==================== block 1
Block 1, the metal 2 layer:
(4 px per um)
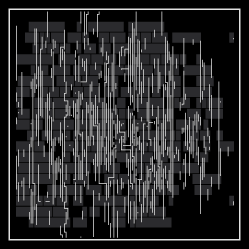

[src/rtl/stride_counter_if.sv]
// stride_counter_if: bundle of the control and status signals of a stride_counter.
//   master modport : loop sequencer side (drives start/en/down/cont/limit/step,
//                    observes count/count_rev/wrap/busy/done)
//   slave modport  : the stride_counter itself
// Parameter N must match the N of the attached stride_counter.
interface stride_counter_if #(
  parameter int N = 4
);
  logic         start;
  logic         en;
  logic         down;
  logic         cont;
  logic [N-1:0] limit;
  logic [N-1:0] step;
  logic [N-1:0] count;
  logic [N-1:0] count_rev;
  logic         wrap;
  logic         busy;
  logic         done;

  modport master (
    output start, en, down, cont, limit, step,
    input  count, count_rev, wrap, busy, done
  );

  modport slave (
    input  start, en, down, cont, limit, step,
    output count, count_rev, wrap, busy, done
  );
endinterface

[src/rtl/stride_counter.sv]
// stride_counter: loadable modulo counter (range 0..limit) with programmable
// stride and direction and a start/busy/done run controller. Generates NTT
// loop indices; instances chain through wrap to build nested loops.
// All state changes on the falling edge of clk; rst is asynchronous, active-high.
//
// Ports:
//   clk, rst        : clock (falling-edge active) and async active-high reset
//   bus (slave)     : start, en, down, cont, limit, step in;
//                     count, count_rev, wrap, busy, done out
//
// Build option: define STRIDE_COUNTER_BITREV_EN to drive count_rev with the
// bit-reversed count; otherwise count_rev is tied to zero.
module stride_counter #(
  parameter int N = 4
) (
  input  logic              clk,
  input  logic              rst,
  stride_counter_if.slave   bus
);

  typedef enum logic [1:0] {
    IDLE = 2'd0,
    RUN  = 2'd1,
    DONE = 2'd2
  } state_t;

  state_t       state_r, state_s;
  logic [N-1:0] count_r, count_s;
  logic         wrap_r, wrap_s;
  logic         busy_r, done_r;
  logic         down_r, down_s;
  logic         cont_r, cont_s;
  logic [N-1:0] limit_r, limit_s;
  logic [N-1:0] step_r, step_s;

  // Arithmetic is carried in N+1 bits so count+step and limit+1 never overflow.
  logic [N:0]   sum_up_s;
  logic [N:0]   span_s;
  logic         term_up_s;
  logic         term_dn_s;
  logic [N:0]   next_up_s;
  logic [N:0]   next_dn_s;

  // Candidate next values for one advance in either direction.
  always_comb begin
    span_s    = {1'b0, limit_r} + {{N{1'b0}}, 1'b1};
    sum_up_s  = {1'b0, count_r} + {1'b0, step_r};
    term_up_s = (sum_up_s > {1'b0, limit_r});
    term_dn_s = (count_r < step_r);
    if (term_up_s) begin
      next_up_s = sum_up_s - span_s;
    end else begin
      next_up_s = sum_up_s;
    end
    if (term_dn_s) begin
      next_dn_s = {1'b0, count_r} + span_s - {1'b0, step_r};
    end else begin
      next_dn_s = {1'b0, count_r} - {1'b0, step_r};
    end
  end

  // Next-state and next-register logic; restart has priority over advancing.
  always_comb begin
    state_s = state_r;
    count_s = count_r;
    wrap_s  = 1'b0;
    down_s  = down_r;
    cont_s  = cont_r;
    limit_s = limit_r;
    step_s  = step_r;
    if (bus.start) begin
      down_s  = bus.down;
      cont_s  = bus.cont;
      limit_s = bus.limit;
      // A zero stride would never terminate; treat it as unit stride.
      if (bus.step == {N{1'b0}}) begin
        step_s = N'(1'b1);
      end else begin
        step_s = bus.step;
      end
      if (bus.down) begin
        count_s = bus.limit;
      end else begin
        count_s = {N{1'b0}};
      end
      state_s = RUN;
    end else begin
      case (state_r)
        IDLE: begin
          state_s = IDLE;
        end
        RUN: begin
          if (bus.en) begin
            if (down_r) begin
              count_s = next_dn_s[N-1:0];
              wrap_s  = term_dn_s;
            end else begin
              count_s = next_up_s[N-1:0];
              wrap_s  = term_up_s;
            end
            if (wrap_s && !cont_r) begin
              state_s = DONE;
            end else begin
              state_s = RUN;
            end
          end else begin
            state_s = RUN;
          end
        end
        DONE: begin
          state_s = IDLE;
        end
        default: begin
          state_s = IDLE;
        end
      endcase
    end
  end

  // State and datapath registers, falling-edge clocked with async reset.
  always_ff @(negedge clk or posedge rst) begin
    if (rst) begin
      state_r <= IDLE;
      count_r <= {N{1'b0}};
      wrap_r  <= 1'b0;
      busy_r  <= 1'b0;
      done_r  <= 1'b0;
      down_r  <= 1'b0;
      cont_r  <= 1'b0;
      limit_r <= {N{1'b0}};
      step_r  <= {N{1'b0}};
    end else begin
      state_r <= state_s;
      count_r <= count_s;
      wrap_r  <= wrap_s;
      busy_r  <= (state_s == RUN);
      done_r  <= (state_s == DONE);
      down_r  <= down_s;
      cont_r  <= cont_s;
      limit_r <= limit_s;
      step_r  <= step_s;
    end
  end

  assign bus.count = count_r;
  assign bus.wrap  = wrap_r;
  assign bus.busy  = busy_r;
  assign bus.done  = done_r;

`ifdef STRIDE_COUNTER_BITREV_EN
  function automatic logic [N-1:0] bitrev(input logic [N-1:0] v);
    logic [N-1:0] r;
    for (int i = 0; i < N; i++) begin
      r[i] = v[N-1-i];
    end
    return r;
  endfunction

  assign bus.count_rev = bitrev(count_r);
`else
  assign bus.count_rev = {N{1'b0}};
`endif

endmodule

[src/flat_wrapper.sv]
// flat-port wrapper written by rule: the top's interface ports become plain ports
module stride_counter_flat 
#(
  parameter int N = 4
)
  (clk, rst, bus_start, bus_en, bus_down, bus_cont, bus_limit, bus_step, bus_count, bus_count_rev, bus_wrap, bus_busy, bus_done);
  stride_counter_if #(.N(N)) bus_i ();
  input  logic clk;
  input  logic rst;
  input wire logic [$bits(bus_i.start)-1:0] bus_start;
  input wire logic [$bits(bus_i.en)-1:0] bus_en;
  input wire logic [$bits(bus_i.down)-1:0] bus_down;
  input wire logic [$bits(bus_i.cont)-1:0] bus_cont;
  input wire logic [$bits(bus_i.limit)-1:0] bus_limit;
  input wire logic [$bits(bus_i.step)-1:0] bus_step;
  output wire logic [$bits(bus_i.count)-1:0] bus_count;
  output wire logic [$bits(bus_i.count_rev)-1:0] bus_count_rev;
  output wire logic [$bits(bus_i.wrap)-1:0] bus_wrap;
  output wire logic [$bits(bus_i.busy)-1:0] bus_busy;
  output wire logic [$bits(bus_i.done)-1:0] bus_done;
  assign bus_i.start = bus_start;
  assign bus_i.en = bus_en;
  assign bus_i.down = bus_down;
  assign bus_i.cont = bus_cont;
  assign bus_i.limit = bus_limit;
  assign bus_i.step = bus_step;
  assign bus_count = bus_i.count;
  assign bus_count_rev = bus_i.count_rev;
  assign bus_wrap = bus_i.wrap;
  assign bus_busy = bus_i.busy;
  assign bus_done = bus_i.done;
  stride_counter #(.N(N)) u_core (.clk(clk), .rst(rst), .bus(bus_i));
endmodule
[config.mk]
export PLATFORM = sky130hd
export DESIGN_NAME = stride_counter_flat
export DESIGN_NICKNAME = d
export VERILOG_FILES = /design/src/rtl/stride_counter_if.sv /design/src/rtl/stride_counter.sv /design/src/flat_wrapper.sv
export SDC_FILE = /design/constraint.sdc
export NUM_CORES = 1
export LEC_CHECK = 0
export CORE_UTILIZATION = 54
export CTS_CLUSTER_DIAMETER = 80
export DETAILED_ROUTE_END_ITERATION = 12
export HOLD_SLACK_MARGIN = 0.05
export PLACE_DENSITY = 0.85
export SLEW_MARGIN = 10
export SYNTH_ARGS = -nofsm -noshare
export SYNTH_HDL_FRONTEND = slang
export SYNTH_SLANG_ARGS = --single-unit
export TNS_END_PERCENT = 50
[constraint.sdc]
create_clock -name clk -period 3.45 [get_ports clk]
set_input_delay 0.8625 -clock clk [delete_from_list [all_inputs] [get_ports clk]]
set_output_delay 0.8625 -clock clk [all_outputs]
set_load 0.02 [all_outputs]
==================== block 2
==> src/rtl/updown_pkg.sv <==
`default_nettype none
// ============================================================================
// Module   : updown_pkg
// Brief    : Shared types and constants for the up/down count decoder.
// Revision : 1.0 - initial release
// ============================================================================
package updown_pkg;

  // Decoder lock state: no sample yet, sampling without direction, locked up/down.
  typedef enum logic [1:0] {
    IDLE = 2'd0,
    ACQ  = 2'd1,
    UP   = 2'd2,
    DOWN = 2'd3
  } state_t;

  // Classification of one sample relative to the previous sample.
  typedef enum logic [1:0] {
    UP_STEP = 2'd0,
    DN_STEP = 2'd1,
    HOLD    = 2'd2,
    JUMP    = 2'd3
  } step_t;

  // Direction encoding matches the counter's mode input.
  localparam logic DIR_UP = 1'b1;
  localparam logic DIR_DN = 1'b0;

  // True for the two locked states.
  function automatic logic is_locked(input state_t s);
    return (s == UP) || (s == DOWN);
  endfunction

endpackage : updown_pkg
`default_nettype wire

==> src/rtl/updown_step_classify.sv <==
`default_nettype none
// ============================================================================
// Module   : updown_step_classify
// Brief    : Combinational step classifier: compares a new sample with the
//            previous one modulo 2^WIDTH and reports step class and wrap.
// Revision : 1.0 - initial release
// ============================================================================
module updown_step_classify
  import updown_pkg::*;
#(
  // Must be >= 2; with one bit +1 and -1 cannot be told apart.
  parameter int WIDTH = 4
) (
  input  logic [WIDTH-1:0] prev,
  input  logic [WIDTH-1:0] q_in,
  output step_t            step,
  output logic             wrap
);

  logic [WIDTH-1:0] delta;

  // Modular difference; the subtraction naturally wraps at 2^WIDTH.
  always_comb begin
    delta = q_in - prev;
    step  = JUMP;
    if (delta == WIDTH'(1)) begin
      step = UP_STEP;
    end else if (delta == {WIDTH{1'b1}}) begin
      step = DN_STEP;
    end else if (delta == '0) begin
      step = HOLD;
    end
  end

  // Wrap is a legal single step across the max/zero boundary.
  always_comb begin
    wrap = ((step == UP_STEP) && (prev == {WIDTH{1'b1}})) ||
           ((step == DN_STEP) && (prev == '0));
  end

endmodule : updown_step_classify
`default_nettype wire

==> src/rtl/updown_count_decoder.sv <==
`default_nettype none
// ============================================================================
// Module   : updown_count_decoder
// Brief    : Monitors an up/down counter's output stream, recovers the count
//            direction and flags wraps, reversals and illegal jumps, with
//            saturating error and run-length counters. All outputs registered.
// Revision : 1.0 - initial release
// ============================================================================
module updown_count_decoder
  import updown_pkg::*;
#(
  parameter int WIDTH = 4,
  parameter int ERR_W = 8,
  parameter int RUN_W = 8
) (
  input  logic             clk,
  input  logic             reset,
  input  logic [WIDTH-1:0] q_in,
  input  logic             q_valid,
  output logic             dir,
  output logic             dir_valid,
  output logic             wrap,
  output logic             dir_change,
  output logic             step_err,
  output logic [ERR_W-1:0] err_count,
  output logic [RUN_W-1:0] run_len
);

  state_t           state, state_n;
  logic [WIDTH-1:0] prev, prev_n;
  step_t            step;
  logic             step_wrap;

  logic             dir_n;
  logic             wrap_n;
  logic             dir_change_n;
  logic             step_err_n;
  logic [ERR_W-1:0] err_count_n;
  logic [RUN_W-1:0] run_len_n;
  logic [RUN_W-1:0] run_inc;

  updown_step_classify #(
    .WIDTH (WIDTH)
  ) u_classify (
    .prev (prev),
    .q_in (q_in),
    .step (step),
    .wrap (step_wrap)
  );

  // Saturating run-length increment used while continuing in one direction.
  always_comb begin
    run_inc = (run_len == {RUN_W{1'b1}}) ? run_len : run_len + RUN_W'(1);
  end

  // Next-state and next-output logic; everything holds unless a sample arrives.
  always_comb begin
    state_n      = state;
    prev_n       = prev;
    dir_n        = dir;
    wrap_n       = 1'b0;
    dir_change_n = 1'b0;
    step_err_n   = 1'b0;
    err_count_n  = err_count;
    run_len_n    = run_len;

    if (q_valid) begin
      prev_n = q_in;

      // The first sample has no predecessor, so it cannot wrap or err.
      if (state != IDLE) begin
        wrap_n = step_wrap;
      end

      case (state)
        IDLE: begin
          state_n = ACQ;
        end

        ACQ: begin
          case (step)
            UP_STEP: begin
              state_n   = UP;
              dir_n     = DIR_UP;
              run_len_n = RUN_W'(1);
            end
            DN_STEP: begin
              state_n   = DOWN;
              dir_n     = DIR_DN;
              run_len_n = RUN_W'(1);
            end
            HOLD: begin
              state_n = ACQ;
            end
            default: begin
              step_err_n = 1'b1;
            end
          endcase
        end

        UP: begin
          case (step)
            UP_STEP: begin
              run_len_n = run_inc;
            end
            DN_STEP: begin
              state_n      = DOWN;
              dir_n        = DIR_DN;
              dir_change_n = 1'b1;
              run_len_n    = RUN_W'(1);
            end
            HOLD: begin
              state_n = UP;
            end
            default: begin
              state_n    = ACQ;
              step_err_n = 1'b1;
              run_len_n  = '0;
            end
          endcase
        end

        DOWN: begin
          case (step)
            DN_STEP: begin
              run_len_n = run_inc;
            end
            UP_STEP: begin
              state_n      = UP;
              dir_n        = DIR_UP;
              dir_change_n = 1'b1;
              run_len_n    = RUN_W'(1);
            end
            HOLD: begin
              state_n = DOWN;
            end
            default: begin
              state_n    = ACQ;
              step_err_n = 1'b1;
              run_len_n  = '0;
            end
          endcase
        end

        default: begin
          state_n = IDLE;
        end
      endcase

      if (step_err_n && (err_count != {ERR_W{1'b1}})) begin
        err_count_n = err_count + ERR_W'(1);
      end
    end
  end

  // State, history and registered outputs; reset discards all history.
  always_ff @(posedge clk) begin
    if (reset) begin
      state      <= IDLE;
      prev       <= '0;
      dir        <= 1'b0;
      dir_valid  <= 1'b0;
      wrap       <= 1'b0;
      dir_change <= 1'b0;
      step_err   <= 1'b0;
      err_count  <= '0;
      run_len    <= '0;
    end else begin
      state      <= state_n;
      prev       <= prev_n;
      dir        <= dir_n;
      dir_valid  <= is_locked(state_n);
      wrap       <= wrap_n;
      dir_change <= dir_change_n;
      step_err   <= step_err_n;
      err_count  <= err_count_n;
      run_len    <= run_len_n;
    end
  end

endmodule : updown_count_decoder
`default_nettype wire

==> config.mk <==
export PLATFORM = sky130hd
export DESIGN_NAME = updown_count_decoder
export DESIGN_NICKNAME = d
export VERILOG_FILES = /design/src/rtl/updown_pkg.sv /design/src/rtl/updown_step_classify.sv /design/src/rtl/updown_count_decoder.sv
export SDC_FILE = /design/constraint.sdc
export NUM_CORES = 1
export LEC_CHECK = 0
export ABC_AREA = 1
export CORE_MARGIN = 2
export CORE_UTILIZATION = 44
export CTS_CLUSTER_DIAMETER = 30
export DETAILED_ROUTE_END_ITERATION = 12
export GPL_ROUTABILITY_DRIVEN = 0
export GPL_TIMING_DRIVEN = 1
export HOLD_SLACK_MARGIN = 0.08
export PLACE_DENSITY = 0.74
export SYNTH_ARGS = -nofsm -noshare
export SYNTH_HDL_FRONTEND = slang
export SYNTH_SLANG_ARGS = --single-unit
==> constraint.sdc <==
create_clock -name clk -period 4.45 [get_ports clk]
set_input_delay 1.1125 -clock clk [delete_from_list [all_inputs] [get_ports clk]]
set_output_delay 1.1125 -clock clk [all_outputs]
set_load 0.005 [all_outputs]
==================== block 3
### src/rtl/pc_seq_pkg.sv
// Shared definitions for the program-counter sequencer: opcode values,
// FSM state encoding and status field widths.
package pc_seq_pkg;

  localparam logic [7:0] OP_JMP  = 8'h81;
  localparam logic [7:0] OP_CALL = 8'h82;
  localparam logic [7:0] OP_RET  = 8'h83;
  localparam logic [7:0] OP_GOTO = 8'h84;
  localparam logic [7:0] OP_JZ   = 8'h85;
  localparam logic [7:0] OP_JNZ  = 8'h87;

  localparam int REDIRECT_W = 1;
  localparam int FAULT_W    = 1;

  typedef enum logic [1:0] {
    S_IDLE   = 2'd0,
    S_EVAL   = 2'd1,
    S_UPDATE = 2'd2,
    S_FAULT  = 2'd3
  } pc_state_e;

  // 0x86 sits inside the range but is not a control-flow opcode.
  function automatic logic is_cf_op(input logic [7:0] op);
    return (op == OP_JMP) || (op == OP_CALL) || (op == OP_RET) ||
           (op == OP_GOTO) || (op == OP_JZ) || (op == OP_JNZ);
  endfunction

endpackage

### src/rtl/pc_sequencer_ret_stack.sv
// Return-address LIFO for CALL/RET. Entry count drives the sp output;
// push and pop are never requested in the same cycle.
module ret_stack #(
  parameter int W     = 16,
  parameter int DEPTH = 8
) (
  input  logic                       clock,
  input  logic                       reset,
  input  logic                       push_i,
  input  logic                       pop_i,
  input  logic [W-1:0]               din_i,
  output logic [W-1:0]               top_o,
  output logic                       full_o,
  output logic                       empty_o,
  output logic [$clog2(DEPTH):0]     count_o
);

  localparam int AW = $clog2(DEPTH);
  localparam int CW = AW + 1;
  localparam logic [CW-1:0] ONE       = CW'(1);
  localparam logic [CW-1:0] DEPTH_CNT = CW'(DEPTH);

  logic [W-1:0]  mem_q [DEPTH];
  logic [CW-1:0] count_q, count_d;
  logic [AW-1:0] wr_idx, top_idx;

  assign wr_idx  = count_q[AW-1:0];
  assign top_idx = AW'(count_q - ONE);

  always_comb begin
    count_d = count_q;
    if (push_i)     count_d = count_q + ONE;
    else if (pop_i) count_d = count_q - ONE;
  end

  always_ff @(posedge clock or negedge reset) begin
    if (!reset) count_q <= '0;
    else        count_q <= count_d;
  end

  // Contents need no reset: only entries below count_q are ever read.
  always_ff @(posedge clock) begin
    if (push_i) mem_q[wr_idx] <= din_i;
  end

  assign top_o   = mem_q[top_idx];
  assign full_o  = (count_q == DEPTH_CNT);
  assign empty_o = (count_q == '0);
  assign count_o = count_q;

endmodule

### src/rtl/pc_sequencer.sv
// Program counter and control-flow sequencer: advances pc on completed
// fetches and executes JMP/CALL/RET/GOTO/JZ/JNZ through IDLE->EVAL->UPDATE.
module pc_sequencer
  import pc_seq_pkg::*;
#(
  parameter int              PC_W     = 16,
  parameter int              DEPTH    = 8,
  parameter logic [PC_W-1:0] RESET_PC = '0
) (
  input  logic                    clock,
  input  logic                    reset,
  input  logic [31:0]             ir,
  input  logic                    op_valid,
  input  logic                    zero_flag,
  input  logic                    pc_inc,
  output logic [PC_W-1:0]         pc,
  output logic                    busy,
  output logic [REDIRECT_W-1:0]   redirect,
  output logic [FAULT_W-1:0]      fault,
  output logic [$clog2(DEPTH):0]  sp
);

  localparam logic [PC_W-1:0] PC_ONE = PC_W'(1);

  pc_state_e       state_q, state_d;
  logic [PC_W-1:0] pc_q, pc_d;
  logic [7:0]      op_q, op_d;
  logic [PC_W-1:0] tgt_q, tgt_d;
  logic [15:0]     off_q, off_d;
  logic [PC_W-1:0] npc_q, npc_d;
  logic            taken_q, taken_d;
  logic            redirect_q, redirect_d;

  logic            stk_push, stk_pop, stk_full, stk_empty;
  logic [PC_W-1:0] stk_top;
  logic [31:0]     goto_ext;
  logic            unused_bits;

  // Offset is sign-extended to 32 bits, then truncated to the pc width.
  assign goto_ext    = {{16{off_q[15]}}, off_q};
  assign unused_bits = ^{ir, goto_ext};

  ret_stack #(.W(PC_W), .DEPTH(DEPTH)) u_ret_stack (
    .clock   (clock),
    .reset   (reset),
    .push_i  (stk_push),
    .pop_i   (stk_pop),
    .din_i   (pc_q),
    .top_o   (stk_top),
    .full_o  (stk_full),
    .empty_o (stk_empty),
    .count_o (sp)
  );

  always_comb begin
    state_d    = state_q;
    pc_d       = pc_q;
    op_d       = op_q;
    tgt_d      = tgt_q;
    off_d      = off_q;
    npc_d      = npc_q;
    taken_d    = taken_q;
    redirect_d = 1'b0;
    stk_push   = 1'b0;
    stk_pop    = 1'b0;
    case (state_q)
      S_IDLE: begin
        if (pc_inc) pc_d = pc_q + PC_ONE;
        if (op_valid && is_cf_op(ir[31:24])) begin
          op_d    = ir[31:24];
          tgt_d   = ir[PC_W-1:0];
          off_d   = ir[15:0];
          state_d = S_EVAL;
        end
      end
      S_EVAL: begin
        taken_d = 1'b1;
        npc_d   = tgt_q;
        state_d = S_UPDATE;
        case (op_q)
          OP_CALL: if (stk_full) state_d = S_FAULT;
          OP_RET: begin
            if (stk_empty) state_d = S_FAULT;
            else           npc_d   = stk_top;
          end
          OP_GOTO: npc_d   = pc_q + goto_ext[PC_W-1:0];
          OP_JZ:   taken_d = zero_flag;
          OP_JNZ:  taken_d = !zero_flag;
          default: ;
        endcase
      end
      S_UPDATE: begin
        if (taken_q) pc_d = npc_q;
        redirect_d = taken_q;
        stk_push   = (op_q == OP_CALL);
        stk_pop    = (op_q == OP_RET);
        state_d    = S_IDLE;
      end
      default: ;
    endcase
  end

  always_ff @(posedge clock or negedge reset) begin
    if (!reset) begin
      state_q    <= S_IDLE;
      pc_q       <= RESET_PC;
      op_q       <= '0;
      tgt_q      <= '0;
      off_q      <= '0;
      npc_q      <= '0;
      taken_q    <= 1'b0;
      redirect_q <= 1'b0;
    end else begin
      state_q    <= state_d;
      pc_q       <= pc_d;
      op_q       <= op_d;
      tgt_q      <= tgt_d;
      off_q      <= off_d;
      npc_q      <= npc_d;
      taken_q    <= taken_d;
      redirect_q <= redirect_d;
    end
  end

  assign pc       = pc_q;
  assign busy     = (state_q == S_EVAL) || (state_q == S_UPDATE);
  assign redirect = REDIRECT_W'(redirect_q);
  assign fault    = FAULT_W'(state_q == S_FAULT);

endmodule

### config.mk
export PLATFORM = sky130hd
export DESIGN_NAME = pc_sequencer
export DESIGN_NICKNAME = d
export VERILOG_FILES = /design/src/rtl/pc_seq_pkg.sv /design/src/rtl/pc_sequencer_ret_stack.sv /design/src/rtl/pc_sequencer.sv
export SDC_FILE = /design/constraint.sdc
export NUM_CORES = 1
export LEC_CHECK = 0
export ABC_AREA = 1
export CORE_ASPECT_RATIO = 1.1
export CORE_UTILIZATION = 65
export CTS_CLUSTER_DIAMETER = 200
export DETAILED_ROUTE_END_ITERATION = 12
export PLACE_DENSITY = 0.84
export SYNTH_ARGS = -nofsm -noshare
export SYNTH_HDL_FRONTEND = slang
export SYNTH_HIERARCHICAL = 1
export SYNTH_SLANG_ARGS = --single-unit
### constraint.sdc
create_clock -name clock -period 6.5 [get_ports clock]
set_input_delay 1.95 -clock clock [delete_from_list [all_inputs] [get_ports clock]]
set_output_delay 1.95 -clock clock [all_outputs]
set_load 0.02 [all_outputs]
Block 2, drive-strength map:
(8 px per um)
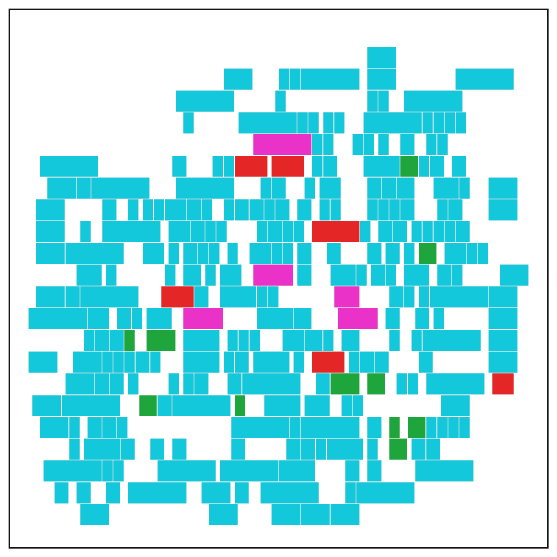
legend:
  magenta:
    size: x6 and larger
    cells: 5
  red:
    size: x3 and x4
    cells: 6
  green:
    size: x2
    cells: 11
  cyan:
    size: x1 and smaller
    cells: 257
area grow syn2layout: 19.9%
Non-clk bufs: 28

==> flow_summary.ini, block 2 <==
; flow metrics
[status]
status = finished clean

[cells_and_area]
layout-drive-gt1-share = 0.0789
seq_share = 0.257
fin_cells = 327
diodes = 0
largest_cell_class = logic gates
clock_buffers = 3

[yosys]
synthArstFlopShare = 0
xor_share = 0.0300
synth.most_common_cell = nand2_1

[setup_path]
crit_end = run_len[6]$_SDFFE_PP0P_
cpLargestDelayFamily = adder cells
r2r_end = run_len[6]$_SDFFE_PP0P_
worstPathCellList = clkdlybuf4s50_1 -> inv_1 -> ha_1 -> inv_1 -> fa_1 -> inv_1 -> or2_0 -> nor2_1 -> nand3_1 -> nand2_4 -> ha_1 -> inv_1 -> o21ai_4 -> o21ai_0 -> a31oi_1 -> o21ai_0 -> inv_1 -> nor2_1 -> nor2_1
reg2regPathDepth = 17
path_buffers = 6

[worst_hold_path]
hold_class = flip-flop to flip-flop
min_delay_path_depth = 1
worstHoldStart = dir$_SDFFE_PP0P_

[power_and_ir_drop]
cellLeakagePower_nw = 0.924
power.density_nw_per_um2 = 249
p_seq_mw = 0.260

[clock_network]
htreeDepth = 1
clock-sinks = 27
ctsHoldBuffers = 0

[final_timing]
rsz0062_at_grt = no
maxSlewHeadroom = 0.649
fmax_mhz = 258
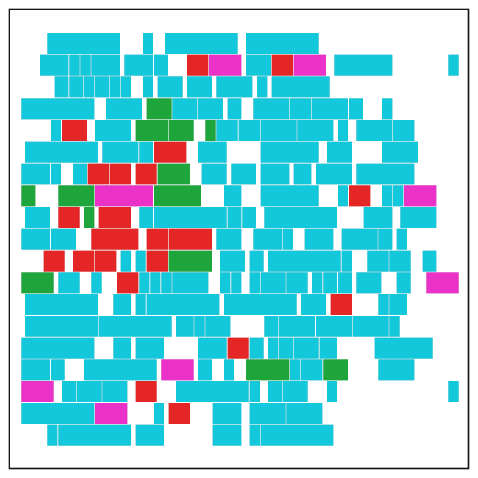
Block 1: drive-strength map
(8 px per um)
legend:
  magenta:
    size: x6 and larger
    cells: 8
  red:
    size: x3 and x4
    cells: 22
  green:
    size: x2
    cells: 13
  cyan:
    size: x1 and smaller
    cells: 163
worst setup margin: -0.0332 ns
Non-clk bufs: 34
post-route cell area: 2030 um2

Notes on 'the metal 2 layer' of block 1 above:
longest straight run: 37.7 um
main direction: vertical

==> flow_summary.ini, block 1 <==
; flow metrics
[status]
status = finished, violations left
violations = DRC, setup timing

[yosys]
ys_sh_simple = 0.109
flop_cell = dfrtn_1

[cells_and_area]
mostFrequentLayoutCells = inv_1 (20), ha_1 (20), dfrtn_1 (19)
largest_cell_class = logic gates

[power_and_ir_drop]
p_seq_mw = 0.313
power.density_nw_per_um2 = 865

[setup_path]
crit_required_ns = 2.59
cp-end-kind = primary output
crit_end = bus_count[0]

[final_timing]
setup_viol_count_final = 3
setup_ws_ns = -0.0332

[detailed_routing]
ant_nets = 0
drc = 4
wl_met2_um = 1810

[clock_network]
post-cts-setup-buffers = 0

[global_route]
globalRouteOverflowTotal = 0
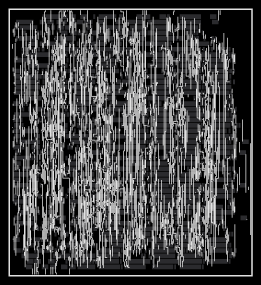
Block 3: the metal 2 layer
(2 px per um)
share of all routed wire: 50%
longest straight run: 76.5 um
drt total wl: 22800 um
met2 usage: 0.507
DR vias: 8003

==> flow_summary.ini, block 3 <==
; flow metrics
[place]
io_buffers = 51

[yosys]
ys_sh_aoi = 0.0469
synth.distinct_cells = 42

[final_timing]
fin_crit_ns = 4.03
rsz0062_at_grt = no
maxSlewHeadroom = 0.287

[status]
status = finished clean

[cells_and_area]
clock_buffers = 18
fill_cells = 1051

[setup_path]
timing.rr.start = state_q[0]$_DFFE_PN0P_
start_kind = flip-flop
path_depth = 7

[clock_network]
ctsHoldBuffers = 0
clock-sinks = 192

[floorplanning]
core_um2 = 15100
chipWidth_um = 121

[global_route]
top_usage_layer = met2

[detailed_routing]
avgViaCountPerCell = 5.42

[worst_hold_path]
worstHoldStart = op_q[6]$_DFFE_PN0P_

## Gallery

Signal wires on met3.
Plate I
(4 px per um)
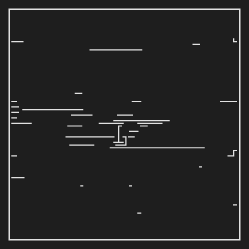
Plate II
(2 px per um)
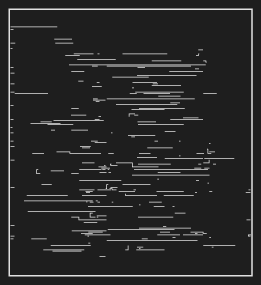
Plate III
(4 px per um)
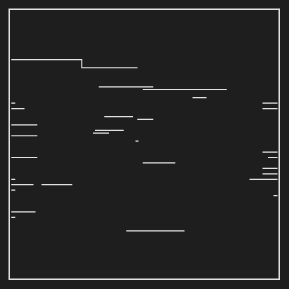
Plate II is block 3.
Plate III is block 2.
Plate I is block 1.
The one with the largest die is Plate II.
The one with the smallest die is Plate I.

Key to Plate II:
share of all routed wire: 7.3%
longest straight run: 68.1 um
nets with wire on the layer: 107


==================== block 4
Block 4, selected gate families:
(4 px per um)
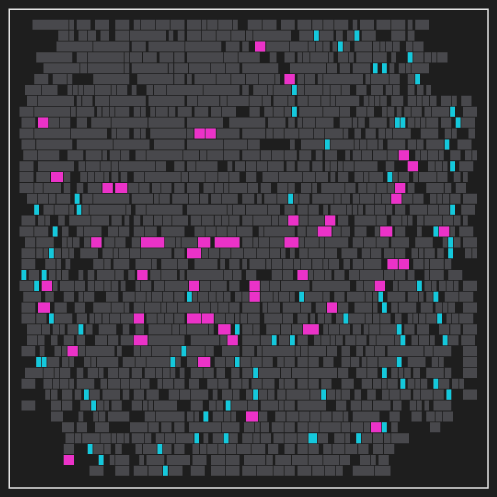

$ cat src/rtl/exec_pkg.sv
// Shared types for the execute stage: opcode and FSM enums, NZCV bit positions.
// Latency: n/a (types and a pure function only).
// Backpressure: n/a.
package exec_pkg;

    // ARM data-processing opcodes, encoded as in the instruction word.
    typedef enum logic [3:0] {
        OP_AND = 4'd0,
        OP_EOR = 4'd1,
        OP_SUB = 4'd2,
        OP_RSB = 4'd3,
        OP_ADD = 4'd4,
        OP_ADC = 4'd5,
        OP_SBC = 4'd6,
        OP_RSC = 4'd7,
        OP_TST = 4'd8,
        OP_TEQ = 4'd9,
        OP_CMP = 4'd10,
        OP_CMN = 4'd11,
        OP_ORR = 4'd12,
        OP_MOV = 4'd13,
        OP_BIC = 4'd14,
        OP_MVN = 4'd15
    } alu_op_t;

    typedef enum logic [1:0] {
        S_IDLE = 2'd0,
        S_MUL  = 2'd1,
        S_HOLD = 2'd2
    } exec_state_t;

    // Bit positions inside the 4-bit NZCV register.
    localparam int FLAG_N = 3;
    localparam int FLAG_Z = 2;
    localparam int FLAG_C = 1;
    localparam int FLAG_V = 0;

    // Compare/test ops only produce flags; they never write a register.
    function automatic logic is_compare(alu_op_t op);
        return (op == OP_TST) || (op == OP_TEQ) || (op == OP_CMP) || (op == OP_CMN);
    endfunction

endpackage

$ cat src/rtl/mul_iter.sv
// Iterative shift-add multiplier, one multiplier bit per cycle, low WIDTH bits kept.
// Latency: start at edge k, done/product valid in the cycle before edge k+MUL_CYCLES.
// Backpressure: none; caller must capture product the cycle done is high.
// Ports: clk/rst_n, start (loads operands), multiplicand/multiplier in,
//        done (combinational, final iteration), product (combinational final sum).
module mul_iter #(
    parameter int WIDTH      = 32,
    parameter int MUL_CYCLES = 32
) (
    input  logic             clk,
    input  logic             rst_n,
    input  logic             start,
    input  logic [WIDTH-1:0] multiplicand,
    input  logic [WIDTH-1:0] multiplier,
    output logic             done,
    output logic [WIDTH-1:0] product
);

    localparam int CW = (MUL_CYCLES > 1) ? $clog2(MUL_CYCLES) : 1;
    localparam logic [CW-1:0] LAST_CNT = CW'(MUL_CYCLES - 1);

    logic [WIDTH-1:0] mcand_q, mcand_d;
    logic [WIDTH-1:0] mplier_q, mplier_d;
    logic [WIDTH-1:0] acc_q, acc_d;
    logic [CW-1:0]    cnt_q, cnt_d;
    logic             run_q, run_d;
    logic [WIDTH-1:0] acc_next;

    always_comb begin
        acc_next = acc_q + (mplier_q[0] ? mcand_q : '0);
        mcand_d  = mcand_q;
        mplier_d = mplier_q;
        acc_d    = acc_q;
        cnt_d    = cnt_q;
        run_d    = run_q;
        // The last iteration's sum is handed out directly so the caller can
        // register it on the same edge that would have stored it here.
        done     = run_q && (cnt_q == LAST_CNT);
        product  = acc_next;
        if (start) begin
            mcand_d  = multiplicand;
            mplier_d = multiplier;
            acc_d    = '0;
            cnt_d    = '0;
            run_d    = 1'b1;
        end else if (run_q) begin
            acc_d    = acc_next;
            mcand_d  = mcand_q << 1;
            mplier_d = mplier_q >> 1;
            cnt_d    = cnt_q + CW'(1);
            if (done) begin
                run_d = 1'b0;
            end
        end
    end

    always_ff @(posedge clk or negedge rst_n) begin
        if (!rst_n) begin
            mcand_q  <= '0;
            mplier_q <= '0;
            acc_q    <= '0;
            cnt_q    <= '0;
            run_q    <= 1'b0;
        end else begin
            mcand_q  <= mcand_d;
            mplier_q <= mplier_d;
            acc_q    <= acc_d;
            cnt_q    <= cnt_d;
            run_q    <= run_d;
        end
    end

endmodule

$ cat src/rtl/execute_unit.sv
// Execute stage: one ARM data-processing op per cycle or an iterative multiply, NZCV upkeep.
// Latency: ALU ops 1 cycle; multiply MUL_CYCLES cycles (busy meanwhile).
// Backpressure: result held in HOLD until out_ready; in_ready drops while busy or stalled.
// Optional feature macro: EXECUTE_MUL_EN (multiply path, MUL state, busy). Without it
// Mul is ignored and busy is tied low.
// Ports: in_valid/in_ready + SrcA, Shifted, ShiftCarry, ALUOp, Mul, SetFlags in;
//        out_valid/out_ready + ALUResult, RegWrite, Flags (NZCV, bit 3 = N), busy out.
module execute_unit
    import exec_pkg::*;
#(
    parameter int WIDTH      = 32,
    parameter int MUL_CYCLES = 32
) (
    input  logic             clk,
    input  logic             rst_n,
    input  logic             in_valid,
    output logic             in_ready,
    input  logic [WIDTH-1:0] SrcA,
    input  logic [WIDTH-1:0] Shifted,
    input  logic             ShiftCarry,
    input  logic [3:0]       ALUOp,
    input  logic             Mul,
    input  logic             SetFlags,
    output logic             out_valid,
    input  logic             out_ready,
    output logic [WIDTH-1:0] ALUResult,
    output logic             RegWrite,
    output logic [3:0]       Flags,
    output logic             busy
);

    exec_state_t      state_q, state_d;
    logic [WIDTH-1:0] result_q, result_d;
    logic             regwrite_q, regwrite_d;
    logic [3:0]       flags_q, flags_d;
    logic             out_valid_q, out_valid_d;
    logic             accept;

    alu_op_t          op;
    logic [WIDTH-1:0] opx, opy, logic_res, alu_res;
    logic [WIDTH:0]   sum;
    logic             cin, arith;
    logic [3:0]       alu_flags;

`ifdef EXECUTE_MUL_EN
    logic             mul_start, mul_done;
    logic [WIDTH-1:0] mul_product;
    logic             mul_setf_q, mul_setf_d;
    logic             busy_q, busy_d;

    mul_iter #(
        .WIDTH      (WIDTH),
        .MUL_CYCLES (MUL_CYCLES)
    ) u_mul_iter (
        .clk          (clk),
        .rst_n        (rst_n),
        .start        (mul_start),
        .multiplicand (SrcA),
        .multiplier   (Shifted),
        .done         (mul_done),
        .product      (mul_product)
    );

    assign busy = busy_q;
`else
    logic mul_unused;
    localparam int unused_mul_cycles = MUL_CYCLES;
    assign mul_unused = Mul;
    assign busy       = 1'b0;
`endif

    assign op        = alu_op_t'(ALUOp);
    assign in_ready  = (state_q == S_IDLE) || ((state_q == S_HOLD) && out_ready);
    assign accept    = in_valid && in_ready;
    assign out_valid = out_valid_q;
    assign ALUResult = result_q;
    assign RegWrite  = regwrite_q;
    assign Flags     = flags_q;

    // Combinational ALU. Subtracts are done as x + ~y + cin so C comes out
    // in the ARM "no borrow" sense without extra inversion.
    always_comb begin
        opx       = SrcA;
        opy       = Shifted;
        cin       = 1'b0;
        arith     = 1'b1;
        logic_res = '0;
        case (op)
            OP_ADD, OP_CMN: cin = 1'b0;
            OP_ADC:         cin = flags_q[FLAG_C];
            OP_SUB, OP_CMP: begin opy = ~Shifted; cin = 1'b1; end
            OP_SBC:         begin opy = ~Shifted; cin = flags_q[FLAG_C]; end
            OP_RSB:         begin opx = Shifted; opy = ~SrcA; cin = 1'b1; end
            OP_RSC:         begin opx = Shifted; opy = ~SrcA; cin = flags_q[FLAG_C]; end
            default:        arith = 1'b0;
        endcase
        case (op)
            OP_AND, OP_TST: logic_res = SrcA & Shifted;
            OP_EOR, OP_TEQ: logic_res = SrcA ^ Shifted;
            OP_ORR:         logic_res = SrcA | Shifted;
            OP_MOV:         logic_res = Shifted;
            OP_BIC:         logic_res = SrcA & ~Shifted;
            OP_MVN:         logic_res = ~Shifted;
            default:        logic_res = '0;
        endcase
        sum     = {1'b0, opx} + {1'b0, opy} + {{WIDTH{1'b0}}, cin};
        alu_res = arith ? sum[WIDTH-1:0] : logic_res;

        alu_flags         = flags_q;
        alu_flags[FLAG_N] = alu_res[WIDTH-1];
        alu_flags[FLAG_Z] = (alu_res == '0);
        if (arith) begin
            alu_flags[FLAG_C] = sum[WIDTH];
            // Overflow: both addends share a sign that the result does not.
            alu_flags[FLAG_V] = (opx[WIDTH-1] == opy[WIDTH-1]) &&
                                (sum[WIDTH-1] != opx[WIDTH-1]);
        end else begin
            alu_flags[FLAG_C] = ShiftCarry;
        end
    end

    // Next-state / next-output logic.
    always_comb begin
        state_d     = state_q;
        result_d    = result_q;
        regwrite_d  = regwrite_q;
        flags_d     = flags_q;
        out_valid_d = out_valid_q;
`ifdef EXECUTE_MUL_EN
        mul_start   = 1'b0;
        mul_setf_d  = mul_setf_q;
`endif

        case (state_q)
            S_HOLD: begin
                if (out_ready) begin
                    state_d     = S_IDLE;
                    out_valid_d = 1'b0;
                end
            end
`ifdef EXECUTE_MUL_EN
            S_MUL: begin
                if (mul_done) begin
                    state_d     = S_HOLD;
                    result_d    = mul_product;
                    regwrite_d  = 1'b1;
                    out_valid_d = 1'b1;
                    if (mul_setf_q) begin
                        flags_d[FLAG_N] = mul_product[WIDTH-1];
                        flags_d[FLAG_Z] = (mul_product == '0);
                    end
                end
            end
`endif
            default: ;
        endcase

        // A new op accepted in HOLD overrides the drain above: no bubble.
        if (accept) begin
`ifdef EXECUTE_MUL_EN
            if (Mul) begin
                mul_start   = 1'b1;
                mul_setf_d  = SetFlags;
                state_d     = S_MUL;
                out_valid_d = 1'b0;
            end else
`endif
            begin
                state_d     = S_HOLD;
                result_d    = alu_res;
                regwrite_d  = !is_compare(op);
                out_valid_d = 1'b1;
                if (SetFlags) begin
                    flags_d = alu_flags;
                end
            end
        end

`ifdef EXECUTE_MUL_EN
        busy_d = (state_d == S_MUL);
`endif
    end

    always_ff @(posedge clk or negedge rst_n) begin
        if (!rst_n) begin
            state_q     <= S_IDLE;
            result_q    <= '0;
            regwrite_q  <= 1'b0;
            flags_q     <= 4'b0000;
            out_valid_q <= 1'b0;
`ifdef EXECUTE_MUL_EN
            mul_setf_q  <= 1'b0;
            busy_q      <= 1'b0;
`endif
        end else begin
            state_q     <= state_d;
            result_q    <= result_d;
            regwrite_q  <= regwrite_d;
            flags_q     <= flags_d;
            out_valid_q <= out_valid_d;
`ifdef EXECUTE_MUL_EN
            mul_setf_q  <= mul_setf_d;
            busy_q      <= busy_d;
`endif
        end
    end

endmodule
$ cat config.mk
export PLATFORM = sky130hd
export DESIGN_NAME = execute_unit
export DESIGN_NICKNAME = d
export VERILOG_FILES = /design/src/rtl/exec_pkg.sv /design/src/rtl/mul_iter.sv /design/src/rtl/execute_unit.sv
export SDC_FILE = /design/constraint.sdc
export NUM_CORES = 1
export LEC_CHECK = 0
export CORE_MARGIN = 2
export CORE_UTILIZATION = 50
export CTS_CLUSTER_DIAMETER = 40
export DETAILED_ROUTE_END_ITERATION = 16
export PLACE_DENSITY = 0.79
export SLEW_MARGIN = 15
export SYNTH_ARGS = -nofsm -noshare
export SYNTH_HDL_FRONTEND = slang
export SYNTH_SLANG_ARGS = --single-unit
$ cat constraint.sdc
create_clock -name clk -period 3.3 [get_ports clk]
set_input_delay 0.495 -clock clk [delete_from_list [all_inputs] [get_ports clk]]
set_output_delay 0.495 -clock clk [all_outputs]
set_load 0.01 [all_outputs]
==================== block 5
===== src/rtl/can_pkg.sv =====
// Shared CAN definitions: bus levels, bit-timing field widths and the
// helper that turns a clamped phase-error magnitude into a signed delta.
package can_pkg;

    localparam logic CAN_RECESSIVE = 1'b1;
    localparam logic CAN_DOMINANT  = 1'b0;

    localparam int STUFF_LEN_DEFAULT = 5;

    localparam int TQ_POS_W   = 5;
    localparam int TSEG1_W    = 4;
    localparam int TSEG2_W    = 3;
    localparam int SJW_W      = 2;
    localparam int TQ_TOTAL_W = 5;
    localparam int RESYNC_W   = 4;

    typedef struct packed {
        logic                  neg;
        logic [TQ_TOTAL_W-1:0] mag;
    } phase_err_t;

    // Magnitude is already clamped to the jump width (<= 4), so it fits RESYNC_W.
    function automatic logic [RESYNC_W-1:0] to_delta(input phase_err_t err);
        logic [RESYNC_W-1:0] mag_n;
        mag_n = err.mag[RESYNC_W-1:0];
        if (err.neg) begin
            to_delta = 4'd0 - mag_n;
        end else begin
            to_delta = mag_n;
        end
    endfunction

endpackage


===== src/rtl/can_destuff.sv =====
// Stuff-bit removal: tracks the current run of equal sampled bits and either
// forwards the bit, drops a correct stuff bit or flags a stuff violation.
module can_destuff
    import can_pkg::*;
#(
    parameter int STUFF_LEN = STUFF_LEN_DEFAULT
) (
    input  logic clk,
    input  logic rst,
    input  logic sample_point,
    input  logic b,
    input  logic destuff_en,
    output logic rx_bit,
    output logic rx_bit_valid,
    output logic stuff_bit_drop,
    output logic stuff_err
);

    localparam int CNT_W = $clog2(STUFF_LEN + 1);
    localparam logic [CNT_W-1:0] CNT_MAX = CNT_W'(STUFF_LEN);
    localparam logic [CNT_W-1:0] CNT_ONE = CNT_W'(1);

    logic [CNT_W-1:0] cnt_r;
    logic [CNT_W-1:0] cnt_s;
    logic             last_bit_r;
    logic             last_bit_s;
    logic             bit_s;
    logic             valid_s;
    logic             drop_s;
    logic             err_s;

    // Next run-length state and sample outputs for this cycle.
    always_comb begin
        cnt_s      = cnt_r;
        last_bit_s = last_bit_r;
        bit_s      = rx_bit;
        valid_s    = 1'b0;
        drop_s     = 1'b0;
        err_s      = 1'b0;
        if (!destuff_en) begin
            cnt_s = '0;
            if (sample_point) begin
                bit_s   = b;
                valid_s = 1'b1;
            end else begin
                bit_s = rx_bit;
            end
        end else if (sample_point) begin
            // The stuff bit starts the next run, so the count restarts at one.
            if (cnt_r == CNT_MAX) begin
                cnt_s      = CNT_ONE;
                last_bit_s = b;
                if (b == last_bit_r) begin
                    err_s = 1'b1;
                end else begin
                    drop_s = 1'b1;
                end
            end else begin
                bit_s      = b;
                valid_s    = 1'b1;
                last_bit_s = b;
                if ((cnt_r == '0) || (b != last_bit_r)) begin
                    cnt_s = CNT_ONE;
                end else begin
                    cnt_s = cnt_r + CNT_ONE;
                end
            end
        end else begin
            cnt_s = cnt_r;
        end
    end

    // Run-length state and registered sample outputs.
    always_ff @(posedge clk or posedge rst) begin
        if (rst) begin
            cnt_r          <= '0;
            last_bit_r     <= CAN_RECESSIVE;
            rx_bit         <= CAN_RECESSIVE;
            rx_bit_valid   <= 1'b0;
            stuff_bit_drop <= 1'b0;
            stuff_err      <= 1'b0;
        end else begin
            cnt_r          <= cnt_s;
            last_bit_r     <= last_bit_s;
            rx_bit         <= bit_s;
            rx_bit_valid   <= valid_s;
            stuff_bit_drop <= drop_s;
            stuff_err      <= err_s;
        end
    end

endmodule


===== src/rtl/can_rx_bit_sampler.sv =====
// CAN receive bit sampler: synchronises can_rx, derives hard-sync and
// SJW-limited resync requests from falling edges, and destuffs sampled bits.
module can_rx_bit_sampler
    import can_pkg::*;
#(
    parameter int SYNC_STAGES = 2,
    parameter int STUFF_LEN   = STUFF_LEN_DEFAULT
) (
    input  logic                clk,
    input  logic                rst,
    input  logic                can_rx,
    input  logic                tq_tick,
    input  logic                sample_point,
    input  logic [TQ_POS_W-1:0] tq_position,
    input  logic [TSEG1_W-1:0]  tseg1,
    input  logic [TSEG2_W-1:0]  tseg2,
    input  logic [SJW_W-1:0]    sjw,
    input  logic                hard_sync_en,
    input  logic                tx_dominant,
    input  logic                destuff_en,
    output logic                rx_bit,
    output logic                rx_bit_valid,
    output logic                stuff_bit_drop,
    output logic                stuff_err,
    output logic                hard_sync,
    output logic                resync_valid,
    output logic [RESYNC_W-1:0] resync_delta
);

    logic [SYNC_STAGES-1:0] sync_r;
    logic                   rx_s;
    logic                   rx_ref_r;
    logic                   edge_s;
    logic                   resync_done_r;
    logic                   resync_done_s;
    logic [TQ_TOTAL_W-1:0]  total_s;
    logic [TQ_TOTAL_W-1:0]  tseg1_end_s;
    logic [TQ_TOTAL_W-1:0]  jump_s;
    phase_err_t             err_raw_s;
    phase_err_t             err_s;
    logic                   err_nonzero_s;
    logic                   hard_sync_s;
    logic                   resync_s;

    assign rx_s   = sync_r[SYNC_STAGES-1];
    assign edge_s = tq_tick && (rx_ref_r == CAN_RECESSIVE) && (rx_s == CAN_DOMINANT);

    // Metastability synchroniser and edge reference captured on every TQ.
    always_ff @(posedge clk or posedge rst) begin
        if (rst) begin
            sync_r   <= {SYNC_STAGES{CAN_RECESSIVE}};
            rx_ref_r <= CAN_RECESSIVE;
        end else begin
            sync_r <= {sync_r[SYNC_STAGES-2:0], can_rx};
            if (tq_tick) begin
                rx_ref_r <= rx_s;
            end else begin
                rx_ref_r <= rx_ref_r;
            end
        end
    end

    // Phase error of the edge, clamped to the jump width sjw+1.
    always_comb begin
        total_s     = 5'd1 + {1'b0, tseg1} + {2'b00, tseg2};
        tseg1_end_s = 5'd1 + {1'b0, tseg1};
        jump_s      = {3'b000, sjw} + 5'd1;
        err_raw_s   = '0;
        if (tq_position <= 5'd1) begin
            err_raw_s = '0;
        end else if (tq_position <= tseg1_end_s) begin
            err_raw_s.neg = 1'b0;
            err_raw_s.mag = tq_position - 5'd1;
        end else begin
            err_raw_s.neg = 1'b1;
            err_raw_s.mag = total_s + 5'd1 - tq_position;
        end
        err_s = err_raw_s;
        if (err_raw_s.mag > jump_s) begin
            err_s.mag = jump_s;
        end else begin
            err_s.mag = err_raw_s.mag;
        end
        err_nonzero_s = (err_s.mag != 5'd0);
    end

    // Sync arbitration: hard sync first, then one resync per bit.
    always_comb begin
        hard_sync_s = edge_s && hard_sync_en;
        resync_s    = edge_s && !hard_sync_en && !resync_done_r && err_nonzero_s
                      && !(tx_dominant && !err_s.neg);
        if (hard_sync_s || resync_s) begin
            resync_done_s = 1'b1;
        end else if (sample_point) begin
            resync_done_s = 1'b0;
        end else begin
            resync_done_s = resync_done_r;
        end
    end

    // Registered sync outputs; resync_delta holds between pulses.
    always_ff @(posedge clk or posedge rst) begin
        if (rst) begin
            resync_done_r <= 1'b0;
            hard_sync     <= 1'b0;
            resync_valid  <= 1'b0;
            resync_delta  <= 4'd0;
        end else begin
            resync_done_r <= resync_done_s;
            hard_sync     <= hard_sync_s;
            resync_valid  <= resync_s;
            if (resync_s) begin
                resync_delta <= to_delta(err_s);
            end else begin
                resync_delta <= resync_delta;
            end
        end
    end

    can_destuff #(
        .STUFF_LEN (STUFF_LEN)
    ) u_destuff (
        .clk            (clk),
        .rst            (rst),
        .sample_point   (sample_point),
        .b              (rx_s),
        .destuff_en     (destuff_en),
        .rx_bit         (rx_bit),
        .rx_bit_valid   (rx_bit_valid),
        .stuff_bit_drop (stuff_bit_drop),
        .stuff_err      (stuff_err)
    );

endmodule


===== config.mk =====
export PLATFORM = sky130hd
export DESIGN_NAME = can_rx_bit_sampler
export DESIGN_NICKNAME = d
export VERILOG_FILES = /design/src/rtl/can_pkg.sv /design/src/rtl/can_destuff.sv /design/src/rtl/can_rx_bit_sampler.sv
export SDC_FILE = /design/constraint.sdc
export NUM_CORES = 1
export LEC_CHECK = 0
export ABC_CLOCK_PERIOD_IN_PS = 2300
export CAP_MARGIN = 20
export CELL_PAD_IN_SITES_DETAIL_PLACEMENT = 2
export CELL_PAD_IN_SITES_GLOBAL_PLACEMENT = 2
export CORE_MARGIN = 4
export CORE_UTILIZATION = 32
export CTS_CLUSTER_SIZE = 30
export DETAILED_ROUTE_END_ITERATION = 10
export GPL_ROUTABILITY_DRIVEN = 0
export PLACE_DENSITY_LB_ADDON = 0.05
export SYNTH_ARGS = -nofsm -noshare
export SYNTH_HDL_FRONTEND = slang
export SYNTH_SLANG_ARGS = --single-unit

===== constraint.sdc =====
create_clock -name clk -period 2.3 [get_ports clk]
set_clock_uncertainty 0.05 [all_clocks]
set_input_delay 0.69 -clock clk [delete_from_list [all_inputs] [get_ports clk]]
set_output_delay 0.69 -clock clk [all_outputs]
set_load 0.005 [all_outputs]

Block 5, selected gate families:
(6 px per um)
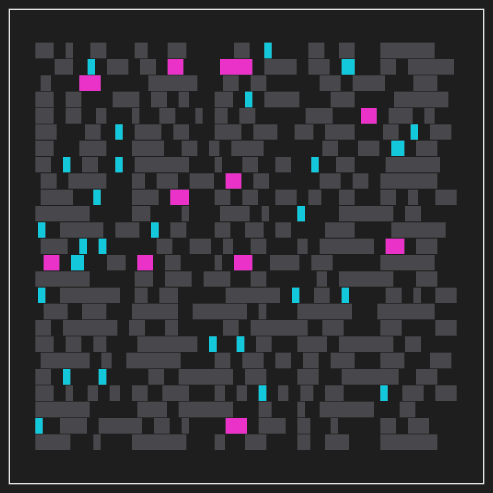
legend:
  magenta:
    family: non-inverting ao/oa cells
    cells: 11
    most_used: o21a_1
  cyan:
    family: inv cells
    cells: 27
    most_used: inv_1
    where: all over the die

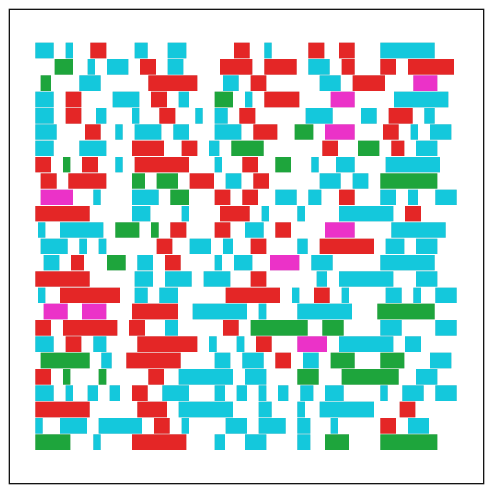
Block 5: drive-strength map
(6 px per um)
legend:
  magenta:
    size: x6 and larger
    cells: 9
  cyan:
    size: x1 and smaller
    cells: 140
  red:
    size: x3 and x4
    cells: 73
  green:
    size: x2
    cells: 28

==> flow_summary.ini, block 5 <==
; flow metrics
[status]
status = finished, violations left
violations = setup timing

[power_and_ir_drop]
p_int_mw = 1.08

[cells_and_area]
fin_cells = 317
regMostFlops = resync_delta
syn_to_final_growth_pct = 66.6
fill_cells = 472

[detailed_routing]
drt_iter0_drc = 51

[place]
place_hpwl_um = 4280

[clock_network]
insertion_delay_ns = 0.25
cts_buffers = 3
ctsHoldBuffers = 0

[yosys]
edf_count = 0
ys_seq_share = 0.284
ys_top_cells_by_area = dfrtp_1 (20%), ha_1 (16%), dfstp_2 (8.2%)
synth.most_common_cell = inv_1

[final_timing]
setup_viol_count_final = 7
setup_ws_ns = -2.12

[setup_path]
crit_fanout = 3
r2r_end = u_destuff.cnt_r[2]$_DFFE_PP0P_
cp_slowest_stage_delay_ns = 0.53
cp_common_cell = ha_4

[global_route]
top_usage_layer = met2
grt_pass1_vias = 1827

[worst_hold_path]
min_to = sync_r[1]$_DFF_PP1_

[floorplanning]
die_h_um = 78.8
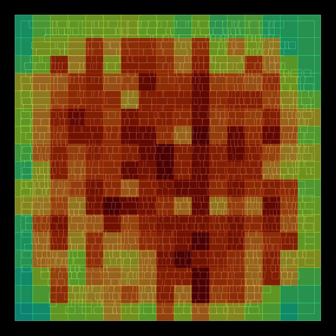
Block 4: track usage over the die
gr usage total: 0.393
Util after Layout: 0.822
met3 Use GR: 0.0512

About 'selected gate families' of block 4:
legend:
  cyan:
    family: inv cells
    cells: 72
    most_used: inv_1
    where: all over the die
  magenta:
    family: non-inverting ao/oa cells
    cells: 46
    most_used: a21o_1

==> flow_summary.ini, block 4 <==
; flow metrics
[status]
status = finished, violations left
violations = setup timing

[yosys]
ys_seq_share = 0.143
synth.distinct_cells = 73
ys_cells = 985
synthDominantCellAreaShare = 0.143
yosys_area_um2 = 6650

[cells_and_area]
combAreaFraction = 0.538
seq_area_um2 = 952
layout-drive-gt1-share = 0.318
combGateArea_um2 = 5780
fill_cells = 746
inv_count = 72

[place]
dpl_worst_slack_ns = -1.49

[setup_path]
cp_slowest_stage_delay_ns = 0.36
slowest_stage = ha_1
worstPathCellList = buf_8 -> nand2_4 -> and3_4 -> o21bai_4 -> buf_4 -> buf_8 -> nand2_1 -> o21ai_2 -> o21ai_0 -> ha_1 -> buf_4 -> a31o_1 -> a21oi_2 -> buf_4 -> o22ai_4 -> buf_6 -> a21oi_4 -> nor3_4 -> a2111oi_4 -> xor2_1 -> o21ai_0 -> o41ai_2
crit_fanout = 5

[power_and_ir_drop]
combPwrFrac = 0.701
p_seq_mw = 0.685

[final_timing]
setup_ws_ns = -0.779
finalClockPeriodUsage = 1.24
setup_viol_count_final = 23

[detailed_routing]
drt_iter0_drc = 1343

[floorplanning]
core_um2 = 13100

[global_route]
globalRouteOverflowTotal = 0
grtUsageMet2 = 0.646

==> screenshots <==
Signal wires on met3.
picture 1
(4 px per um)
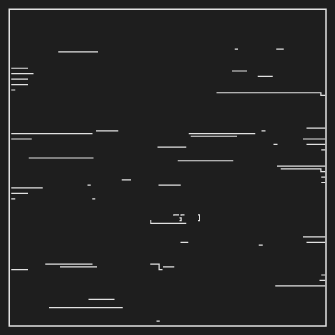
picture 2
(2 px per um)
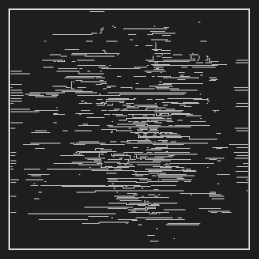
For block 5, see picture 1.
For block 4, see picture 2.
Of these, largest die: picture 2


==================== block 6
### src/rtl/zwait_pkg.sv
// ---------------------------------------------------------------------------
// zwait_pkg -- shared definitions for the Z80 wait-state service block.
//   * zwait_cmd_e   : command codes issued from the SPI/MCU side
//   * zwait_state_e : FSM state encoding of zwait_svc
//   * ZW_IDLE_BYTE  : value driven to the Z80 when no data has been supplied
//   * zw_stat_byte  : builds the GETSTAT response byte
// Optional feature macro (used by zwait_svc): ZWAIT_TIMEOUT_EN
// ---------------------------------------------------------------------------
package zwait_pkg;

   typedef enum logic [1:0] {
      CMD_GETSTAT = 2'd0,
      CMD_GETDATA = 2'd1,
      CMD_SETDATA = 2'd2,
      CMD_RELEASE = 2'd3
   } zwait_cmd_e;

   typedef enum logic [2:0] {
      ST_IDLE = 3'd0,
      ST_CAPT = 3'd1,
      ST_SERV = 3'd2,
      ST_REL  = 3'd3,
      ST_HOLD = 3'd4
   } zwait_state_e;

   localparam logic [7:0] ZW_IDLE_BYTE = 8'hFF;

   // Status byte layout: {4'b0, timed_out, wrn, status[1:0]}
   function automatic logic [7:0] zw_stat_byte(input logic       tmo,
                                                input logic       wrn,
                                                input logic [1:0] status);
      return {4'b0000, tmo, wrn, status};
   endfunction

endpackage

### src/rtl/zwait_tmo.sv
// ---------------------------------------------------------------------------
// zwait_tmo -- service timeout counter for zwait_svc (only instantiated when
// ZWAIT_TIMEOUT_EN is defined).
// Ports:
//   clk, rst_n : clock, asynchronous active-low reset
//   clr        : clear the count (asserted the cycle before SERV is entered)
//   inc        : count this cycle (asserted in every SERV cycle)
//   hit        : the count reaches 2^TMO_W-1 on the coming edge
// ---------------------------------------------------------------------------
module zwait_tmo #(
   parameter int TMO_W = 16
) (
   input  logic clk,
   input  logic rst_n,
   input  logic clr,
   input  logic inc,
   output logic hit
);

   // Last value before the all-ones terminal count; seeing it while counting
   // means the increment on this edge reaches the terminal value.
   localparam logic [TMO_W-1:0] CNT_LAST = {{(TMO_W-1){1'b1}}, 1'b0};

   logic [TMO_W-1:0] cnt_r;

   // Count SERV cycles, restarting on every capture
   always_ff @(posedge clk or negedge rst_n) begin
      if (!rst_n) begin
         cnt_r <= {TMO_W{1'b0}};
      end else if (clr) begin
         cnt_r <= {TMO_W{1'b0}};
      end else if (inc) begin
         cnt_r <= cnt_r + {{(TMO_W-1){1'b0}}, 1'b1};
      end else begin
         cnt_r <= cnt_r;
      end
   end

   assign hit = inc && (cnt_r == CNT_LAST);

endmodule

### src/rtl/zwait_svc.sv
// ---------------------------------------------------------------------------
// zwait_svc -- services Z80/DMA wait states on behalf of an SPI-attached MCU.
// A pending wait (spiint_n low) is captured, flagged via svc_irq, and served
// by commands: GETSTAT / GETDATA / SETDATA / RELEASE. RELEASE emits one
// wait_end pulse, after which the block holds off until spiint_n returns high.
// Ports:
//   clk, rst_n        : clock, asynchronous active-low reset
//   spiint_n          : low while a wait is pending
//   wait_status[1:0]  : wait source code, latched on capture
//   wait_status_wrn   : 0 = Z80 write, 1 = Z80 read, latched on capture
//   zdata_in[7:0]     : Z80 data bus, latched on capture
//   cmd_stb, cmd[1:0] : one-cycle command strobe and command code
//   cmd_wdata[7:0]    : SETDATA operand
//   rsp_data, rsp_valid : response byte and its one-cycle qualifier
//   wait_rdata[7:0]   : byte returned to the Z80 on read waits
//   wait_end          : one-cycle pulse terminating the wait
//   svc_irq           : high while in SERV
//   cmd_err           : sticky illegal-command flag, cleared by GETSTAT
// Build option: define ZWAIT_TIMEOUT_EN to release an unserved wait after
// 2^TMO_W-1 SERV cycles (wait_rdata forced to 8'hFF, timed_out set).
// ---------------------------------------------------------------------------
module zwait_svc
   import zwait_pkg::*;
#(
   parameter int TMO_W = 16
) (
   input  logic       clk,
   input  logic       rst_n,
   input  logic       spiint_n,
   input  logic [1:0] wait_status,
   input  logic       wait_status_wrn,
   input  logic [7:0] zdata_in,
   input  logic       cmd_stb,
   input  logic [1:0] cmd,
   input  logic [7:0] cmd_wdata,
   output logic [7:0] rsp_data,
   output logic       rsp_valid,
   output logic [7:0] wait_rdata,
   output logic       wait_end,
   output logic       svc_irq,
   output logic       cmd_err
);

   zwait_state_e state_r;
   logic [1:0]   status_r;
   logic         wrn_r;
   logic [7:0]   zdata_r;
   logic         hold_cnt_r;
   logic [7:0]   rsp_data_r;
   logic         rsp_valid_r;
   logic [7:0]   wait_rdata_r;
   logic         wait_end_r;
   logic         svc_irq_r;
   logic         cmd_err_r;

   logic         timed_out_s;
   logic         tmo_hit_s;
   logic         in_serv_s;

   assign in_serv_s = (state_r == ST_SERV);

`ifdef ZWAIT_TIMEOUT_EN
   logic timed_out_r;

   zwait_tmo #(
      .TMO_W (TMO_W)
   ) u_tmo (
      .clk   (clk),
      .rst_n (rst_n),
      .clr   (state_r == ST_CAPT),
      .inc   (in_serv_s),
      .hit   (tmo_hit_s)
   );

   // Timeout flag: set when SERV expires, cleared by the next capture
   always_ff @(posedge clk or negedge rst_n) begin
      if (!rst_n) begin
         timed_out_r <= 1'b0;
      end else if (state_r == ST_CAPT) begin
         timed_out_r <= 1'b0;
      end else if (tmo_hit_s) begin
         timed_out_r <= 1'b1;
      end else begin
         timed_out_r <= timed_out_r;
      end
   end

   assign timed_out_s = timed_out_r;
`else
   assign timed_out_s = 1'b0;
   assign tmo_hit_s   = 1'b0;
`endif

   // Main FSM with command decode and all registered outputs
   always_ff @(posedge clk or negedge rst_n) begin
      if (!rst_n) begin
         state_r      <= ST_IDLE;
         status_r     <= 2'b00;
         wrn_r        <= 1'b0;
         zdata_r      <= 8'h00;
         hold_cnt_r   <= 1'b0;
         rsp_data_r   <= 8'h00;
         rsp_valid_r  <= 1'b0;
         wait_rdata_r <= ZW_IDLE_BYTE;
         wait_end_r   <= 1'b0;
         svc_irq_r    <= 1'b0;
         cmd_err_r    <= 1'b0;
      end else begin
         rsp_valid_r <= 1'b0;
         wait_end_r  <= 1'b0;

         // Commands are judged against the current state, so a strobe in the
         // IDLE->CAPT cycle still counts as outside SERV.
         if (cmd_stb) begin
            case (zwait_cmd_e'(cmd))
               CMD_GETSTAT: begin
                  rsp_data_r  <= zw_stat_byte(timed_out_s, wrn_r, status_r);
                  rsp_valid_r <= 1'b1;
                  cmd_err_r   <= 1'b0;
               end
               CMD_GETDATA: begin
                  rsp_valid_r <= 1'b1;
                  if (in_serv_s) begin
                     rsp_data_r <= zdata_r;
                  end else begin
                     rsp_data_r <= ZW_IDLE_BYTE;
                     cmd_err_r  <= 1'b1;
                  end
               end
               CMD_SETDATA: begin
                  if (in_serv_s) begin
                     wait_rdata_r <= cmd_wdata;
                  end else begin
                     cmd_err_r <= 1'b1;
                  end
               end
               CMD_RELEASE: begin
                  if (!in_serv_s) begin
                     cmd_err_r <= 1'b1;
                  end
               end
               default: begin
                  cmd_err_r <= 1'b1;
               end
            endcase
         end

         case (state_r)
            ST_IDLE: begin
               if (!spiint_n) begin
                  state_r <= ST_CAPT;
               end
            end
            ST_CAPT: begin
               status_r  <= wait_status;
               wrn_r     <= wait_status_wrn;
               zdata_r   <= zdata_in;
               state_r   <= ST_SERV;
               svc_irq_r <= 1'b1;
            end
            ST_SERV: begin
               // Timeout overrides any SETDATA landing in the same cycle
               if (tmo_hit_s) begin
                  wait_rdata_r <= ZW_IDLE_BYTE;
                  state_r      <= ST_REL;
                  svc_irq_r    <= 1'b0;
                  wait_end_r   <= 1'b1;
               end else if (cmd_stb && (zwait_cmd_e'(cmd) == CMD_RELEASE)) begin
                  state_r    <= ST_REL;
                  svc_irq_r  <= 1'b0;
                  wait_end_r <= 1'b1;
               end
            end
            ST_REL: begin
               state_r    <= ST_HOLD;
               hold_cnt_r <= 1'b0;
            end
            ST_HOLD: begin
               // Two-cycle minimum lets the wait generator drop spiint_n
               // before a low level can be mistaken for a new request.
               if (!hold_cnt_r) begin
                  hold_cnt_r <= 1'b1;
               end else if (spiint_n) begin
                  state_r <= ST_IDLE;
               end
            end
            default: begin
               state_r   <= ST_IDLE;
               svc_irq_r <= 1'b0;
            end
         endcase
      end
   end

   assign rsp_data   = rsp_data_r;
   assign rsp_valid  = rsp_valid_r;
   assign wait_rdata = wait_rdata_r;
   assign wait_end   = wait_end_r;
   assign svc_irq    = svc_irq_r;
   assign cmd_err    = cmd_err_r;

endmodule

### config.mk
export PLATFORM = sky130hd
export DESIGN_NAME = zwait_svc
export DESIGN_NICKNAME = d
export VERILOG_FILES = /design/src/rtl/zwait_pkg.sv /design/src/rtl/zwait_tmo.sv /design/src/rtl/zwait_svc.sv
export SDC_FILE = /design/constraint.sdc
export NUM_CORES = 1
export LEC_CHECK = 0
export CAP_MARGIN = 20
export CELL_PAD_IN_SITES_DETAIL_PLACEMENT = 0
export CELL_PAD_IN_SITES_GLOBAL_PLACEMENT = 1
export CORE_UTILIZATION = 32
export CTS_CLUSTER_SIZE = 12
export DETAILED_ROUTE_END_ITERATION = 12
export HOLD_SLACK_MARGIN = 0.05
export PLACE_DENSITY = 0.79
export SLEW_MARGIN = 20
export SYNTH_ARGS = -nofsm -noshare
export SYNTH_HDL_FRONTEND = slang
export SYNTH_HIERARCHICAL = 1
export SYNTH_SLANG_ARGS = --single-unit
### constraint.sdc
create_clock -name clk -period 1.6 [get_ports clk]
set_clock_uncertainty 0.2 [all_clocks]
set_input_delay 0.32 -clock clk [delete_from_list [all_inputs] [get_ports clk]]
set_output_delay 0.32 -clock clk [all_outputs]
set_load 0.05 [all_outputs]
==================== block 7
`config.mk`:
```
export PLATFORM = sky130hd
export DESIGN_NAME = alu_sequencer
export DESIGN_NICKNAME = d
export VERILOG_FILES = /design/src/rtl/alu_pkg.sv /design/src/rtl/alu_sequencer.sv
export SDC_FILE = /design/constraint.sdc
export NUM_CORES = 1
export LEC_CHECK = 0
export CAP_MARGIN = 30
export CORE_MARGIN = 5
export CORE_UTILIZATION = 40
export CTS_CLUSTER_DIAMETER = 30
export DETAILED_ROUTE_END_ITERATION = 8
export PLACE_DENSITY = 0.76
export SLEW_MARGIN = 20
export SYNTH_ARGS = -nofsm -noshare
export SYNTH_HDL_FRONTEND = slang
export SYNTH_SLANG_ARGS = --single-unit
```
`constraint.sdc`:
```
create_clock -name clk -period 1.73 [get_ports clk]
set_input_delay 0.2595 -clock clk [delete_from_list [all_inputs] [get_ports clk]]
set_output_delay 0.2595 -clock clk [all_outputs]
set_load 0.02 [all_outputs]
```
`src/rtl/alu_pkg.sv`:
```
// Shared definitions for the 16-bit ALU and its command sequencer.
package alu_pkg;

  localparam int W = 16;

  typedef enum logic [2:0] {
    ADD  = 3'b000,
    TRU  = 3'b001,
    SET0 = 3'b010,
    SET1 = 3'b011,
    SET2 = 3'b100,
    SET3 = 3'b101,
    SUB  = 3'b110,
    RSVD = 3'b111
  } alu_op_t;

  typedef enum logic [1:0] {
    IDLE = 2'd0,
    EXEC = 2'd1,
    DONE = 2'd2
  } seq_state_t;

endpackage

```
`src/rtl/alu_sequencer.sv`:
```
// Accumulator-style command sequencer: feeds the neighbouring ALU, writes its
// result back into acc rep+1 times and returns the final value.
module alu_sequencer
  import alu_pkg::*;
#(
  parameter int W     = alu_pkg::W,
  parameter int REP_W = 4
) (
  input  logic             clk,
  input  logic             rst,
  input  logic             cmd_valid,
  output logic             cmd_ready,
  input  logic [2:0]       cmd_op,
  input  logic [W-1:0]     cmd_data,
  input  logic [REP_W-1:0] cmd_rep,
  output logic [W-1:0]     alu_a,
  output logic [W-1:0]     alu_b,
  output logic [2:0]       alu_op,
  input  logic [W-1:0]     alu_r,
  output logic             res_valid,
  input  logic             res_ready,
  output logic [W-1:0]     res_data,
  output logic             res_err,
  output logic [W-1:0]     acc
);

  seq_state_t       state;
  alu_op_t          op_q;
  logic [W-1:0]     data_q;
  logic [REP_W-1:0] cnt;

  // NOTE: every register here is a plain flop, so all of them take the async
  // reset; sequential state is only ever assigned with <= so that reads in the
  // same block see the pre-edge value.
  always_ff @(posedge clk or posedge rst) begin
    if (rst) begin
      state     <= IDLE;
      acc       <= '0;
      cnt       <= '0;
      op_q      <= ADD;
      data_q    <= '0;
      res_valid <= 1'b0;
      res_err   <= 1'b0;
    end else begin
      case (state)
        IDLE: begin
          if (cmd_valid) begin
            op_q   <= alu_op_t'(cmd_op);
            data_q <= cmd_data;
            cnt    <= cmd_rep;
            if (alu_op_t'(cmd_op) == RSVD) begin
              state     <= DONE;
              res_valid <= 1'b1;
              res_err   <= 1'b1;
            end else begin
              state <= EXEC;
            end
          end
        end
        EXEC: begin
          acc <= alu_r;
          if (cnt == '0) begin
            state     <= DONE;
            res_valid <= 1'b1;
          end else begin
            cnt <= cnt - 1'b1;
          end
        end
        DONE: begin
          if (res_ready) begin
            state     <= IDLE;
            res_valid <= 1'b0;
            res_err   <= 1'b0;
          end
        end
        // The spare encoding recovers to IDLE and leaves acc alone.
        default: state <= IDLE;
      endcase
    end
  end

  // NOTE: each output gets a default before the conditional override so no
  // latch can be inferred.
  always_comb begin
    cmd_ready = 1'b0;
    alu_a     = acc;
    alu_b     = '0;
    alu_op    = TRU;
    res_data  = acc;
    if (state == IDLE) cmd_ready = 1'b1;
    if (state == EXEC) begin
      alu_b  = data_q;
      alu_op = op_q;
    end
  end

endmodule

```
==================== block 8
===== config.mk =====
export PLATFORM = sky130hd
export DESIGN_NAME = bus_rcv
export DESIGN_NICKNAME = d
export VERILOG_FILES = /design/src/rtl/bus_rcv.sv
export SDC_FILE = /design/constraint.sdc
export NUM_CORES = 1
export LEC_CHECK = 0
export CAP_MARGIN = 30
export CORE_ASPECT_RATIO = 1.1
export CORE_MARGIN = 1.5
export CORE_UTILIZATION = 35
export CTS_CLUSTER_SIZE = 12
export DETAILED_ROUTE_END_ITERATION = 16
export HOLD_SLACK_MARGIN = 0.12
export PLACE_DENSITY = 0.63
export SYNTH_ARGS = -nofsm -noshare
export SYNTH_HDL_FRONTEND = slang
export SYNTH_SLANG_ARGS = --single-unit

===== constraint.sdc =====
create_clock -name clk -period 2 [get_ports clk]
set_input_delay 0.2 -clock clk [delete_from_list [all_inputs] [get_ports clk]]
set_output_delay 0.2 -clock clk [all_outputs]
set_load 0.03 [all_outputs]

===== src/rtl/bus_rcv.sv =====
// ---------------------------------------------------------------------------
// bus_rcv : receiving end of the pulse-strobed bus.
//
// This block detects the leading edge of a strobe, waits SETTLE cycles and
// then latches the data bus into a holding register. The latch either
// overwrites the register (jam) or ORs the bus into it. It then emits a
// one-cycle rdy pulse, followed ACK_DLY cycles later by a one-cycle ack
// pulse back to the sender. A second strobe edge that arrives during a
// transaction sets the sticky ovr flag. A strobe that drops before the latch
// edge sets the sticky short flag.
//
// Parameters
//   WIDTH   : data bus / holding register width
//   SETTLE  : cycles between edge detection and latch (0..15)
//   ACK_DLY : cycles from latch edge to ack pulse (1..255)
//
// Ports
//   clk    in   system clock
//   reset  in   asynchronous, active-high reset
//   strb   in   strobe from the sending driver (pulse or level)
//   bus    in   data bus, valid at the latch edge
//   mode   in   0 = jam, 1 = OR-in; sampled at the latch edge
//   clr    in   synchronous clear of data, ovr and short
//   data   out  holding register
//   rdy    out  one-cycle pulse, data updated
//   ack    out  one-cycle acknowledge pulse to the sender
//   busy   out  transaction in progress
//   ovr    out  sticky overrun flag
//   short  out  sticky short-strobe flag
// ---------------------------------------------------------------------------
module bus_rcv #(
  parameter int unsigned WIDTH   = 36,
  parameter int unsigned SETTLE  = 1,
  parameter int unsigned ACK_DLY = 4
) (
  input  logic             clk,
  input  logic             reset,
  input  logic             strb,
  input  logic [WIDTH-1:0] bus,
  input  logic             mode,
  input  logic             clr,
  output logic [WIDTH-1:0] data,
  output logic             rdy,
  output logic             ack,
  output logic             busy,
  output logic             ovr,
  output logic             short
);

  localparam logic [1:0] ST_IDLE    = 2'd0;
  localparam logic [1:0] ST_SETTLE  = 2'd1;
  localparam logic [1:0] ST_LATCH   = 2'd2;
  localparam logic [1:0] ST_ACKWAIT = 2'd3;

  localparam logic [3:0] SETTLE_INIT = 4'((SETTLE > 32'd0) ? (SETTLE - 32'd1) : 32'd0);
  localparam logic [7:0] ACK_INIT    = 8'(ACK_DLY - 32'd1);
  localparam bit         SETTLE_ZERO = (SETTLE == 32'd0);

  logic [1:0]       s_r;
  logic [1:0]       state_r, state_s;
  logic [3:0]       cnt_r, cnt_s;
  logic [7:0]       acnt_r, acnt_s;
  logic [WIDTH-1:0] data_r, data_s;
  logic             rdy_r, ack_r, busy_r, ovr_r, short_r;
  logic             ack_s, busy_s, ovr_s, short_s;
  logic             rise_s, latch_s, ovr_ev_s, short_ev_s;

  // A strobe held high across reset release still yields one rise, because
  // the shift register restarts from zero.
  assign rise_s = s_r[0] & ~s_r[1];

  // Next-state, counter, holding-register and flag computation.
  always_comb begin
    state_s    = state_r;
    cnt_s      = cnt_r;
    acnt_s     = acnt_r;
    latch_s    = 1'b0;
    ack_s      = 1'b0;
    short_ev_s = 1'b0;
    ovr_ev_s   = 1'b0;
    case (state_r)
      ST_IDLE: begin
        if (rise_s) begin
          if (SETTLE_ZERO) begin
            latch_s = 1'b1;
          end else begin
            state_s = ST_SETTLE;
            cnt_s   = SETTLE_INIT;
          end
        end else begin
          state_s = ST_IDLE;
        end
      end
      ST_SETTLE: begin
        // The strobe must still be high at every edge up to the latch edge.
        short_ev_s = ~s_r[0];
        if (cnt_r == 4'd0) begin
          latch_s = 1'b1;
        end else begin
          cnt_s = cnt_r - 4'd1;
        end
      end
      ST_LATCH, ST_ACKWAIT: begin
        // The LATCH cycle already counts toward the ack delay.
        if (acnt_r == 8'd0) begin
          ack_s   = 1'b1;
          state_s = ST_IDLE;
        end else begin
          acnt_s  = acnt_r - 8'd1;
          state_s = ST_ACKWAIT;
        end
      end
      default: begin
        state_s = ST_IDLE;
      end
    endcase

    // The data update happens on the edge that enters LATCH.
    if (latch_s) begin
      state_s = ST_LATCH;
      acnt_s  = ACK_INIT;
    end else begin
      acnt_s  = acnt_s;
    end

    if (rise_s && (state_r != ST_IDLE)) begin
      ovr_ev_s = 1'b1;
    end else begin
      ovr_ev_s = 1'b0;
    end

    // A clear that lands on the latch edge behaves as a jam.
    if (latch_s) begin
      if (clr || !mode) begin
        data_s = bus;
      end else begin
        data_s = data_r | bus;
      end
    end else if (clr) begin
      data_s = {WIDTH{1'b0}};
    end else begin
      data_s = data_r;
    end

    busy_s  = (state_s != ST_IDLE);
    ovr_s   = ovr_ev_s   | (ovr_r   & ~clr);
    short_s = short_ev_s | (short_r & ~clr);
  end

  // State and output registers with asynchronous reset.
  always_ff @(posedge clk or posedge reset) begin
    if (reset) begin
      s_r     <= 2'b00;
      state_r <= ST_IDLE;
      cnt_r   <= 4'd0;
      acnt_r  <= 8'd0;
      data_r  <= {WIDTH{1'b0}};
      rdy_r   <= 1'b0;
      ack_r   <= 1'b0;
      busy_r  <= 1'b0;
      ovr_r   <= 1'b0;
      short_r <= 1'b0;
    end else begin
      s_r     <= {s_r[0], strb};
      state_r <= state_s;
      cnt_r   <= cnt_s;
      acnt_r  <= acnt_s;
      data_r  <= data_s;
      rdy_r   <= latch_s;
      ack_r   <= ack_s;
      busy_r  <= busy_s;
      ovr_r   <= ovr_s;
      short_r <= short_s;
    end
  end

  assign data  = data_r;
  assign rdy   = rdy_r;
  assign ack   = ack_r;
  assign busy  = busy_r;
  assign ovr   = ovr_r;
  assign short = short_r;

endmodule



==> notes/layouts.md <==
Pictures saved along the way, in no particular order.

Signal wires on met3.
panel A
(3 px per um)
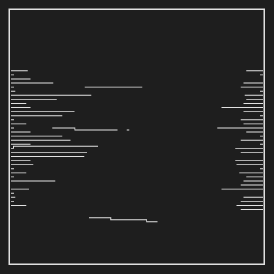
panel B
(4 px per um)
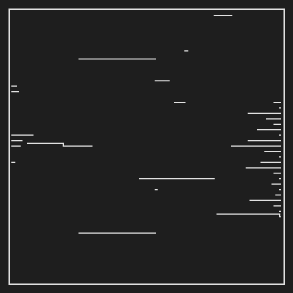
panel C
(3 px per um)
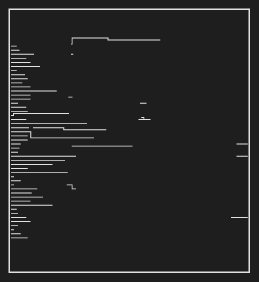
- smallest die: panel B
panel B: block 6
panel C: block 8
panel A: block 7

Key to panel C:
main direction: horizontal
longest straight run: 25.1 um

Block 8, track usage over the die:
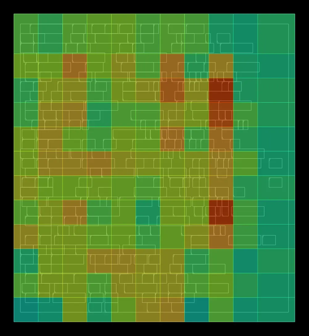
gr usage total: 0.166
met2 usage: 0.227
Util after Layout: 0.547
met3 Use GR: 0.0838
routed len/inst: 14.6 um

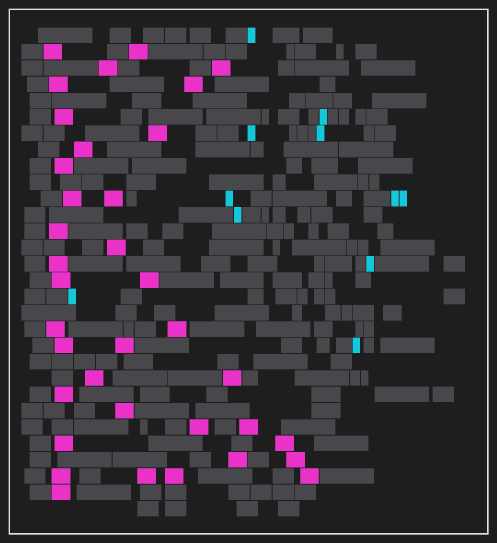
Block 8: selected gate families
(6 px per um)
legend:
  cyan:
    family: inv cells
    cells: 11
    most_used: inv_1
  magenta:
    family: non-inverting ao/oa cells
    cells: 36
    most_used: a22o_1

==> flow_summary.ini, block 8 <==
; flow metrics
[setup_path]
path_depth = 6
reg2regPathDepth = 6

[global_route]
top_usage_layer = met2

[cells_and_area]
buffers = 91
flop-count = 57
final_nets = 312
largest_cell_class = flip-flops and latches

[floorplanning]
initial_utilization = 0.364
ios = 82
die_h_um = 87.2

[clock_network]
tritoncts = done

[status]
status = finished clean

[power_and_ir_drop]
p_sw_mw = 1.81
peakVddDrop_mv = 0.753
power.density_nw_per_um2 = 1410

[yosys]
flop_cell = dfrtp_1
synth.most_common_cell = dfrtp_1
synthCells = 177

[detailed_routing]
drtPass1Iterations = 4

[place]
place_hpwl_um = 3540
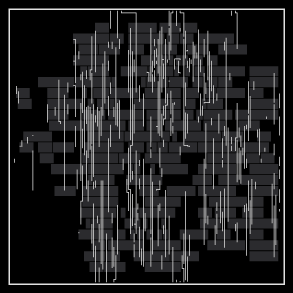
Block 6: the metal 2 layer
(4 px per um)
wire length on this layer: 1680 um
nets with wire on the layer: 185
main direction: vertical
met2 usage: 0.268
DR vias: 1097

==> flow_summary.ini, block 6 <==
; flow metrics
[status]
status = finished, violations left
violations = setup timing

[cells_and_area]
fin_util = 0.613
mostFrequentLayoutCells = dfrtp_1 (27), clkdlybuf4s50_1 (24), buf_12 (22)
diodes = 0

[yosys]
ys_warn_count = 6
flop_cell = dfrtp_1
ys_cells = 111
edf_count = 0

[detailed_routing]
drt_iter0_drc = 45
drt-met1-wl_um = 1360

[power_and_ir_drop]
peakVddDrop_mv = 0.711
power_frac_clock = 0.122

[final_timing]
worst_hold_slack_ns = 0.204
setup_viol_count_final = 10
tns_ns = -0.362
setup_ws_ns = -0.0491

[setup_path]
r2r_end = wait_rdata[4]$_DFFE_PN1P_

[floorplanning]
fp-row-count = 23

[clock_network]
cts_resized = 12

[place]
io_buffers = 44
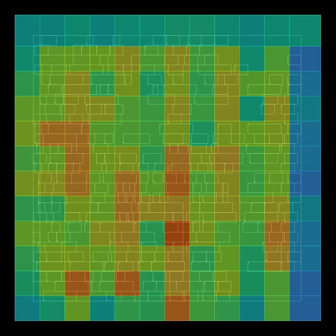
Block 7: track usage over the die
Util after Layout: 0.595
routed len/inst: 14.0 um
gr usage total: 0.137
most crowded layer after global routing: met2
met2 usage: 0.226

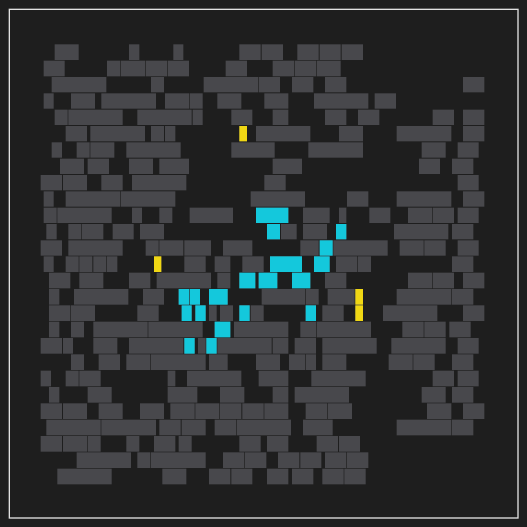
Block 7: selected gate families
(6 px per um)
legend:
  yellow:
    family: inv cells
    cells: 4
    most_used: inv_1
  cyan:
    family: aoi and oai cells
    cells: 19
    most_used: a21oi_1
    where: center

==> flow_summary.ini, block 7 <==
; flow metrics
[global_route]
antenna_found_initial = 0
grt_pass1_vias = 1653
grt_max_degree = 44

[final_timing]
rsz0062_at_grt = no
hold_violations = 0
fmax_mhz = 607
fin_crit_ns = 1.65
maxSlewHeadroom = 0.712

[cells_and_area]
syn_to_final_growth_pct = 45.6
combAreaFraction = 0.255
fill_cells = 470
seq_area_um2 = 1080
reg.largest.list = acc x16, data_q x16, cnt x4

[power_and_ir_drop]
pg_clk_mw = 0.614
peakVddDrop_mv = 0.940

[setup_path]
path_depth = 4
start_kind = flip-flop

[yosys]
synth-seq-cells = 43
ys_top_cells_by_area = dfrtp_1 (48%), mux2_2 (18%), buf_4 (12%)
common_cells = dfrtp_1 (43), buf_4 (36), mux2_2 (35)
synthCells = 182
flop_cell = dfrtp_1

[detailed_routing]
drt_iter0_drc = 56
ant_nets = 0
drtPass1Iterations = 4
wl_met2_um = 2270
drt-met1-wl_um = 1900

[clock_network]
tritoncts = done
clock-sinks = 43
cts_buffers = 5
post-cts-setup-buffers = 0
insertion_delay_ns = 0.29

[floorplanning]
die_h_um = 84.5

[place]
dpl_cell_area_um2 = 3220
dpl_worst_slack_ns = 0.00682

[status]
status = finished clean

==================== block 9
Block 9, signal wires on met3:
(1 px per um)
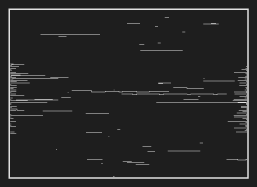

## src/rtl/pipeline_stage_skid.sv

```systemverilog
// Inter-stage pipeline register with valid/ready handshake and a
// two-entry skid buffer, synchronous flush and saturating stall counter.
module pipeline_stage_skid #(
  parameter int unsigned CW   = 4,
  parameter int unsigned DW   = 32,
  parameter int unsigned NCH  = 3,
  parameter int unsigned RW   = 5,
  parameter int unsigned CNTW = 16,
  parameter bit ZERO_CTRL_ON_BUBBLE = 1'b1
) (
  input  logic              clock,
  input  logic              reset,
  input  logic              flush,
  input  logic              in_valid,
  output logic              in_ready,
  input  logic [CW-1:0]     in_control,
  input  logic [NCH*DW-1:0] in_data,
  input  logic [RW-1:0]     in_rd,
  output logic              out_valid,
  input  logic              out_ready,
  output logic [CW-1:0]     out_control,
  output logic [NCH*DW-1:0] out_data,
  output logic [RW-1:0]     out_rd,
  output logic [CNTW-1:0]   stall_count
);

  // Encoding is {skid_valid, main_valid}; 2'b10 is unreachable.
  typedef enum logic [1:0] {
    EMPTY = 2'b00,
    ONE   = 2'b01,
    TWO   = 2'b11
  } state_e;

  state_e state_q, state_d;

  logic [CW-1:0]     m_ctrl_q, m_ctrl_d;
  logic [NCH*DW-1:0] m_data_q, m_data_d;
  logic [RW-1:0]     m_rd_q, m_rd_d;
  logic [CW-1:0]     s_ctrl_q, s_ctrl_d;
  logic [NCH*DW-1:0] s_data_q, s_data_d;
  logic [RW-1:0]     s_rd_q, s_rd_d;
  logic [CNTW-1:0]   stall_q, stall_d;

  logic main_v, skid_v;
  logic acc, drn;

  assign main_v = state_q[0];
  assign skid_v = state_q[1];
  assign acc    = in_valid & ~skid_v;
  assign drn    = main_v & out_ready;

  always_comb begin
    state_d  = state_q;
    m_ctrl_d = m_ctrl_q;
    m_data_d = m_data_q;
    m_rd_d   = m_rd_q;
    s_ctrl_d = s_ctrl_q;
    s_data_d = s_data_q;
    s_rd_d   = s_rd_q;
    stall_d  = stall_q;

    unique case (state_q)
      EMPTY: begin
        if (acc) begin
          m_ctrl_d = in_control;
          m_data_d = in_data;
          m_rd_d   = in_rd;
          state_d  = ONE;
        end
      end
      ONE: begin
        if (acc && drn) begin
          m_ctrl_d = in_control;
          m_data_d = in_data;
          m_rd_d   = in_rd;
        end else if (acc) begin
          s_ctrl_d = in_control;
          s_data_d = in_data;
          s_rd_d   = in_rd;
          state_d  = TWO;
        end else if (drn) begin
          state_d  = EMPTY;
        end
      end
      TWO: begin
        if (drn) begin
          m_ctrl_d = s_ctrl_q;
          m_data_d = s_data_q;
          m_rd_d   = s_rd_q;
          state_d  = ONE;
        end
      end
      default: state_d = EMPTY;
    endcase

    if (flush) begin
      state_d  = EMPTY;
      m_ctrl_d = '0;
      s_ctrl_d = '0;
    end

    // Counts even in a flush cycle; only reset clears it.
    if (main_v && !out_ready && (stall_q != '1)) begin
      stall_d = stall_q + CNTW'(1);
    end
  end

  always_ff @(posedge clock) begin
    if (reset) begin
      state_q  <= EMPTY;
      m_ctrl_q <= '0;
      m_data_q <= '0;
      m_rd_q   <= '0;
      s_ctrl_q <= '0;
      s_data_q <= '0;
      s_rd_q   <= '0;
      stall_q  <= '0;
    end else begin
      state_q  <= state_d;
      m_ctrl_q <= m_ctrl_d;
      m_data_q <= m_data_d;
      m_rd_q   <= m_rd_d;
      s_ctrl_q <= s_ctrl_d;
      s_data_q <= s_data_d;
      s_rd_q   <= s_rd_d;
      stall_q  <= stall_d;
    end
  end

  assign in_ready    = ~skid_v;
  assign out_valid   = main_v;
  assign out_control = (ZERO_CTRL_ON_BUBBLE && !main_v) ? '0 : m_ctrl_q;
  assign out_data    = m_data_q;
  assign out_rd      = m_rd_q;
  assign stall_count = stall_q;

endmodule

```

## config.mk

```make
export PLATFORM = sky130hd
export DESIGN_NAME = pipeline_stage_skid
export DESIGN_NICKNAME = d
export VERILOG_FILES = /design/src/rtl/pipeline_stage_skid.sv
export SDC_FILE = /design/constraint.sdc
export NUM_CORES = 1
export LEC_CHECK = 0
export CAP_MARGIN = 20
export CELL_PAD_IN_SITES_DETAIL_PLACEMENT = 0
export CELL_PAD_IN_SITES_GLOBAL_PLACEMENT = 1
export CORE_ASPECT_RATIO = 0.7
export CORE_MARGIN = 2
export CORE_UTILIZATION = 25
export CTS_BUF_LIST = sky130_fd_sc_hd__clkbuf_2
export CTS_CLUSTER_DIAMETER = 80
export CTS_CLUSTER_SIZE = 25
export DETAILED_ROUTE_END_ITERATION = 12
export PLACE_DENSITY = 0.65
export SYNTH_ARGS = -nofsm -noshare
export SYNTH_HDL_FRONTEND = slang
export SYNTH_SLANG_ARGS = --single-unit
```

## constraint.sdc

```tcl
create_clock -name clock -period 6.6 [get_ports clock]
set_clock_uncertainty 0.05 [all_clocks]
set_input_delay 0.99 -clock clock [delete_from_list [all_inputs] [get_ports clock]]
set_output_delay 0.99 -clock clock [all_outputs]
set_load 0.03 [all_outputs]
```

==================== block 10
### src/rtl/sseg_pkg.sv
// Shared definitions for the multiplexed 7-segment scan driver:
// active-low segment patterns, the converter FSM encoding and the
// BCD-digit to segment lookup.
package sseg_pkg;

    // Segment order is {g,f,e,d,c,b,a}; a 0 lights the segment.
    localparam logic [6:0] SEG_0     = 7'b1000000;
    localparam logic [6:0] SEG_1     = 7'b1111001;
    localparam logic [6:0] SEG_2     = 7'b0100100;
    localparam logic [6:0] SEG_3     = 7'b0110000;
    localparam logic [6:0] SEG_4     = 7'b0011001;
    localparam logic [6:0] SEG_5     = 7'b0010010;
    localparam logic [6:0] SEG_6     = 7'b0000010;
    localparam logic [6:0] SEG_7     = 7'b1111000;
    localparam logic [6:0] SEG_8     = 7'b0000000;
    localparam logic [6:0] SEG_9     = 7'b0010000;
    localparam logic [6:0] SEG_BLANK = 7'b1111111;
    localparam logic [6:0] SEG_DASH  = 7'b0111111;

    typedef enum logic [1:0] {
        ST_IDLE   = 2'd0,
        ST_SHIFT  = 2'd1,
        ST_COMMIT = 2'd2
    } conv_state_t;

    // Non-decimal codes (10..15) render as a dark digit.
    function automatic logic [6:0] bcd_to_seg(input logic [3:0] bcd);
        logic [6:0] seg;
        case (bcd)
            4'd0:    seg = SEG_0;
            4'd1:    seg = SEG_1;
            4'd2:    seg = SEG_2;
            4'd3:    seg = SEG_3;
            4'd4:    seg = SEG_4;
            4'd5:    seg = SEG_5;
            4'd6:    seg = SEG_6;
            4'd7:    seg = SEG_7;
            4'd8:    seg = SEG_8;
            4'd9:    seg = SEG_9;
            default: seg = SEG_BLANK;
        endcase
        return seg;
    endfunction

endpackage

### src/rtl/bin2bcd_seq.sv
// Sequential binary-to-BCD converter (shift-add-3, one bit per clock).
// A start in IDLE captures bin; BIN_W shift cycles follow, then a single
// COMMIT cycle in which valid is high and bcd holds the final digits.
// Digits beyond N_DIGITS are silently dropped; the caller flags overflow.
module bin2bcd_seq
    import sseg_pkg::*;
#(
    parameter int BIN_W    = 14,
    parameter int N_DIGITS = 4
) (
    input  logic                  clk,
    input  logic                  rst,
    input  logic                  start,
    input  logic [BIN_W-1:0]      bin,
    output logic                  busy,
    output logic                  valid,
    output logic [4*N_DIGITS-1:0] bcd
);

    localparam int BCD_W = 4 * N_DIGITS;
    localparam int CNT_W = $clog2(BIN_W + 1);

    conv_state_t      state_reg, state_next;
    logic [CNT_W-1:0] cnt_reg;
    logic [BIN_W-1:0] bin_sh_reg;
    logic [BCD_W-1:0] bcd_reg;
    logic [BCD_W-1:0] bcd_adj;
    logic             last_shift;

    // Add-3 correction on every digit that would exceed 9 after doubling.
    generate
        for (genvar gi = 0; gi < N_DIGITS; gi++) begin : g_adj
            assign bcd_adj[gi*4 +: 4] = (bcd_reg[gi*4 +: 4] >= 4'd5)
                                      ? bcd_reg[gi*4 +: 4] + 4'd3
                                      : bcd_reg[gi*4 +: 4];
        end
    endgenerate

    assign last_shift = (cnt_reg == CNT_W'(BIN_W - 1));

    // FSM state register.
    always_ff @(posedge clk or negedge rst) begin
        if (!rst) state_reg <= ST_IDLE;
        else      state_reg <= state_next;
    end

    // Next-state logic: IDLE -> SHIFT (BIN_W cycles) -> COMMIT -> IDLE.
    always_comb begin
        state_next = state_reg;
        case (state_reg)
            ST_IDLE:   if (start) state_next = ST_SHIFT;
            ST_SHIFT:  if (last_shift) state_next = ST_COMMIT;
            ST_COMMIT: state_next = ST_IDLE;
            default:   state_next = ST_IDLE;
        endcase
    end

    // Datapath: capture on start, then shift one binary bit into the BCD register per cycle.
    always_ff @(posedge clk or negedge rst) begin
        if (!rst) begin
            cnt_reg    <= '0;
            bin_sh_reg <= '0;
            bcd_reg    <= '0;
        end else if (state_reg == ST_IDLE && start) begin
            cnt_reg    <= '0;
            bin_sh_reg <= bin;
            bcd_reg    <= '0;
        end else if (state_reg == ST_SHIFT) begin
            bcd_reg    <= {bcd_adj[BCD_W-2:0], bin_sh_reg[BIN_W-1]};
            bin_sh_reg <= bin_sh_reg << 1;
            cnt_reg    <= cnt_reg + CNT_W'(1);
        end
    end

    assign busy  = (state_reg != ST_IDLE);
    assign valid = (state_reg == ST_COMMIT);
    assign bcd   = bcd_reg;

endmodule

### src/rtl/sseg_scan_driver.sv
// Multiplexed common-anode 7-segment driver. Converts a loaded binary value
// to BCD in the background, commits it to a shadow register in one cycle and
// scans the digits continuously with registered pin outputs.
module sseg_scan_driver
    import sseg_pkg::*;
#(
    parameter int N_DIGITS    = 4,
    parameter int BIN_W       = 14,
    parameter int REFRESH_DIV = 65536,
    parameter int BLANK_LZ    = 1
) (
    input  logic                clk,
    input  logic                rst,
    input  logic [BIN_W-1:0]    bin,
    input  logic                load,
    input  logic [N_DIGITS-1:0] dp,
    output logic                busy,
    output logic                done,
    output logic                ovf,
    output logic [N_DIGITS-1:0] an,
    output logic [6:0]          sseg,
    output logic                dp_out
);

    localparam int          BCD_W   = 4 * N_DIGITS;
    localparam int          IDX_W   = (N_DIGITS > 1) ? $clog2(N_DIGITS) : 1;
    localparam int          CNT_W   = $clog2(REFRESH_DIV);
    localparam logic [63:0] MAX_VAL = 64'(10 ** N_DIGITS - 1);

    logic                conv_busy, conv_valid;
    logic [BCD_W-1:0]    conv_bcd;
    logic                accept;
    logic                ovf_pend_reg, ovf_reg, done_reg;
    logic [BCD_W-1:0]    shadow_reg;
    logic [CNT_W-1:0]    refresh_cnt_reg;
    logic [IDX_W-1:0]    idx_reg;
    logic [N_DIGITS-1:0] an_reg, an_next, zero_from;
    logic [6:0]          sseg_reg, sseg_next;
    logic                dp_out_reg, dp_out_next;
    logic [3:0]          cur_digit;

    assign accept = load && !conv_busy;

    bin2bcd_seq #(
        .BIN_W    (BIN_W),
        .N_DIGITS (N_DIGITS)
    ) u_bin2bcd (
        .clk   (clk),
        .rst   (rst),
        .start (accept),
        .bin   (bin),
        .busy  (conv_busy),
        .valid (conv_valid),
        .bcd   (conv_bcd)
    );

    // Overflow is decided at capture time and only becomes visible with the commit.
    always_ff @(posedge clk or negedge rst) begin
        if (!rst) begin
            ovf_pend_reg <= 1'b0;
            ovf_reg      <= 1'b0;
            done_reg     <= 1'b0;
            shadow_reg   <= '0;
        end else begin
            if (accept) ovf_pend_reg <= (64'(bin) > MAX_VAL);
            done_reg <= conv_valid;
            if (conv_valid) begin
                shadow_reg <= conv_bcd;
                ovf_reg    <= ovf_pend_reg;
            end
        end
    end

    // Refresh prescaler and scan index; both are clock enables in the clk domain.
    always_ff @(posedge clk or negedge rst) begin
        if (!rst) begin
            refresh_cnt_reg <= '0;
            idx_reg         <= '0;
        end else if (refresh_cnt_reg == CNT_W'(REFRESH_DIV - 1)) begin
            refresh_cnt_reg <= '0;
            idx_reg <= (idx_reg == IDX_W'(N_DIGITS - 1)) ? '0 : idx_reg + IDX_W'(1);
        end else begin
            refresh_cnt_reg <= refresh_cnt_reg + CNT_W'(1);
        end
    end

    // zero_from[i]: digit i and every digit above it are zero.
    generate
        for (genvar gi = 0; gi < N_DIGITS; gi++) begin : g_lz
            assign zero_from[gi] = ~|shadow_reg[BCD_W-1:4*gi];
        end
    endgenerate

    assign cur_digit = shadow_reg[{idx_reg, 2'b00} +: 4];

    // Pin values for the currently selected digit: dash on overflow, else blanking, else decode.
    always_comb begin
        an_next          = '1;
        an_next[idx_reg] = 1'b0;
        dp_out_next      = ~dp[idx_reg];
        sseg_next        = bcd_to_seg(cur_digit);
        if (ovf_reg)
            sseg_next = SEG_DASH;
        else if (BLANK_LZ != 0 && idx_reg != '0 && zero_from[idx_reg])
            sseg_next = SEG_BLANK;
    end

    // Output registers: one cycle from index change to the pins, all dark in reset.
    always_ff @(posedge clk or negedge rst) begin
        if (!rst) begin
            an_reg     <= '1;
            sseg_reg   <= SEG_BLANK;
            dp_out_reg <= 1'b1;
        end else begin
            an_reg     <= an_next;
            sseg_reg   <= sseg_next;
            dp_out_reg <= dp_out_next;
        end
    end

    assign busy   = conv_busy;
    assign done   = done_reg;
    assign ovf    = ovf_reg;
    assign an     = an_reg;
    assign sseg   = sseg_reg;
    assign dp_out = dp_out_reg;

endmodule
### config.mk
export PLATFORM = sky130hd
export DESIGN_NAME = sseg_scan_driver
export DESIGN_NICKNAME = d
export VERILOG_FILES = /design/src/rtl/sseg_pkg.sv /design/src/rtl/bin2bcd_seq.sv /design/src/rtl/sseg_scan_driver.sv
export SDC_FILE = /design/constraint.sdc
export NUM_CORES = 1
export LEC_CHECK = 0
export ABC_AREA = 1
export CAP_MARGIN = 5
export CORE_MARGIN = 2
export CORE_UTILIZATION = 50
export CTS_BUF_LIST = sky130_fd_sc_hd__clkbuf_16
export DETAILED_ROUTE_END_ITERATION = 12
export GPL_ROUTABILITY_DRIVEN = 0
export PLACE_DENSITY = 0.73
export SLEW_MARGIN = 10
export SYNTH_ARGS = -nofsm -noshare
export SYNTH_HDL_FRONTEND = slang
export SYNTH_HIERARCHICAL = 1
export SYNTH_SLANG_ARGS = --single-unit
### constraint.sdc
create_clock -name clk -period 1.5 [get_ports clk]
set_clock_uncertainty 0.1 [all_clocks]
set_input_delay 0.3 -clock clk [delete_from_list [all_inputs] [get_ports clk]]
set_output_delay 0.3 -clock clk [all_outputs]
set_load 0.05 [all_outputs]
==================== block 11
--- config.mk ---
export PLATFORM = sky130hd
export DESIGN_NAME = reset_seq_gen
export DESIGN_NICKNAME = d
export VERILOG_FILES = /design/src/rtl/reset_seq_gen.sv
export SDC_FILE = /design/constraint.sdc
export NUM_CORES = 1
export LEC_CHECK = 0
export CELL_PAD_IN_SITES_DETAIL_PLACEMENT = 2
export CELL_PAD_IN_SITES_GLOBAL_PLACEMENT = 2
export CORE_AREA = 2 2 79 81
export DETAILED_ROUTE_END_ITERATION = 12
export DIE_AREA = 0 0 81 83
export GPL_ROUTABILITY_DRIVEN = 0
export PLACE_DENSITY_LB_ADDON = 0.1
export SYNTH_ARGS = -nofsm -noshare
export SYNTH_HDL_FRONTEND = slang
export SYNTH_SLANG_ARGS = --single-unit
--- constraint.sdc ---
create_clock -name clk -period 6.6 [get_ports clk]
set_clock_uncertainty 0.2 [all_clocks]
set_input_delay 1.32 -clock clk [delete_from_list [all_inputs] [get_ports clk]]
set_output_delay 1.32 -clock clk [all_outputs]
set_load 0.01 [all_outputs]
--- src/rtl/reset_seq_gen.sv ---
// Per-domain reset sequencer: holds all domain resets low, then releases them
// one at a time in index order, waiting for each domain's synchronized ack.
module reset_seq_gen #(
  parameter int unsigned NUM_DOM  = 4,
  parameter int unsigned HOLD_CYC = 16,
  parameter int unsigned GAP_CYC  = 4,
  parameter int unsigned TO_CYC   = 256,
  parameter int unsigned CNT_W    = 9
) (
  input  logic               clk,
  input  logic               inreset_,
  input  logic               sw_req,
  input  logic               test_mode,
  input  logic               direct_reset_,
  input  logic [NUM_DOM-1:0] dom_ack,
  output logic [NUM_DOM-1:0] dom_reset_,
  output logic               busy,
  output logic               done,
  output logic               timeout_err,
  output logic [3:0]         err_dom
);

  typedef enum logic [2:0] {
    IDLE,
    ASSERT,
    RELEASE,
    WAIT_ACK,
    GAP,
    DONE
  } state_e;

  localparam int unsigned GAP_LAST_I = (GAP_CYC > 0) ? GAP_CYC - 1 : 0;
  localparam logic [CNT_W-1:0] HOLD_LAST = CNT_W'(HOLD_CYC - 1);
  localparam logic [CNT_W-1:0] GAP_LAST  = CNT_W'(GAP_LAST_I);
  localparam logic [CNT_W-1:0] TO_LAST   = CNT_W'(TO_CYC - 1);
  localparam logic [3:0]       LAST_IDX  = 4'(NUM_DOM - 1);

  state_e             state_q, state_d;
  logic [CNT_W-1:0]   cnt_q, cnt_d;
  logic [3:0]         idx_q, idx_d;
  logic [NUM_DOM-1:0] dom_rst_q, dom_rst_d;
  logic               terr_q, terr_d;
  logic [3:0]         err_dom_q, err_dom_d;
  logic [NUM_DOM-1:0] ack_meta_q, ack_sync_q;

  logic [CNT_W-1:0]   cnt_inc;
  logic               ack_cur;
  logic               advance;

  assign cnt_inc = (cnt_q == '1) ? cnt_q : cnt_q + 1'b1;

  always_comb begin
    ack_cur = 1'b0;
    for (int unsigned i = 0; i < NUM_DOM; i++) begin
      if (idx_q == 4'(i)) ack_cur = ack_sync_q[i];
    end
  end

  always_comb begin
    state_d   = state_q;
    cnt_d     = cnt_q;
    idx_d     = idx_q;
    dom_rst_d = dom_rst_q;
    terr_d    = terr_q;
    err_dom_d = err_dom_q;
    advance   = 1'b0;

    case (state_q)
      IDLE: begin
        dom_rst_d = '1;
        if (sw_req) begin
          state_d   = ASSERT;
          dom_rst_d = '0;
          cnt_d     = '0;
          idx_d     = '0;
          terr_d    = 1'b0;
          err_dom_d = '0;
        end
      end
      ASSERT: begin
        dom_rst_d = '0;
        if (cnt_q >= HOLD_LAST) begin
          state_d = RELEASE;
          idx_d   = '0;
          cnt_d   = '0;
        end else begin
          cnt_d = cnt_inc;
        end
      end
      RELEASE: begin
        for (int unsigned i = 0; i < NUM_DOM; i++) begin
          if (idx_q == 4'(i)) dom_rst_d[i] = 1'b1;
        end
        cnt_d   = '0;
        state_d = WAIT_ACK;
      end
      WAIT_ACK: begin
        if (ack_cur) begin
          advance = 1'b1;
        end else if (cnt_q >= TO_LAST) begin
          // Timed-out domain is treated as acknowledged; only the first offender is recorded.
          terr_d = 1'b1;
          if (!terr_q) err_dom_d = idx_q;
          advance = 1'b1;
        end else begin
          cnt_d = cnt_inc;
        end
        if (advance) begin
          cnt_d = '0;
          if (idx_q >= LAST_IDX) begin
            state_d = DONE;
          end else if (GAP_CYC == 0) begin
            idx_d   = idx_q + 4'd1;
            state_d = RELEASE;
          end else begin
            state_d = GAP;
          end
        end
      end
      GAP: begin
        if (cnt_q >= GAP_LAST) begin
          idx_d   = idx_q + 4'd1;
          cnt_d   = '0;
          state_d = RELEASE;
        end else begin
          cnt_d = cnt_inc;
        end
      end
      DONE: begin
        state_d = IDLE;
      end
      default: begin
        state_d = ASSERT;
      end
    endcase
  end

  always_ff @(posedge clk) begin
    if (!inreset_) begin
      state_q    <= ASSERT;
      cnt_q      <= '0;
      idx_q      <= '0;
      dom_rst_q  <= '0;
      terr_q     <= 1'b0;
      err_dom_q  <= '0;
      ack_meta_q <= '0;
      ack_sync_q <= '0;
    end else begin
      state_q    <= state_d;
      cnt_q      <= cnt_d;
      idx_q      <= idx_d;
      dom_rst_q  <= dom_rst_d;
      terr_q     <= terr_d;
      err_dom_q  <= err_dom_d;
      ack_meta_q <= dom_ack;
      ack_sync_q <= ack_meta_q;
    end
  end

  // DFT bypass overrides only the reset outputs; the sequencer keeps running.
  assign dom_reset_  = test_mode ? {NUM_DOM{direct_reset_}} : dom_rst_q;
  assign busy        = (state_q != IDLE);
  assign done        = (state_q == DONE);
  assign timeout_err = terr_q;
  assign err_dom     = err_dom_q;

endmodule

==================== block 12
==> src/rtl/pio_bank_irq.sv <==
// Avalon-MM parallel I/O bank: synchronised, debounced inputs with edge capture and masked irq, set/clear output register.
// Read latency 1, writes take effect on the sampling edge; no waitrequest. Optional debounce via PIO_DEBOUNCE_EN.
module pio_bank_irq #(
    parameter int                   IN_WIDTH        = 16,
    parameter int                   OUT_WIDTH       = 32,
    parameter int                   DEBOUNCE_CYCLES = 50000,
    parameter int                   EDGE_MODE       = 2,
    parameter logic [OUT_WIDTH-1:0] OUT_RESET       = '0
) (
    input  logic                 clk,
    input  logic                 reset_n,
    input  logic [2:0]           address,
    input  logic                 read,
    input  logic                 write,
    input  logic [31:0]          writedata,
    output logic [31:0]          readdata,
    output logic                 irq,
    input  logic [IN_WIDTH-1:0]  in_port,
    output logic [OUT_WIDTH-1:0] out_port
);

    logic [IN_WIDTH-1:0]  sync1;
    logic [IN_WIDTH-1:0]  stable;
    logic [IN_WIDTH-1:0]  stable_nxt;
    logic [IN_WIDTH-1:0]  rise;
    logic [IN_WIDTH-1:0]  fall;
    logic [IN_WIDTH-1:0]  edge_set;
    logic [IN_WIDTH-1:0]  cap_clr;
    logic [IN_WIDTH-1:0]  edge_cap;
    logic [IN_WIDTH-1:0]  irq_mask;
    logic [OUT_WIDTH-1:0] data_out;
    logic [31:0]          rd_mux;

`ifdef PIO_DEBOUNCE_EN
    localparam int            CW      = $clog2(DEBOUNCE_CYCLES);
    localparam logic [CW-1:0] CNT_MAX = CW'(DEBOUNCE_CYCLES - 1);

    logic [IN_WIDTH-1:0] sync2;
    logic [CW-1:0]       cnt     [IN_WIDTH];
    logic [CW-1:0]       cnt_nxt [IN_WIDTH];

    // A bit flips only after DEBOUNCE_CYCLES consecutive samples disagreeing with the stable value.
    always_comb begin
        stable_nxt = stable;
        for (int i = 0; i < IN_WIDTH; i++) begin
            cnt_nxt[i] = '0;
            if (sync2[i] != stable[i]) begin
                if (cnt[i] == CNT_MAX) begin
                    stable_nxt[i] = sync2[i];
                end else begin
                    cnt_nxt[i] = cnt[i] + 1'b1;
                end
            end
        end
    end

    always_ff @(posedge clk) begin
        if (!reset_n) begin
            sync1  <= '0;
            sync2  <= '0;
            stable <= '0;
            cnt    <= '{default: '0};
        end else begin
            sync1  <= in_port;
            sync2  <= sync1;
            stable <= stable_nxt;
            cnt    <= cnt_nxt;
        end
    end
`else
    // Without debounce the stable register doubles as the second synchroniser flop.
    assign stable_nxt = sync1;

    always_ff @(posedge clk) begin
        if (!reset_n) begin
            sync1  <= '0;
            stable <= '0;
        end else begin
            sync1  <= in_port;
            stable <= stable_nxt;
        end
    end
`endif

    assign rise     = stable_nxt & ~stable;
    assign fall     = ~stable_nxt & stable;
    assign edge_set = (EDGE_MODE == 0) ? rise :
                      (EDGE_MODE == 1) ? fall : (rise | fall);
    assign cap_clr  = (write && address == 3'd5) ? writedata[IN_WIDTH-1:0] : '0;

    always_comb begin
        rd_mux = '0;
        case (address)
            3'd0:    rd_mux = 32'(stable);
            3'd1:    rd_mux = 32'(data_out);
            3'd4:    rd_mux = 32'(irq_mask);
            3'd5:    rd_mux = 32'(edge_cap);
            default: rd_mux = '0;
        endcase
    end

    always_ff @(posedge clk) begin
        if (!reset_n) begin
            data_out <= OUT_RESET;
            irq_mask <= '0;
            edge_cap <= '0;
            irq      <= 1'b0;
            readdata <= '0;
        end else begin
            if (write) begin
                case (address)
                    3'd1:    data_out <= writedata[OUT_WIDTH-1:0];
                    3'd2:    data_out <= data_out | writedata[OUT_WIDTH-1:0];
                    3'd3:    data_out <= data_out & ~writedata[OUT_WIDTH-1:0];
                    3'd4:    irq_mask <= writedata[IN_WIDTH-1:0];
                    default: ;
                endcase
            end
            // A new edge beats a simultaneous write-1-clear.
            edge_cap <= (edge_cap & ~cap_clr) | edge_set;
            irq      <= |(edge_cap & irq_mask);
            if (read) begin
                readdata <= rd_mux;
            end
        end
    end

    assign out_port = data_out;

endmodule

==> config.mk <==
export PLATFORM = sky130hd
export DESIGN_NAME = pio_bank_irq
export DESIGN_NICKNAME = d
export VERILOG_FILES = /design/src/rtl/pio_bank_irq.sv
export SDC_FILE = /design/constraint.sdc
export NUM_CORES = 1
export LEC_CHECK = 0
export CAP_MARGIN = 0
export CORE_UTILIZATION = 55
export CTS_BUF_LIST = sky130_fd_sc_hd__clkbuf_4
export CTS_CLUSTER_DIAMETER = 100
export CTS_CLUSTER_SIZE = 12
export DETAILED_ROUTE_END_ITERATION = 10
export GPL_TIMING_DRIVEN = 0
export PLACE_DENSITY = 0.87
export SLEW_MARGIN = 20
export SYNTH_ARGS = -nofsm -noshare
export SYNTH_HDL_FRONTEND = slang
export SYNTH_SLANG_ARGS = --single-unit
==> constraint.sdc <==
create_clock -name clk -period 2.36 [get_ports clk]
set_input_delay 0.354 -clock clk [delete_from_list [all_inputs] [get_ports clk]]
set_output_delay 0.354 -clock clk [all_outputs]
set_load 0.05 [all_outputs]

==> gallery <==
Track usage over the die.
shot_01.png
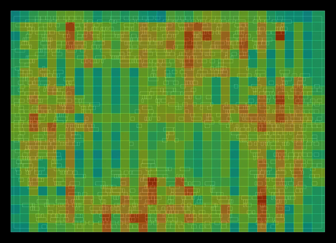
shot_02.png
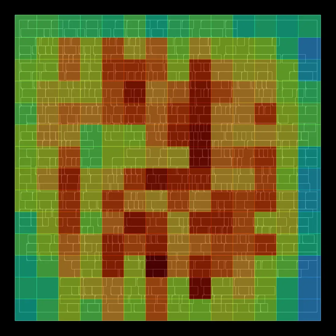
shot_03.png
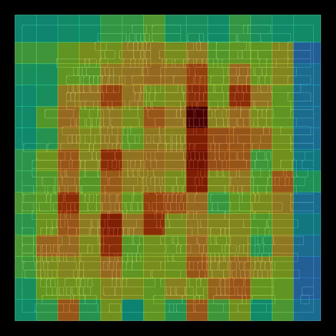
shot_04.png
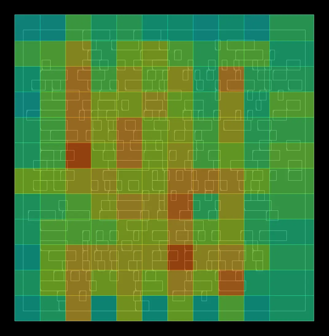
- block 11 = shot_04.png
- block 12 = shot_02.png
- block 9 = shot_01.png
- block 10 = shot_03.png
- least wire per cell: shot_03.png

Block 9, drive-strength map:
(2 px per um)
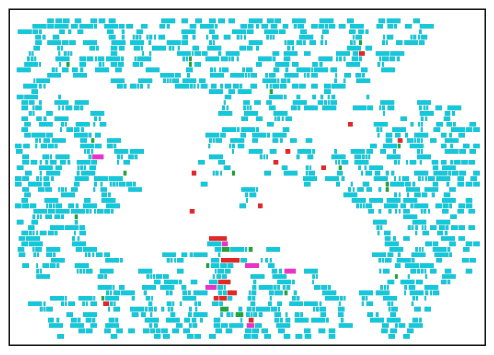
legend:
  magenta:
    size: x6 and larger
    cells: 6
  cyan:
    size: x1 and smaller
    cells: 1188
  green:
    size: x2
    cells: 21
  red:
    size: x3 and x4
    cells: 17
area grow syn2layout: 29.4%
Non-clk bufs: 242
worst setup margin: 2.89 ns
post-route cell area: 12300 um2

## Picture notes: 'signal wires on met3' of block 9
wire length on this layer: 1490 um
nets with wire on the layer: 119
main direction: horizontal

==> flow_summary.ini, block 9 <==
; flow metrics
[status]
status = finished clean

[cells_and_area]
final_nets = 1340
final-nonclk-buf-share = 0.196
combGateArea_um2 = 4530
clock_buffers = 15
largest_cell_class = flip-flops and latches
fill_cells = 3884

[power_and_ir_drop]
p_sw_mw = 1.07
combPwrFrac = 0.281
power.density_nw_per_um2 = 245
cellLeakagePower_nw = 3.78

[setup_path]
cp_slowest_stage_delay_ns = 0.86

[clock_network]
cts_root_buf = clkbuf_2

[detailed_routing]
avgViaCountPerCell = 4.84
drt_iter0_drc = 472
ant_nets = 0
wl_met2_um = 12700

[worst_hold_path]
worstHoldStart = s_data_q[54]$_SDFFE_PP0P_
min_delay_path_depth = 2

[yosys]
ys_top_cells_by_area = dfxtp_1 (48%), a21oi_1 (12%), mux2i_1 (11%)
ys_sh_simple = 0.119

[final_timing]
maxSlewHeadroom = 0.195
finalClockPeriodUsage = 0.563
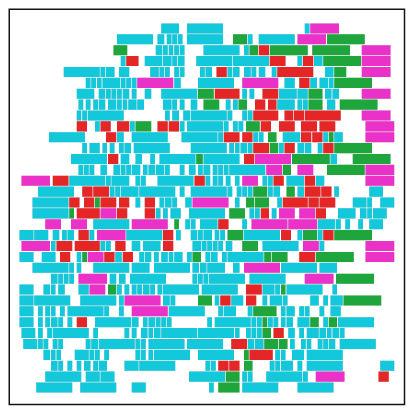
Block 10: drive-strength map
(4 px per um)
legend:
  cyan:
    size: x1 and smaller
    cells: 459
  green:
    size: x2
    cells: 59
  magenta:
    size: x6 and larger
    cells: 40
  red:
    size: x3 and x4
    cells: 78
worst setup margin: -0.116 ns
post-route cell area: 6070 um2

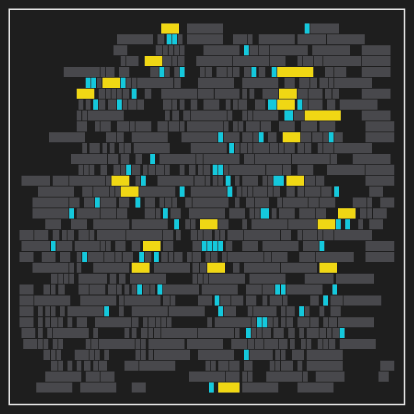
Block 10: selected gate families
(4 px per um)
legend:
  cyan:
    family: inv cells
    cells: 64
    most_used: inv_1
  yellow:
    family: fa/ha/maj cells
    cells: 20
    most_used: ha_1

==> flow_summary.ini, block 10 <==
; flow metrics
[final_timing]
maxSlewHeadroom = 0.779
hold_violations = 0
worst_hold_slack_ns = 0.287
setup_viol_count_final = 8
setup_ws_ns = -0.116

[yosys]
ys_top_cells_by_area = dfrtp_1 (41%), nand2_1 (14%), dfstp_2 (7.1%)
xor_share = 0.0196
yosys_area_um2 = 4460
synth.most_common_cell = nand2_1

[clock_network]
clkTransAtPathRegs_ns = 0.07
cts_resized = 23
post-cts-setup-buffers = 8

[floorplanning]
tapcell.inserted = 108
ios = 36
initial_utilization = 0.514
chipWidth_um = 98.5

[worst_hold_path]
hold_class = primary input to asynchronous set/reset pin

[place]
place_hpwl_um = 6680

[detailed_routing]
drt_iter0_drc = 190
vias = 3778
wl_met3_um = 344
drc = 0
highest_layer = met4

[status]
status = finished, violations left
violations = setup timing

[cells_and_area]
flop-count = 85
clk_share = 0.0445
buffers = 98
num-multi-input-gates = 373
combGateArea_um2 = 2200

[global_route]
grt_util_met1 = 0.267
grt_usage = 0.207

[power_and_ir_drop]
power.group.top = combinational cells

[setup_path]
timing.rr.start = idx_reg[0]$_DFFE_PN0N_
slowest_stage = dfrtp_2
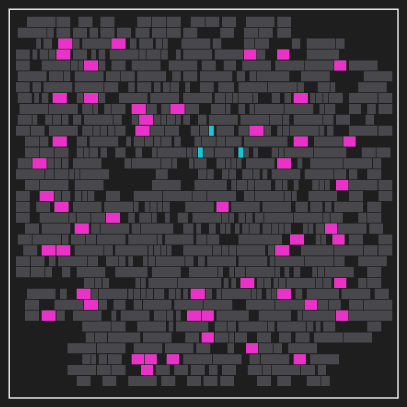
Block 12: selected gate families
(4 px per um)
legend:
  magenta:
    family: non-inverting ao/oa cells
    cells: 50
    most_used: a32o_1
    where: all over the die
  cyan:
    family: inv cells
    cells: 3
    most_used: inv_1
filler-free cell count of the finished design: 738
Commonest Layout Cell: dfxtp_1
logic share of the area: 0.329

==> flow_summary.ini, block 12 <==
; flow metrics
[status]
status = finished clean

[power_and_ir_drop]
p_sw_mw = 1.22

[place]
dpl_worst_slack_ns = -0.0178
routabilityCongestion = 0.842

[clock_network]
insertion_delay_ns = 0.56

[final_timing]
hold_violations = 0
tightest_slew_ns = 0.644

[cells_and_area]
seq_share = 0.392
final_area_um2 = 6580
final-nonclk-buf-share = 0.210

[floorplanning]
tapcell.inserted = 108
ios = 120

[global_route]
grt_usage = 0.301

[setup_path]
cpLargestDelayFamily = buffers and inverters
cp_slowest_stage_delay_ns = 0.84

[yosys]
xor_share = 0.0283
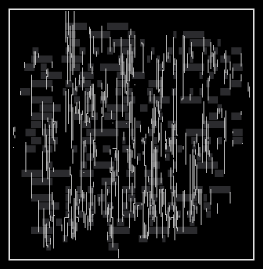
Block 11: the metal 2 layer
(3 px per um)
longest straight run: 32.6 um
share of all routed wire: 45%
DR vias: 1623
drt total wl: 4940 um
met2 usage: 0.250

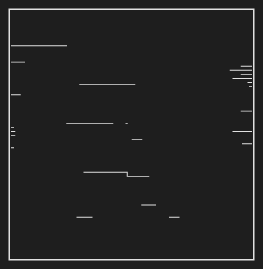
Block 11: signal wires on met3
(3 px per um)
share of all routed wire: 2.8%
wire length on this layer: 137 um
longest straight run: 18.4 um

==> flow_summary.ini, block 11 <==
; flow metrics
[status]
status = finished clean

[power_and_ir_drop]
p_seq_frac = 0.387
cellLeakagePower_nw = 0.754
power.group.top = sequential cells
combPwrFrac = 0.340
pg_clk_mw = 0.194

[yosys]
common_cells = dfxtp_1 (33), nor2_1 (17), o21ai_0 (17)
ys_top_cells_by_area = dfxtp_1 (38%), o21ai_0 (4.9%), nor2_1 (3.7%)
syn_avg_cell_area_um2 = 8.28
synthDominantCellAreaShare = 0.383
synth.distinct_cells = 46
adder_share = 0.0363
netlist_area_um2 = 1720
fp_nets = 222
synth.most_common_cell = dfxtp_1
yosys_area_um2 = 1720

[cells_and_area]
regMostFlops = cnt_q
fin_cells = 299
mostFrequentLayoutCells = dfxtp_1 (33), clkdlybuf4s50_1 (19), o21ai_0 (17), nor2_1 (17), nand2_1 (15)
final_area_um2 = 2060

[clock_network]
clock-sinks = 33
ctsHoldBuffers = 0
clkTransAtPathRegs_ns = 0.08
htreeDepth = 2

[global_route]
grt_util_met1 = 0.239
top_usage_layer = met2
grt_usage = 0.166
grt_pass1_wl_um = 8860

[detailed_routing]
wl_met2_um = 2210
avgViaCountPerCell = 5.43
drt-met1-wl_um = 2540

[final_timing]
finalClockPeriodUsage = 0.625
drv_slew = 0
tightest_slew_ns = 0.610
fin_crit_ns = 4.12
setup_ws_ns = 2.48

[floorplanning]
chipWidth_um = 81
die-area_um2 = 6720
tapcell.inserted = 75
die_h_um = 83

[place]
dp.cells = 291

[setup_path]
start_kind = primary input
timing.rr.start = state_q[2]$_SDFFE_PN0P_
worstPathCellList = clkdlybuf4s50_1 -> nand2_1 -> o21ai_0 -> clkdlybuf4s50_1

[flow_run]
tool_warnings = 29

==================== block 13
Block 13, selected gate families:
(4 px per um)
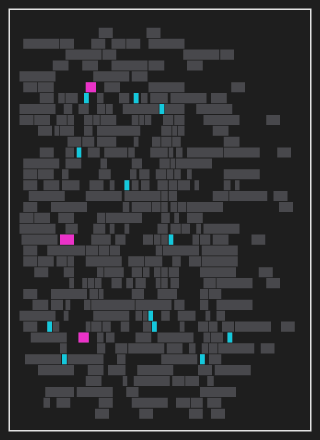

==> config.mk <==
export PLATFORM = sky130hd
export DESIGN_NAME = vga_stream_gen_flat
export DESIGN_NICKNAME = d
export VERILOG_FILES = /design/src/rtl/vga_stream_gen_pkg.sv /design/src/rtl/vga_stream_gen_if.sv /design/src/rtl/vga_stream_gen_pattern_gen.sv /design/src/rtl/vga_stream_gen.sv /design/src/flat_wrapper.sv
export SDC_FILE = /design/constraint.sdc
export NUM_CORES = 1
export LEC_CHECK = 0
export CAP_MARGIN = 25
export CORE_AREA = 2 2 73 103
export DETAILED_ROUTE_END_ITERATION = 12
export DIE_AREA = 0 0 75 105
export PLACE_DENSITY_LB_ADDON = 0.25
export SLEW_MARGIN = 20
export SYNTH_ARGS = -nofsm -noshare
export SYNTH_HDL_FRONTEND = slang
export SYNTH_HIERARCHICAL = 1
export SYNTH_SLANG_ARGS = --single-unit
==> constraint.sdc <==
create_clock -name px_clk -period 2.7 [get_ports px_clk]
set_clock_uncertainty 0.1 [all_clocks]
set_input_delay 0.81 -clock px_clk [delete_from_list [all_inputs] [get_ports px_clk]]
set_output_delay 0.81 -clock px_clk [all_outputs]
set_load 0.02 [all_outputs]
==> src/rtl/vga_stream_gen_pkg.sv <==
// Shared stream definitions: bit-field positions of the 26-bit RGB stream and
// the default 640x480@60 timing used by every stream stage.
package vga_stream_gen_pkg;

  localparam int VGA_W   = 26;
  localparam int CNT_W   = 10;

  localparam int ACTIVE_BIT = 0;
  localparam int VS_BIT     = 1;
  localparam int HS_BIT     = 2;
  localparam int YC_LSB     = 3;
  localparam int YC_MSB     = 12;
  localparam int XC_LSB     = 13;
  localparam int XC_MSB     = 22;
  localparam int R_BIT      = 23;
  localparam int G_BIT      = 24;
  localparam int B_BIT      = 25;
  localparam int RGB_LSB    = R_BIT;
  localparam int RGB_MSB    = B_BIT;

  // Idle word: syncs deasserted (high), everything else zero.
  localparam logic [VGA_W-1:0] VGA_IDLE = 26'h0000006;

  localparam int DEF_H_ACTIVE = 640;
  localparam int DEF_H_FP     = 16;
  localparam int DEF_H_SYNC   = 96;
  localparam int DEF_H_BP     = 48;
  localparam int DEF_V_ACTIVE = 480;
  localparam int DEF_V_FP     = 10;
  localparam int DEF_V_SYNC   = 2;
  localparam int DEF_V_BP     = 33;

  typedef logic [2:0] rgb_t;   // {B,G,R}

  typedef enum logic [1:0] {
    PAT_SOLID   = 2'd0,
    PAT_BARS    = 2'd1,
    PAT_CHECKER = 2'd2,
    PAT_GRID    = 2'd3
  } pattern_e;

endpackage

==> src/rtl/vga_stream_gen_if.sv <==
// Output side of the timing generator: pixel stream word plus frame markers.
interface vga_stream_gen_if;
  import vga_stream_gen_pkg::*;

  logic [VGA_W-1:0] strRGB_o;
  logic             frame_start_o;
  logic [7:0]       frame_cnt_o;

  modport master (output strRGB_o, output frame_start_o, output frame_cnt_o);
  modport slave  (input  strRGB_o, input  frame_start_o, input  frame_cnt_o);

endinterface

==> src/rtl/vga_stream_gen_pattern_gen.sv <==
// Test-pattern colour from raw counters; purely combinational, black outside
// the active area.
module vga_stream_gen_pattern_gen
  import vga_stream_gen_pkg::*;
(
  input  logic [CNT_W-1:0] h_cnt,
  input  logic [CNT_W-1:0] v_cnt,
  input  logic             active,
  input  logic [1:0]       pattern_sel,
  input  rgb_t             bg_color,
  output rgb_t             rgb
);

  pattern_e pat;
  logic     unused_cnt_bits;

  assign pat             = pattern_e'(pattern_sel);
  assign unused_cnt_bits = ^{h_cnt[6:4], v_cnt[CNT_W-1:4]};

  always_comb begin
    rgb = '0;
    if (active) begin
      case (pat)
        PAT_SOLID:   rgb = bg_color;
        // 128-pixel bars straight from the top counter bits
        PAT_BARS:    rgb = h_cnt[CNT_W-1 -: 3];
        PAT_CHECKER: rgb = (h_cnt[3] ^ v_cnt[3]) ? ~bg_color : bg_color;
        PAT_GRID:    rgb = ((h_cnt[3:0] == 4'd0) || (v_cnt[3:0] == 4'd0)) ? 3'b111 : bg_color;
        default:     rgb = bg_color;
      endcase
    end
  end

endmodule

==> src/rtl/vga_stream_gen.sv <==
// VGA timing + test-pattern stream source; all outputs registered, one cycle
// behind the counters. en=0 freezes every register and suppresses frame_start_o.
module vga_stream_gen
  import vga_stream_gen_pkg::*;
#(
  parameter int H_ACTIVE = DEF_H_ACTIVE,
  parameter int H_FP     = DEF_H_FP,
  parameter int H_SYNC   = DEF_H_SYNC,
  parameter int H_BP     = DEF_H_BP,
  parameter int V_ACTIVE = DEF_V_ACTIVE,
  parameter int V_FP     = DEF_V_FP,
  parameter int V_SYNC   = DEF_V_SYNC,
  parameter int V_BP     = DEF_V_BP
) (
  input  logic             px_clk,
  input  logic             reset_n,
  input  logic             en,
  input  logic [2:0]       bg_color,
  input  logic [1:0]       pattern_sel,
  vga_stream_gen_if.master strm
);

  localparam int HT = H_ACTIVE + H_FP + H_SYNC + H_BP;
  localparam int VT = V_ACTIVE + V_FP + V_SYNC + V_BP;

  localparam logic [CNT_W-1:0] H_VIS    = CNT_W'(H_ACTIVE);
  localparam logic [CNT_W-1:0] HS_START = CNT_W'(H_ACTIVE + H_FP);
  localparam logic [CNT_W-1:0] HS_END   = CNT_W'(H_ACTIVE + H_FP + H_SYNC);
  localparam logic [CNT_W-1:0] H_LAST   = CNT_W'(HT - 1);
  localparam logic [CNT_W-1:0] V_VIS    = CNT_W'(V_ACTIVE);
  localparam logic [CNT_W-1:0] VS_START = CNT_W'(V_ACTIVE + V_FP);
  localparam logic [CNT_W-1:0] VS_END   = CNT_W'(V_ACTIVE + V_FP + V_SYNC);
  localparam logic [CNT_W-1:0] V_LAST   = CNT_W'(VT - 1);

  logic [CNT_W-1:0] h_cnt;
  logic [CNT_W-1:0] v_cnt;
  logic             active;
  logic             hs;
  logic             vs;
  logic             first_px;
  rgb_t             rgb;
  logic [VGA_W-1:0] pix_nxt;

  assign active   = (h_cnt < H_VIS) && (v_cnt < V_VIS);
  assign hs       = !((h_cnt >= HS_START) && (h_cnt < HS_END));
  assign vs       = !((v_cnt >= VS_START) && (v_cnt < VS_END));
  assign first_px = (h_cnt == '0) && (v_cnt == '0);

  vga_stream_gen_pattern_gen pattern_gen (
    .h_cnt       (h_cnt),
    .v_cnt       (v_cnt),
    .active      (active),
    .pattern_sel (pattern_sel),
    .bg_color    (bg_color),
    .rgb         (rgb)
  );

  always_comb begin
    pix_nxt                   = '0;
    pix_nxt[RGB_MSB:RGB_LSB]  = rgb;
    pix_nxt[XC_MSB:XC_LSB]    = h_cnt;
    pix_nxt[YC_MSB:YC_LSB]    = v_cnt;
    pix_nxt[HS_BIT]           = hs;
    pix_nxt[VS_BIT]           = vs;
    pix_nxt[ACTIVE_BIT]       = active;
  end

  always_ff @(posedge px_clk or negedge reset_n) begin
    if (!reset_n) begin
      h_cnt              <= '0;
      v_cnt              <= '0;
      strm.strRGB_o      <= VGA_IDLE;
      strm.frame_start_o <= 1'b0;
      strm.frame_cnt_o   <= 8'd0;
    end else if (en) begin
      strm.strRGB_o      <= pix_nxt;
      strm.frame_start_o <= first_px;
      // counter bumps together with the pulse so they read consistently
      if (first_px) begin
        strm.frame_cnt_o <= strm.frame_cnt_o + 8'd1;
      end
      if (h_cnt == H_LAST) begin
        h_cnt <= '0;
        v_cnt <= (v_cnt == V_LAST) ? '0 : v_cnt + CNT_W'(1);
      end else begin
        h_cnt <= h_cnt + CNT_W'(1);
      end
    end else begin
      strm.frame_start_o <= 1'b0;
    end
  end

endmodule

==> src/flat_wrapper.sv <==
// flat-port wrapper written by rule: the top's interface ports become plain ports
module vga_stream_gen_flat import vga_stream_gen_pkg::*;
#(
  parameter int H_ACTIVE = DEF_H_ACTIVE,
  parameter int H_FP     = DEF_H_FP,
  parameter int H_SYNC   = DEF_H_SYNC,
  parameter int H_BP     = DEF_H_BP,
  parameter int V_ACTIVE = DEF_V_ACTIVE,
  parameter int V_FP     = DEF_V_FP,
  parameter int V_SYNC   = DEF_V_SYNC,
  parameter int V_BP     = DEF_V_BP
)
  (px_clk, reset_n, en, bg_color, pattern_sel, strm_strRGB_o, strm_frame_start_o, strm_frame_cnt_o);
  vga_stream_gen_if strm_i ();
  input  logic px_clk;
  input  logic reset_n;
  input  logic en;
  input  logic [2:0] bg_color;
  input  logic [1:0] pattern_sel;
  output wire logic [$bits(strm_i.strRGB_o)-1:0] strm_strRGB_o;
  output wire logic [$bits(strm_i.frame_start_o)-1:0] strm_frame_start_o;
  output wire logic [$bits(strm_i.frame_cnt_o)-1:0] strm_frame_cnt_o;
  assign strm_strRGB_o = strm_i.strRGB_o;
  assign strm_frame_start_o = strm_i.frame_start_o;
  assign strm_frame_cnt_o = strm_i.frame_cnt_o;
  vga_stream_gen #(.H_ACTIVE(H_ACTIVE), .H_FP(H_FP), .H_SYNC(H_SYNC), .H_BP(H_BP), .V_ACTIVE(V_ACTIVE), .V_FP(V_FP), .V_SYNC(V_SYNC), .V_BP(V_BP)) u_core (.px_clk(px_clk), .reset_n(reset_n), .en(en), .bg_color(bg_color), .pattern_sel(pattern_sel), .strm(strm_i));
endmodule
==================== block 14
===== config.mk =====
export PLATFORM = sky130hd
export DESIGN_NAME = level_peak_hold_flat
export DESIGN_NICKNAME = d
export VERILOG_FILES = /design/src/rtl/level_peak_hold_if.sv /design/src/rtl/level_peak_hold.sv /design/src/flat_wrapper.sv
export SDC_FILE = /design/constraint.sdc
export NUM_CORES = 1
export LEC_CHECK = 0
export CAP_MARGIN = 20
export CORE_UTILIZATION = 58
export DETAILED_ROUTE_END_ITERATION = 16
export PLACE_DENSITY = 0.88
export SETUP_SLACK_MARGIN = 0.2
export SYNTH_ARGS = -nofsm -noshare
export SYNTH_HDL_FRONTEND = slang
export SYNTH_SLANG_ARGS = --single-unit

===== constraint.sdc =====
create_clock -name clk -period 5.1 [get_ports clk]
set_input_delay 1.02 -clock clk [delete_from_list [all_inputs] [get_ports clk]]
set_output_delay 1.02 -clock clk [all_outputs]
set_load 0.01 [all_outputs]

===== src/rtl/level_peak_hold_if.sv =====
// rtl/level_peak_hold_if.sv - min/max pair input and meter level output handshake bundle
interface level_peak_hold_if #(
  parameter int width = 16
);
  logic             i_valid;
  logic             i_ready;
  logic [width-1:0] i_min_value;
  logic [width-1:0] i_max_value;
  logic             o_valid;
  logic             o_ready;
  logic [width-1:0] o_level;
  logic             o_clip;

  modport slave (
    input  i_valid, i_min_value, i_max_value, o_ready,
    output i_ready, o_valid, o_level, o_clip
  );

  modport master (
    output i_valid, i_min_value, i_max_value, o_ready,
    input  i_ready, o_valid, o_level, o_clip
  );
endinterface


===== src/rtl/level_peak_hold.sv =====
// rtl/level_peak_hold.sv - peak meter ballistics: instant attack, hold, then linear decay
module level_peak_hold #(
  parameter int               width      = 16,
  parameter int               hold_count = 4,
  parameter logic [width-1:0] decay_step = width'(16'h0100)
) (
  input  logic               clk,
  input  logic               reset,
  level_peak_hold_if.slave   bus
);

  typedef enum logic [1:0] {IDLE, MAG, UPD, OUT} state_t;

  localparam logic [width-1:0] most_neg  = {1'b1, {(width-1){1'b0}}};
  localparam logic [width-1:0] most_pos  = {1'b0, {(width-1){1'b1}}};
  localparam logic [7:0]       hold_init = 8'(hold_count);

  state_t           state_q, state_d;
  logic [width-1:0] min_q, min_d;
  logic [width-1:0] max_q, max_d;
  logic [width-1:0] peak_q, peak_d;
  logic [width-1:0] level_q, level_d;
  logic [7:0]       hold_q, hold_d;
  logic             clip_next_q, clip_next_d;
  logic             clip_q, clip_d;

  logic [width-1:0] min_mag, max_mag, level_dec;

  // The most-negative code has no positive counterpart, so it pins to full scale.
  function automatic logic [width-1:0] magnitude(input logic [width-1:0] x);
    if (x == most_neg)
      return most_pos;
    else if (x[width-1])
      return -x;
    else
      return x;
  endfunction

  assign min_mag   = magnitude(min_q);
  assign max_mag   = magnitude(max_q);
  assign level_dec = (level_q >= decay_step) ? (level_q - decay_step) : '0;

  always_ff @(posedge clk or posedge reset) begin
    if (reset) begin
      state_q     <= IDLE;
      min_q       <= '0;
      max_q       <= '0;
      peak_q      <= '0;
      level_q     <= '0;
      hold_q      <= '0;
      clip_next_q <= 1'b0;
      clip_q      <= 1'b0;
    end else begin
      state_q     <= state_d;
      min_q       <= min_d;
      max_q       <= max_d;
      peak_q      <= peak_d;
      level_q     <= level_d;
      hold_q      <= hold_d;
      clip_next_q <= clip_next_d;
      clip_q      <= clip_d;
    end
  end

  always_comb begin
    state_d     = state_q;
    min_d       = min_q;
    max_d       = max_q;
    peak_d      = peak_q;
    level_d     = level_q;
    hold_d      = hold_q;
    clip_next_d = clip_next_q;
    clip_d      = clip_q;

    case (state_q)
      IDLE: begin
        if (bus.i_valid) begin
          min_d   = bus.i_min_value;
          max_d   = bus.i_max_value;
          state_d = MAG;
        end
      end
      MAG: begin
        peak_d      = (min_mag > max_mag) ? min_mag : max_mag;
        clip_next_d = (min_q == most_neg) || (max_q == most_pos);
        state_d     = UPD;
      end
      UPD: begin
        // An equal peak counts as fresh and restarts the hold window.
        if (peak_q >= level_q) begin
          level_d = peak_q;
          hold_d  = hold_init;
        end else if (hold_q != 8'd0) begin
          hold_d = hold_q - 8'd1;
        end else begin
          level_d = (peak_q > level_dec) ? peak_q : level_dec;
        end
        clip_d  = clip_next_q;
        state_d = OUT;
      end
      OUT: begin
        if (bus.o_ready)
          state_d = IDLE;
      end
      default: state_d = IDLE;
    endcase
  end

  assign bus.i_ready = (state_q == IDLE);
  assign bus.o_valid = (state_q == OUT);
  assign bus.o_level = level_q;
  assign bus.o_clip  = clip_q;

endmodule


===== src/flat_wrapper.sv =====
// flat-port wrapper written by rule: the top's interface ports become plain ports
module level_peak_hold_flat 
#(
  parameter int               width      = 16,
  parameter int               hold_count = 4,
  parameter logic [width-1:0] decay_step = width'(16'h0100)
)
  (clk, reset, bus_i_valid, bus_i_min_value, bus_i_max_value, bus_o_ready, bus_i_ready, bus_o_valid, bus_o_level, bus_o_clip);
  level_peak_hold_if #(.width(width)) bus_i ();
  input  logic clk;
  input  logic reset;
  input wire logic [$bits(bus_i.i_valid)-1:0] bus_i_valid;
  input wire logic [$bits(bus_i.i_min_value)-1:0] bus_i_min_value;
  input wire logic [$bits(bus_i.i_max_value)-1:0] bus_i_max_value;
  input wire logic [$bits(bus_i.o_ready)-1:0] bus_o_ready;
  output wire logic [$bits(bus_i.i_ready)-1:0] bus_i_ready;
  output wire logic [$bits(bus_i.o_valid)-1:0] bus_o_valid;
  output wire logic [$bits(bus_i.o_level)-1:0] bus_o_level;
  output wire logic [$bits(bus_i.o_clip)-1:0] bus_o_clip;
  assign bus_i.i_valid = bus_i_valid;
  assign bus_i.i_min_value = bus_i_min_value;
  assign bus_i.i_max_value = bus_i_max_value;
  assign bus_i.o_ready = bus_o_ready;
  assign bus_i_ready = bus_i.i_ready;
  assign bus_o_valid = bus_i.o_valid;
  assign bus_o_level = bus_i.o_level;
  assign bus_o_clip = bus_i.o_clip;
  level_peak_hold #(.width(width), .hold_count(hold_count), .decay_step(decay_step)) u_core (.clk(clk), .reset(reset), .bus(bus_i));
endmodule

Block 14, the metal 2 layer:
(3 px per um)
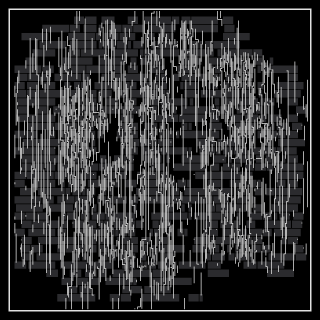
main direction: vertical
nets with wire on the layer: 637

==> flow_summary.ini, block 14 <==
; flow metrics
[status]
status = finished clean

[yosys]
edf_count = 0
common_cells = dfrtp_1 (76), ha_1 (59), nand2_1 (50)
synth.distinct_cells = 63
ys_warn_count = 0
ys_top_cells_by_area = dfrtp_1 (34%), ha_1 (13%), mux2_2 (6.9%)
top_area_cell = dfrtp_1
fp_nets = 695

[floorplanning]
chipWidth_um = 100

[global_route]
grt_pass1_wl_um = 22500
antenna_found_initial = 0
top_usage_layer = met2
grt_pass1_vias = 4712

[place]
io_buffers = 54
dp.cells = 758

[setup_path]
timing.rr.start = u_core.max_q[1]$_DFFE_PP0P_
start_kind = flip-flop
reg2regPathDepth = 13
cp_slowest_stage_delay_ns = 0.60
cpLargestDelayFamily = simple AND/OR/NAND/NOR gates
rrSetupSlack_ns = 0.86
crit_required_ns = 5.37

[clock_network]
cts_buffers = 9
post-cts-setup-buffers = 0
htreeDepth = 3

[cells_and_area]
mostFrequentLayoutCells = dfrtp_1 (76), ha_1 (59), clkdlybuf4s50_1 (54)
final-nonclk-buf-share = 0.0987
inv_count = 37

[detailed_routing]
wl_per_cell_um = 17.0
ant_nets = 0
drc = 0
drt-met1-wl_um = 5620
avgViaCountPerCell = 6.31

[flow_run]
tool_warnings = 32

[power_and_ir_drop]
p_int_mw = 2.61
cellLeakagePower_nw = 2.78
p_sw_mw = 2.38
power.group.top = combinational cells
p_total_mw = 4.98

[final_timing]
worst_hold_slack_ns = 0.522
drv_slew = 0

[worst_hold_path]
min_delay_path_depth = 1
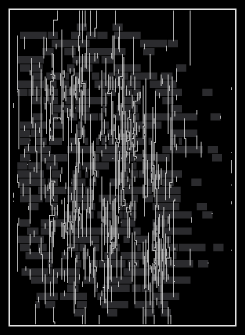
Block 13: the metal 2 layer
(3 px per um)
longest straight run: 43.9 um
wire length on this layer: 2910 um
share of all routed wire: 51%
main direction: vertical
nets with wire on the layer: 278

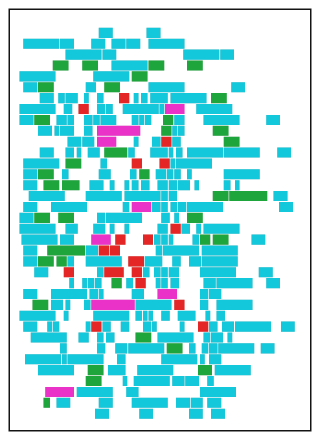
Block 13: drive-strength map
(4 px per um)
legend:
  green:
    size: x2
    cells: 37
  magenta:
    size: x6 and larger
    cells: 8
  red:
    size: x3 and x4
    cells: 18
  cyan:
    size: x1 and smaller
    cells: 243

About 'selected gate families' of block 13:
legend:
  cyan:
    family: inv cells
    cells: 12
    most_used: inv_1
  magenta:
    family: non-inverting ao/oa cells
    cells: 3

==> flow_summary.ini, block 13 <==
; flow metrics
[clock_network]
clock_path_buffers = 2
tritoncts = done

[final_timing]
setup_viol_count_final = 0
fmax_mhz = 381
fin_crit_ns = 2.62
finalClockPeriodUsage = 0.971

[cells_and_area]
reg.largest.list = u_core/strm.strRGB_o x26, u_core/h_cnt x10, u_core/v_cnt x10
regMostFlops = u_core/strm.strRGB_o
num-multi-input-gates = 173
layout-drive-gt1-share = 0.206
seq_area_um2 = 1380
seq_share = 0.398
mostFrequentLayoutCells = dfrtp_1 (53), clkdlybuf4s50_1 (41), mux2_2 (25)
clk_share = 0.0393
fin_util = 0.503

[power_and_ir_drop]
power_frac_clock = 0.315
power.density_nw_per_um2 = 584
power.group.top = sequential cells
cellLeakagePower_nw = 1.52

[setup_path]
slowest_stage = or4_1
worstSetupPathType = primary input to flip-flop
worstPathCellList = clkdlybuf4s50_1 -> or4b_4 -> or3_4 -> or4_1 -> o21ai_0
cpLargestDelayFamily = simple AND/OR/NAND/NOR gates
crit_required_ns = 2.84
cp_slowest_stage_delay_ns = 0.50

[flow_run]
tool_warnings = 28

[place]
dpl_worst_slack_ns = -0.253
place_hpwl_um = 4040
routabilityCongestion = 0.771

[yosys]
fp_nets = 259
synthCells = 246
adder_share = 0.0233
xor_share = 0.0488
ys_sh_mux = 0.120
synthDominantCellAreaShare = 0.493
synthArstFlopShare = 1.00

[floorplanning]
die-area_um2 = 7880
fp-row-count = 36
core_um2 = 6890

[global_route]
grt_max_degree = 56
grt_pass1_wl_um = 9920

[status]
status = finished clean

[detailed_routing]
wl_um = 5740

==================== block 15
**src/rtl/cmult_arb.sv**
```systemverilog
// Round-robin arbiter sharing one pipelined complex multiplier among N_REQ requesters.
// Optional overflow latch (ovf_sticky/ovf_id) enabled by defining CMULT_ARB_OVF_LATCH_EN.
module cmult_arb #(
  parameter int unsigned N_REQ   = 4,
  parameter int unsigned A_WIDTH = 16,
  parameter int unsigned B_WIDTH = 16,
  parameter int unsigned P_WIDTH = 16,
  parameter int unsigned LATENCY = 4,
  localparam int unsigned IDW    = (N_REQ > 1) ? $clog2(N_REQ) : 1
) (
  input  logic                       clk,
  input  logic                       rst,
  input  logic [N_REQ-1:0]           req_valid,
  output logic [N_REQ-1:0]           req_ready,
  input  logic [N_REQ*A_WIDTH-1:0]   req_ar,
  input  logic [N_REQ*A_WIDTH-1:0]   req_ai,
  input  logic [N_REQ*B_WIDTH-1:0]   req_br,
  input  logic [N_REQ*B_WIDTH-1:0]   req_bi,
  output logic [A_WIDTH-1:0]         mul_ar,
  output logic [A_WIDTH-1:0]         mul_ai,
  output logic [B_WIDTH-1:0]         mul_br,
  output logic [B_WIDTH-1:0]         mul_bi,
  input  logic [P_WIDTH-1:0]         mul_pr,
  input  logic [P_WIDTH-1:0]         mul_pi,
  input  logic                       mul_err_ovf,
  output logic [N_REQ-1:0]           rsp_valid,
  output logic [P_WIDTH-1:0]         rsp_pr,
  output logic [P_WIDTH-1:0]         rsp_pi,
  output logic                       rsp_ovf,
  input  logic                       flush,
  output logic                       flush_done
`ifdef CMULT_ARB_OVF_LATCH_EN
  ,
  output logic                       ovf_sticky,
  output logic [IDW-1:0]             ovf_id
`endif
);

  localparam int unsigned IFW = $clog2(LATENCY + 1);

  typedef enum logic [1:0] {
    IDLE  = 2'd0,
    RUN   = 2'd1,
    DRAIN = 2'd2
  } state_e;

  state_e               state_q, state_d;
  logic [IDW-1:0]       ptr_q, ptr_d;
  logic [IFW-1:0]       inflight_q, inflight_d;
  logic [LATENCY-1:0]   tag_v_q;
  logic [IDW-1:0]       tag_id_q [LATENCY];
  logic [A_WIDTH-1:0]   mul_ar_q, mul_ai_q;
  logic [B_WIDTH-1:0]   mul_br_q, mul_bi_q;

  logic                 grant_any;
  logic [IDW-1:0]       grant_idx;
  logic [IDW-1:0]       cand;
  int unsigned          cand_int;
  int unsigned          sel_a, sel_b;
  logic                 grant_en;
  logic                 issue;
  logic                 retire;
  logic                 drain_empty;
  logic                 rsp_hit;

  // Round-robin search starting at the pointer
  always_comb begin
    grant_any = 1'b0;
    grant_idx = ptr_q;
    cand_int  = 0;
    cand      = '0;
    for (int unsigned i = 0; i < N_REQ; i++) begin
      cand_int = 32'(ptr_q) + i;
      if (cand_int >= N_REQ) cand_int = cand_int - N_REQ;
      cand = IDW'(cand_int);
      if (!grant_any && req_valid[cand]) begin
        grant_any = 1'b1;
        grant_idx = cand;
      end
    end
  end

  assign issue       = |req_ready;
  assign retire      = tag_v_q[LATENCY-1];
  assign inflight_d  = inflight_q + IFW'(issue) - IFW'(retire);
  assign drain_empty = (inflight_d == '0);
  assign sel_a       = 32'(grant_idx) * A_WIDTH;
  assign sel_b       = 32'(grant_idx) * B_WIDTH;

  // State register
  always_ff @(posedge clk) begin
    if (rst) state_q <= IDLE;
    else     state_q <= state_d;
  end

  // Next-state logic
  always_comb begin
    state_d = state_q;
    case (state_q)
      IDLE:    if (flush) state_d = DRAIN;
               else if (|req_valid) state_d = RUN;
      RUN:     if (flush) state_d = DRAIN;
               else if (!issue && inflight_q == '0) state_d = IDLE;
      DRAIN:   if (drain_empty) state_d = IDLE;
      default: state_d = IDLE;
    endcase
  end

  // FSM outputs: grant gating, flush completion, pointer update
  always_comb begin
    grant_en   = 1'b0;
    req_ready  = '0;
    flush_done = 1'b0;
    ptr_d      = ptr_q;
    grant_en   = !rst && !flush && (state_q != DRAIN);
    if (grant_en && grant_any) req_ready = N_REQ'(1) << grant_idx;
    flush_done = !rst && (state_q == DRAIN) && drain_empty;
    if (flush_done)  ptr_d = '0;
    else if (issue)  ptr_d = (grant_idx == IDW'(N_REQ - 1)) ? '0 : grant_idx + IDW'(1);
  end

  // Tag pipeline, in-flight count, pointer and held multiplier operands
  always_ff @(posedge clk) begin
    if (rst) begin
      ptr_q      <= '0;
      inflight_q <= '0;
      tag_v_q    <= '0;
      for (int unsigned i = 0; i < LATENCY; i++) tag_id_q[i] <= '0;
      mul_ar_q   <= '0;
      mul_ai_q   <= '0;
      mul_br_q   <= '0;
      mul_bi_q   <= '0;
    end else begin
      ptr_q       <= ptr_d;
      inflight_q  <= inflight_d;
      tag_v_q[0]  <= issue;
      tag_id_q[0] <= grant_idx;
      for (int unsigned i = 1; i < LATENCY; i++) begin
        tag_v_q[i]  <= tag_v_q[i-1];
        tag_id_q[i] <= tag_id_q[i-1];
      end
      if (issue) begin
        mul_ar_q <= req_ar[sel_a +: A_WIDTH];
        mul_ai_q <= req_ai[sel_a +: A_WIDTH];
        mul_br_q <= req_br[sel_b +: B_WIDTH];
        mul_bi_q <= req_bi[sel_b +: B_WIDTH];
      end
    end
  end

  assign mul_ar = mul_ar_q;
  assign mul_ai = mul_ai_q;
  assign mul_br = mul_br_q;
  assign mul_bi = mul_bi_q;

  // Results pass straight through from the multiplier on the retire cycle
  assign rsp_hit   = !rst && retire;
  assign rsp_valid = rsp_hit ? (N_REQ'(1) << tag_id_q[LATENCY-1]) : '0;
  assign rsp_pr    = rsp_hit ? mul_pr : '0;
  assign rsp_pi    = rsp_hit ? mul_pi : '0;
  assign rsp_ovf   = rsp_hit && mul_err_ovf;

`ifdef CMULT_ARB_OVF_LATCH_EN
  logic           ovf_sticky_q;
  logic [IDW-1:0] ovf_id_q;

  // Capture the id of the first overflowing result until cleared
  always_ff @(posedge clk) begin
    if (rst || flush_done) begin
      ovf_sticky_q <= 1'b0;
      ovf_id_q     <= '0;
    end else if (rsp_ovf && !ovf_sticky_q) begin
      ovf_sticky_q <= 1'b1;
      ovf_id_q     <= tag_id_q[LATENCY-1];
    end
  end

  assign ovf_sticky = ovf_sticky_q;
  assign ovf_id     = ovf_id_q;
`endif

endmodule

```
**config.mk**
```make
export PLATFORM = sky130hd
export DESIGN_NAME = cmult_arb
export DESIGN_NICKNAME = d
export VERILOG_FILES = /design/src/rtl/cmult_arb.sv
export SDC_FILE = /design/constraint.sdc
export NUM_CORES = 1
export LEC_CHECK = 0
export CAP_MARGIN = 20
export CORE_AREA = 2 2 155 157
export DETAILED_ROUTE_END_ITERATION = 10
export DIE_AREA = 0 0 157 159
export HOLD_SLACK_MARGIN = 0.12
export PLACE_DENSITY_LB_ADDON = 0.1
export SLEW_MARGIN = 10
export SYNTH_ARGS = -nofsm -noshare
export SYNTH_HDL_FRONTEND = slang
export SYNTH_SLANG_ARGS = --single-unit
```
**constraint.sdc**
```tcl
create_clock -name clk -period 6.7 [get_ports clk]
set_input_delay 1.005 -clock clk [delete_from_list [all_inputs] [get_ports clk]]
set_output_delay 1.005 -clock clk [all_outputs]
set_load 0.005 [all_outputs]
```
==================== block 16
## src/rtl/ppc_types.sv

```systemverilog
`default_nettype none
// ----------------------------------------------------------------------------
// ppc_types : shared decode and reservation-station types       rev 1.0
// ----------------------------------------------------------------------------
package ppc_types;

    localparam int RS_TAG_MAX_W = 8;
    localparam int RS_AGE_MAX_W = 3;

    typedef enum logic [1:0] {
        DIV_OP_DIVW   = 2'd0,
        DIV_OP_DIVWU  = 2'd1,
        DIV_OP_DIVWE  = 2'd2,
        DIV_OP_DIVWEU = 2'd3
    } div_op_e;

    typedef struct packed {
        div_op_e op;
        logic    oe;
        logic    rc;
    } div_decode_t;

    // Tags are held zero-extended to the widest supported tag width.
    typedef struct packed {
        logic                    busy;
        logic                    op1_rdy;
        logic [RS_TAG_MAX_W-1:0] op1_tag;
        logic [31:0]             op1;
        logic                    op2_rdy;
        logic [RS_TAG_MAX_W-1:0] op2_tag;
        logic [31:0]             op2;
        logic                    xer_rdy;
        logic [RS_TAG_MAX_W-1:0] xer_tag;
        logic [31:0]             xer;
        logic [4:0]              result_reg_addr;
        div_decode_t             control;
        logic [RS_AGE_MAX_W-1:0] age;
    } rs_entry_div_t;

    function automatic logic rs_cdb_hit(input logic                    rdy,
                                        input logic [RS_TAG_MAX_W-1:0] tag,
                                        input logic                    cdb_v,
                                        input logic [RS_TAG_MAX_W-1:0] cdb_t);
        return !rdy && cdb_v && (tag == cdb_t);
    endfunction

endpackage
`default_nettype wire

```

## src/rtl/div_rs_if.sv

```systemverilog
`default_nettype none
// ----------------------------------------------------------------------------
// div_rs_if : dispatch / CDB / issue bundle of the divide RS     rev 1.0
// ----------------------------------------------------------------------------
interface div_rs_if
    import ppc_types::*;
#(
    parameter int RS_ID_WIDTH = 5
);
    logic                   dispatch_valid;
    logic                   dispatch_ready;
    logic [4:0]             result_reg_addr_in;
    div_decode_t            control_in;
    logic [31:0]            op1_in;
    logic [31:0]            op2_in;
    logic [31:0]            xer_in;
    logic                   op1_rdy_in;
    logic                   op2_rdy_in;
    logic                   xer_rdy_in;
    logic [RS_ID_WIDTH-1:0] op1_tag_in;
    logic [RS_ID_WIDTH-1:0] op2_tag_in;
    logic [RS_ID_WIDTH-1:0] xer_tag_in;
    logic                   cdb_valid;
    logic [RS_ID_WIDTH-1:0] cdb_rs_id;
    logic [31:0]            cdb_result;
    logic [31:0]            cdb_xer;
    logic                   issue_valid;
    logic                   issue_ready;
    logic [RS_ID_WIDTH-1:0] rs_id_out;
    logic [4:0]             result_reg_addr_out;
    logic [31:0]            op1;
    logic [31:0]            op2;
    logic [31:0]            xer;
    div_decode_t            control;

    modport slave (
        input  dispatch_valid, result_reg_addr_in, control_in,
        input  op1_in, op2_in, xer_in, op1_rdy_in, op2_rdy_in, xer_rdy_in,
        input  op1_tag_in, op2_tag_in, xer_tag_in,
        input  cdb_valid, cdb_rs_id, cdb_result, cdb_xer, issue_ready,
        output dispatch_ready, issue_valid, rs_id_out, result_reg_addr_out,
        output op1, op2, xer, control
    );

    modport master (
        output dispatch_valid, result_reg_addr_in, control_in,
        output op1_in, op2_in, xer_in, op1_rdy_in, op2_rdy_in, xer_rdy_in,
        output op1_tag_in, op2_tag_in, xer_tag_in,
        output cdb_valid, cdb_rs_id, cdb_result, cdb_xer, issue_ready,
        input  dispatch_ready, issue_valid, rs_id_out, result_reg_addr_out,
        input  op1, op2, xer, control
    );
endinterface
`default_nettype wire

```

## src/rtl/div_rs_age_select.sv

```systemverilog
`default_nettype none
// ----------------------------------------------------------------------------
// age_select : picks the eligible entry with the smallest age    rev 1.0
// ----------------------------------------------------------------------------
module age_select #(
    parameter int ENTRIES = 4,
    parameter int AGE_W   = 3,
    parameter int IDX_W   = $clog2(ENTRIES)
) (
    input  wire logic [ENTRIES-1:0]       eligible_i,
    input  wire logic [ENTRIES*AGE_W-1:0] age_i,
    output logic                          valid_o,
    output logic [IDX_W-1:0]              idx_o
);
    logic [AGE_W-1:0] best_age_w;

    // Ages of busy entries are unique, so the minimum is unambiguous.
    always_comb begin
        valid_o    = 1'b0;
        idx_o      = '0;
        best_age_w = '0;
        for (int i = 0; i < ENTRIES; i++) begin
            if (eligible_i[i] && (!valid_o || (age_i[i*AGE_W +: AGE_W] < best_age_w))) begin
                valid_o    = 1'b1;
                idx_o      = IDX_W'(i);
                best_age_w = age_i[i*AGE_W +: AGE_W];
            end
        end
    end
endmodule
`default_nettype wire

```

## src/rtl/div_rs.sv

```systemverilog
`default_nettype none
// ----------------------------------------------------------------------------
// div_rs : divide-unit reservation station, oldest-ready issue   rev 1.0
// ----------------------------------------------------------------------------
module div_rs
    import ppc_types::*;
#(
    parameter int RS_ID_WIDTH = 5,
    parameter int ENTRIES     = 4,
    parameter int RS_BASE_ID  = 0
) (
    input  wire logic clk,
    input  wire logic rst,
    div_rs_if.slave   bus
);
    localparam int IDX_W = $clog2(ENTRIES);
    localparam int CNT_W = IDX_W + 1;

    rs_entry_div_t entries_q [ENTRIES];
    rs_entry_div_t entries_d [ENTRIES];

    logic [ENTRIES-1:0]              busy_w;
    logic [ENTRIES-1:0]              elig_w;
    logic [ENTRIES*RS_AGE_MAX_W-1:0] ages_w;
    logic                            sel_valid_w;
    logic [IDX_W-1:0]                sel_idx_w;
    logic [RS_AGE_MAX_W-1:0]         sel_age_w;
    logic [IDX_W-1:0]                free_idx_w;
    logic                            free_found_w;
    logic [CNT_W-1:0]                busy_cnt_w;
    logic                            issue_fire_w;
    logic                            dispatch_fire_w;
    logic [RS_TAG_MAX_W-1:0]         cdb_tag_w;
    rs_entry_div_t                   new_entry_w;

    for (genvar gi = 0; gi < ENTRIES; gi++) begin : g_flags
        assign busy_w[gi] = entries_q[gi].busy;
        assign elig_w[gi] = entries_q[gi].busy & entries_q[gi].op1_rdy &
                            entries_q[gi].op2_rdy & entries_q[gi].xer_rdy;
        assign ages_w[gi*RS_AGE_MAX_W +: RS_AGE_MAX_W] = entries_q[gi].age;
    end

    age_select #(
        .ENTRIES (ENTRIES),
        .AGE_W   (RS_AGE_MAX_W),
        .IDX_W   (IDX_W)
    ) u_age_select (
        .eligible_i (elig_w),
        .age_i      (ages_w),
        .valid_o    (sel_valid_w),
        .idx_o      (sel_idx_w)
    );

    always_comb begin
        free_found_w = 1'b0;
        free_idx_w   = '0;
        busy_cnt_w   = '0;
        for (int i = ENTRIES - 1; i >= 0; i--) begin
            if (!busy_w[i]) begin
                free_found_w = 1'b1;
                free_idx_w   = IDX_W'(i);
            end
            busy_cnt_w = busy_cnt_w + CNT_W'(busy_w[i]);
        end
    end

    assign cdb_tag_w       = RS_TAG_MAX_W'(bus.cdb_rs_id);
    assign sel_age_w       = entries_q[sel_idx_w].age;
    assign issue_fire_w    = sel_valid_w & bus.issue_ready;
    assign dispatch_fire_w = bus.dispatch_valid & free_found_w;

    // Age counts the older busy entries, so a new entry's age is the
    // occupancy left after this cycle's issue.
    always_comb begin
        new_entry_w                 = '0;
        new_entry_w.busy            = 1'b1;
        new_entry_w.op1_tag         = RS_TAG_MAX_W'(bus.op1_tag_in);
        new_entry_w.op2_tag         = RS_TAG_MAX_W'(bus.op2_tag_in);
        new_entry_w.xer_tag         = RS_TAG_MAX_W'(bus.xer_tag_in);
        new_entry_w.op1_rdy         = bus.op1_rdy_in |
            rs_cdb_hit(1'b0, new_entry_w.op1_tag, bus.cdb_valid, cdb_tag_w);
        new_entry_w.op2_rdy         = bus.op2_rdy_in |
            rs_cdb_hit(1'b0, new_entry_w.op2_tag, bus.cdb_valid, cdb_tag_w);
        new_entry_w.xer_rdy         = bus.xer_rdy_in |
            rs_cdb_hit(1'b0, new_entry_w.xer_tag, bus.cdb_valid, cdb_tag_w);
        new_entry_w.op1             = bus.op1_rdy_in ? bus.op1_in : bus.cdb_result;
        new_entry_w.op2             = bus.op2_rdy_in ? bus.op2_in : bus.cdb_result;
        new_entry_w.xer             = bus.xer_rdy_in ? bus.xer_in : bus.cdb_xer;
        new_entry_w.result_reg_addr = bus.result_reg_addr_in;
        new_entry_w.control         = bus.control_in;
        new_entry_w.age             = RS_AGE_MAX_W'(busy_cnt_w - CNT_W'(issue_fire_w));
    end

    always_comb begin
        for (int i = 0; i < ENTRIES; i++) begin
            entries_d[i] = entries_q[i];
            if (entries_q[i].busy) begin
                if (rs_cdb_hit(entries_q[i].op1_rdy, entries_q[i].op1_tag, bus.cdb_valid, cdb_tag_w)) begin
                    entries_d[i].op1     = bus.cdb_result;
                    entries_d[i].op1_rdy = 1'b1;
                end
                if (rs_cdb_hit(entries_q[i].op2_rdy, entries_q[i].op2_tag, bus.cdb_valid, cdb_tag_w)) begin
                    entries_d[i].op2     = bus.cdb_result;
                    entries_d[i].op2_rdy = 1'b1;
                end
                if (rs_cdb_hit(entries_q[i].xer_rdy, entries_q[i].xer_tag, bus.cdb_valid, cdb_tag_w)) begin
                    entries_d[i].xer     = bus.cdb_xer;
                    entries_d[i].xer_rdy = 1'b1;
                end
                if (issue_fire_w && (sel_idx_w == IDX_W'(i))) begin
                    entries_d[i].busy = 1'b0;
                end else if (issue_fire_w && (entries_q[i].age > sel_age_w)) begin
                    entries_d[i].age = entries_q[i].age - RS_AGE_MAX_W'(1);
                end
            end
        end
        if (dispatch_fire_w) begin
            entries_d[free_idx_w] = new_entry_w;
        end
    end

    always_ff @(posedge clk) begin
        for (int i = 0; i < ENTRIES; i++) begin
            if (rst) begin
                entries_q[i] <= '0;
            end else begin
                entries_q[i] <= entries_d[i];
            end
        end
    end

    assign bus.dispatch_ready      = free_found_w;
    assign bus.issue_valid         = sel_valid_w;
    assign bus.rs_id_out           = RS_ID_WIDTH'(RS_BASE_ID) + RS_ID_WIDTH'(sel_idx_w);
    assign bus.result_reg_addr_out = entries_q[sel_idx_w].result_reg_addr;
    assign bus.op1                 = entries_q[sel_idx_w].op1;
    assign bus.op2                 = entries_q[sel_idx_w].op2;
    assign bus.xer                 = entries_q[sel_idx_w].xer;
    assign bus.control             = entries_q[sel_idx_w].control;

endmodule
`default_nettype wire

```

## src/flat_wrapper.sv

```systemverilog
// flat-port wrapper written by rule: the top's interface ports become plain ports
module div_rs_flat import ppc_types::*;
#(
    parameter int RS_ID_WIDTH = 5,
    parameter int ENTRIES     = 4,
    parameter int RS_BASE_ID  = 0
)
  (clk, rst, bus_dispatch_valid, bus_result_reg_addr_in, bus_control_in, bus_op1_in, bus_op2_in, bus_xer_in, bus_op1_rdy_in, bus_op2_rdy_in, bus_xer_rdy_in, bus_op1_tag_in, bus_op2_tag_in, bus_xer_tag_in, bus_cdb_valid, bus_cdb_rs_id, bus_cdb_result, bus_cdb_xer, bus_issue_ready, bus_dispatch_ready, bus_issue_valid, bus_rs_id_out, bus_result_reg_addr_out, bus_op1, bus_op2, bus_xer, bus_control);
  div_rs_if #(.RS_ID_WIDTH(RS_ID_WIDTH)) bus_i ();
  input  wire logic clk;
  input  wire logic rst;
  input wire logic [$bits(bus_i.dispatch_valid)-1:0] bus_dispatch_valid;
  input wire logic [$bits(bus_i.result_reg_addr_in)-1:0] bus_result_reg_addr_in;
  input wire logic [$bits(bus_i.control_in)-1:0] bus_control_in;
  input wire logic [$bits(bus_i.op1_in)-1:0] bus_op1_in;
  input wire logic [$bits(bus_i.op2_in)-1:0] bus_op2_in;
  input wire logic [$bits(bus_i.xer_in)-1:0] bus_xer_in;
  input wire logic [$bits(bus_i.op1_rdy_in)-1:0] bus_op1_rdy_in;
  input wire logic [$bits(bus_i.op2_rdy_in)-1:0] bus_op2_rdy_in;
  input wire logic [$bits(bus_i.xer_rdy_in)-1:0] bus_xer_rdy_in;
  input wire logic [$bits(bus_i.op1_tag_in)-1:0] bus_op1_tag_in;
  input wire logic [$bits(bus_i.op2_tag_in)-1:0] bus_op2_tag_in;
  input wire logic [$bits(bus_i.xer_tag_in)-1:0] bus_xer_tag_in;
  input wire logic [$bits(bus_i.cdb_valid)-1:0] bus_cdb_valid;
  input wire logic [$bits(bus_i.cdb_rs_id)-1:0] bus_cdb_rs_id;
  input wire logic [$bits(bus_i.cdb_result)-1:0] bus_cdb_result;
  input wire logic [$bits(bus_i.cdb_xer)-1:0] bus_cdb_xer;
  input wire logic [$bits(bus_i.issue_ready)-1:0] bus_issue_ready;
  output wire logic [$bits(bus_i.dispatch_ready)-1:0] bus_dispatch_ready;
  output wire logic [$bits(bus_i.issue_valid)-1:0] bus_issue_valid;
  output wire logic [$bits(bus_i.rs_id_out)-1:0] bus_rs_id_out;
  output wire logic [$bits(bus_i.result_reg_addr_out)-1:0] bus_result_reg_addr_out;
  output wire logic [$bits(bus_i.op1)-1:0] bus_op1;
  output wire logic [$bits(bus_i.op2)-1:0] bus_op2;
  output wire logic [$bits(bus_i.xer)-1:0] bus_xer;
  output wire logic [$bits(bus_i.control)-1:0] bus_control;
  assign bus_i.dispatch_valid = bus_dispatch_valid;
  assign bus_i.result_reg_addr_in = bus_result_reg_addr_in;
  assign bus_i.control_in = bus_control_in;
  assign bus_i.op1_in = bus_op1_in;
  assign bus_i.op2_in = bus_op2_in;
  assign bus_i.xer_in = bus_xer_in;
  assign bus_i.op1_rdy_in = bus_op1_rdy_in;
  assign bus_i.op2_rdy_in = bus_op2_rdy_in;
  assign bus_i.xer_rdy_in = bus_xer_rdy_in;
  assign bus_i.op1_tag_in = bus_op1_tag_in;
  assign bus_i.op2_tag_in = bus_op2_tag_in;
  assign bus_i.xer_tag_in = bus_xer_tag_in;
  assign bus_i.cdb_valid = bus_cdb_valid;
  assign bus_i.cdb_rs_id = bus_cdb_rs_id;
  assign bus_i.cdb_result = bus_cdb_result;
  assign bus_i.cdb_xer = bus_cdb_xer;
  assign bus_i.issue_ready = bus_issue_ready;
  assign bus_dispatch_ready = bus_i.dispatch_ready;
  assign bus_issue_valid = bus_i.issue_valid;
  assign bus_rs_id_out = bus_i.rs_id_out;
  assign bus_result_reg_addr_out = bus_i.result_reg_addr_out;
  assign bus_op1 = bus_i.op1;
  assign bus_op2 = bus_i.op2;
  assign bus_xer = bus_i.xer;
  assign bus_control = bus_i.control;
  div_rs #(.RS_ID_WIDTH(RS_ID_WIDTH), .ENTRIES(ENTRIES), .RS_BASE_ID(RS_BASE_ID)) u_core (.clk(clk), .rst(rst), .bus(bus_i));
endmodule
```

## config.mk

```make
export PLATFORM = sky130hd
export DESIGN_NAME = div_rs_flat
export DESIGN_NICKNAME = d
export VERILOG_FILES = /design/src/rtl/ppc_types.sv /design/src/rtl/div_rs_if.sv /design/src/rtl/div_rs_age_select.sv /design/src/rtl/div_rs.sv /design/src/flat_wrapper.sv
export SDC_FILE = /design/constraint.sdc
export NUM_CORES = 1
export LEC_CHECK = 0
export ABC_AREA = 1
export CELL_PAD_IN_SITES_DETAIL_PLACEMENT = 1
export CELL_PAD_IN_SITES_GLOBAL_PLACEMENT = 1
export CORE_ASPECT_RATIO = 1.5
export CORE_MARGIN = 2
export CORE_UTILIZATION = 44
export CTS_BUF_LIST = sky130_fd_sc_hd__clkbuf_16
export DETAILED_ROUTE_END_ITERATION = 6
export GPL_ROUTABILITY_DRIVEN = 1
export MAX_ROUTING_LAYER = met4
export PLACE_DENSITY = 0.92
export SETUP_SLACK_MARGIN = 0.5
export SYNTH_ARGS = -nofsm -noshare
export SYNTH_HDL_FRONTEND = slang
export SYNTH_SLANG_ARGS = --single-unit
export TNS_END_PERCENT = 20
```

## constraint.sdc

```tcl
create_clock -name clk -period 9.6 [get_ports clk]
set_input_delay 1.44 -clock clk [delete_from_list [all_inputs] [get_ports clk]]
set_output_delay 1.44 -clock clk [all_outputs]
set_load 0.01 [all_outputs]
```

Block 16, track usage over the die:
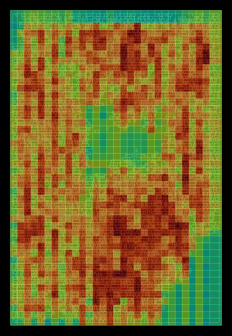
routed len/inst: 21.2 um
GRT met1 Usage: 0.371
most crowded layer after global routing: met2
gr usage total: 0.341

==> flow_summary.ini, block 16 <==
; flow metrics
[status]
status = finished clean

[clock_network]
cts_buffers = 55

[final_timing]
drv_slew = 0
tightest_slew_ns = 1.49
fmax_mhz = 114

[cells_and_area]
combGateArea_um2 = 14300
clk_share = 0.0509
layout-drive-gt1-share = 0.0362

[setup_path]
cp.arrival_ns = 7.37
crit_required_ns = 8.16
crit_fanout = 60

[global_route]
grt_pass1_vias = 32400
grtUsageMet2 = 0.579

[yosys]
synthArstFlopShare = 0
ys_sh_simple = 0.219
netlist_area_um2 = 28600
top_area_cell = dfxtp_1

[power_and_ir_drop]
p_total_mw = 5.36
cellLeakagePower_nw = 15.5
power.density_nw_per_um2 = 160
p_seq_mw = 2.43
combPwrFrac = 0.149

[detailed_routing]
vias = 31600
drt_iter0_drc = 2258

[floorplanning]
tapcell.inserted = 870
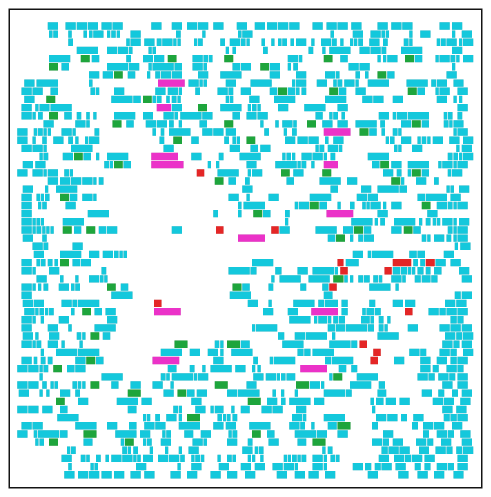
Block 15: drive-strength map
(3 px per um)
legend:
  green:
    size: x2
    cells: 65
  cyan:
    size: x1 and smaller
    cells: 1032
  magenta:
    size: x6 and larger
    cells: 12
  red:
    size: x3 and x4
    cells: 14
worst setup margin: 0.603 ns
post-route cell area: 9800 um2
area grow syn2layout: 84.5%
Non-clk bufs: 410

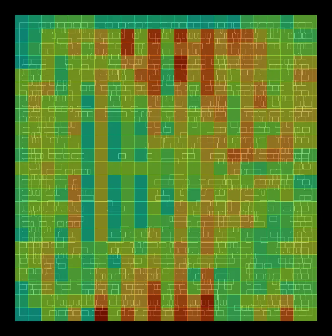
Block 15: track usage over the die
routed len/inst: 16.0 um
gr usage total: 0.176

==> flow_summary.ini, block 15 <==
; flow metrics
[detailed_routing]
avgViaCountPerCell = 4.47

[yosys]
synthDominantCellAreaShare = 0.313
flop_cell = dfxtp_1
ys_cells = 771
common_cells = nand2_1 (260), dfxtp_1 (83), a21oi_1 (66)

[final_timing]
fmax_mhz = 164

[cells_and_area]
largest_cell_class = non-clock buffers
seq_share = 0.170
num-multi-input-gates = 613
clock_buffers = 11

[setup_path]
path_buffers = 4
worstPathCellList = clkdlybuf4s50_1 -> and3b_1 -> or4_1 -> and2_4 -> inv_1 -> ha_1 -> o31a_2 -> xor2_1 -> ha_1 -> inv_1 -> fa_1 -> xor2_1 -> xnor2_1 -> nand3b_1 -> nor3_1 -> clkdlybuf4s50_1

[clock_network]
cts_root_buf = clkbuf_16

[status]
status = finished clean

[power_and_ir_drop]
power.density_nw_per_um2 = 178

[global_route]
grt_util_met1 = 0.209

[worst_hold_path]
hold_class = flip-flop to flip-flop

==================== block 17
Block 17, selected gate families:
(1.5 px per um)
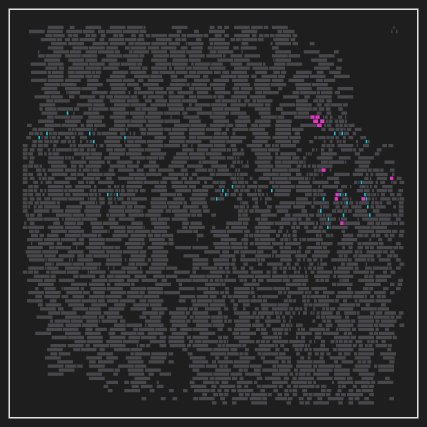

<file path="src/rtl/commit_store_buffer.sv">
// commit_store_buffer
//   In-order FIFO of committed stores placed in front of the data memory
//   store port. Each byte/half/word store is turned into a dword-aligned
//   64-bit write with byte strobes. Entries drain one at a time and an
//   entry is retired only when the memory returns a store completion.
//   A combinational overlap check lets the LSU hold back loads that touch
//   bytes still owned by a buffered or in-flight store.
//
// Optional build macro:
//   STB_COALESCE_EN - merge an aligned store into the tail entry when both
//                     target the same dword and the tail has not been issued.
//
// Ports:
//   clk, rst_n              clock, synchronous active-low reset
//   in_valid/in_ready       committed store handshake
//   in_addr/in_data/in_size store byte address, right-justified data, size
//   misalign_err            one-cycle pulse: last accepted store was dropped
//   st_valid/st_ready       store request handshake to memory
//   st_addr/st_wdata/st_wstrb  head entry payload (dword address)
//   st_resp_valid/st_resp_ready  store completion handshake
//   ld_chk_addr/ld_chk_size load to check, ld_chk_hit = overlap found
//   sb_count/sb_empty       live entry count (in-flight included), empty flag
module commit_store_buffer #(
  parameter int DEPTH  = 8,
  parameter int ADDR_W = 32
) (
  input  logic                     clk,
  input  logic                     rst_n,
  input  logic                     in_valid,
  output logic                     in_ready,
  input  logic [ADDR_W-1:0]        in_addr,
  input  logic [31:0]              in_data,
  input  logic [1:0]               in_size,
  output logic                     misalign_err,
  output logic                     st_valid,
  input  logic                     st_ready,
  output logic [ADDR_W-1:0]        st_addr,
  output logic [63:0]              st_wdata,
  output logic [7:0]               st_wstrb,
  input  logic                     st_resp_valid,
  output logic                     st_resp_ready,
  input  logic [ADDR_W-1:0]        ld_chk_addr,
  input  logic [1:0]               ld_chk_size,
  output logic                     ld_chk_hit,
  output logic [$clog2(DEPTH):0]   sb_count,
  output logic                     sb_empty
);

  localparam int PTR_W = $clog2(DEPTH);
  localparam int CNT_W = PTR_W + 1;

  typedef enum logic [0:0] {
    S_ISSUE = 1'b0,
    S_WAIT  = 1'b1
  } state_e;

  // Byte strobes for an access of the given size at the given dword offset.
  // Reserved size yields no strobes (never hits, never written).
  function automatic logic [7:0] strb_of(input logic [1:0] size, input logic [2:0] off);
    logic [7:0] base;
    case (size)
      2'd0:    base = 8'h01;
      2'd1:    base = 8'h03;
      2'd2:    base = 8'h0F;
      default: base = 8'h00;
    endcase
    return base << off;
  endfunction

  // Natural alignment test; reserved size is never aligned.
  function automatic logic is_aligned(input logic [1:0] size, input logic [1:0] lo);
    logic ok;
    case (size)
      2'd0:    ok = 1'b1;
      2'd1:    ok = (lo[0] == 1'b0);
      2'd2:    ok = (lo == 2'b00);
      default: ok = 1'b0;
    endcase
    return ok;
  endfunction

  // Replicate the word into both halves and shift it onto its byte lanes.
  function automatic logic [63:0] lanes_of(input logic [31:0] d, input logic [2:0] off);
    return {d, d} << {off, 3'b000};
  endfunction

  // Entry storage
  logic [ADDR_W-1:0] addr_q [DEPTH];
  logic [63:0]       data_q [DEPTH];
  logic [7:0]        strb_q [DEPTH];

  logic [PTR_W-1:0]  head_q, head_d;
  logic [PTR_W-1:0]  tail_q, tail_d;
  logic [CNT_W-1:0]  count_q, count_d;
  state_e            state_q, state_d;
  logic              misalign_q, misalign_d;

  logic [ADDR_W-1:0] in_dw_s;
  logic [7:0]        in_strb_s;
  logic [63:0]       in_lanes_s;
  logic              in_ok_s;
  logic              accept_s;
  logic              push_s;
  logic              merge_s;
  logic              pop_s;
  logic              hs_s;
  logic              st_valid_s;
  logic              resp_rdy_s;
  logic [ADDR_W-1:0] ld_dw_s;
  logic [7:0]        ld_strb_s;
  logic [PTR_W-1:0]  hz_rel_s;
  logic              hit_s;

  assign in_dw_s    = {in_addr[ADDR_W-1:3], 3'b000};
  assign in_strb_s  = strb_of(in_size, in_addr[2:0]);
  assign in_lanes_s = lanes_of(in_data, in_addr[2:0]);
  assign in_ok_s    = is_aligned(in_size, in_addr[1:0]);
  assign in_ready   = (count_q != CNT_W'(DEPTH));
  assign accept_s   = in_valid && in_ready;

`ifdef STB_COALESCE_EN
  logic [PTR_W-1:0] tail_last_s;
  logic             tail_open_s;
  logic [63:0]      merged_data_s;

  assign tail_last_s = tail_q - PTR_W'(1);

  // Tail is still mergeable if it is behind the head, or it is the head
  // and is not being handed to memory this very cycle.
  always_comb begin
    tail_open_s = 1'b0;
    if (count_q > CNT_W'(1)) begin
      tail_open_s = 1'b1;
    end else begin
      tail_open_s = (state_q == S_ISSUE) && !hs_s;
    end
  end

  // Merge condition: aligned store into the same dword as a live, open tail.
  always_comb begin
    merge_s = 1'b0;
    if (accept_s && in_ok_s && (count_q != {CNT_W{1'b0}}) &&
        (addr_q[tail_last_s] == in_dw_s) && tail_open_s) begin
      merge_s = 1'b1;
    end else begin
      merge_s = 1'b0;
    end
  end

  // Overlay the incoming strobed bytes onto the tail entry data.
  always_comb begin
    merged_data_s = data_q[tail_last_s];
    for (int b = 0; b < 8; b++) begin
      if (in_strb_s[b]) begin
        merged_data_s[8*b +: 8] = in_lanes_s[8*b +: 8];
      end else begin
        merged_data_s[8*b +: 8] = data_q[tail_last_s][8*b +: 8];
      end
    end
  end
`else
  assign merge_s = 1'b0;
`endif

  assign push_s     = accept_s && in_ok_s && !merge_s;
  assign misalign_d = accept_s && !in_ok_s;

  // Drain FSM: issue head, then wait for its completion before popping.
  always_comb begin
    state_d    = state_q;
    st_valid_s = 1'b0;
    resp_rdy_s = 1'b0;
    hs_s       = 1'b0;
    pop_s      = 1'b0;
    case (state_q)
      S_ISSUE: begin
        st_valid_s = (count_q != {CNT_W{1'b0}});
        hs_s       = st_valid_s && st_ready;
        if (hs_s) begin
          state_d = S_WAIT;
        end else begin
          state_d = S_ISSUE;
        end
      end
      S_WAIT: begin
        resp_rdy_s = 1'b1;
        if (st_resp_valid) begin
          pop_s   = 1'b1;
          state_d = S_ISSUE;
        end else begin
          state_d = S_WAIT;
        end
      end
      default: begin
        state_d = S_ISSUE;
      end
    endcase
  end

  // Pointer and occupancy update; pointers wrap naturally at DEPTH.
  always_comb begin
    head_d  = head_q;
    tail_d  = tail_q;
    count_d = count_q;
    if (push_s) begin
      tail_d = tail_q + PTR_W'(1);
    end else begin
      tail_d = tail_q;
    end
    if (pop_s) begin
      head_d = head_q + PTR_W'(1);
    end else begin
      head_d = head_q;
    end
    case ({push_s, pop_s})
      2'b10:   count_d = count_q + CNT_W'(1);
      2'b01:   count_d = count_q - CNT_W'(1);
      default: count_d = count_q;
    endcase
  end

  // Control state register with synchronous reset.
  always_ff @(posedge clk) begin
    if (!rst_n) begin
      head_q     <= {PTR_W{1'b0}};
      tail_q     <= {PTR_W{1'b0}};
      count_q    <= {CNT_W{1'b0}};
      state_q    <= S_ISSUE;
      misalign_q <= 1'b0;
    end else begin
      head_q     <= head_d;
      tail_q     <= tail_d;
      count_q    <= count_d;
      state_q    <= state_d;
      misalign_q <= misalign_d;
    end
  end

  // Entry payload write; contents are qualified by count so need no reset.
  always_ff @(posedge clk) begin
    if (push_s) begin
      addr_q[tail_q] <= in_dw_s;
      data_q[tail_q] <= in_lanes_s;
      strb_q[tail_q] <= in_strb_s;
    end
`ifdef STB_COALESCE_EN
    else if (merge_s) begin
      data_q[tail_last_s] <= merged_data_s;
      strb_q[tail_last_s] <= strb_q[tail_last_s] | in_strb_s;
    end
`endif
  end

  assign ld_dw_s   = {ld_chk_addr[ADDR_W-1:3], 3'b000};
  assign ld_strb_s = strb_of(ld_chk_size, ld_chk_addr[2:0]);

  // Load hazard scan: an entry is live when its distance from head < count.
  always_comb begin
    hit_s    = 1'b0;
    hz_rel_s = {PTR_W{1'b0}};
    for (int i = 0; i < DEPTH; i++) begin
      hz_rel_s = PTR_W'(i) - head_q;
      if (({1'b0, hz_rel_s} < count_q) && (addr_q[i] == ld_dw_s) &&
          ((strb_q[i] & ld_strb_s) != 8'h00)) begin
        hit_s = 1'b1;
      end else begin
        hit_s = hit_s;
      end
    end
  end

  assign st_valid      = st_valid_s;
  assign st_addr       = addr_q[head_q];
  assign st_wdata      = data_q[head_q];
  assign st_wstrb      = strb_q[head_q];
  assign st_resp_ready = resp_rdy_s;
  assign ld_chk_hit    = hit_s;
  assign misalign_err  = misalign_q;
  assign sb_count      = count_q;
  assign sb_empty      = (count_q == {CNT_W{1'b0}});

endmodule

</file>
<file path="config.mk">
export PLATFORM = sky130hd
export DESIGN_NAME = commit_store_buffer
export DESIGN_NICKNAME = d
export VERILOG_FILES = /design/src/rtl/commit_store_buffer.sv
export SDC_FILE = /design/constraint.sdc
export NUM_CORES = 1
export LEC_CHECK = 0
export CORE_MARGIN = 8
export CORE_UTILIZATION = 55
export CTS_BUF_LIST = sky130_fd_sc_hd__clkbuf_4 sky130_fd_sc_hd__clkbuf_8
export DETAILED_ROUTE_END_ITERATION = 6
export PLACE_DENSITY = 0.75
export SKIP_CTS_REPAIR_TIMING = 1
export SLEW_MARGIN = 40
export SYNTH_ARGS = -nofsm -noshare
export SYNTH_HDL_FRONTEND = slang
export SYNTH_SLANG_ARGS = --single-unit
</file>
<file path="constraint.sdc">
create_clock -name clk -period 18.2 [get_ports clk]
set_clock_uncertainty 0.05 [all_clocks]
set_input_delay 3.64 -clock clk [delete_from_list [all_inputs] [get_ports clk]]
set_output_delay 3.64 -clock clk [all_outputs]
set_load 0.03 [all_outputs]
</file>
==================== block 18
--- src/rtl/pwm_ramp_ctrl.sv ---
// rtl/pwm_ramp_ctrl.sv - pwm configuration sequencer with overflow-aligned soft duty ramp
//
// Purpose: latches duty/prescaler/clear button edges into target settings and
// pushes them to the pwm only on overflow boundaries. ccr slews toward the
// target duty by at most RAMP_STEP per applied boundary.
//
// Optional feature macro: PWM_RAMP_CTRL_WDOG_EN
//   defined   - a PEND watchdog forces an apply after WDOG_CYCLES clocks without
//               an overflow and sets the sticky wdog_flag
//   undefined - PEND waits for an overflow indefinitely, wdog_flag tied 0
//
// Ports:
//   clk, rst                    clock, asynchronous active-high reset
//   duty_btn, psc_btn, clr_btn  debounced button levels (rising edge = command)
//   ovf                         pwm overflow flag (rising edge = period boundary)
//   ccr, psc, top               compare / prescaler / period top to the pwm
//   pwm_cf_reg                  pwm config (enable, count up)
//   busy                        an update is outstanding
//   wdog_flag                   sticky watchdog indication

module pwm_ramp_ctrl #(
    parameter int DATA_WIDTH  = 8,
    parameter int DUTY_STEP   = 25,
    parameter int RAMP_STEP   = 1,
    parameter int TOP_VAL     = 255,
    parameter int WDOG_CYCLES = 1024
) (
    input  logic                  clk,
    input  logic                  rst,
    input  logic                  duty_btn,
    input  logic                  psc_btn,
    input  logic                  clr_btn,
    input  logic                  ovf,
    output logic [DATA_WIDTH-1:0] ccr,
    output logic [DATA_WIDTH-1:0] psc,
    output logic [DATA_WIDTH-1:0] top,
    output logic [7:0]            pwm_cf_reg,
    output logic                  busy,
    output logic                  wdog_flag
);

    localparam logic [DATA_WIDTH-1:0] DUTY_STEP_W = DATA_WIDTH'(DUTY_STEP);
    localparam logic [DATA_WIDTH-1:0] RAMP_STEP_W = DATA_WIDTH'(RAMP_STEP);

    // Reject degenerate configurations at elaboration.
    if (RAMP_STEP < 1 || WDOG_CYCLES < 2) begin : g_bad_param
        $error("pwm_ramp_ctrl: RAMP_STEP must be >= 1 and WDOG_CYCLES >= 2");
    end

    typedef enum logic [1:0] {
        IDLE  = 2'd0,
        PEND  = 2'd1,
        APPLY = 2'd2
    } state_t;

    state_t                state_q, state_d;
    logic                  duty_btn_q, psc_btn_q, clr_btn_q, ovf_q;
    logic [DATA_WIDTH-1:0] ccr_q, ccr_d;
    logic [DATA_WIDTH-1:0] psc_q, psc_d;
    logic [DATA_WIDTH-1:0] target_q, target_d;
    logic [DATA_WIDTH-1:0] psc_pend_q, psc_pend_d;
    logic                  psc_dirty_q, psc_dirty_d;

    logic                  duty_rise, psc_rise, clr_rise, ovf_rise;
    logic [DATA_WIDTH-1:0] ccr_step;
    logic [DATA_WIDTH-1:0] psc_next;
    logic [DATA_WIDTH+1:0] psc_x4;

`ifdef PWM_RAMP_CTRL_WDOG_EN
    localparam int WDOG_W = $clog2(WDOG_CYCLES + 1);
    logic [WDOG_W-1:0] wdog_cnt_q, wdog_cnt_d;
    logic              wdog_flag_q, wdog_flag_d;
`endif

    assign duty_rise = duty_btn & ~duty_btn_q;
    assign psc_rise  = psc_btn  & ~psc_btn_q;
    assign clr_rise  = clr_btn  & ~clr_btn_q;
    assign ovf_rise  = ovf      & ~ovf_q;

    // Prescaler sequence 0 -> 4 -> x4 ... ; anything past full scale folds to 0.
    assign psc_x4 = {psc_pend_q, 2'b00};
    always_comb begin
        psc_next = '0;
        if (psc_pend_q == '0) begin
            psc_next = DATA_WIDTH'(4);
        end else if (psc_x4[DATA_WIDTH+1:DATA_WIDTH] == 2'b00) begin
            psc_next = psc_x4[DATA_WIDTH-1:0];
        end
    end

    // One ramp step toward the target. Compare magnitudes first so ccr never
    // overshoots the target and never wraps through zero or full scale.
    always_comb begin
        ccr_step = ccr_q;
        if (target_q > ccr_q) begin
            if ((target_q - ccr_q) <= RAMP_STEP_W) ccr_step = target_q;
            else                                    ccr_step = ccr_q + RAMP_STEP_W;
        end else if (target_q < ccr_q) begin
            if ((ccr_q - target_q) <= RAMP_STEP_W) ccr_step = target_q;
            else                                    ccr_step = ccr_q - RAMP_STEP_W;
        end
    end

    always_comb begin
        state_d     = state_q;
        ccr_d       = ccr_q;
        psc_d       = psc_q;
        target_d    = target_q;
        psc_pend_d  = psc_pend_q;
        psc_dirty_d = psc_dirty_q;
`ifdef PWM_RAMP_CTRL_WDOG_EN
        wdog_cnt_d  = '0;
        wdog_flag_d = wdog_flag_q;
`endif

        case (state_q)
            IDLE: begin
                if ((ccr_q != target_q) || psc_dirty_q) state_d = PEND;
            end
            PEND: begin
`ifdef PWM_RAMP_CTRL_WDOG_EN
                if (ovf_rise) begin
                    state_d = APPLY;
                end else if (wdog_cnt_q == WDOG_W'(WDOG_CYCLES - 1)) begin
                    state_d     = APPLY;
                    wdog_flag_d = 1'b1;
                end else begin
                    wdog_cnt_d = wdog_cnt_q + 1'b1;
                end
`else
                if (ovf_rise) state_d = APPLY;
`endif
            end
            APPLY: begin
                ccr_d = ccr_step;
                if (psc_dirty_q) begin
                    psc_d       = psc_pend_q;
                    psc_dirty_d = 1'b0;
                end
            end
            default: state_d = IDLE;
        endcase

        // Commands are applied after the FSM so a same-cycle command re-marks
        // the prescaler dirty even while APPLY is consuming the old value.
        if (clr_rise) begin
            target_d    = '0;
            psc_pend_d  = '0;
            psc_dirty_d = 1'b1;
        end else begin
            if (duty_rise) target_d = target_q + DUTY_STEP_W;
            if (psc_rise) begin
                psc_pend_d  = psc_next;
                psc_dirty_d = 1'b1;
            end
        end

        if (state_q == APPLY) begin
            state_d = ((ccr_d == target_d) && !psc_dirty_d) ? IDLE : PEND;
        end
    end

    always_ff @(posedge clk or posedge rst) begin
        if (rst) begin
            state_q     <= IDLE;
            duty_btn_q  <= 1'b0;
            psc_btn_q   <= 1'b0;
            clr_btn_q   <= 1'b0;
            ovf_q       <= 1'b0;
            ccr_q       <= '0;
            psc_q       <= '0;
            target_q    <= '0;
            psc_pend_q  <= '0;
            psc_dirty_q <= 1'b0;
`ifdef PWM_RAMP_CTRL_WDOG_EN
            wdog_cnt_q  <= '0;
            wdog_flag_q <= 1'b0;
`endif
        end else begin
            state_q     <= state_d;
            duty_btn_q  <= duty_btn;
            psc_btn_q   <= psc_btn;
            clr_btn_q   <= clr_btn;
            ovf_q       <= ovf;
            ccr_q       <= ccr_d;
            psc_q       <= psc_d;
            target_q    <= target_d;
            psc_pend_q  <= psc_pend_d;
            psc_dirty_q <= psc_dirty_d;
`ifdef PWM_RAMP_CTRL_WDOG_EN
            wdog_cnt_q  <= wdog_cnt_d;
            wdog_flag_q <= wdog_flag_d;
`endif
        end
    end

    assign ccr        = ccr_q;
    assign psc        = psc_q;
    assign top        = DATA_WIDTH'(TOP_VAL);
    assign pwm_cf_reg = 8'h03;
    assign busy       = (state_q != IDLE);
`ifdef PWM_RAMP_CTRL_WDOG_EN
    assign wdog_flag  = wdog_flag_q;
`else
    assign wdog_flag  = 1'b0;
`endif

endmodule

--- config.mk ---
export PLATFORM = sky130hd
export DESIGN_NAME = pwm_ramp_ctrl
export DESIGN_NICKNAME = d
export VERILOG_FILES = /design/src/rtl/pwm_ramp_ctrl.sv
export SDC_FILE = /design/constraint.sdc
export NUM_CORES = 1
export LEC_CHECK = 0
export ABC_CLOCK_PERIOD_IN_PS = 5600
export CORE_AREA = 2 2 87 89
export DETAILED_ROUTE_END_ITERATION = 8
export DIE_AREA = 0 0 89 91
export PLACE_DENSITY_LB_ADDON = 0.12
export SLEW_MARGIN = 20
export SYNTH_ARGS = -nofsm -noshare
export SYNTH_HDL_FRONTEND = slang
export SYNTH_SLANG_ARGS = --single-unit
--- constraint.sdc ---
create_clock -name clk -period 5.6 [get_ports clk]
set_input_delay 1.12 -clock clk [delete_from_list [all_inputs] [get_ports clk]]
set_output_delay 1.12 -clock clk [all_outputs]
set_load 0.1 [all_outputs]
==================== block 19
### src/rtl/branch_predictor.sv
// Direct-mapped branch target buffer with 2-bit saturating direction counters.
// Supplies a same-cycle next-PC prediction to fetch, is trained by ID-stage resolution and keeps saturating statistics.
module branch_predictor #(
  parameter int         AWIDTH   = 16,
  parameter int         ENTRIES  = 16,
  parameter logic [1:0] CTR_INIT = 2'b01
) (
  input  logic              clk,
  input  logic              rst,
  input  logic [AWIDTH-1:0] if_pc,
  output logic              pred_taken,
  output logic [AWIDTH-1:0] pred_next_pc,
  input  logic              upd_valid,
  input  logic [AWIDTH-1:0] upd_pc,
  input  logic              upd_taken,
  input  logic [AWIDTH-1:0] upd_target,
  input  logic              upd_pred_taken,
  input  logic [AWIDTH-1:0] upd_pred_next_pc,
  input  logic              inv_all,
  output logic              mispredict,
  output logic [15:0]       stat_branches,
  output logic [15:0]       stat_mispredicts
);

  localparam int IW = $clog2(ENTRIES);
  localparam int TW = AWIDTH - 1 - IW;

  logic [ENTRIES-1:0] valid;
  logic [TW-1:0]      tags    [ENTRIES];
  logic [AWIDTH-1:0]  targets [ENTRIES];
  logic [1:0]         ctrs    [ENTRIES];

  logic [IW-1:0]     lk_idx;
  logic [TW-1:0]     lk_tag;
  logic              lk_hit;
  logic [IW-1:0]     up_idx;
  logic [TW-1:0]     up_tag;
  logic              up_hit;
  logic [AWIDTH-1:0] actual_next;

  // The next-PC comparison alone decides a mispredict, so the carried direction flag is redundant.
  logic unused_pred_taken;
  assign unused_pred_taken = upd_pred_taken;

  assign lk_idx = if_pc[IW:1];
  assign lk_tag = if_pc[AWIDTH-1:IW+1];
  assign lk_hit = valid[lk_idx] && (tags[lk_idx] == lk_tag);

  assign pred_taken   = lk_hit && ctrs[lk_idx][1];
  assign pred_next_pc = pred_taken ? targets[lk_idx] : if_pc + AWIDTH'(2);

  assign up_idx = upd_pc[IW:1];
  assign up_tag = upd_pc[AWIDTH-1:IW+1];
  assign up_hit = valid[up_idx] && (tags[up_idx] == up_tag);

  assign actual_next = upd_taken ? upd_target : upd_pc + AWIDTH'(2);
  assign mispredict  = upd_valid && (upd_pred_next_pc != actual_next);

  // Valid bits and counters; invalidate overrides any update presented with it.
  always_ff @(posedge clk) begin
    if (!rst || inv_all) begin
      valid <= '0;
      for (int i = 0; i < ENTRIES; i++) ctrs[i] <= CTR_INIT;
    end else if (upd_valid) begin
      if (up_hit) begin
        if (upd_taken) begin
          if (ctrs[up_idx] != 2'b11) ctrs[up_idx] <= ctrs[up_idx] + 2'b01;
        end else begin
          if (ctrs[up_idx] != 2'b00) ctrs[up_idx] <= ctrs[up_idx] - 2'b01;
        end
      end else if (upd_taken) begin
        valid[up_idx] <= 1'b1;
        ctrs[up_idx]  <= 2'b10;
      end
    end
  end

  // Tags and targets carry no reset; they only matter once the valid bit is set.
  always_ff @(posedge clk) begin
    if (rst && !inv_all && upd_valid && upd_taken) begin
      tags[up_idx]    <= up_tag;
      targets[up_idx] <= upd_target;
    end
  end

  always_ff @(posedge clk) begin
    if (!rst) begin
      stat_branches    <= '0;
      stat_mispredicts <= '0;
    end else begin
      if (upd_valid && stat_branches != 16'hFFFF)
        stat_branches <= stat_branches + 16'd1;
      if (mispredict && stat_mispredicts != 16'hFFFF)
        stat_mispredicts <= stat_mispredicts + 16'd1;
    end
  end

endmodule

### config.mk
export PLATFORM = sky130hd
export DESIGN_NAME = branch_predictor
export DESIGN_NICKNAME = d
export VERILOG_FILES = /design/src/rtl/branch_predictor.sv
export SDC_FILE = /design/constraint.sdc
export NUM_CORES = 1
export LEC_CHECK = 0
export CAP_MARGIN = 20
export CORE_MARGIN = 8
export CORE_UTILIZATION = 30
export DETAILED_ROUTE_END_ITERATION = 12
export SLEW_MARGIN = 25
export SYNTH_ARGS = -nofsm -noshare
export SYNTH_HDL_FRONTEND = slang
export SYNTH_SLANG_ARGS = --single-unit
### constraint.sdc
create_clock -name clk -period 6.77 [get_ports clk]
set_clock_uncertainty 0.1 [all_clocks]
set_input_delay 1.354 -clock clk [delete_from_list [all_inputs] [get_ports clk]]
set_output_delay 1.354 -clock clk [all_outputs]
set_load 0.05 [all_outputs]
==================== block 20
`src/rtl/param_serializer.sv`:
```
`default_nettype none
// ============================================================================
// Module      : param_serializer
// Description : Parametrised parallel-to-serial converter for the UART TX
//               datapath. Loads a DATA_WIDTH-bit word, emits it one bit per
//               baud tick (shift_en) in LSB- or MSB-first order, flags the
//               end of each word with a one-cycle ser_done pulse and keeps
//               the even-parity bit of the loaded word for the parity stage.
//               A new word may be loaded on the completion edge of the
//               previous one, giving gap-free back-to-back transmission.
// Ports       : CLK      - system clock, rising edge
//               RST      - synchronous active-low reset
//               P_DATA   - parallel word, sampled only on a load edge
//               ser_en   - load strobe
//               shift_en - advance enable (baud tick)
//               ser_data - registered serial bit
//               ser_done - one-cycle pulse after the last bit period
//               busy     - high while a word is being shifted
//               par_bit  - XOR of the loaded word, held until next load
// Revision    : 1.0 - initial release
// ============================================================================
module param_serializer #(
  parameter int DATA_WIDTH = 8,
  parameter bit MSB_FIRST  = 1'b0
) (
  input  logic                  CLK,
  input  logic                  RST,
  input  logic [DATA_WIDTH-1:0] P_DATA,
  input  logic                  ser_en,
  input  logic                  shift_en,
  output logic                  ser_data,
  output logic                  ser_done,
  output logic                  busy,
  output logic                  par_bit
);

  localparam int                CNT_W    = (DATA_WIDTH > 1) ? $clog2(DATA_WIDTH) : 1;
  localparam logic [CNT_W-1:0]  LAST_CNT = CNT_W'(DATA_WIDTH - 1);

  typedef enum logic [0:0] {
    IDLE  = 1'b0,
    SHIFT = 1'b1
  } state_t;

  state_t                r_state;
  state_t                w_state_nxt;
  logic [DATA_WIDTH-1:0] r_shift;
  logic [DATA_WIDTH-1:0] w_shift_nxt;
  logic [CNT_W-1:0]      r_cnt;
  logic [CNT_W-1:0]      w_cnt_nxt;
  logic                  r_done;
  logic                  w_done_nxt;
  logic                  r_par;
  logic                  w_par_nxt;
  logic                  w_load;

  // The outgoing bit always sits at the exit end of the shift register, so
  // ser_data comes straight from a flop. Clearing the register on completion
  // returns ser_data to 0 without a separate output flop.
  logic [DATA_WIDTH-1:0] w_shifted;
  logic                  w_out_bit;

  generate
    if (MSB_FIRST) begin : g_msb_first
      assign w_shifted = {r_shift[DATA_WIDTH-2:0], 1'b0};
      assign w_out_bit = r_shift[DATA_WIDTH-1];
    end else begin : g_lsb_first
      assign w_shifted = {1'b0, r_shift[DATA_WIDTH-1:1]};
      assign w_out_bit = r_shift[0];
    end
  endgenerate

  // State register and datapath registers.
  always_ff @(posedge CLK) begin
    if (!RST) begin
      r_state <= IDLE;
      r_shift <= '0;
      r_cnt   <= '0;
      r_done  <= 1'b0;
      r_par   <= 1'b0;
    end else begin
      r_state <= w_state_nxt;
      r_shift <= w_shift_nxt;
      r_cnt   <= w_cnt_nxt;
      r_done  <= w_done_nxt;
      r_par   <= w_par_nxt;
    end
  end

  // Next-state and datapath logic.
  always_comb begin
    w_state_nxt = r_state;
    w_shift_nxt = r_shift;
    w_cnt_nxt   = r_cnt;
    w_done_nxt  = 1'b0;
    w_par_nxt   = r_par;
    w_load      = 1'b0;

    case (r_state)
      IDLE: begin
        if (ser_en) begin
          w_load = 1'b1;
        end
      end
      SHIFT: begin
        if (shift_en) begin
          if (r_cnt == LAST_CNT) begin
            w_done_nxt = 1'b1;
            // ser_en is only honoured here while busy: back-to-back reload.
            if (ser_en) begin
              w_load = 1'b1;
            end else begin
              w_state_nxt = IDLE;
              w_shift_nxt = '0;
              w_cnt_nxt   = '0;
            end
          end else begin
            w_cnt_nxt   = r_cnt + CNT_W'(1);
            w_shift_nxt = w_shifted;
          end
        end
      end
      default: begin
        w_state_nxt = IDLE;
      end
    endcase

    if (w_load) begin
      w_state_nxt = SHIFT;
      w_shift_nxt = P_DATA;
      w_cnt_nxt   = '0;
      w_par_nxt   = ^P_DATA;
    end
  end

  assign ser_data = w_out_bit;
  assign ser_done = r_done;
  assign busy     = (r_state == SHIFT);
  assign par_bit  = r_par;

endmodule
`default_nettype wire

```
`config.mk`:
```
export PLATFORM = sky130hd
export DESIGN_NAME = param_serializer
export DESIGN_NICKNAME = d
export VERILOG_FILES = /design/src/rtl/param_serializer.sv
export SDC_FILE = /design/constraint.sdc
export NUM_CORES = 1
export LEC_CHECK = 0
export ABC_AREA = 1
export CAP_MARGIN = 15
export CORE_MARGIN = 2
export CORE_UTILIZATION = 30
export CTS_BUF_LIST = sky130_fd_sc_hd__clkbuf_4 sky130_fd_sc_hd__clkbuf_8
export CTS_CLUSTER_DIAMETER = 200
export DETAILED_ROUTE_END_ITERATION = 10
export HOLD_SLACK_MARGIN = 0.15
export PLACE_DENSITY = 0.49
export SETUP_SLACK_MARGIN = 0.1
export SLEW_MARGIN = 20
export SYNTH_ARGS = -nofsm -noshare
export SYNTH_HDL_FRONTEND = slang
export SYNTH_SLANG_ARGS = --single-unit
```
`constraint.sdc`:
```
create_clock -name CLK -period 4.1 [get_ports CLK]
set_clock_uncertainty 0.05 [all_clocks]
set_input_delay 0.82 -clock CLK [delete_from_list [all_inputs] [get_ports CLK]]
set_output_delay 0.82 -clock CLK [all_outputs]
set_load 0.01 [all_outputs]
```
Block 19, the metal 2 layer:
(1 px per um)
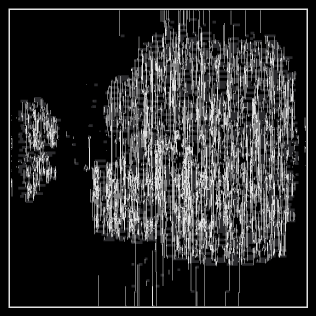
wire length on this layer: 31.3 mm
share of all routed wire: 46%
longest straight run: 111 um
nets with wire on the layer: 1500
main direction: vertical

==> flow_summary.ini, block 19 <==
; flow metrics
[detailed_routing]
avgViaCountPerCell = 5.39
wl_met3_um = 6010

[setup_path]
worstPathCellList = buf_4 -> buf_4 -> buf_4 -> o21ai_0 -> o211ai_1 -> o21ai_0 -> o21ai_0 -> nor4_1 -> nand4_2 -> buf_4 -> mux2_2 -> buf_12
path_depth = 12
cpLargestDelayFamily = buffers and inverters
start_kind = primary input
r2r_end = ctrs[0][1]$_SDFFCE_PN0P_
rrSetupSlack_ns = 2.94

[yosys]
synthArstFlopShare = 0
ys_sh_mux = 0.202
synth.distinct_cells = 64
yosys_area_um2 = 23600
ys_top_cells_by_area = edfxtp_1 (59%), mux4_2 (16%), dfxtp_1 (4.1%)
xor_share = 0.0260
fp_nets = 1517
ys_sh_aoi = 0.0448

[cells_and_area]
num-multi-input-gates = 813
regMostFlops = targets
seq_share = 0.528
clk_share = 0.0623
layout.cells.most_common = edfxtp_1
largest_reg_flops = 256

[worst_hold_path]
min_to = valid[11]$_SDFFE_PP0P_

[status]
status = finished clean

[clock_network]
post-cts-setup-buffers = 0
insertion_delay_ns = 0.62
clock_path_buffers = 3
cts_root_buf = clkbuf_16

[power_and_ir_drop]
p_seq_frac = 0.495
p_total_mw = 7.02
power_frac_clock = 0.417
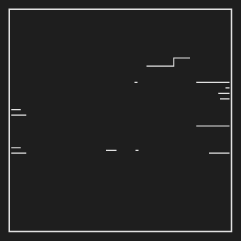
Block 20: signal wires on met3
(4 px per um)
wire length on this layer: 52.6 um
nets with wire on the layer: 13
share of all routed wire: 3.3%
main direction: horizontal

==> flow_summary.ini, block 20 <==
; flow metrics
[final_timing]
hold_violations = 0
tns_ns = 0
finalClockPeriodUsage = 0.530
worst_hold_slack_ns = 0.411

[worst_hold_path]
min_delay_path_depth = 1
min_to = r_cnt[0]$_SDFFE_PP0P_
hold_class = flip-flop to flip-flop

[setup_path]
r2r_end = r_cnt[0]$_SDFFE_PP0P_
start_kind = flip-flop
crit_path_start = busy$_SDFF_PN0_

[global_route]
top_usage_layer = met2
globalRouteOverflowTotal = 0
grt_util_met1 = 0.137

[power_and_ir_drop]
power.group.top = sequential cells
power_frac_clock = 0.324
p_seq_frac = 0.472

[yosys]
common_cells = nand2_1 (40), inv_1 (15), dfxtp_1 (14)
ys_sh_simple = 0.307
logic_family = simple AND/OR/NAND/NOR gates
ys_seq_share = 0.357
ys_sh_aoi = 0.172
xor_share = 0.0223
synthCells = 119
ys_warn_count = 0

[cells_and_area]
regMostFlops = r_shift
combGateArea_um2 = 419
fin_util = 0.397
clk_share = 0.0369
final_nets = 150
buffers = 15

[detailed_routing]
wl_met3_um = 52
drt-met1-wl_um = 816

[floorplanning]
chipWidth_um = 55.2
core_um2 = 2480

[clock_network]
insertion_delay_ns = 0.29

[flow_run]
drv_cap = 0

[status]
status = finished clean
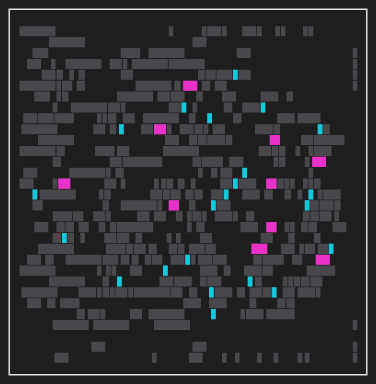
Block 18: selected gate families
(4 px per um)
legend:
  magenta:
    family: non-inverting ao/oa cells
    cells: 10
  cyan:
    family: inv cells
    cells: 22
    most_used: inv_1

==> flow_summary.ini, block 18 <==
; flow metrics
[yosys]
ys_top_cells_by_area = dfrtp_1 (26%), ha_1 (8.0%), xnor2_1 (5.9%)
flop_cell = dfrtp_1
ys_sh_simple = 0.179
yosys_area_um2 = 2800

[setup_path]
cp_common_cell = mux2i_1
crit_required_ns = 5.74
cp-end-kind = flip-flop
worstSetupPathType = flip-flop to flip-flop

[power_and_ir_drop]
p_seq_mw = 0.351
combPwrFrac = 0.722
power_frac_clock = 0.092
peakVddDrop_mv = 0.231

[clock_network]
cts_buffers = 5

[detailed_routing]
vias = 2273
wl_per_cell_um = 15.2

[cells_and_area]
fin_util = 0.424
fin_cells = 439
mostFrequentLayoutCells = nor2_1 (34), dfrtp_1 (29), a21oi_1 (22), inv_1 (22), conb_1 (22)
final-nonclk-buf-share = 0.0587

[final_timing]
drv_slew = 0
tightest_slew_ns = 0.994

[floorplanning]
chipWidth_um = 89
fp-row-count = 31
die-area_um2 = 8100
ios = 40

[status]
status = finished clean

[place]
place_hpwl_um = 5360

[worst_hold_path]
hold_class = flip-flop to flip-flop
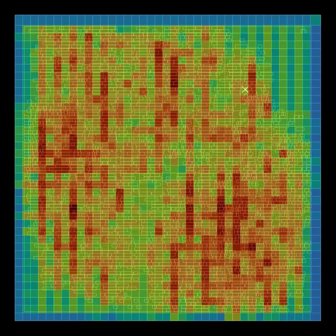
Block 17: track usage over the die
routed len/inst: 28.7 um
met3 Use GR: 0.0805

Notes on 'selected gate families' of block 17 above:
legend:
  magenta:
    family: non-inverting ao/oa cells
    cells: 11
    most_used: a22o_1
    where: middle right
  cyan:
    family: inv cells
    cells: 29
    most_used: inv_1
filler-free cell count of the finished design: 3148
logic share of the area: 0.260
Commonest Layout Cell: edfxtp_1

==> flow_summary.ini, block 17 <==
; flow metrics
[status]
violations = DRC
status = finished, violations left

[detailed_routing]
drc = 9
wl_met2_um = 42900
highest_layer = met5
ant_nets = 0

[setup_path]
reg2regPathDepth = 8
worstPathCellList = clkdlybuf4s50_1 -> xor2_1 -> nor4_1 -> nand4_1 -> nor4_1 -> o21ai_0 -> o2111ai_1 -> clkdlybuf4s50_1

[final_timing]
setup_ws_ns = 7.41
fin_crit_ns = 10.79

[power_and_ir_drop]
power_frac_clock = 0.387

[place]
place_hpwl_um = 57300
dp.cells = 2917

[yosys]
ys_cells = 1930

[cells_and_area]
fill_cells = 4437
regMostFlops = data_q
largest_reg_flops = 512

==> screenshots <==
Drive-strength map.
image #1
(4 px per um)
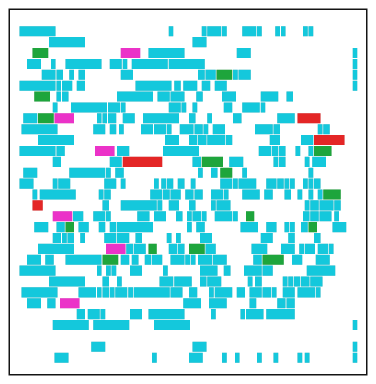
image #2
(8 px per um)
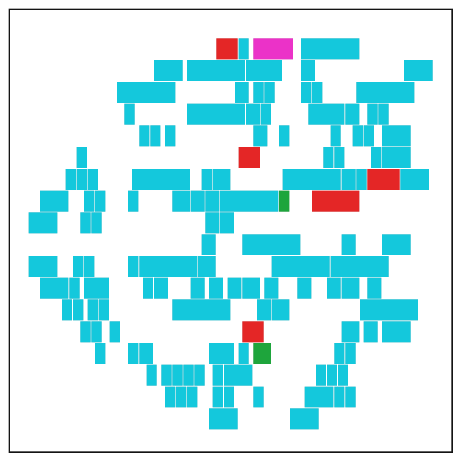
image #3
(1.5 px per um)
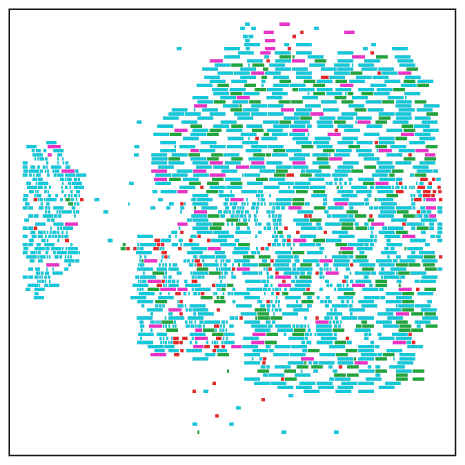
image #4
(1.5 px per um)
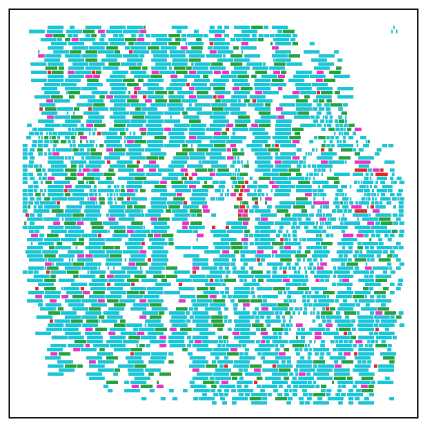
image #4: block 17
image #3: block 19
image #2: block 20
image #1: block 18
Of these, largest die: image #3
Of these, most cells: image #4


==================== block 21
===== src/rtl/mem_arbiter_if.sv =====
// mem_arbiter_if
// Bundles every bus signal that crosses the arbiter: the I-cache refill port,
// the D-cache refill/write-back port and the shared main-memory port.
//   IMEM_*  : I-cache block read request, address, returned block, stall
//   DMEM_*  : D-cache read/write request, address, write block, returned block, stall
//   MEM_*   : main-memory strobes, address, write block, read block, busy
// Modport "slave" is the arbiter's view of the bundle. It serves the two cache
// ports and drives the memory strobes. Modport "master" is the surrounding
// system's view: the caches plus the memory model.
interface mem_arbiter_if #(
    parameter int ADDR_W = 28,
    parameter int DATA_W = 128
);
    logic              IMEM_READ;
    logic [ADDR_W-1:0] IMEM_ADDR;
    logic [DATA_W-1:0] IMEM_READDATA;
    logic              IMEM_BUSYWAIT;

    logic              DMEM_READ;
    logic              DMEM_WRITE;
    logic [ADDR_W-1:0] DMEM_ADDR;
    logic [DATA_W-1:0] DMEM_WRITEDATA;
    logic [DATA_W-1:0] DMEM_READDATA;
    logic              DMEM_BUSYWAIT;

    logic              MEM_READ;
    logic              MEM_WRITE;
    logic [ADDR_W-1:0] MEM_ADDR;
    logic [DATA_W-1:0] MEM_WRITEDATA;
    logic [DATA_W-1:0] MEM_READDATA;
    logic              MEM_BUSYWAIT;

    modport slave (
        input  IMEM_READ, IMEM_ADDR,
        output IMEM_READDATA, IMEM_BUSYWAIT,
        input  DMEM_READ, DMEM_WRITE, DMEM_ADDR, DMEM_WRITEDATA,
        output DMEM_READDATA, DMEM_BUSYWAIT,
        output MEM_READ, MEM_WRITE, MEM_ADDR, MEM_WRITEDATA,
        input  MEM_READDATA, MEM_BUSYWAIT
    );

    modport master (
        output IMEM_READ, IMEM_ADDR,
        input  IMEM_READDATA, IMEM_BUSYWAIT,
        output DMEM_READ, DMEM_WRITE, DMEM_ADDR, DMEM_WRITEDATA,
        input  DMEM_READDATA, DMEM_BUSYWAIT,
        input  MEM_READ, MEM_WRITE, MEM_ADDR, MEM_WRITEDATA,
        output MEM_READDATA, MEM_BUSYWAIT
    );
endinterface


===== src/rtl/mem_arbiter.sv =====
// mem_arbiter
// Shares one block-wide main memory between the I-cache and the D-cache.
// Requests are served one at a time. When both caches request together, the
// grant alternates between them (round robin). The arbiter latches each granted
// request, runs it against memory and hands read blocks back through registers.
//   CLK   : clock, all state changes on the rising edge
//   RESET : synchronous, active-low reset
//   bus   : mem_arbiter_if.slave, carrying the I-cache, D-cache and memory ports
module mem_arbiter #(
    parameter int ADDR_W = 28,
    parameter int DATA_W = 128
) (
    input  logic         CLK,
    input  logic         RESET,
    mem_arbiter_if.slave bus
);

    typedef enum logic [2:0] {
        IDLE,
        SERVE_I,
        SERVE_D,
        DONE_I,
        DONE_D
    } state_t;

    state_t            state_q,     state_d;
    logic              lastGrant_q, lastGrant_d;
    logic              isWrite_q,   isWrite_d;
    logic [ADDR_W-1:0] addr_q,      addr_d;
    logic [DATA_W-1:0] wdata_q,     wdata_d;
    logic [DATA_W-1:0] iRdata_q,    iRdata_d;
    logic [DATA_W-1:0] dRdata_q,    dRdata_d;

    logic iReq;
    logic dReq;
    logic grantI;
    logic grantD;
    logic memRead;
    logic memWrite;

    // A D-cache request is either kind. When both kind lines are high, the
    // request is treated as a write-back.
    // On a tie, the client that was not granted last time wins.
    // lastGrant: 0 = I, 1 = D.
    assign iReq   = bus.IMEM_READ;
    assign dReq   = bus.DMEM_READ | bus.DMEM_WRITE;
    assign grantI = iReq & (~dReq | lastGrant_q);
    assign grantD = dReq & (~iReq | ~lastGrant_q);

    // Next-state and Moore strobe logic. A grant snapshots the request so that
    // the client may change its inputs, or withdraw, without disturbing the
    // memory transaction already under way. The DONE states give the served
    // client its one-cycle busywait release.
    always_comb begin
        state_d     = state_q;
        lastGrant_d = lastGrant_q;
        isWrite_d   = isWrite_q;
        addr_d      = addr_q;
        wdata_d     = wdata_q;
        iRdata_d    = iRdata_q;
        dRdata_d    = dRdata_q;
        memRead     = 1'b0;
        memWrite    = 1'b0;

        case (state_q)
            IDLE: begin
                if (grantI) begin
                    addr_d      = bus.IMEM_ADDR;
                    isWrite_d   = 1'b0;
                    lastGrant_d = 1'b0;
                    state_d     = SERVE_I;
                end else if (grantD) begin
                    addr_d      = bus.DMEM_ADDR;
                    wdata_d     = bus.DMEM_WRITEDATA;
                    isWrite_d   = bus.DMEM_WRITE;
                    lastGrant_d = 1'b1;
                    state_d     = SERVE_D;
                end
            end
            SERVE_I, SERVE_D: begin
                memRead  = ~isWrite_q;
                memWrite = isWrite_q;
                if (!bus.MEM_BUSYWAIT) begin
                    if (!isWrite_q) begin
                        if (state_q == SERVE_I) begin
                            iRdata_d = bus.MEM_READDATA;
                        end else begin
                            dRdata_d = bus.MEM_READDATA;
                        end
                    end
                    state_d = (state_q == SERVE_I) ? DONE_I : DONE_D;
                end
            end
            DONE_I, DONE_D: begin
                state_d = IDLE;
            end
            default: begin
                state_d = IDLE;
            end
        endcase
    end

    // State and datapath registers. Reset leaves lastGrant pointing at D so
    // that the I-cache wins the first tie after reset.
    always_ff @(posedge CLK) begin
        if (!RESET) begin
            state_q     <= IDLE;
            lastGrant_q <= 1'b1;
            isWrite_q   <= 1'b0;
            addr_q      <= '0;
            wdata_q     <= '0;
            iRdata_q    <= '0;
            dRdata_q    <= '0;
        end else begin
            state_q     <= state_d;
            lastGrant_q <= lastGrant_d;
            isWrite_q   <= isWrite_d;
            addr_q      <= addr_d;
            wdata_q     <= wdata_d;
            iRdata_q    <= iRdata_d;
            dRdata_q    <= dRdata_d;
        end
    end

    // Client stalls drop only in that client's DONE cycle. In every other state
    // they follow the request line.
    assign bus.IMEM_BUSYWAIT = bus.IMEM_READ & (state_q != DONE_I);
    assign bus.DMEM_BUSYWAIT = (bus.DMEM_READ | bus.DMEM_WRITE) & (state_q != DONE_D);

    assign bus.IMEM_READDATA = iRdata_q;
    assign bus.DMEM_READDATA = dRdata_q;
    assign bus.MEM_READ      = memRead;
    assign bus.MEM_WRITE     = memWrite;
    assign bus.MEM_ADDR      = addr_q;
    assign bus.MEM_WRITEDATA = wdata_q;

endmodule


===== src/flat_wrapper.sv =====
// flat-port wrapper written by rule: the top's interface ports become plain ports
module mem_arbiter_flat 
#(
    parameter int ADDR_W = 28,
    parameter int DATA_W = 128
)
  (CLK, RESET, bus_IMEM_READ, bus_IMEM_ADDR, bus_IMEM_READDATA, bus_IMEM_BUSYWAIT, bus_DMEM_READ, bus_DMEM_WRITE, bus_DMEM_ADDR, bus_DMEM_WRITEDATA, bus_DMEM_READDATA, bus_DMEM_BUSYWAIT, bus_MEM_READ, bus_MEM_WRITE, bus_MEM_ADDR, bus_MEM_WRITEDATA, bus_MEM_READDATA, bus_MEM_BUSYWAIT);
  mem_arbiter_if #(.ADDR_W(ADDR_W), .DATA_W(DATA_W)) bus_i ();
  input  logic CLK;
  input  logic RESET;
  input wire logic [$bits(bus_i.IMEM_READ)-1:0] bus_IMEM_READ;
  input wire logic [$bits(bus_i.IMEM_ADDR)-1:0] bus_IMEM_ADDR;
  output wire logic [$bits(bus_i.IMEM_READDATA)-1:0] bus_IMEM_READDATA;
  output wire logic [$bits(bus_i.IMEM_BUSYWAIT)-1:0] bus_IMEM_BUSYWAIT;
  input wire logic [$bits(bus_i.DMEM_READ)-1:0] bus_DMEM_READ;
  input wire logic [$bits(bus_i.DMEM_WRITE)-1:0] bus_DMEM_WRITE;
  input wire logic [$bits(bus_i.DMEM_ADDR)-1:0] bus_DMEM_ADDR;
  input wire logic [$bits(bus_i.DMEM_WRITEDATA)-1:0] bus_DMEM_WRITEDATA;
  output wire logic [$bits(bus_i.DMEM_READDATA)-1:0] bus_DMEM_READDATA;
  output wire logic [$bits(bus_i.DMEM_BUSYWAIT)-1:0] bus_DMEM_BUSYWAIT;
  output wire logic [$bits(bus_i.MEM_READ)-1:0] bus_MEM_READ;
  output wire logic [$bits(bus_i.MEM_WRITE)-1:0] bus_MEM_WRITE;
  output wire logic [$bits(bus_i.MEM_ADDR)-1:0] bus_MEM_ADDR;
  output wire logic [$bits(bus_i.MEM_WRITEDATA)-1:0] bus_MEM_WRITEDATA;
  input wire logic [$bits(bus_i.MEM_READDATA)-1:0] bus_MEM_READDATA;
  input wire logic [$bits(bus_i.MEM_BUSYWAIT)-1:0] bus_MEM_BUSYWAIT;
  assign bus_i.IMEM_READ = bus_IMEM_READ;
  assign bus_i.IMEM_ADDR = bus_IMEM_ADDR;
  assign bus_IMEM_READDATA = bus_i.IMEM_READDATA;
  assign bus_IMEM_BUSYWAIT = bus_i.IMEM_BUSYWAIT;
  assign bus_i.DMEM_READ = bus_DMEM_READ;
  assign bus_i.DMEM_WRITE = bus_DMEM_WRITE;
  assign bus_i.DMEM_ADDR = bus_DMEM_ADDR;
  assign bus_i.DMEM_WRITEDATA = bus_DMEM_WRITEDATA;
  assign bus_DMEM_READDATA = bus_i.DMEM_READDATA;
  assign bus_DMEM_BUSYWAIT = bus_i.DMEM_BUSYWAIT;
  assign bus_MEM_READ = bus_i.MEM_READ;
  assign bus_MEM_WRITE = bus_i.MEM_WRITE;
  assign bus_MEM_ADDR = bus_i.MEM_ADDR;
  assign bus_MEM_WRITEDATA = bus_i.MEM_WRITEDATA;
  assign bus_i.MEM_READDATA = bus_MEM_READDATA;
  assign bus_i.MEM_BUSYWAIT = bus_MEM_BUSYWAIT;
  mem_arbiter #(.ADDR_W(ADDR_W), .DATA_W(DATA_W)) u_core (.CLK(CLK), .RESET(RESET), .bus(bus_i));
endmodule

===== config.mk =====
export PLATFORM = sky130hd
export DESIGN_NAME = mem_arbiter_flat
export DESIGN_NICKNAME = d
export VERILOG_FILES = /design/src/rtl/mem_arbiter_if.sv /design/src/rtl/mem_arbiter.sv /design/src/flat_wrapper.sv
export SDC_FILE = /design/constraint.sdc
export NUM_CORES = 1
export LEC_CHECK = 0
export CORE_AREA = 2 2 285 287
export CTS_CLUSTER_SIZE = 20
export DETAILED_ROUTE_END_ITERATION = 8
export DIE_AREA = 0 0 287 289
export HOLD_SLACK_MARGIN = 0.03
export PLACE_DENSITY = 0.55
export SLEW_MARGIN = 20
export SYNTH_ARGS = -nofsm -noshare
export SYNTH_HDL_FRONTEND = slang
export SYNTH_SLANG_ARGS = --single-unit
export TNS_END_PERCENT = 5

===== constraint.sdc =====
create_clock -name CLK -period 1.6 [get_ports CLK]
set_input_delay 0.48 -clock CLK [delete_from_list [all_inputs] [get_ports CLK]]
set_output_delay 0.48 -clock CLK [all_outputs]
set_load 0.02 [all_outputs]

==================== block 22
**src/rtl/axi4lite_reg_slave_if.sv**
```systemverilog
// AXI4-Lite bus bundle for the register slave: AW/W/B/AR/R channels.
interface axi4lite_reg_slave_if #(
  parameter int ADDR_W = 5
);
  logic [ADDR_W-1:0] s_axi_awaddr;
  logic              s_axi_awvalid;
  logic              s_axi_awready;
  logic [31:0]       s_axi_wdata;
  logic [3:0]        s_axi_wstrb;
  logic              s_axi_wvalid;
  logic              s_axi_wready;
  logic [1:0]        s_axi_bresp;
  logic              s_axi_bvalid;
  logic              s_axi_bready;
  logic [ADDR_W-1:0] s_axi_araddr;
  logic              s_axi_arvalid;
  logic              s_axi_arready;
  logic [31:0]       s_axi_rdata;
  logic [1:0]        s_axi_rresp;
  logic              s_axi_rvalid;
  logic              s_axi_rready;

  modport master (
    output s_axi_awaddr, s_axi_awvalid, s_axi_wdata, s_axi_wstrb, s_axi_wvalid,
           s_axi_bready, s_axi_araddr, s_axi_arvalid, s_axi_rready,
    input  s_axi_awready, s_axi_wready, s_axi_bresp, s_axi_bvalid,
           s_axi_arready, s_axi_rdata, s_axi_rresp, s_axi_rvalid
  );

  modport slave (
    input  s_axi_awaddr, s_axi_awvalid, s_axi_wdata, s_axi_wstrb, s_axi_wvalid,
           s_axi_bready, s_axi_araddr, s_axi_arvalid, s_axi_rready,
    output s_axi_awready, s_axi_wready, s_axi_bresp, s_axi_bvalid,
           s_axi_arready, s_axi_rdata, s_axi_rresp, s_axi_rvalid
  );
endinterface

```
**src/rtl/axi4lite_reg_slave.sv**
```systemverilog
// AXI4-Lite register slave: CTRL/SCRATCH (R/W), WCOUNT (RO write counter),
// ID (RO constant). AW and W are captured independently; one write and one
// read in flight at a time. CTRL is exported live on ctrl_out.
module axi4lite_reg_slave #(
  parameter int          ADDR_W   = 5,
  parameter int          CNT_W    = 8,
  parameter logic [31:0] ID_VALUE = 32'hA41E0001
) (
  input  logic                sysclk,
  input  logic                rst,
  axi4lite_reg_slave_if.slave s_axi,
  output logic [31:0]         ctrl_out
);
  localparam logic [1:0] RESP_OKAY   = 2'b00;
  localparam logic [1:0] RESP_SLVERR = 2'b10;
  localparam logic [1:0] RESP_DECERR = 2'b11;

  localparam logic [1:0] SEL_CTRL    = 2'd0;
  localparam logic [1:0] SEL_SCRATCH = 2'd1;
  localparam logic [1:0] SEL_WCOUNT  = 2'd2;
  localparam logic [1:0] SEL_ID      = 2'd3;

  // write capture state
  logic              r_aw_held;
  logic [ADDR_W-1:0] r_awaddr;
  logic              r_w_held;
  logic [31:0]       r_wdata;
  logic [3:0]        r_wstrb;
  // write response
  logic              r_bvalid;
  logic [1:0]        r_bresp;
  // read response
  logic              r_rvalid;
  logic [31:0]       r_rdata;
  logic [1:0]        r_rresp;
  // register file
  logic [31:0]       r_ctrl;
  logic [31:0]       r_scratch;
  logic [CNT_W-1:0]  r_wcount;

  logic              w_awready, w_wready, w_arready;
  logic              w_aw_hs, w_w_hs, w_ar_hs, w_commit;
  logic [ADDR_W-1:0] w_waddr;
  logic [31:0]       w_wdata;
  logic [3:0]        w_wstrb;
  logic              w_wmapped;
  logic [1:0]        w_wsel;
  logic              w_wr_ok;
  logic [1:0]        w_bresp;
  logic [31:0]       w_ctrl_merge, w_scratch_merge;
  logic              w_rmapped;
  logic [1:0]        w_rsel;
  logic [31:0]       w_rdata;
  logic [1:0]        w_rresp;
  logic              w_unused;

  // Readies are pure functions of internal state (no input -> ready path).
  assign w_awready = !r_aw_held && !r_bvalid;
  assign w_wready  = !r_w_held  && !r_bvalid;
  assign w_arready = !r_rvalid;

  assign s_axi.s_axi_awready = w_awready;
  assign s_axi.s_axi_wready  = w_wready;
  assign s_axi.s_axi_arready = w_arready;
  assign s_axi.s_axi_bvalid  = r_bvalid;
  assign s_axi.s_axi_bresp   = r_bresp;
  assign s_axi.s_axi_rvalid  = r_rvalid;
  assign s_axi.s_axi_rdata   = r_rdata;
  assign s_axi.s_axi_rresp   = r_rresp;
  assign ctrl_out            = r_ctrl;

  assign w_aw_hs = s_axi.s_axi_awvalid && w_awready;
  assign w_w_hs  = s_axi.s_axi_wvalid  && w_wready;
  assign w_ar_hs = s_axi.s_axi_arvalid && w_arready;

  // Commit once both halves are present, either held or arriving this edge.
  assign w_commit = (r_aw_held || w_aw_hs) && (r_w_held || w_w_hs);

  // Bypass the holding registers for whichever half arrives on the commit edge.
  assign w_waddr = w_aw_hs ? s_axi.s_axi_awaddr : r_awaddr;
  assign w_wdata = w_w_hs  ? s_axi.s_axi_wdata  : r_wdata;
  assign w_wstrb = w_w_hs  ? s_axi.s_axi_wstrb  : r_wstrb;

  // Only 0x00-0x0F is populated; byte offset bits are ignored.
  assign w_wmapped = (w_waddr[ADDR_W-1:4] == '0);
  assign w_wsel    = w_waddr[3:2];
  assign w_wr_ok   = w_wmapped && (w_wsel == SEL_CTRL || w_wsel == SEL_SCRATCH);

  // Write response code from the decoded target.
  always_comb begin
    w_bresp = RESP_OKAY;
    if (!w_wmapped)   w_bresp = RESP_DECERR;
    else if (!w_wr_ok) w_bresp = RESP_SLVERR;
  end

  // Byte-lane merge of the write data into the current register values.
  for (genvar b = 0; b < 4; b++) begin : g_lane
    assign w_ctrl_merge[b*8 +: 8]    = w_wstrb[b] ? w_wdata[b*8 +: 8] : r_ctrl[b*8 +: 8];
    assign w_scratch_merge[b*8 +: 8] = w_wstrb[b] ? w_wdata[b*8 +: 8] : r_scratch[b*8 +: 8];
  end

  // AW/W holding registers; commit releases both.
  always_ff @(posedge sysclk or posedge rst) begin
    if (rst) begin
      r_aw_held <= 1'b0;
      r_w_held  <= 1'b0;
      r_awaddr  <= '0;
      r_wdata   <= '0;
      r_wstrb   <= '0;
    end else begin
      if (w_commit) begin
        r_aw_held <= 1'b0;
        r_w_held  <= 1'b0;
      end else begin
        if (w_aw_hs) r_aw_held <= 1'b1;
        if (w_w_hs)  r_w_held  <= 1'b1;
      end
      if (w_aw_hs) r_awaddr <= s_axi.s_axi_awaddr;
      if (w_w_hs) begin
        r_wdata <= s_axi.s_axi_wdata;
        r_wstrb <= s_axi.s_axi_wstrb;
      end
    end
  end

  // Write response channel: raised on commit, held until accepted.
  always_ff @(posedge sysclk or posedge rst) begin
    if (rst) begin
      r_bvalid <= 1'b0;
      r_bresp  <= RESP_OKAY;
    end else if (w_commit) begin
      r_bvalid <= 1'b1;
      r_bresp  <= w_bresp;
    end else if (r_bvalid && s_axi.s_axi_bready) begin
      r_bvalid <= 1'b0;
    end
  end

  // Register file update and count of successful writes.
  always_ff @(posedge sysclk or posedge rst) begin
    if (rst) begin
      r_ctrl    <= '0;
      r_scratch <= '0;
      r_wcount  <= '0;
    end else if (w_commit && w_wr_ok) begin
      if (w_wsel == SEL_CTRL)    r_ctrl    <= w_ctrl_merge;
      if (w_wsel == SEL_SCRATCH) r_scratch <= w_scratch_merge;
      r_wcount <= r_wcount + 1'b1;
    end
  end

  assign w_rmapped = (s_axi.s_axi_araddr[ADDR_W-1:4] == '0);
  assign w_rsel    = s_axi.s_axi_araddr[3:2];

  // Read mux over the pre-write register contents.
  always_comb begin
    w_rdata = '0;
    w_rresp = RESP_OKAY;
    if (!w_rmapped) begin
      w_rresp = RESP_DECERR;
    end else begin
      case (w_rsel)
        SEL_CTRL:    w_rdata = r_ctrl;
        SEL_SCRATCH: w_rdata = r_scratch;
        SEL_WCOUNT:  w_rdata = {{(32-CNT_W){1'b0}}, r_wcount};
        SEL_ID:      w_rdata = ID_VALUE;
        default:     w_rdata = '0;
      endcase
    end
  end

  // Read response channel: registered on AR, held until accepted.
  always_ff @(posedge sysclk or posedge rst) begin
    if (rst) begin
      r_rvalid <= 1'b0;
      r_rdata  <= '0;
      r_rresp  <= RESP_OKAY;
    end else if (w_ar_hs) begin
      r_rvalid <= 1'b1;
      r_rdata  <= w_rdata;
      r_rresp  <= w_rresp;
    end else if (r_rvalid && s_axi.s_axi_rready) begin
      r_rvalid <= 1'b0;
    end
  end

  // Byte-offset address bits are intentionally ignored.
  assign w_unused = ^{s_axi.s_axi_awaddr[1:0], s_axi.s_axi_araddr[1:0], r_awaddr[1:0]};
endmodule

```
**src/flat_wrapper.sv**
```systemverilog
// flat-port wrapper written by rule: the top's interface ports become plain ports
module axi4lite_reg_slave_flat 
#(
  parameter int          ADDR_W   = 5,
  parameter int          CNT_W    = 8,
  parameter logic [31:0] ID_VALUE = 32'hA41E0001
)
  (sysclk, rst, ctrl_out, s_axi_s_axi_awaddr, s_axi_s_axi_awvalid, s_axi_s_axi_wdata, s_axi_s_axi_wstrb, s_axi_s_axi_wvalid, s_axi_s_axi_bready, s_axi_s_axi_araddr, s_axi_s_axi_arvalid, s_axi_s_axi_rready, s_axi_s_axi_awready, s_axi_s_axi_wready, s_axi_s_axi_bresp, s_axi_s_axi_bvalid, s_axi_s_axi_arready, s_axi_s_axi_rdata, s_axi_s_axi_rresp, s_axi_s_axi_rvalid);
  axi4lite_reg_slave_if #(.ADDR_W(ADDR_W)) s_axi_i ();
  input  logic sysclk;
  input  logic rst;
  output logic [31:0] ctrl_out;
  input wire logic [$bits(s_axi_i.s_axi_awaddr)-1:0] s_axi_s_axi_awaddr;
  input wire logic [$bits(s_axi_i.s_axi_awvalid)-1:0] s_axi_s_axi_awvalid;
  input wire logic [$bits(s_axi_i.s_axi_wdata)-1:0] s_axi_s_axi_wdata;
  input wire logic [$bits(s_axi_i.s_axi_wstrb)-1:0] s_axi_s_axi_wstrb;
  input wire logic [$bits(s_axi_i.s_axi_wvalid)-1:0] s_axi_s_axi_wvalid;
  input wire logic [$bits(s_axi_i.s_axi_bready)-1:0] s_axi_s_axi_bready;
  input wire logic [$bits(s_axi_i.s_axi_araddr)-1:0] s_axi_s_axi_araddr;
  input wire logic [$bits(s_axi_i.s_axi_arvalid)-1:0] s_axi_s_axi_arvalid;
  input wire logic [$bits(s_axi_i.s_axi_rready)-1:0] s_axi_s_axi_rready;
  output wire logic [$bits(s_axi_i.s_axi_awready)-1:0] s_axi_s_axi_awready;
  output wire logic [$bits(s_axi_i.s_axi_wready)-1:0] s_axi_s_axi_wready;
  output wire logic [$bits(s_axi_i.s_axi_bresp)-1:0] s_axi_s_axi_bresp;
  output wire logic [$bits(s_axi_i.s_axi_bvalid)-1:0] s_axi_s_axi_bvalid;
  output wire logic [$bits(s_axi_i.s_axi_arready)-1:0] s_axi_s_axi_arready;
  output wire logic [$bits(s_axi_i.s_axi_rdata)-1:0] s_axi_s_axi_rdata;
  output wire logic [$bits(s_axi_i.s_axi_rresp)-1:0] s_axi_s_axi_rresp;
  output wire logic [$bits(s_axi_i.s_axi_rvalid)-1:0] s_axi_s_axi_rvalid;
  assign s_axi_i.s_axi_awaddr = s_axi_s_axi_awaddr;
  assign s_axi_i.s_axi_awvalid = s_axi_s_axi_awvalid;
  assign s_axi_i.s_axi_wdata = s_axi_s_axi_wdata;
  assign s_axi_i.s_axi_wstrb = s_axi_s_axi_wstrb;
  assign s_axi_i.s_axi_wvalid = s_axi_s_axi_wvalid;
  assign s_axi_i.s_axi_bready = s_axi_s_axi_bready;
  assign s_axi_i.s_axi_araddr = s_axi_s_axi_araddr;
  assign s_axi_i.s_axi_arvalid = s_axi_s_axi_arvalid;
  assign s_axi_i.s_axi_rready = s_axi_s_axi_rready;
  assign s_axi_s_axi_awready = s_axi_i.s_axi_awready;
  assign s_axi_s_axi_wready = s_axi_i.s_axi_wready;
  assign s_axi_s_axi_bresp = s_axi_i.s_axi_bresp;
  assign s_axi_s_axi_bvalid = s_axi_i.s_axi_bvalid;
  assign s_axi_s_axi_arready = s_axi_i.s_axi_arready;
  assign s_axi_s_axi_rdata = s_axi_i.s_axi_rdata;
  assign s_axi_s_axi_rresp = s_axi_i.s_axi_rresp;
  assign s_axi_s_axi_rvalid = s_axi_i.s_axi_rvalid;
  axi4lite_reg_slave #(.ADDR_W(ADDR_W), .CNT_W(CNT_W), .ID_VALUE(ID_VALUE)) u_core (.sysclk(sysclk), .rst(rst), .s_axi(s_axi_i), .ctrl_out(ctrl_out));
endmodule
```
**config.mk**
```make
export PLATFORM = sky130hd
export DESIGN_NAME = axi4lite_reg_slave_flat
export DESIGN_NICKNAME = d
export VERILOG_FILES = /design/src/rtl/axi4lite_reg_slave_if.sv /design/src/rtl/axi4lite_reg_slave.sv /design/src/flat_wrapper.sv
export SDC_FILE = /design/constraint.sdc
export NUM_CORES = 1
export LEC_CHECK = 0
export ABC_AREA = 1
export CAP_MARGIN = 20
export CELL_PAD_IN_SITES_DETAIL_PLACEMENT = 0
export CELL_PAD_IN_SITES_GLOBAL_PLACEMENT = 1
export CORE_MARGIN = 2
export CORE_UTILIZATION = 41
export CTS_BUF_LIST = sky130_fd_sc_hd__clkbuf_8
export DETAILED_ROUTE_END_ITERATION = 10
export GPL_ROUTABILITY_DRIVEN = 1
export PLACE_DENSITY = 0.9
export SETUP_SLACK_MARGIN = 0.5
export SLEW_MARGIN = 10
export SYNTH_ARGS = -nofsm -noshare
export SYNTH_HDL_FRONTEND = slang
export SYNTH_SLANG_ARGS = --single-unit
```
**constraint.sdc**
```tcl
create_clock -name sysclk -period 6.65 [get_ports sysclk]
set_input_delay 1.33 -clock sysclk [delete_from_list [all_inputs] [get_ports sysclk]]
set_output_delay 1.33 -clock sysclk [all_outputs]
set_load 0.1 [all_outputs]
```
==================== block 23
**src/rtl/wb_master_standard.sv**
```systemverilog
// Wishbone classic standard-cycle initiator: single/incrementing block transfers
// from a valid/ready command port, with per-beat ACK timeout.
module wb_master_standard #(
   parameter int AW      = 16,
   parameter int DW      = 16,
   parameter int LENW    = 8,
   parameter int TIMEOUT = 255
) (
   input  logic            clk,
   input  logic            rst_n,
   input  logic            cmd_valid,
   output logic            cmd_ready,
   input  logic            cmd_we,
   input  logic [AW-1:0]   cmd_adr,
   input  logic [LENW-1:0] cmd_len,
   input  logic            wdat_valid,
   output logic            wdat_ready,
   input  logic [DW-1:0]   wdat,
   output logic            rdat_valid,
   output logic [DW-1:0]   rdat,
   output logic            done,
   output logic            err,
   output logic            busy,
   output logic            wb_cyc,
   output logic            wb_stb,
   output logic            wb_we,
   output logic [AW-1:0]   wb_adr,
   output logic [DW-1:0]   wb_dat_o,
   input  logic [DW-1:0]   wb_dat_i,
   input  logic            wb_ack,
   input  logic            wb_stall
);

   localparam int TW = (TIMEOUT > 0) ? $clog2(TIMEOUT + 1) : 1;

   typedef enum logic [1:0] {IDLE, WDATA, STROBE} state_t;

   state_t          state_q, state_d;
   logic            cyc_q, cyc_d;
   logic            stb_q, stb_d;
   logic            we_q, we_d;
   logic [AW-1:0]   adr_q, adr_d;
   logic [DW-1:0]   dat_q, dat_d;
   logic [DW-1:0]   rdat_q, rdat_d;
   logic            rdat_valid_q, rdat_valid_d;
   logic            done_q, done_d;
   logic            err_q, err_d;
   logic [LENW-1:0] cnt_q, cnt_d;
   logic [TW-1:0]   timer_q, timer_d;

   // Classic cycles never stall; the input exists only for port compatibility.
   logic unused_stall;
   assign unused_stall = wb_stall;

   always_ff @(posedge clk or negedge rst_n) begin
      if (!rst_n) begin
         state_q      <= IDLE;
         cyc_q        <= 1'b0;
         stb_q        <= 1'b0;
         we_q         <= 1'b0;
         adr_q        <= '0;
         dat_q        <= '0;
         rdat_q       <= '0;
         rdat_valid_q <= 1'b0;
         done_q       <= 1'b0;
         err_q        <= 1'b0;
         cnt_q        <= '0;
         timer_q      <= '0;
      end else begin
         state_q      <= state_d;
         cyc_q        <= cyc_d;
         stb_q        <= stb_d;
         we_q         <= we_d;
         adr_q        <= adr_d;
         dat_q        <= dat_d;
         rdat_q       <= rdat_d;
         rdat_valid_q <= rdat_valid_d;
         done_q       <= done_d;
         err_q        <= err_d;
         cnt_q        <= cnt_d;
         timer_q      <= timer_d;
      end
   end

   always_comb begin
      state_d      = state_q;
      cyc_d        = cyc_q;
      stb_d        = stb_q;
      we_d         = we_q;
      adr_d        = adr_q;
      dat_d        = dat_q;
      rdat_d       = rdat_q;
      rdat_valid_d = 1'b0;
      done_d       = 1'b0;
      err_d        = 1'b0;
      cnt_d        = cnt_q;
      timer_d      = timer_q;
      case (state_q)
         IDLE: begin
            if (cmd_valid) begin
               adr_d   = cmd_adr;
               we_d    = cmd_we;
               cnt_d   = cmd_len;
               timer_d = '0;
               cyc_d   = 1'b1;
               if (cmd_we) begin
                  state_d = WDATA;
               end else begin
                  stb_d   = 1'b1;
                  state_d = STROBE;
               end
            end
         end
         WDATA: begin
            if (wdat_valid) begin
               dat_d   = wdat;
               stb_d   = 1'b1;
               state_d = STROBE;
            end
         end
         STROBE: begin
            // ACK is checked before the timer so a late ACK still completes the beat.
            if (wb_ack) begin
               timer_d = '0;
               if (!we_q) begin
                  rdat_d       = wb_dat_i;
                  rdat_valid_d = 1'b1;
               end
               if (cnt_q == '0) begin
                  cyc_d   = 1'b0;
                  stb_d   = 1'b0;
                  done_d  = 1'b1;
                  state_d = IDLE;
               end else begin
                  cnt_d = cnt_q - 1'b1;
                  adr_d = adr_q + 1'b1;
                  if (we_q) begin
                     stb_d   = 1'b0;
                     state_d = WDATA;
                  end
               end
            end else if ((TIMEOUT != 0) && (timer_q == TW'(TIMEOUT - 1))) begin
               cyc_d   = 1'b0;
               stb_d   = 1'b0;
               done_d  = 1'b1;
               err_d   = 1'b1;
               state_d = IDLE;
            end else begin
               timer_d = timer_q + 1'b1;
            end
         end
         default: state_d = IDLE;
      endcase
   end

   assign cmd_ready  = (state_q == IDLE);
   assign busy       = (state_q != IDLE);
   assign wdat_ready = (state_q == WDATA);
   assign wb_cyc     = cyc_q;
   assign wb_stb     = stb_q;
   assign wb_we      = we_q;
   assign wb_adr     = adr_q;
   assign wb_dat_o   = dat_q;
   assign rdat       = rdat_q;
   assign rdat_valid = rdat_valid_q;
   assign done       = done_q;
   assign err        = err_q;

endmodule

```
**config.mk**
```make
export PLATFORM = sky130hd
export DESIGN_NAME = wb_master_standard
export DESIGN_NICKNAME = d
export VERILOG_FILES = /design/src/rtl/wb_master_standard.sv
export SDC_FILE = /design/constraint.sdc
export NUM_CORES = 1
export LEC_CHECK = 0
export ABC_AREA = 1
export CAP_MARGIN = 20
export CORE_MARGIN = 4
export CORE_UTILIZATION = 40
export DETAILED_ROUTE_END_ITERATION = 12
export PLACE_DENSITY = 0.76
export SETUP_SLACK_MARGIN = 0.2
export SLEW_MARGIN = 20
export SYNTH_ARGS = -nofsm -noshare
export SYNTH_HDL_FRONTEND = slang
export SYNTH_SLANG_ARGS = --single-unit
```
**constraint.sdc**
```tcl
create_clock -name clk -period 2.6 [get_ports clk]
set_input_delay 0.26 -clock clk [delete_from_list [all_inputs] [get_ports clk]]
set_output_delay 0.26 -clock clk [all_outputs]
set_load 0.005 [all_outputs]
```

==> layout pictures side by side <==
Signal wires on met3.
(a)
(3 px per um)
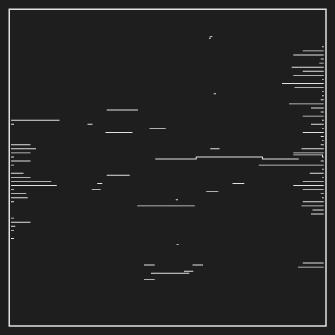
(b)
(2 px per um)
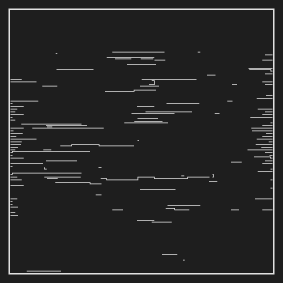
(c)
(1 px per um)
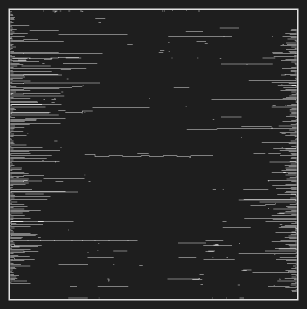
For block 23, see (a).
For block 22, see (b).
For block 21, see (c).

Block 23, drive-strength map:
(4 px per um)
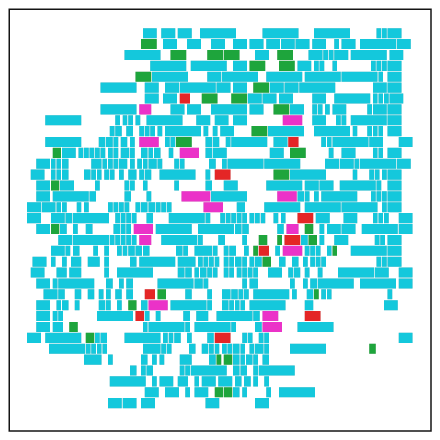
legend:
  red:
    size: x3 and x4
    cells: 10
  magenta:
    size: x6 and larger
    cells: 14
  green:
    size: x2
    cells: 36
  cyan:
    size: x1 and smaller
    cells: 545
Non-clk bufs: 121
area grow syn2layout: 38.5%
post-route cell area: 5220 um2

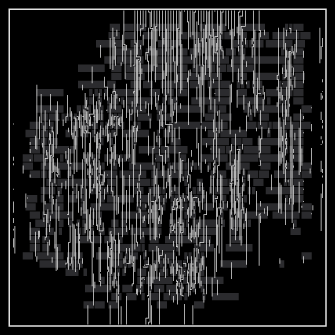
Block 23: the metal 2 layer
(3 px per um)
longest straight run: 44.4 um
share of all routed wire: 49%
nets with wire on the layer: 534

==> flow_summary.ini, block 23 <==
; flow metrics
[final_timing]
worst_hold_slack_ns = 0.440
rsz0062_at_grt = no

[power_and_ir_drop]
combPwrFrac = 0.492

[status]
status = finished clean

[setup_path]
cp-end-kind = flip-flop
slowest_stage = dfrtp_1
path_depth = 9

[floorplanning]
tapcell.inserted = 111

[detailed_routing]
wl_um = 9880

[yosys]
fp_nets = 547

[cells_and_area]
combAreaFraction = 0.327

[global_route]
grt_util_met1 = 0.235

[clock_network]
htreeDepth = 3
cts_root_buf = clkbuf_8
tritoncts = done
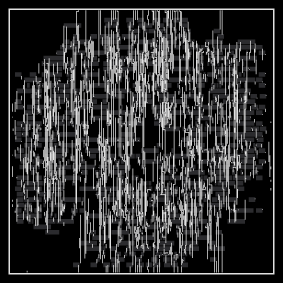
Block 22: the metal 2 layer
(2 px per um)
share of all routed wire: 47%
main direction: vertical
longest straight run: 58.1 um
nets with wire on the layer: 687
wire length on this layer: 8480 um

==> flow_summary.ini, block 22 <==
; flow metrics
[detailed_routing]
avgViaCountPerCell = 5.24
drtPass1Iterations = 5
wl_met3_um = 1080

[power_and_ir_drop]
p_seq_mw = 1.35
cellLeakagePower_nw = 4.14
power.density_nw_per_um2 = 461

[cells_and_area]
flop-count = 150

[floorplanning]
die_h_um = 132

[yosys]
ys_seq_share = 0.563
synthCells = 737
logic_family = simple AND/OR/NAND/NOR gates
adder_share = 0.00188

[setup_path]
worstPathCellList = clkdlybuf4s50_1 -> clkinv_1 -> nor2_2 -> buf_4 -> inv_1 -> o21ai_0 -> o21ai_0

[global_route]
antenna_found_initial = 0
top_usage_layer = met2

[flow_run]
drv_cap = 0

[final_timing]
fin_crit_ns = 4.10

[status]
status = finished clean
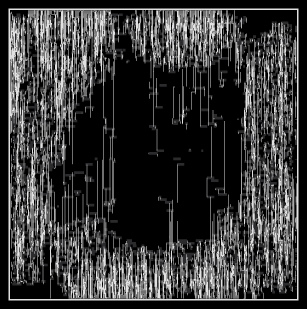
Block 21: the metal 2 layer
(1 px per um)
nets with wire on the layer: 2540
wire length on this layer: 36.6 mm
longest straight run: 109 um
share of all routed wire: 47%

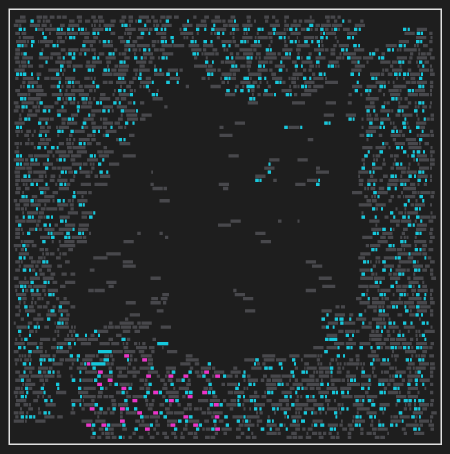
Block 21: selected gate families
(1.5 px per um)
legend:
  magenta:
    family: non-inverting ao/oa cells
    cells: 31
    most_used: o311a_1
  cyan:
    family: aoi and oai cells
    cells: 833
    most_used: a21boi_0
    where: all over the die
filler-free cell count of the finished design: 3778
Commonest Layout Cell: nand3_1

==> flow_summary.ini, block 21 <==
; flow metrics
[yosys]
adder_share = 0
top_area_cell = dfxtp_1
ys_sh_simple = 0.129
synth-seq-cells = 417

[final_timing]
setup_ws_ns = -0.434
setup_viol_count_final = 453
worst_hold_slack_ns = 0.344

[clock_network]
cts_root_buf = clkbuf_16
htreeDepth = 2

[cells_and_area]
combGateArea_um2 = 8030
flop-count = 417

[setup_path]
crit_fanout = 6
worstPathCellList = clkdlybuf4s50_1 -> buf_6 -> o32a_1 -> buf_6

[worst_hold_path]
worstHoldStart = RESET
hold_class = primary input to flip-flop

[power_and_ir_drop]
p_seq_frac = 0.333
power.density_nw_per_um2 = 1290

[place]
dpl_cell_area_um2 = 27000
place_hpwl_um = 55400

[detailed_routing]
avgViaCountPerCell = 4.70

[status]
status = finished, violations left
violations = setup timing


==> gallery <==
Selected gate families.
image #1
(4 px per um)
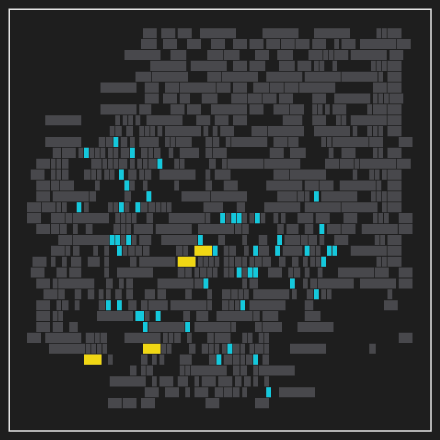
image #2
(6 px per um)
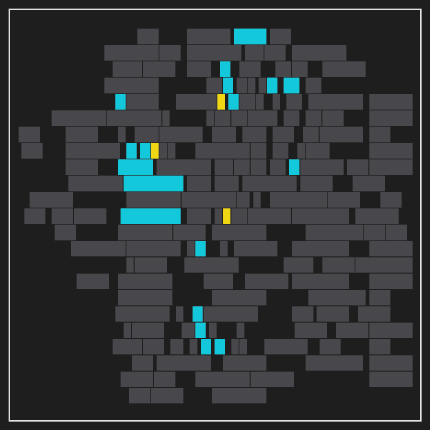
image #3
(1.5 px per um)
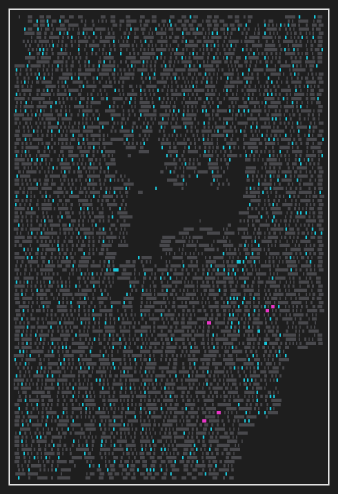
image #4
(8 px per um)
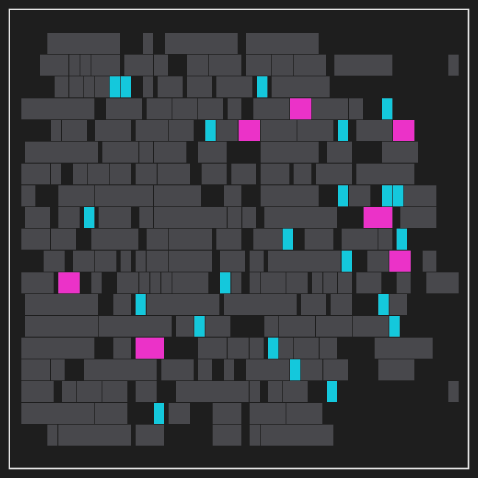
image #5
(4 px per um)
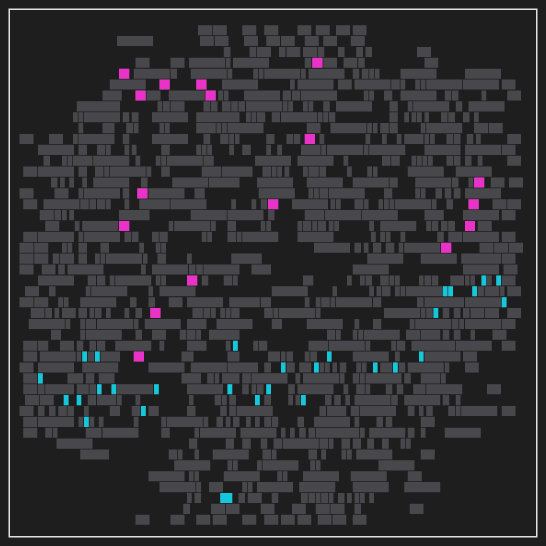
image #6
(3 px per um)
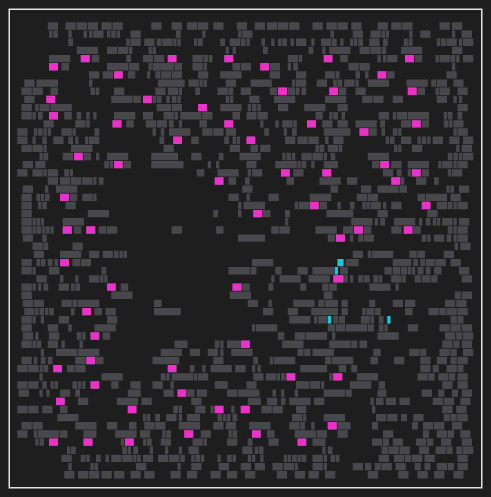
| from | picture |
|---|---|
| block 6 | image #2 |
| block 1 | image #4 |
| block 23 | image #1 |
| block 15 | image #6 |
| block 22 | image #5 |
| block 16 | image #3 |

Key to image #5:
legend:
  cyan:
    family: inv cells
    cells: 29
    most_used: inv_1
  magenta:
    family: non-inverting ao/oa cells
    cells: 17
    most_used: a21o_1


## Gallery

The metal 2 layer.
Plate I
(3 px per um)
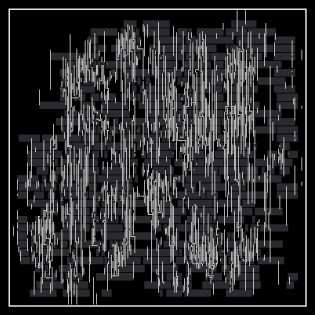
Plate II
(2 px per um)
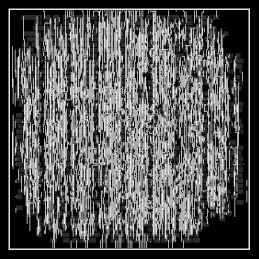
Plate III
(3 px per um)
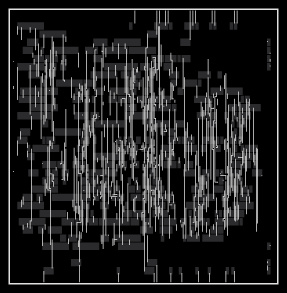
Plate IV
(1 px per um)
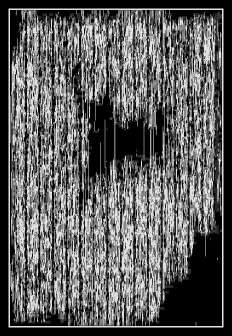
Plate V
(3 px per um)
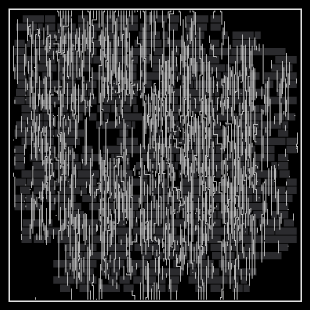
Plate VI
(1.5 px per um)
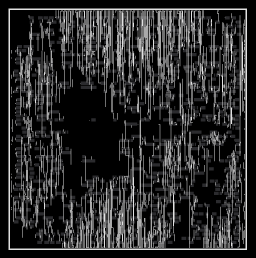
| from | picture |
|---|---|
| block 10 | Plate I |
| block 15 | Plate VI |
| block 16 | Plate IV |
| block 18 | Plate III |
| block 12 | Plate V |
| block 4 | Plate II |

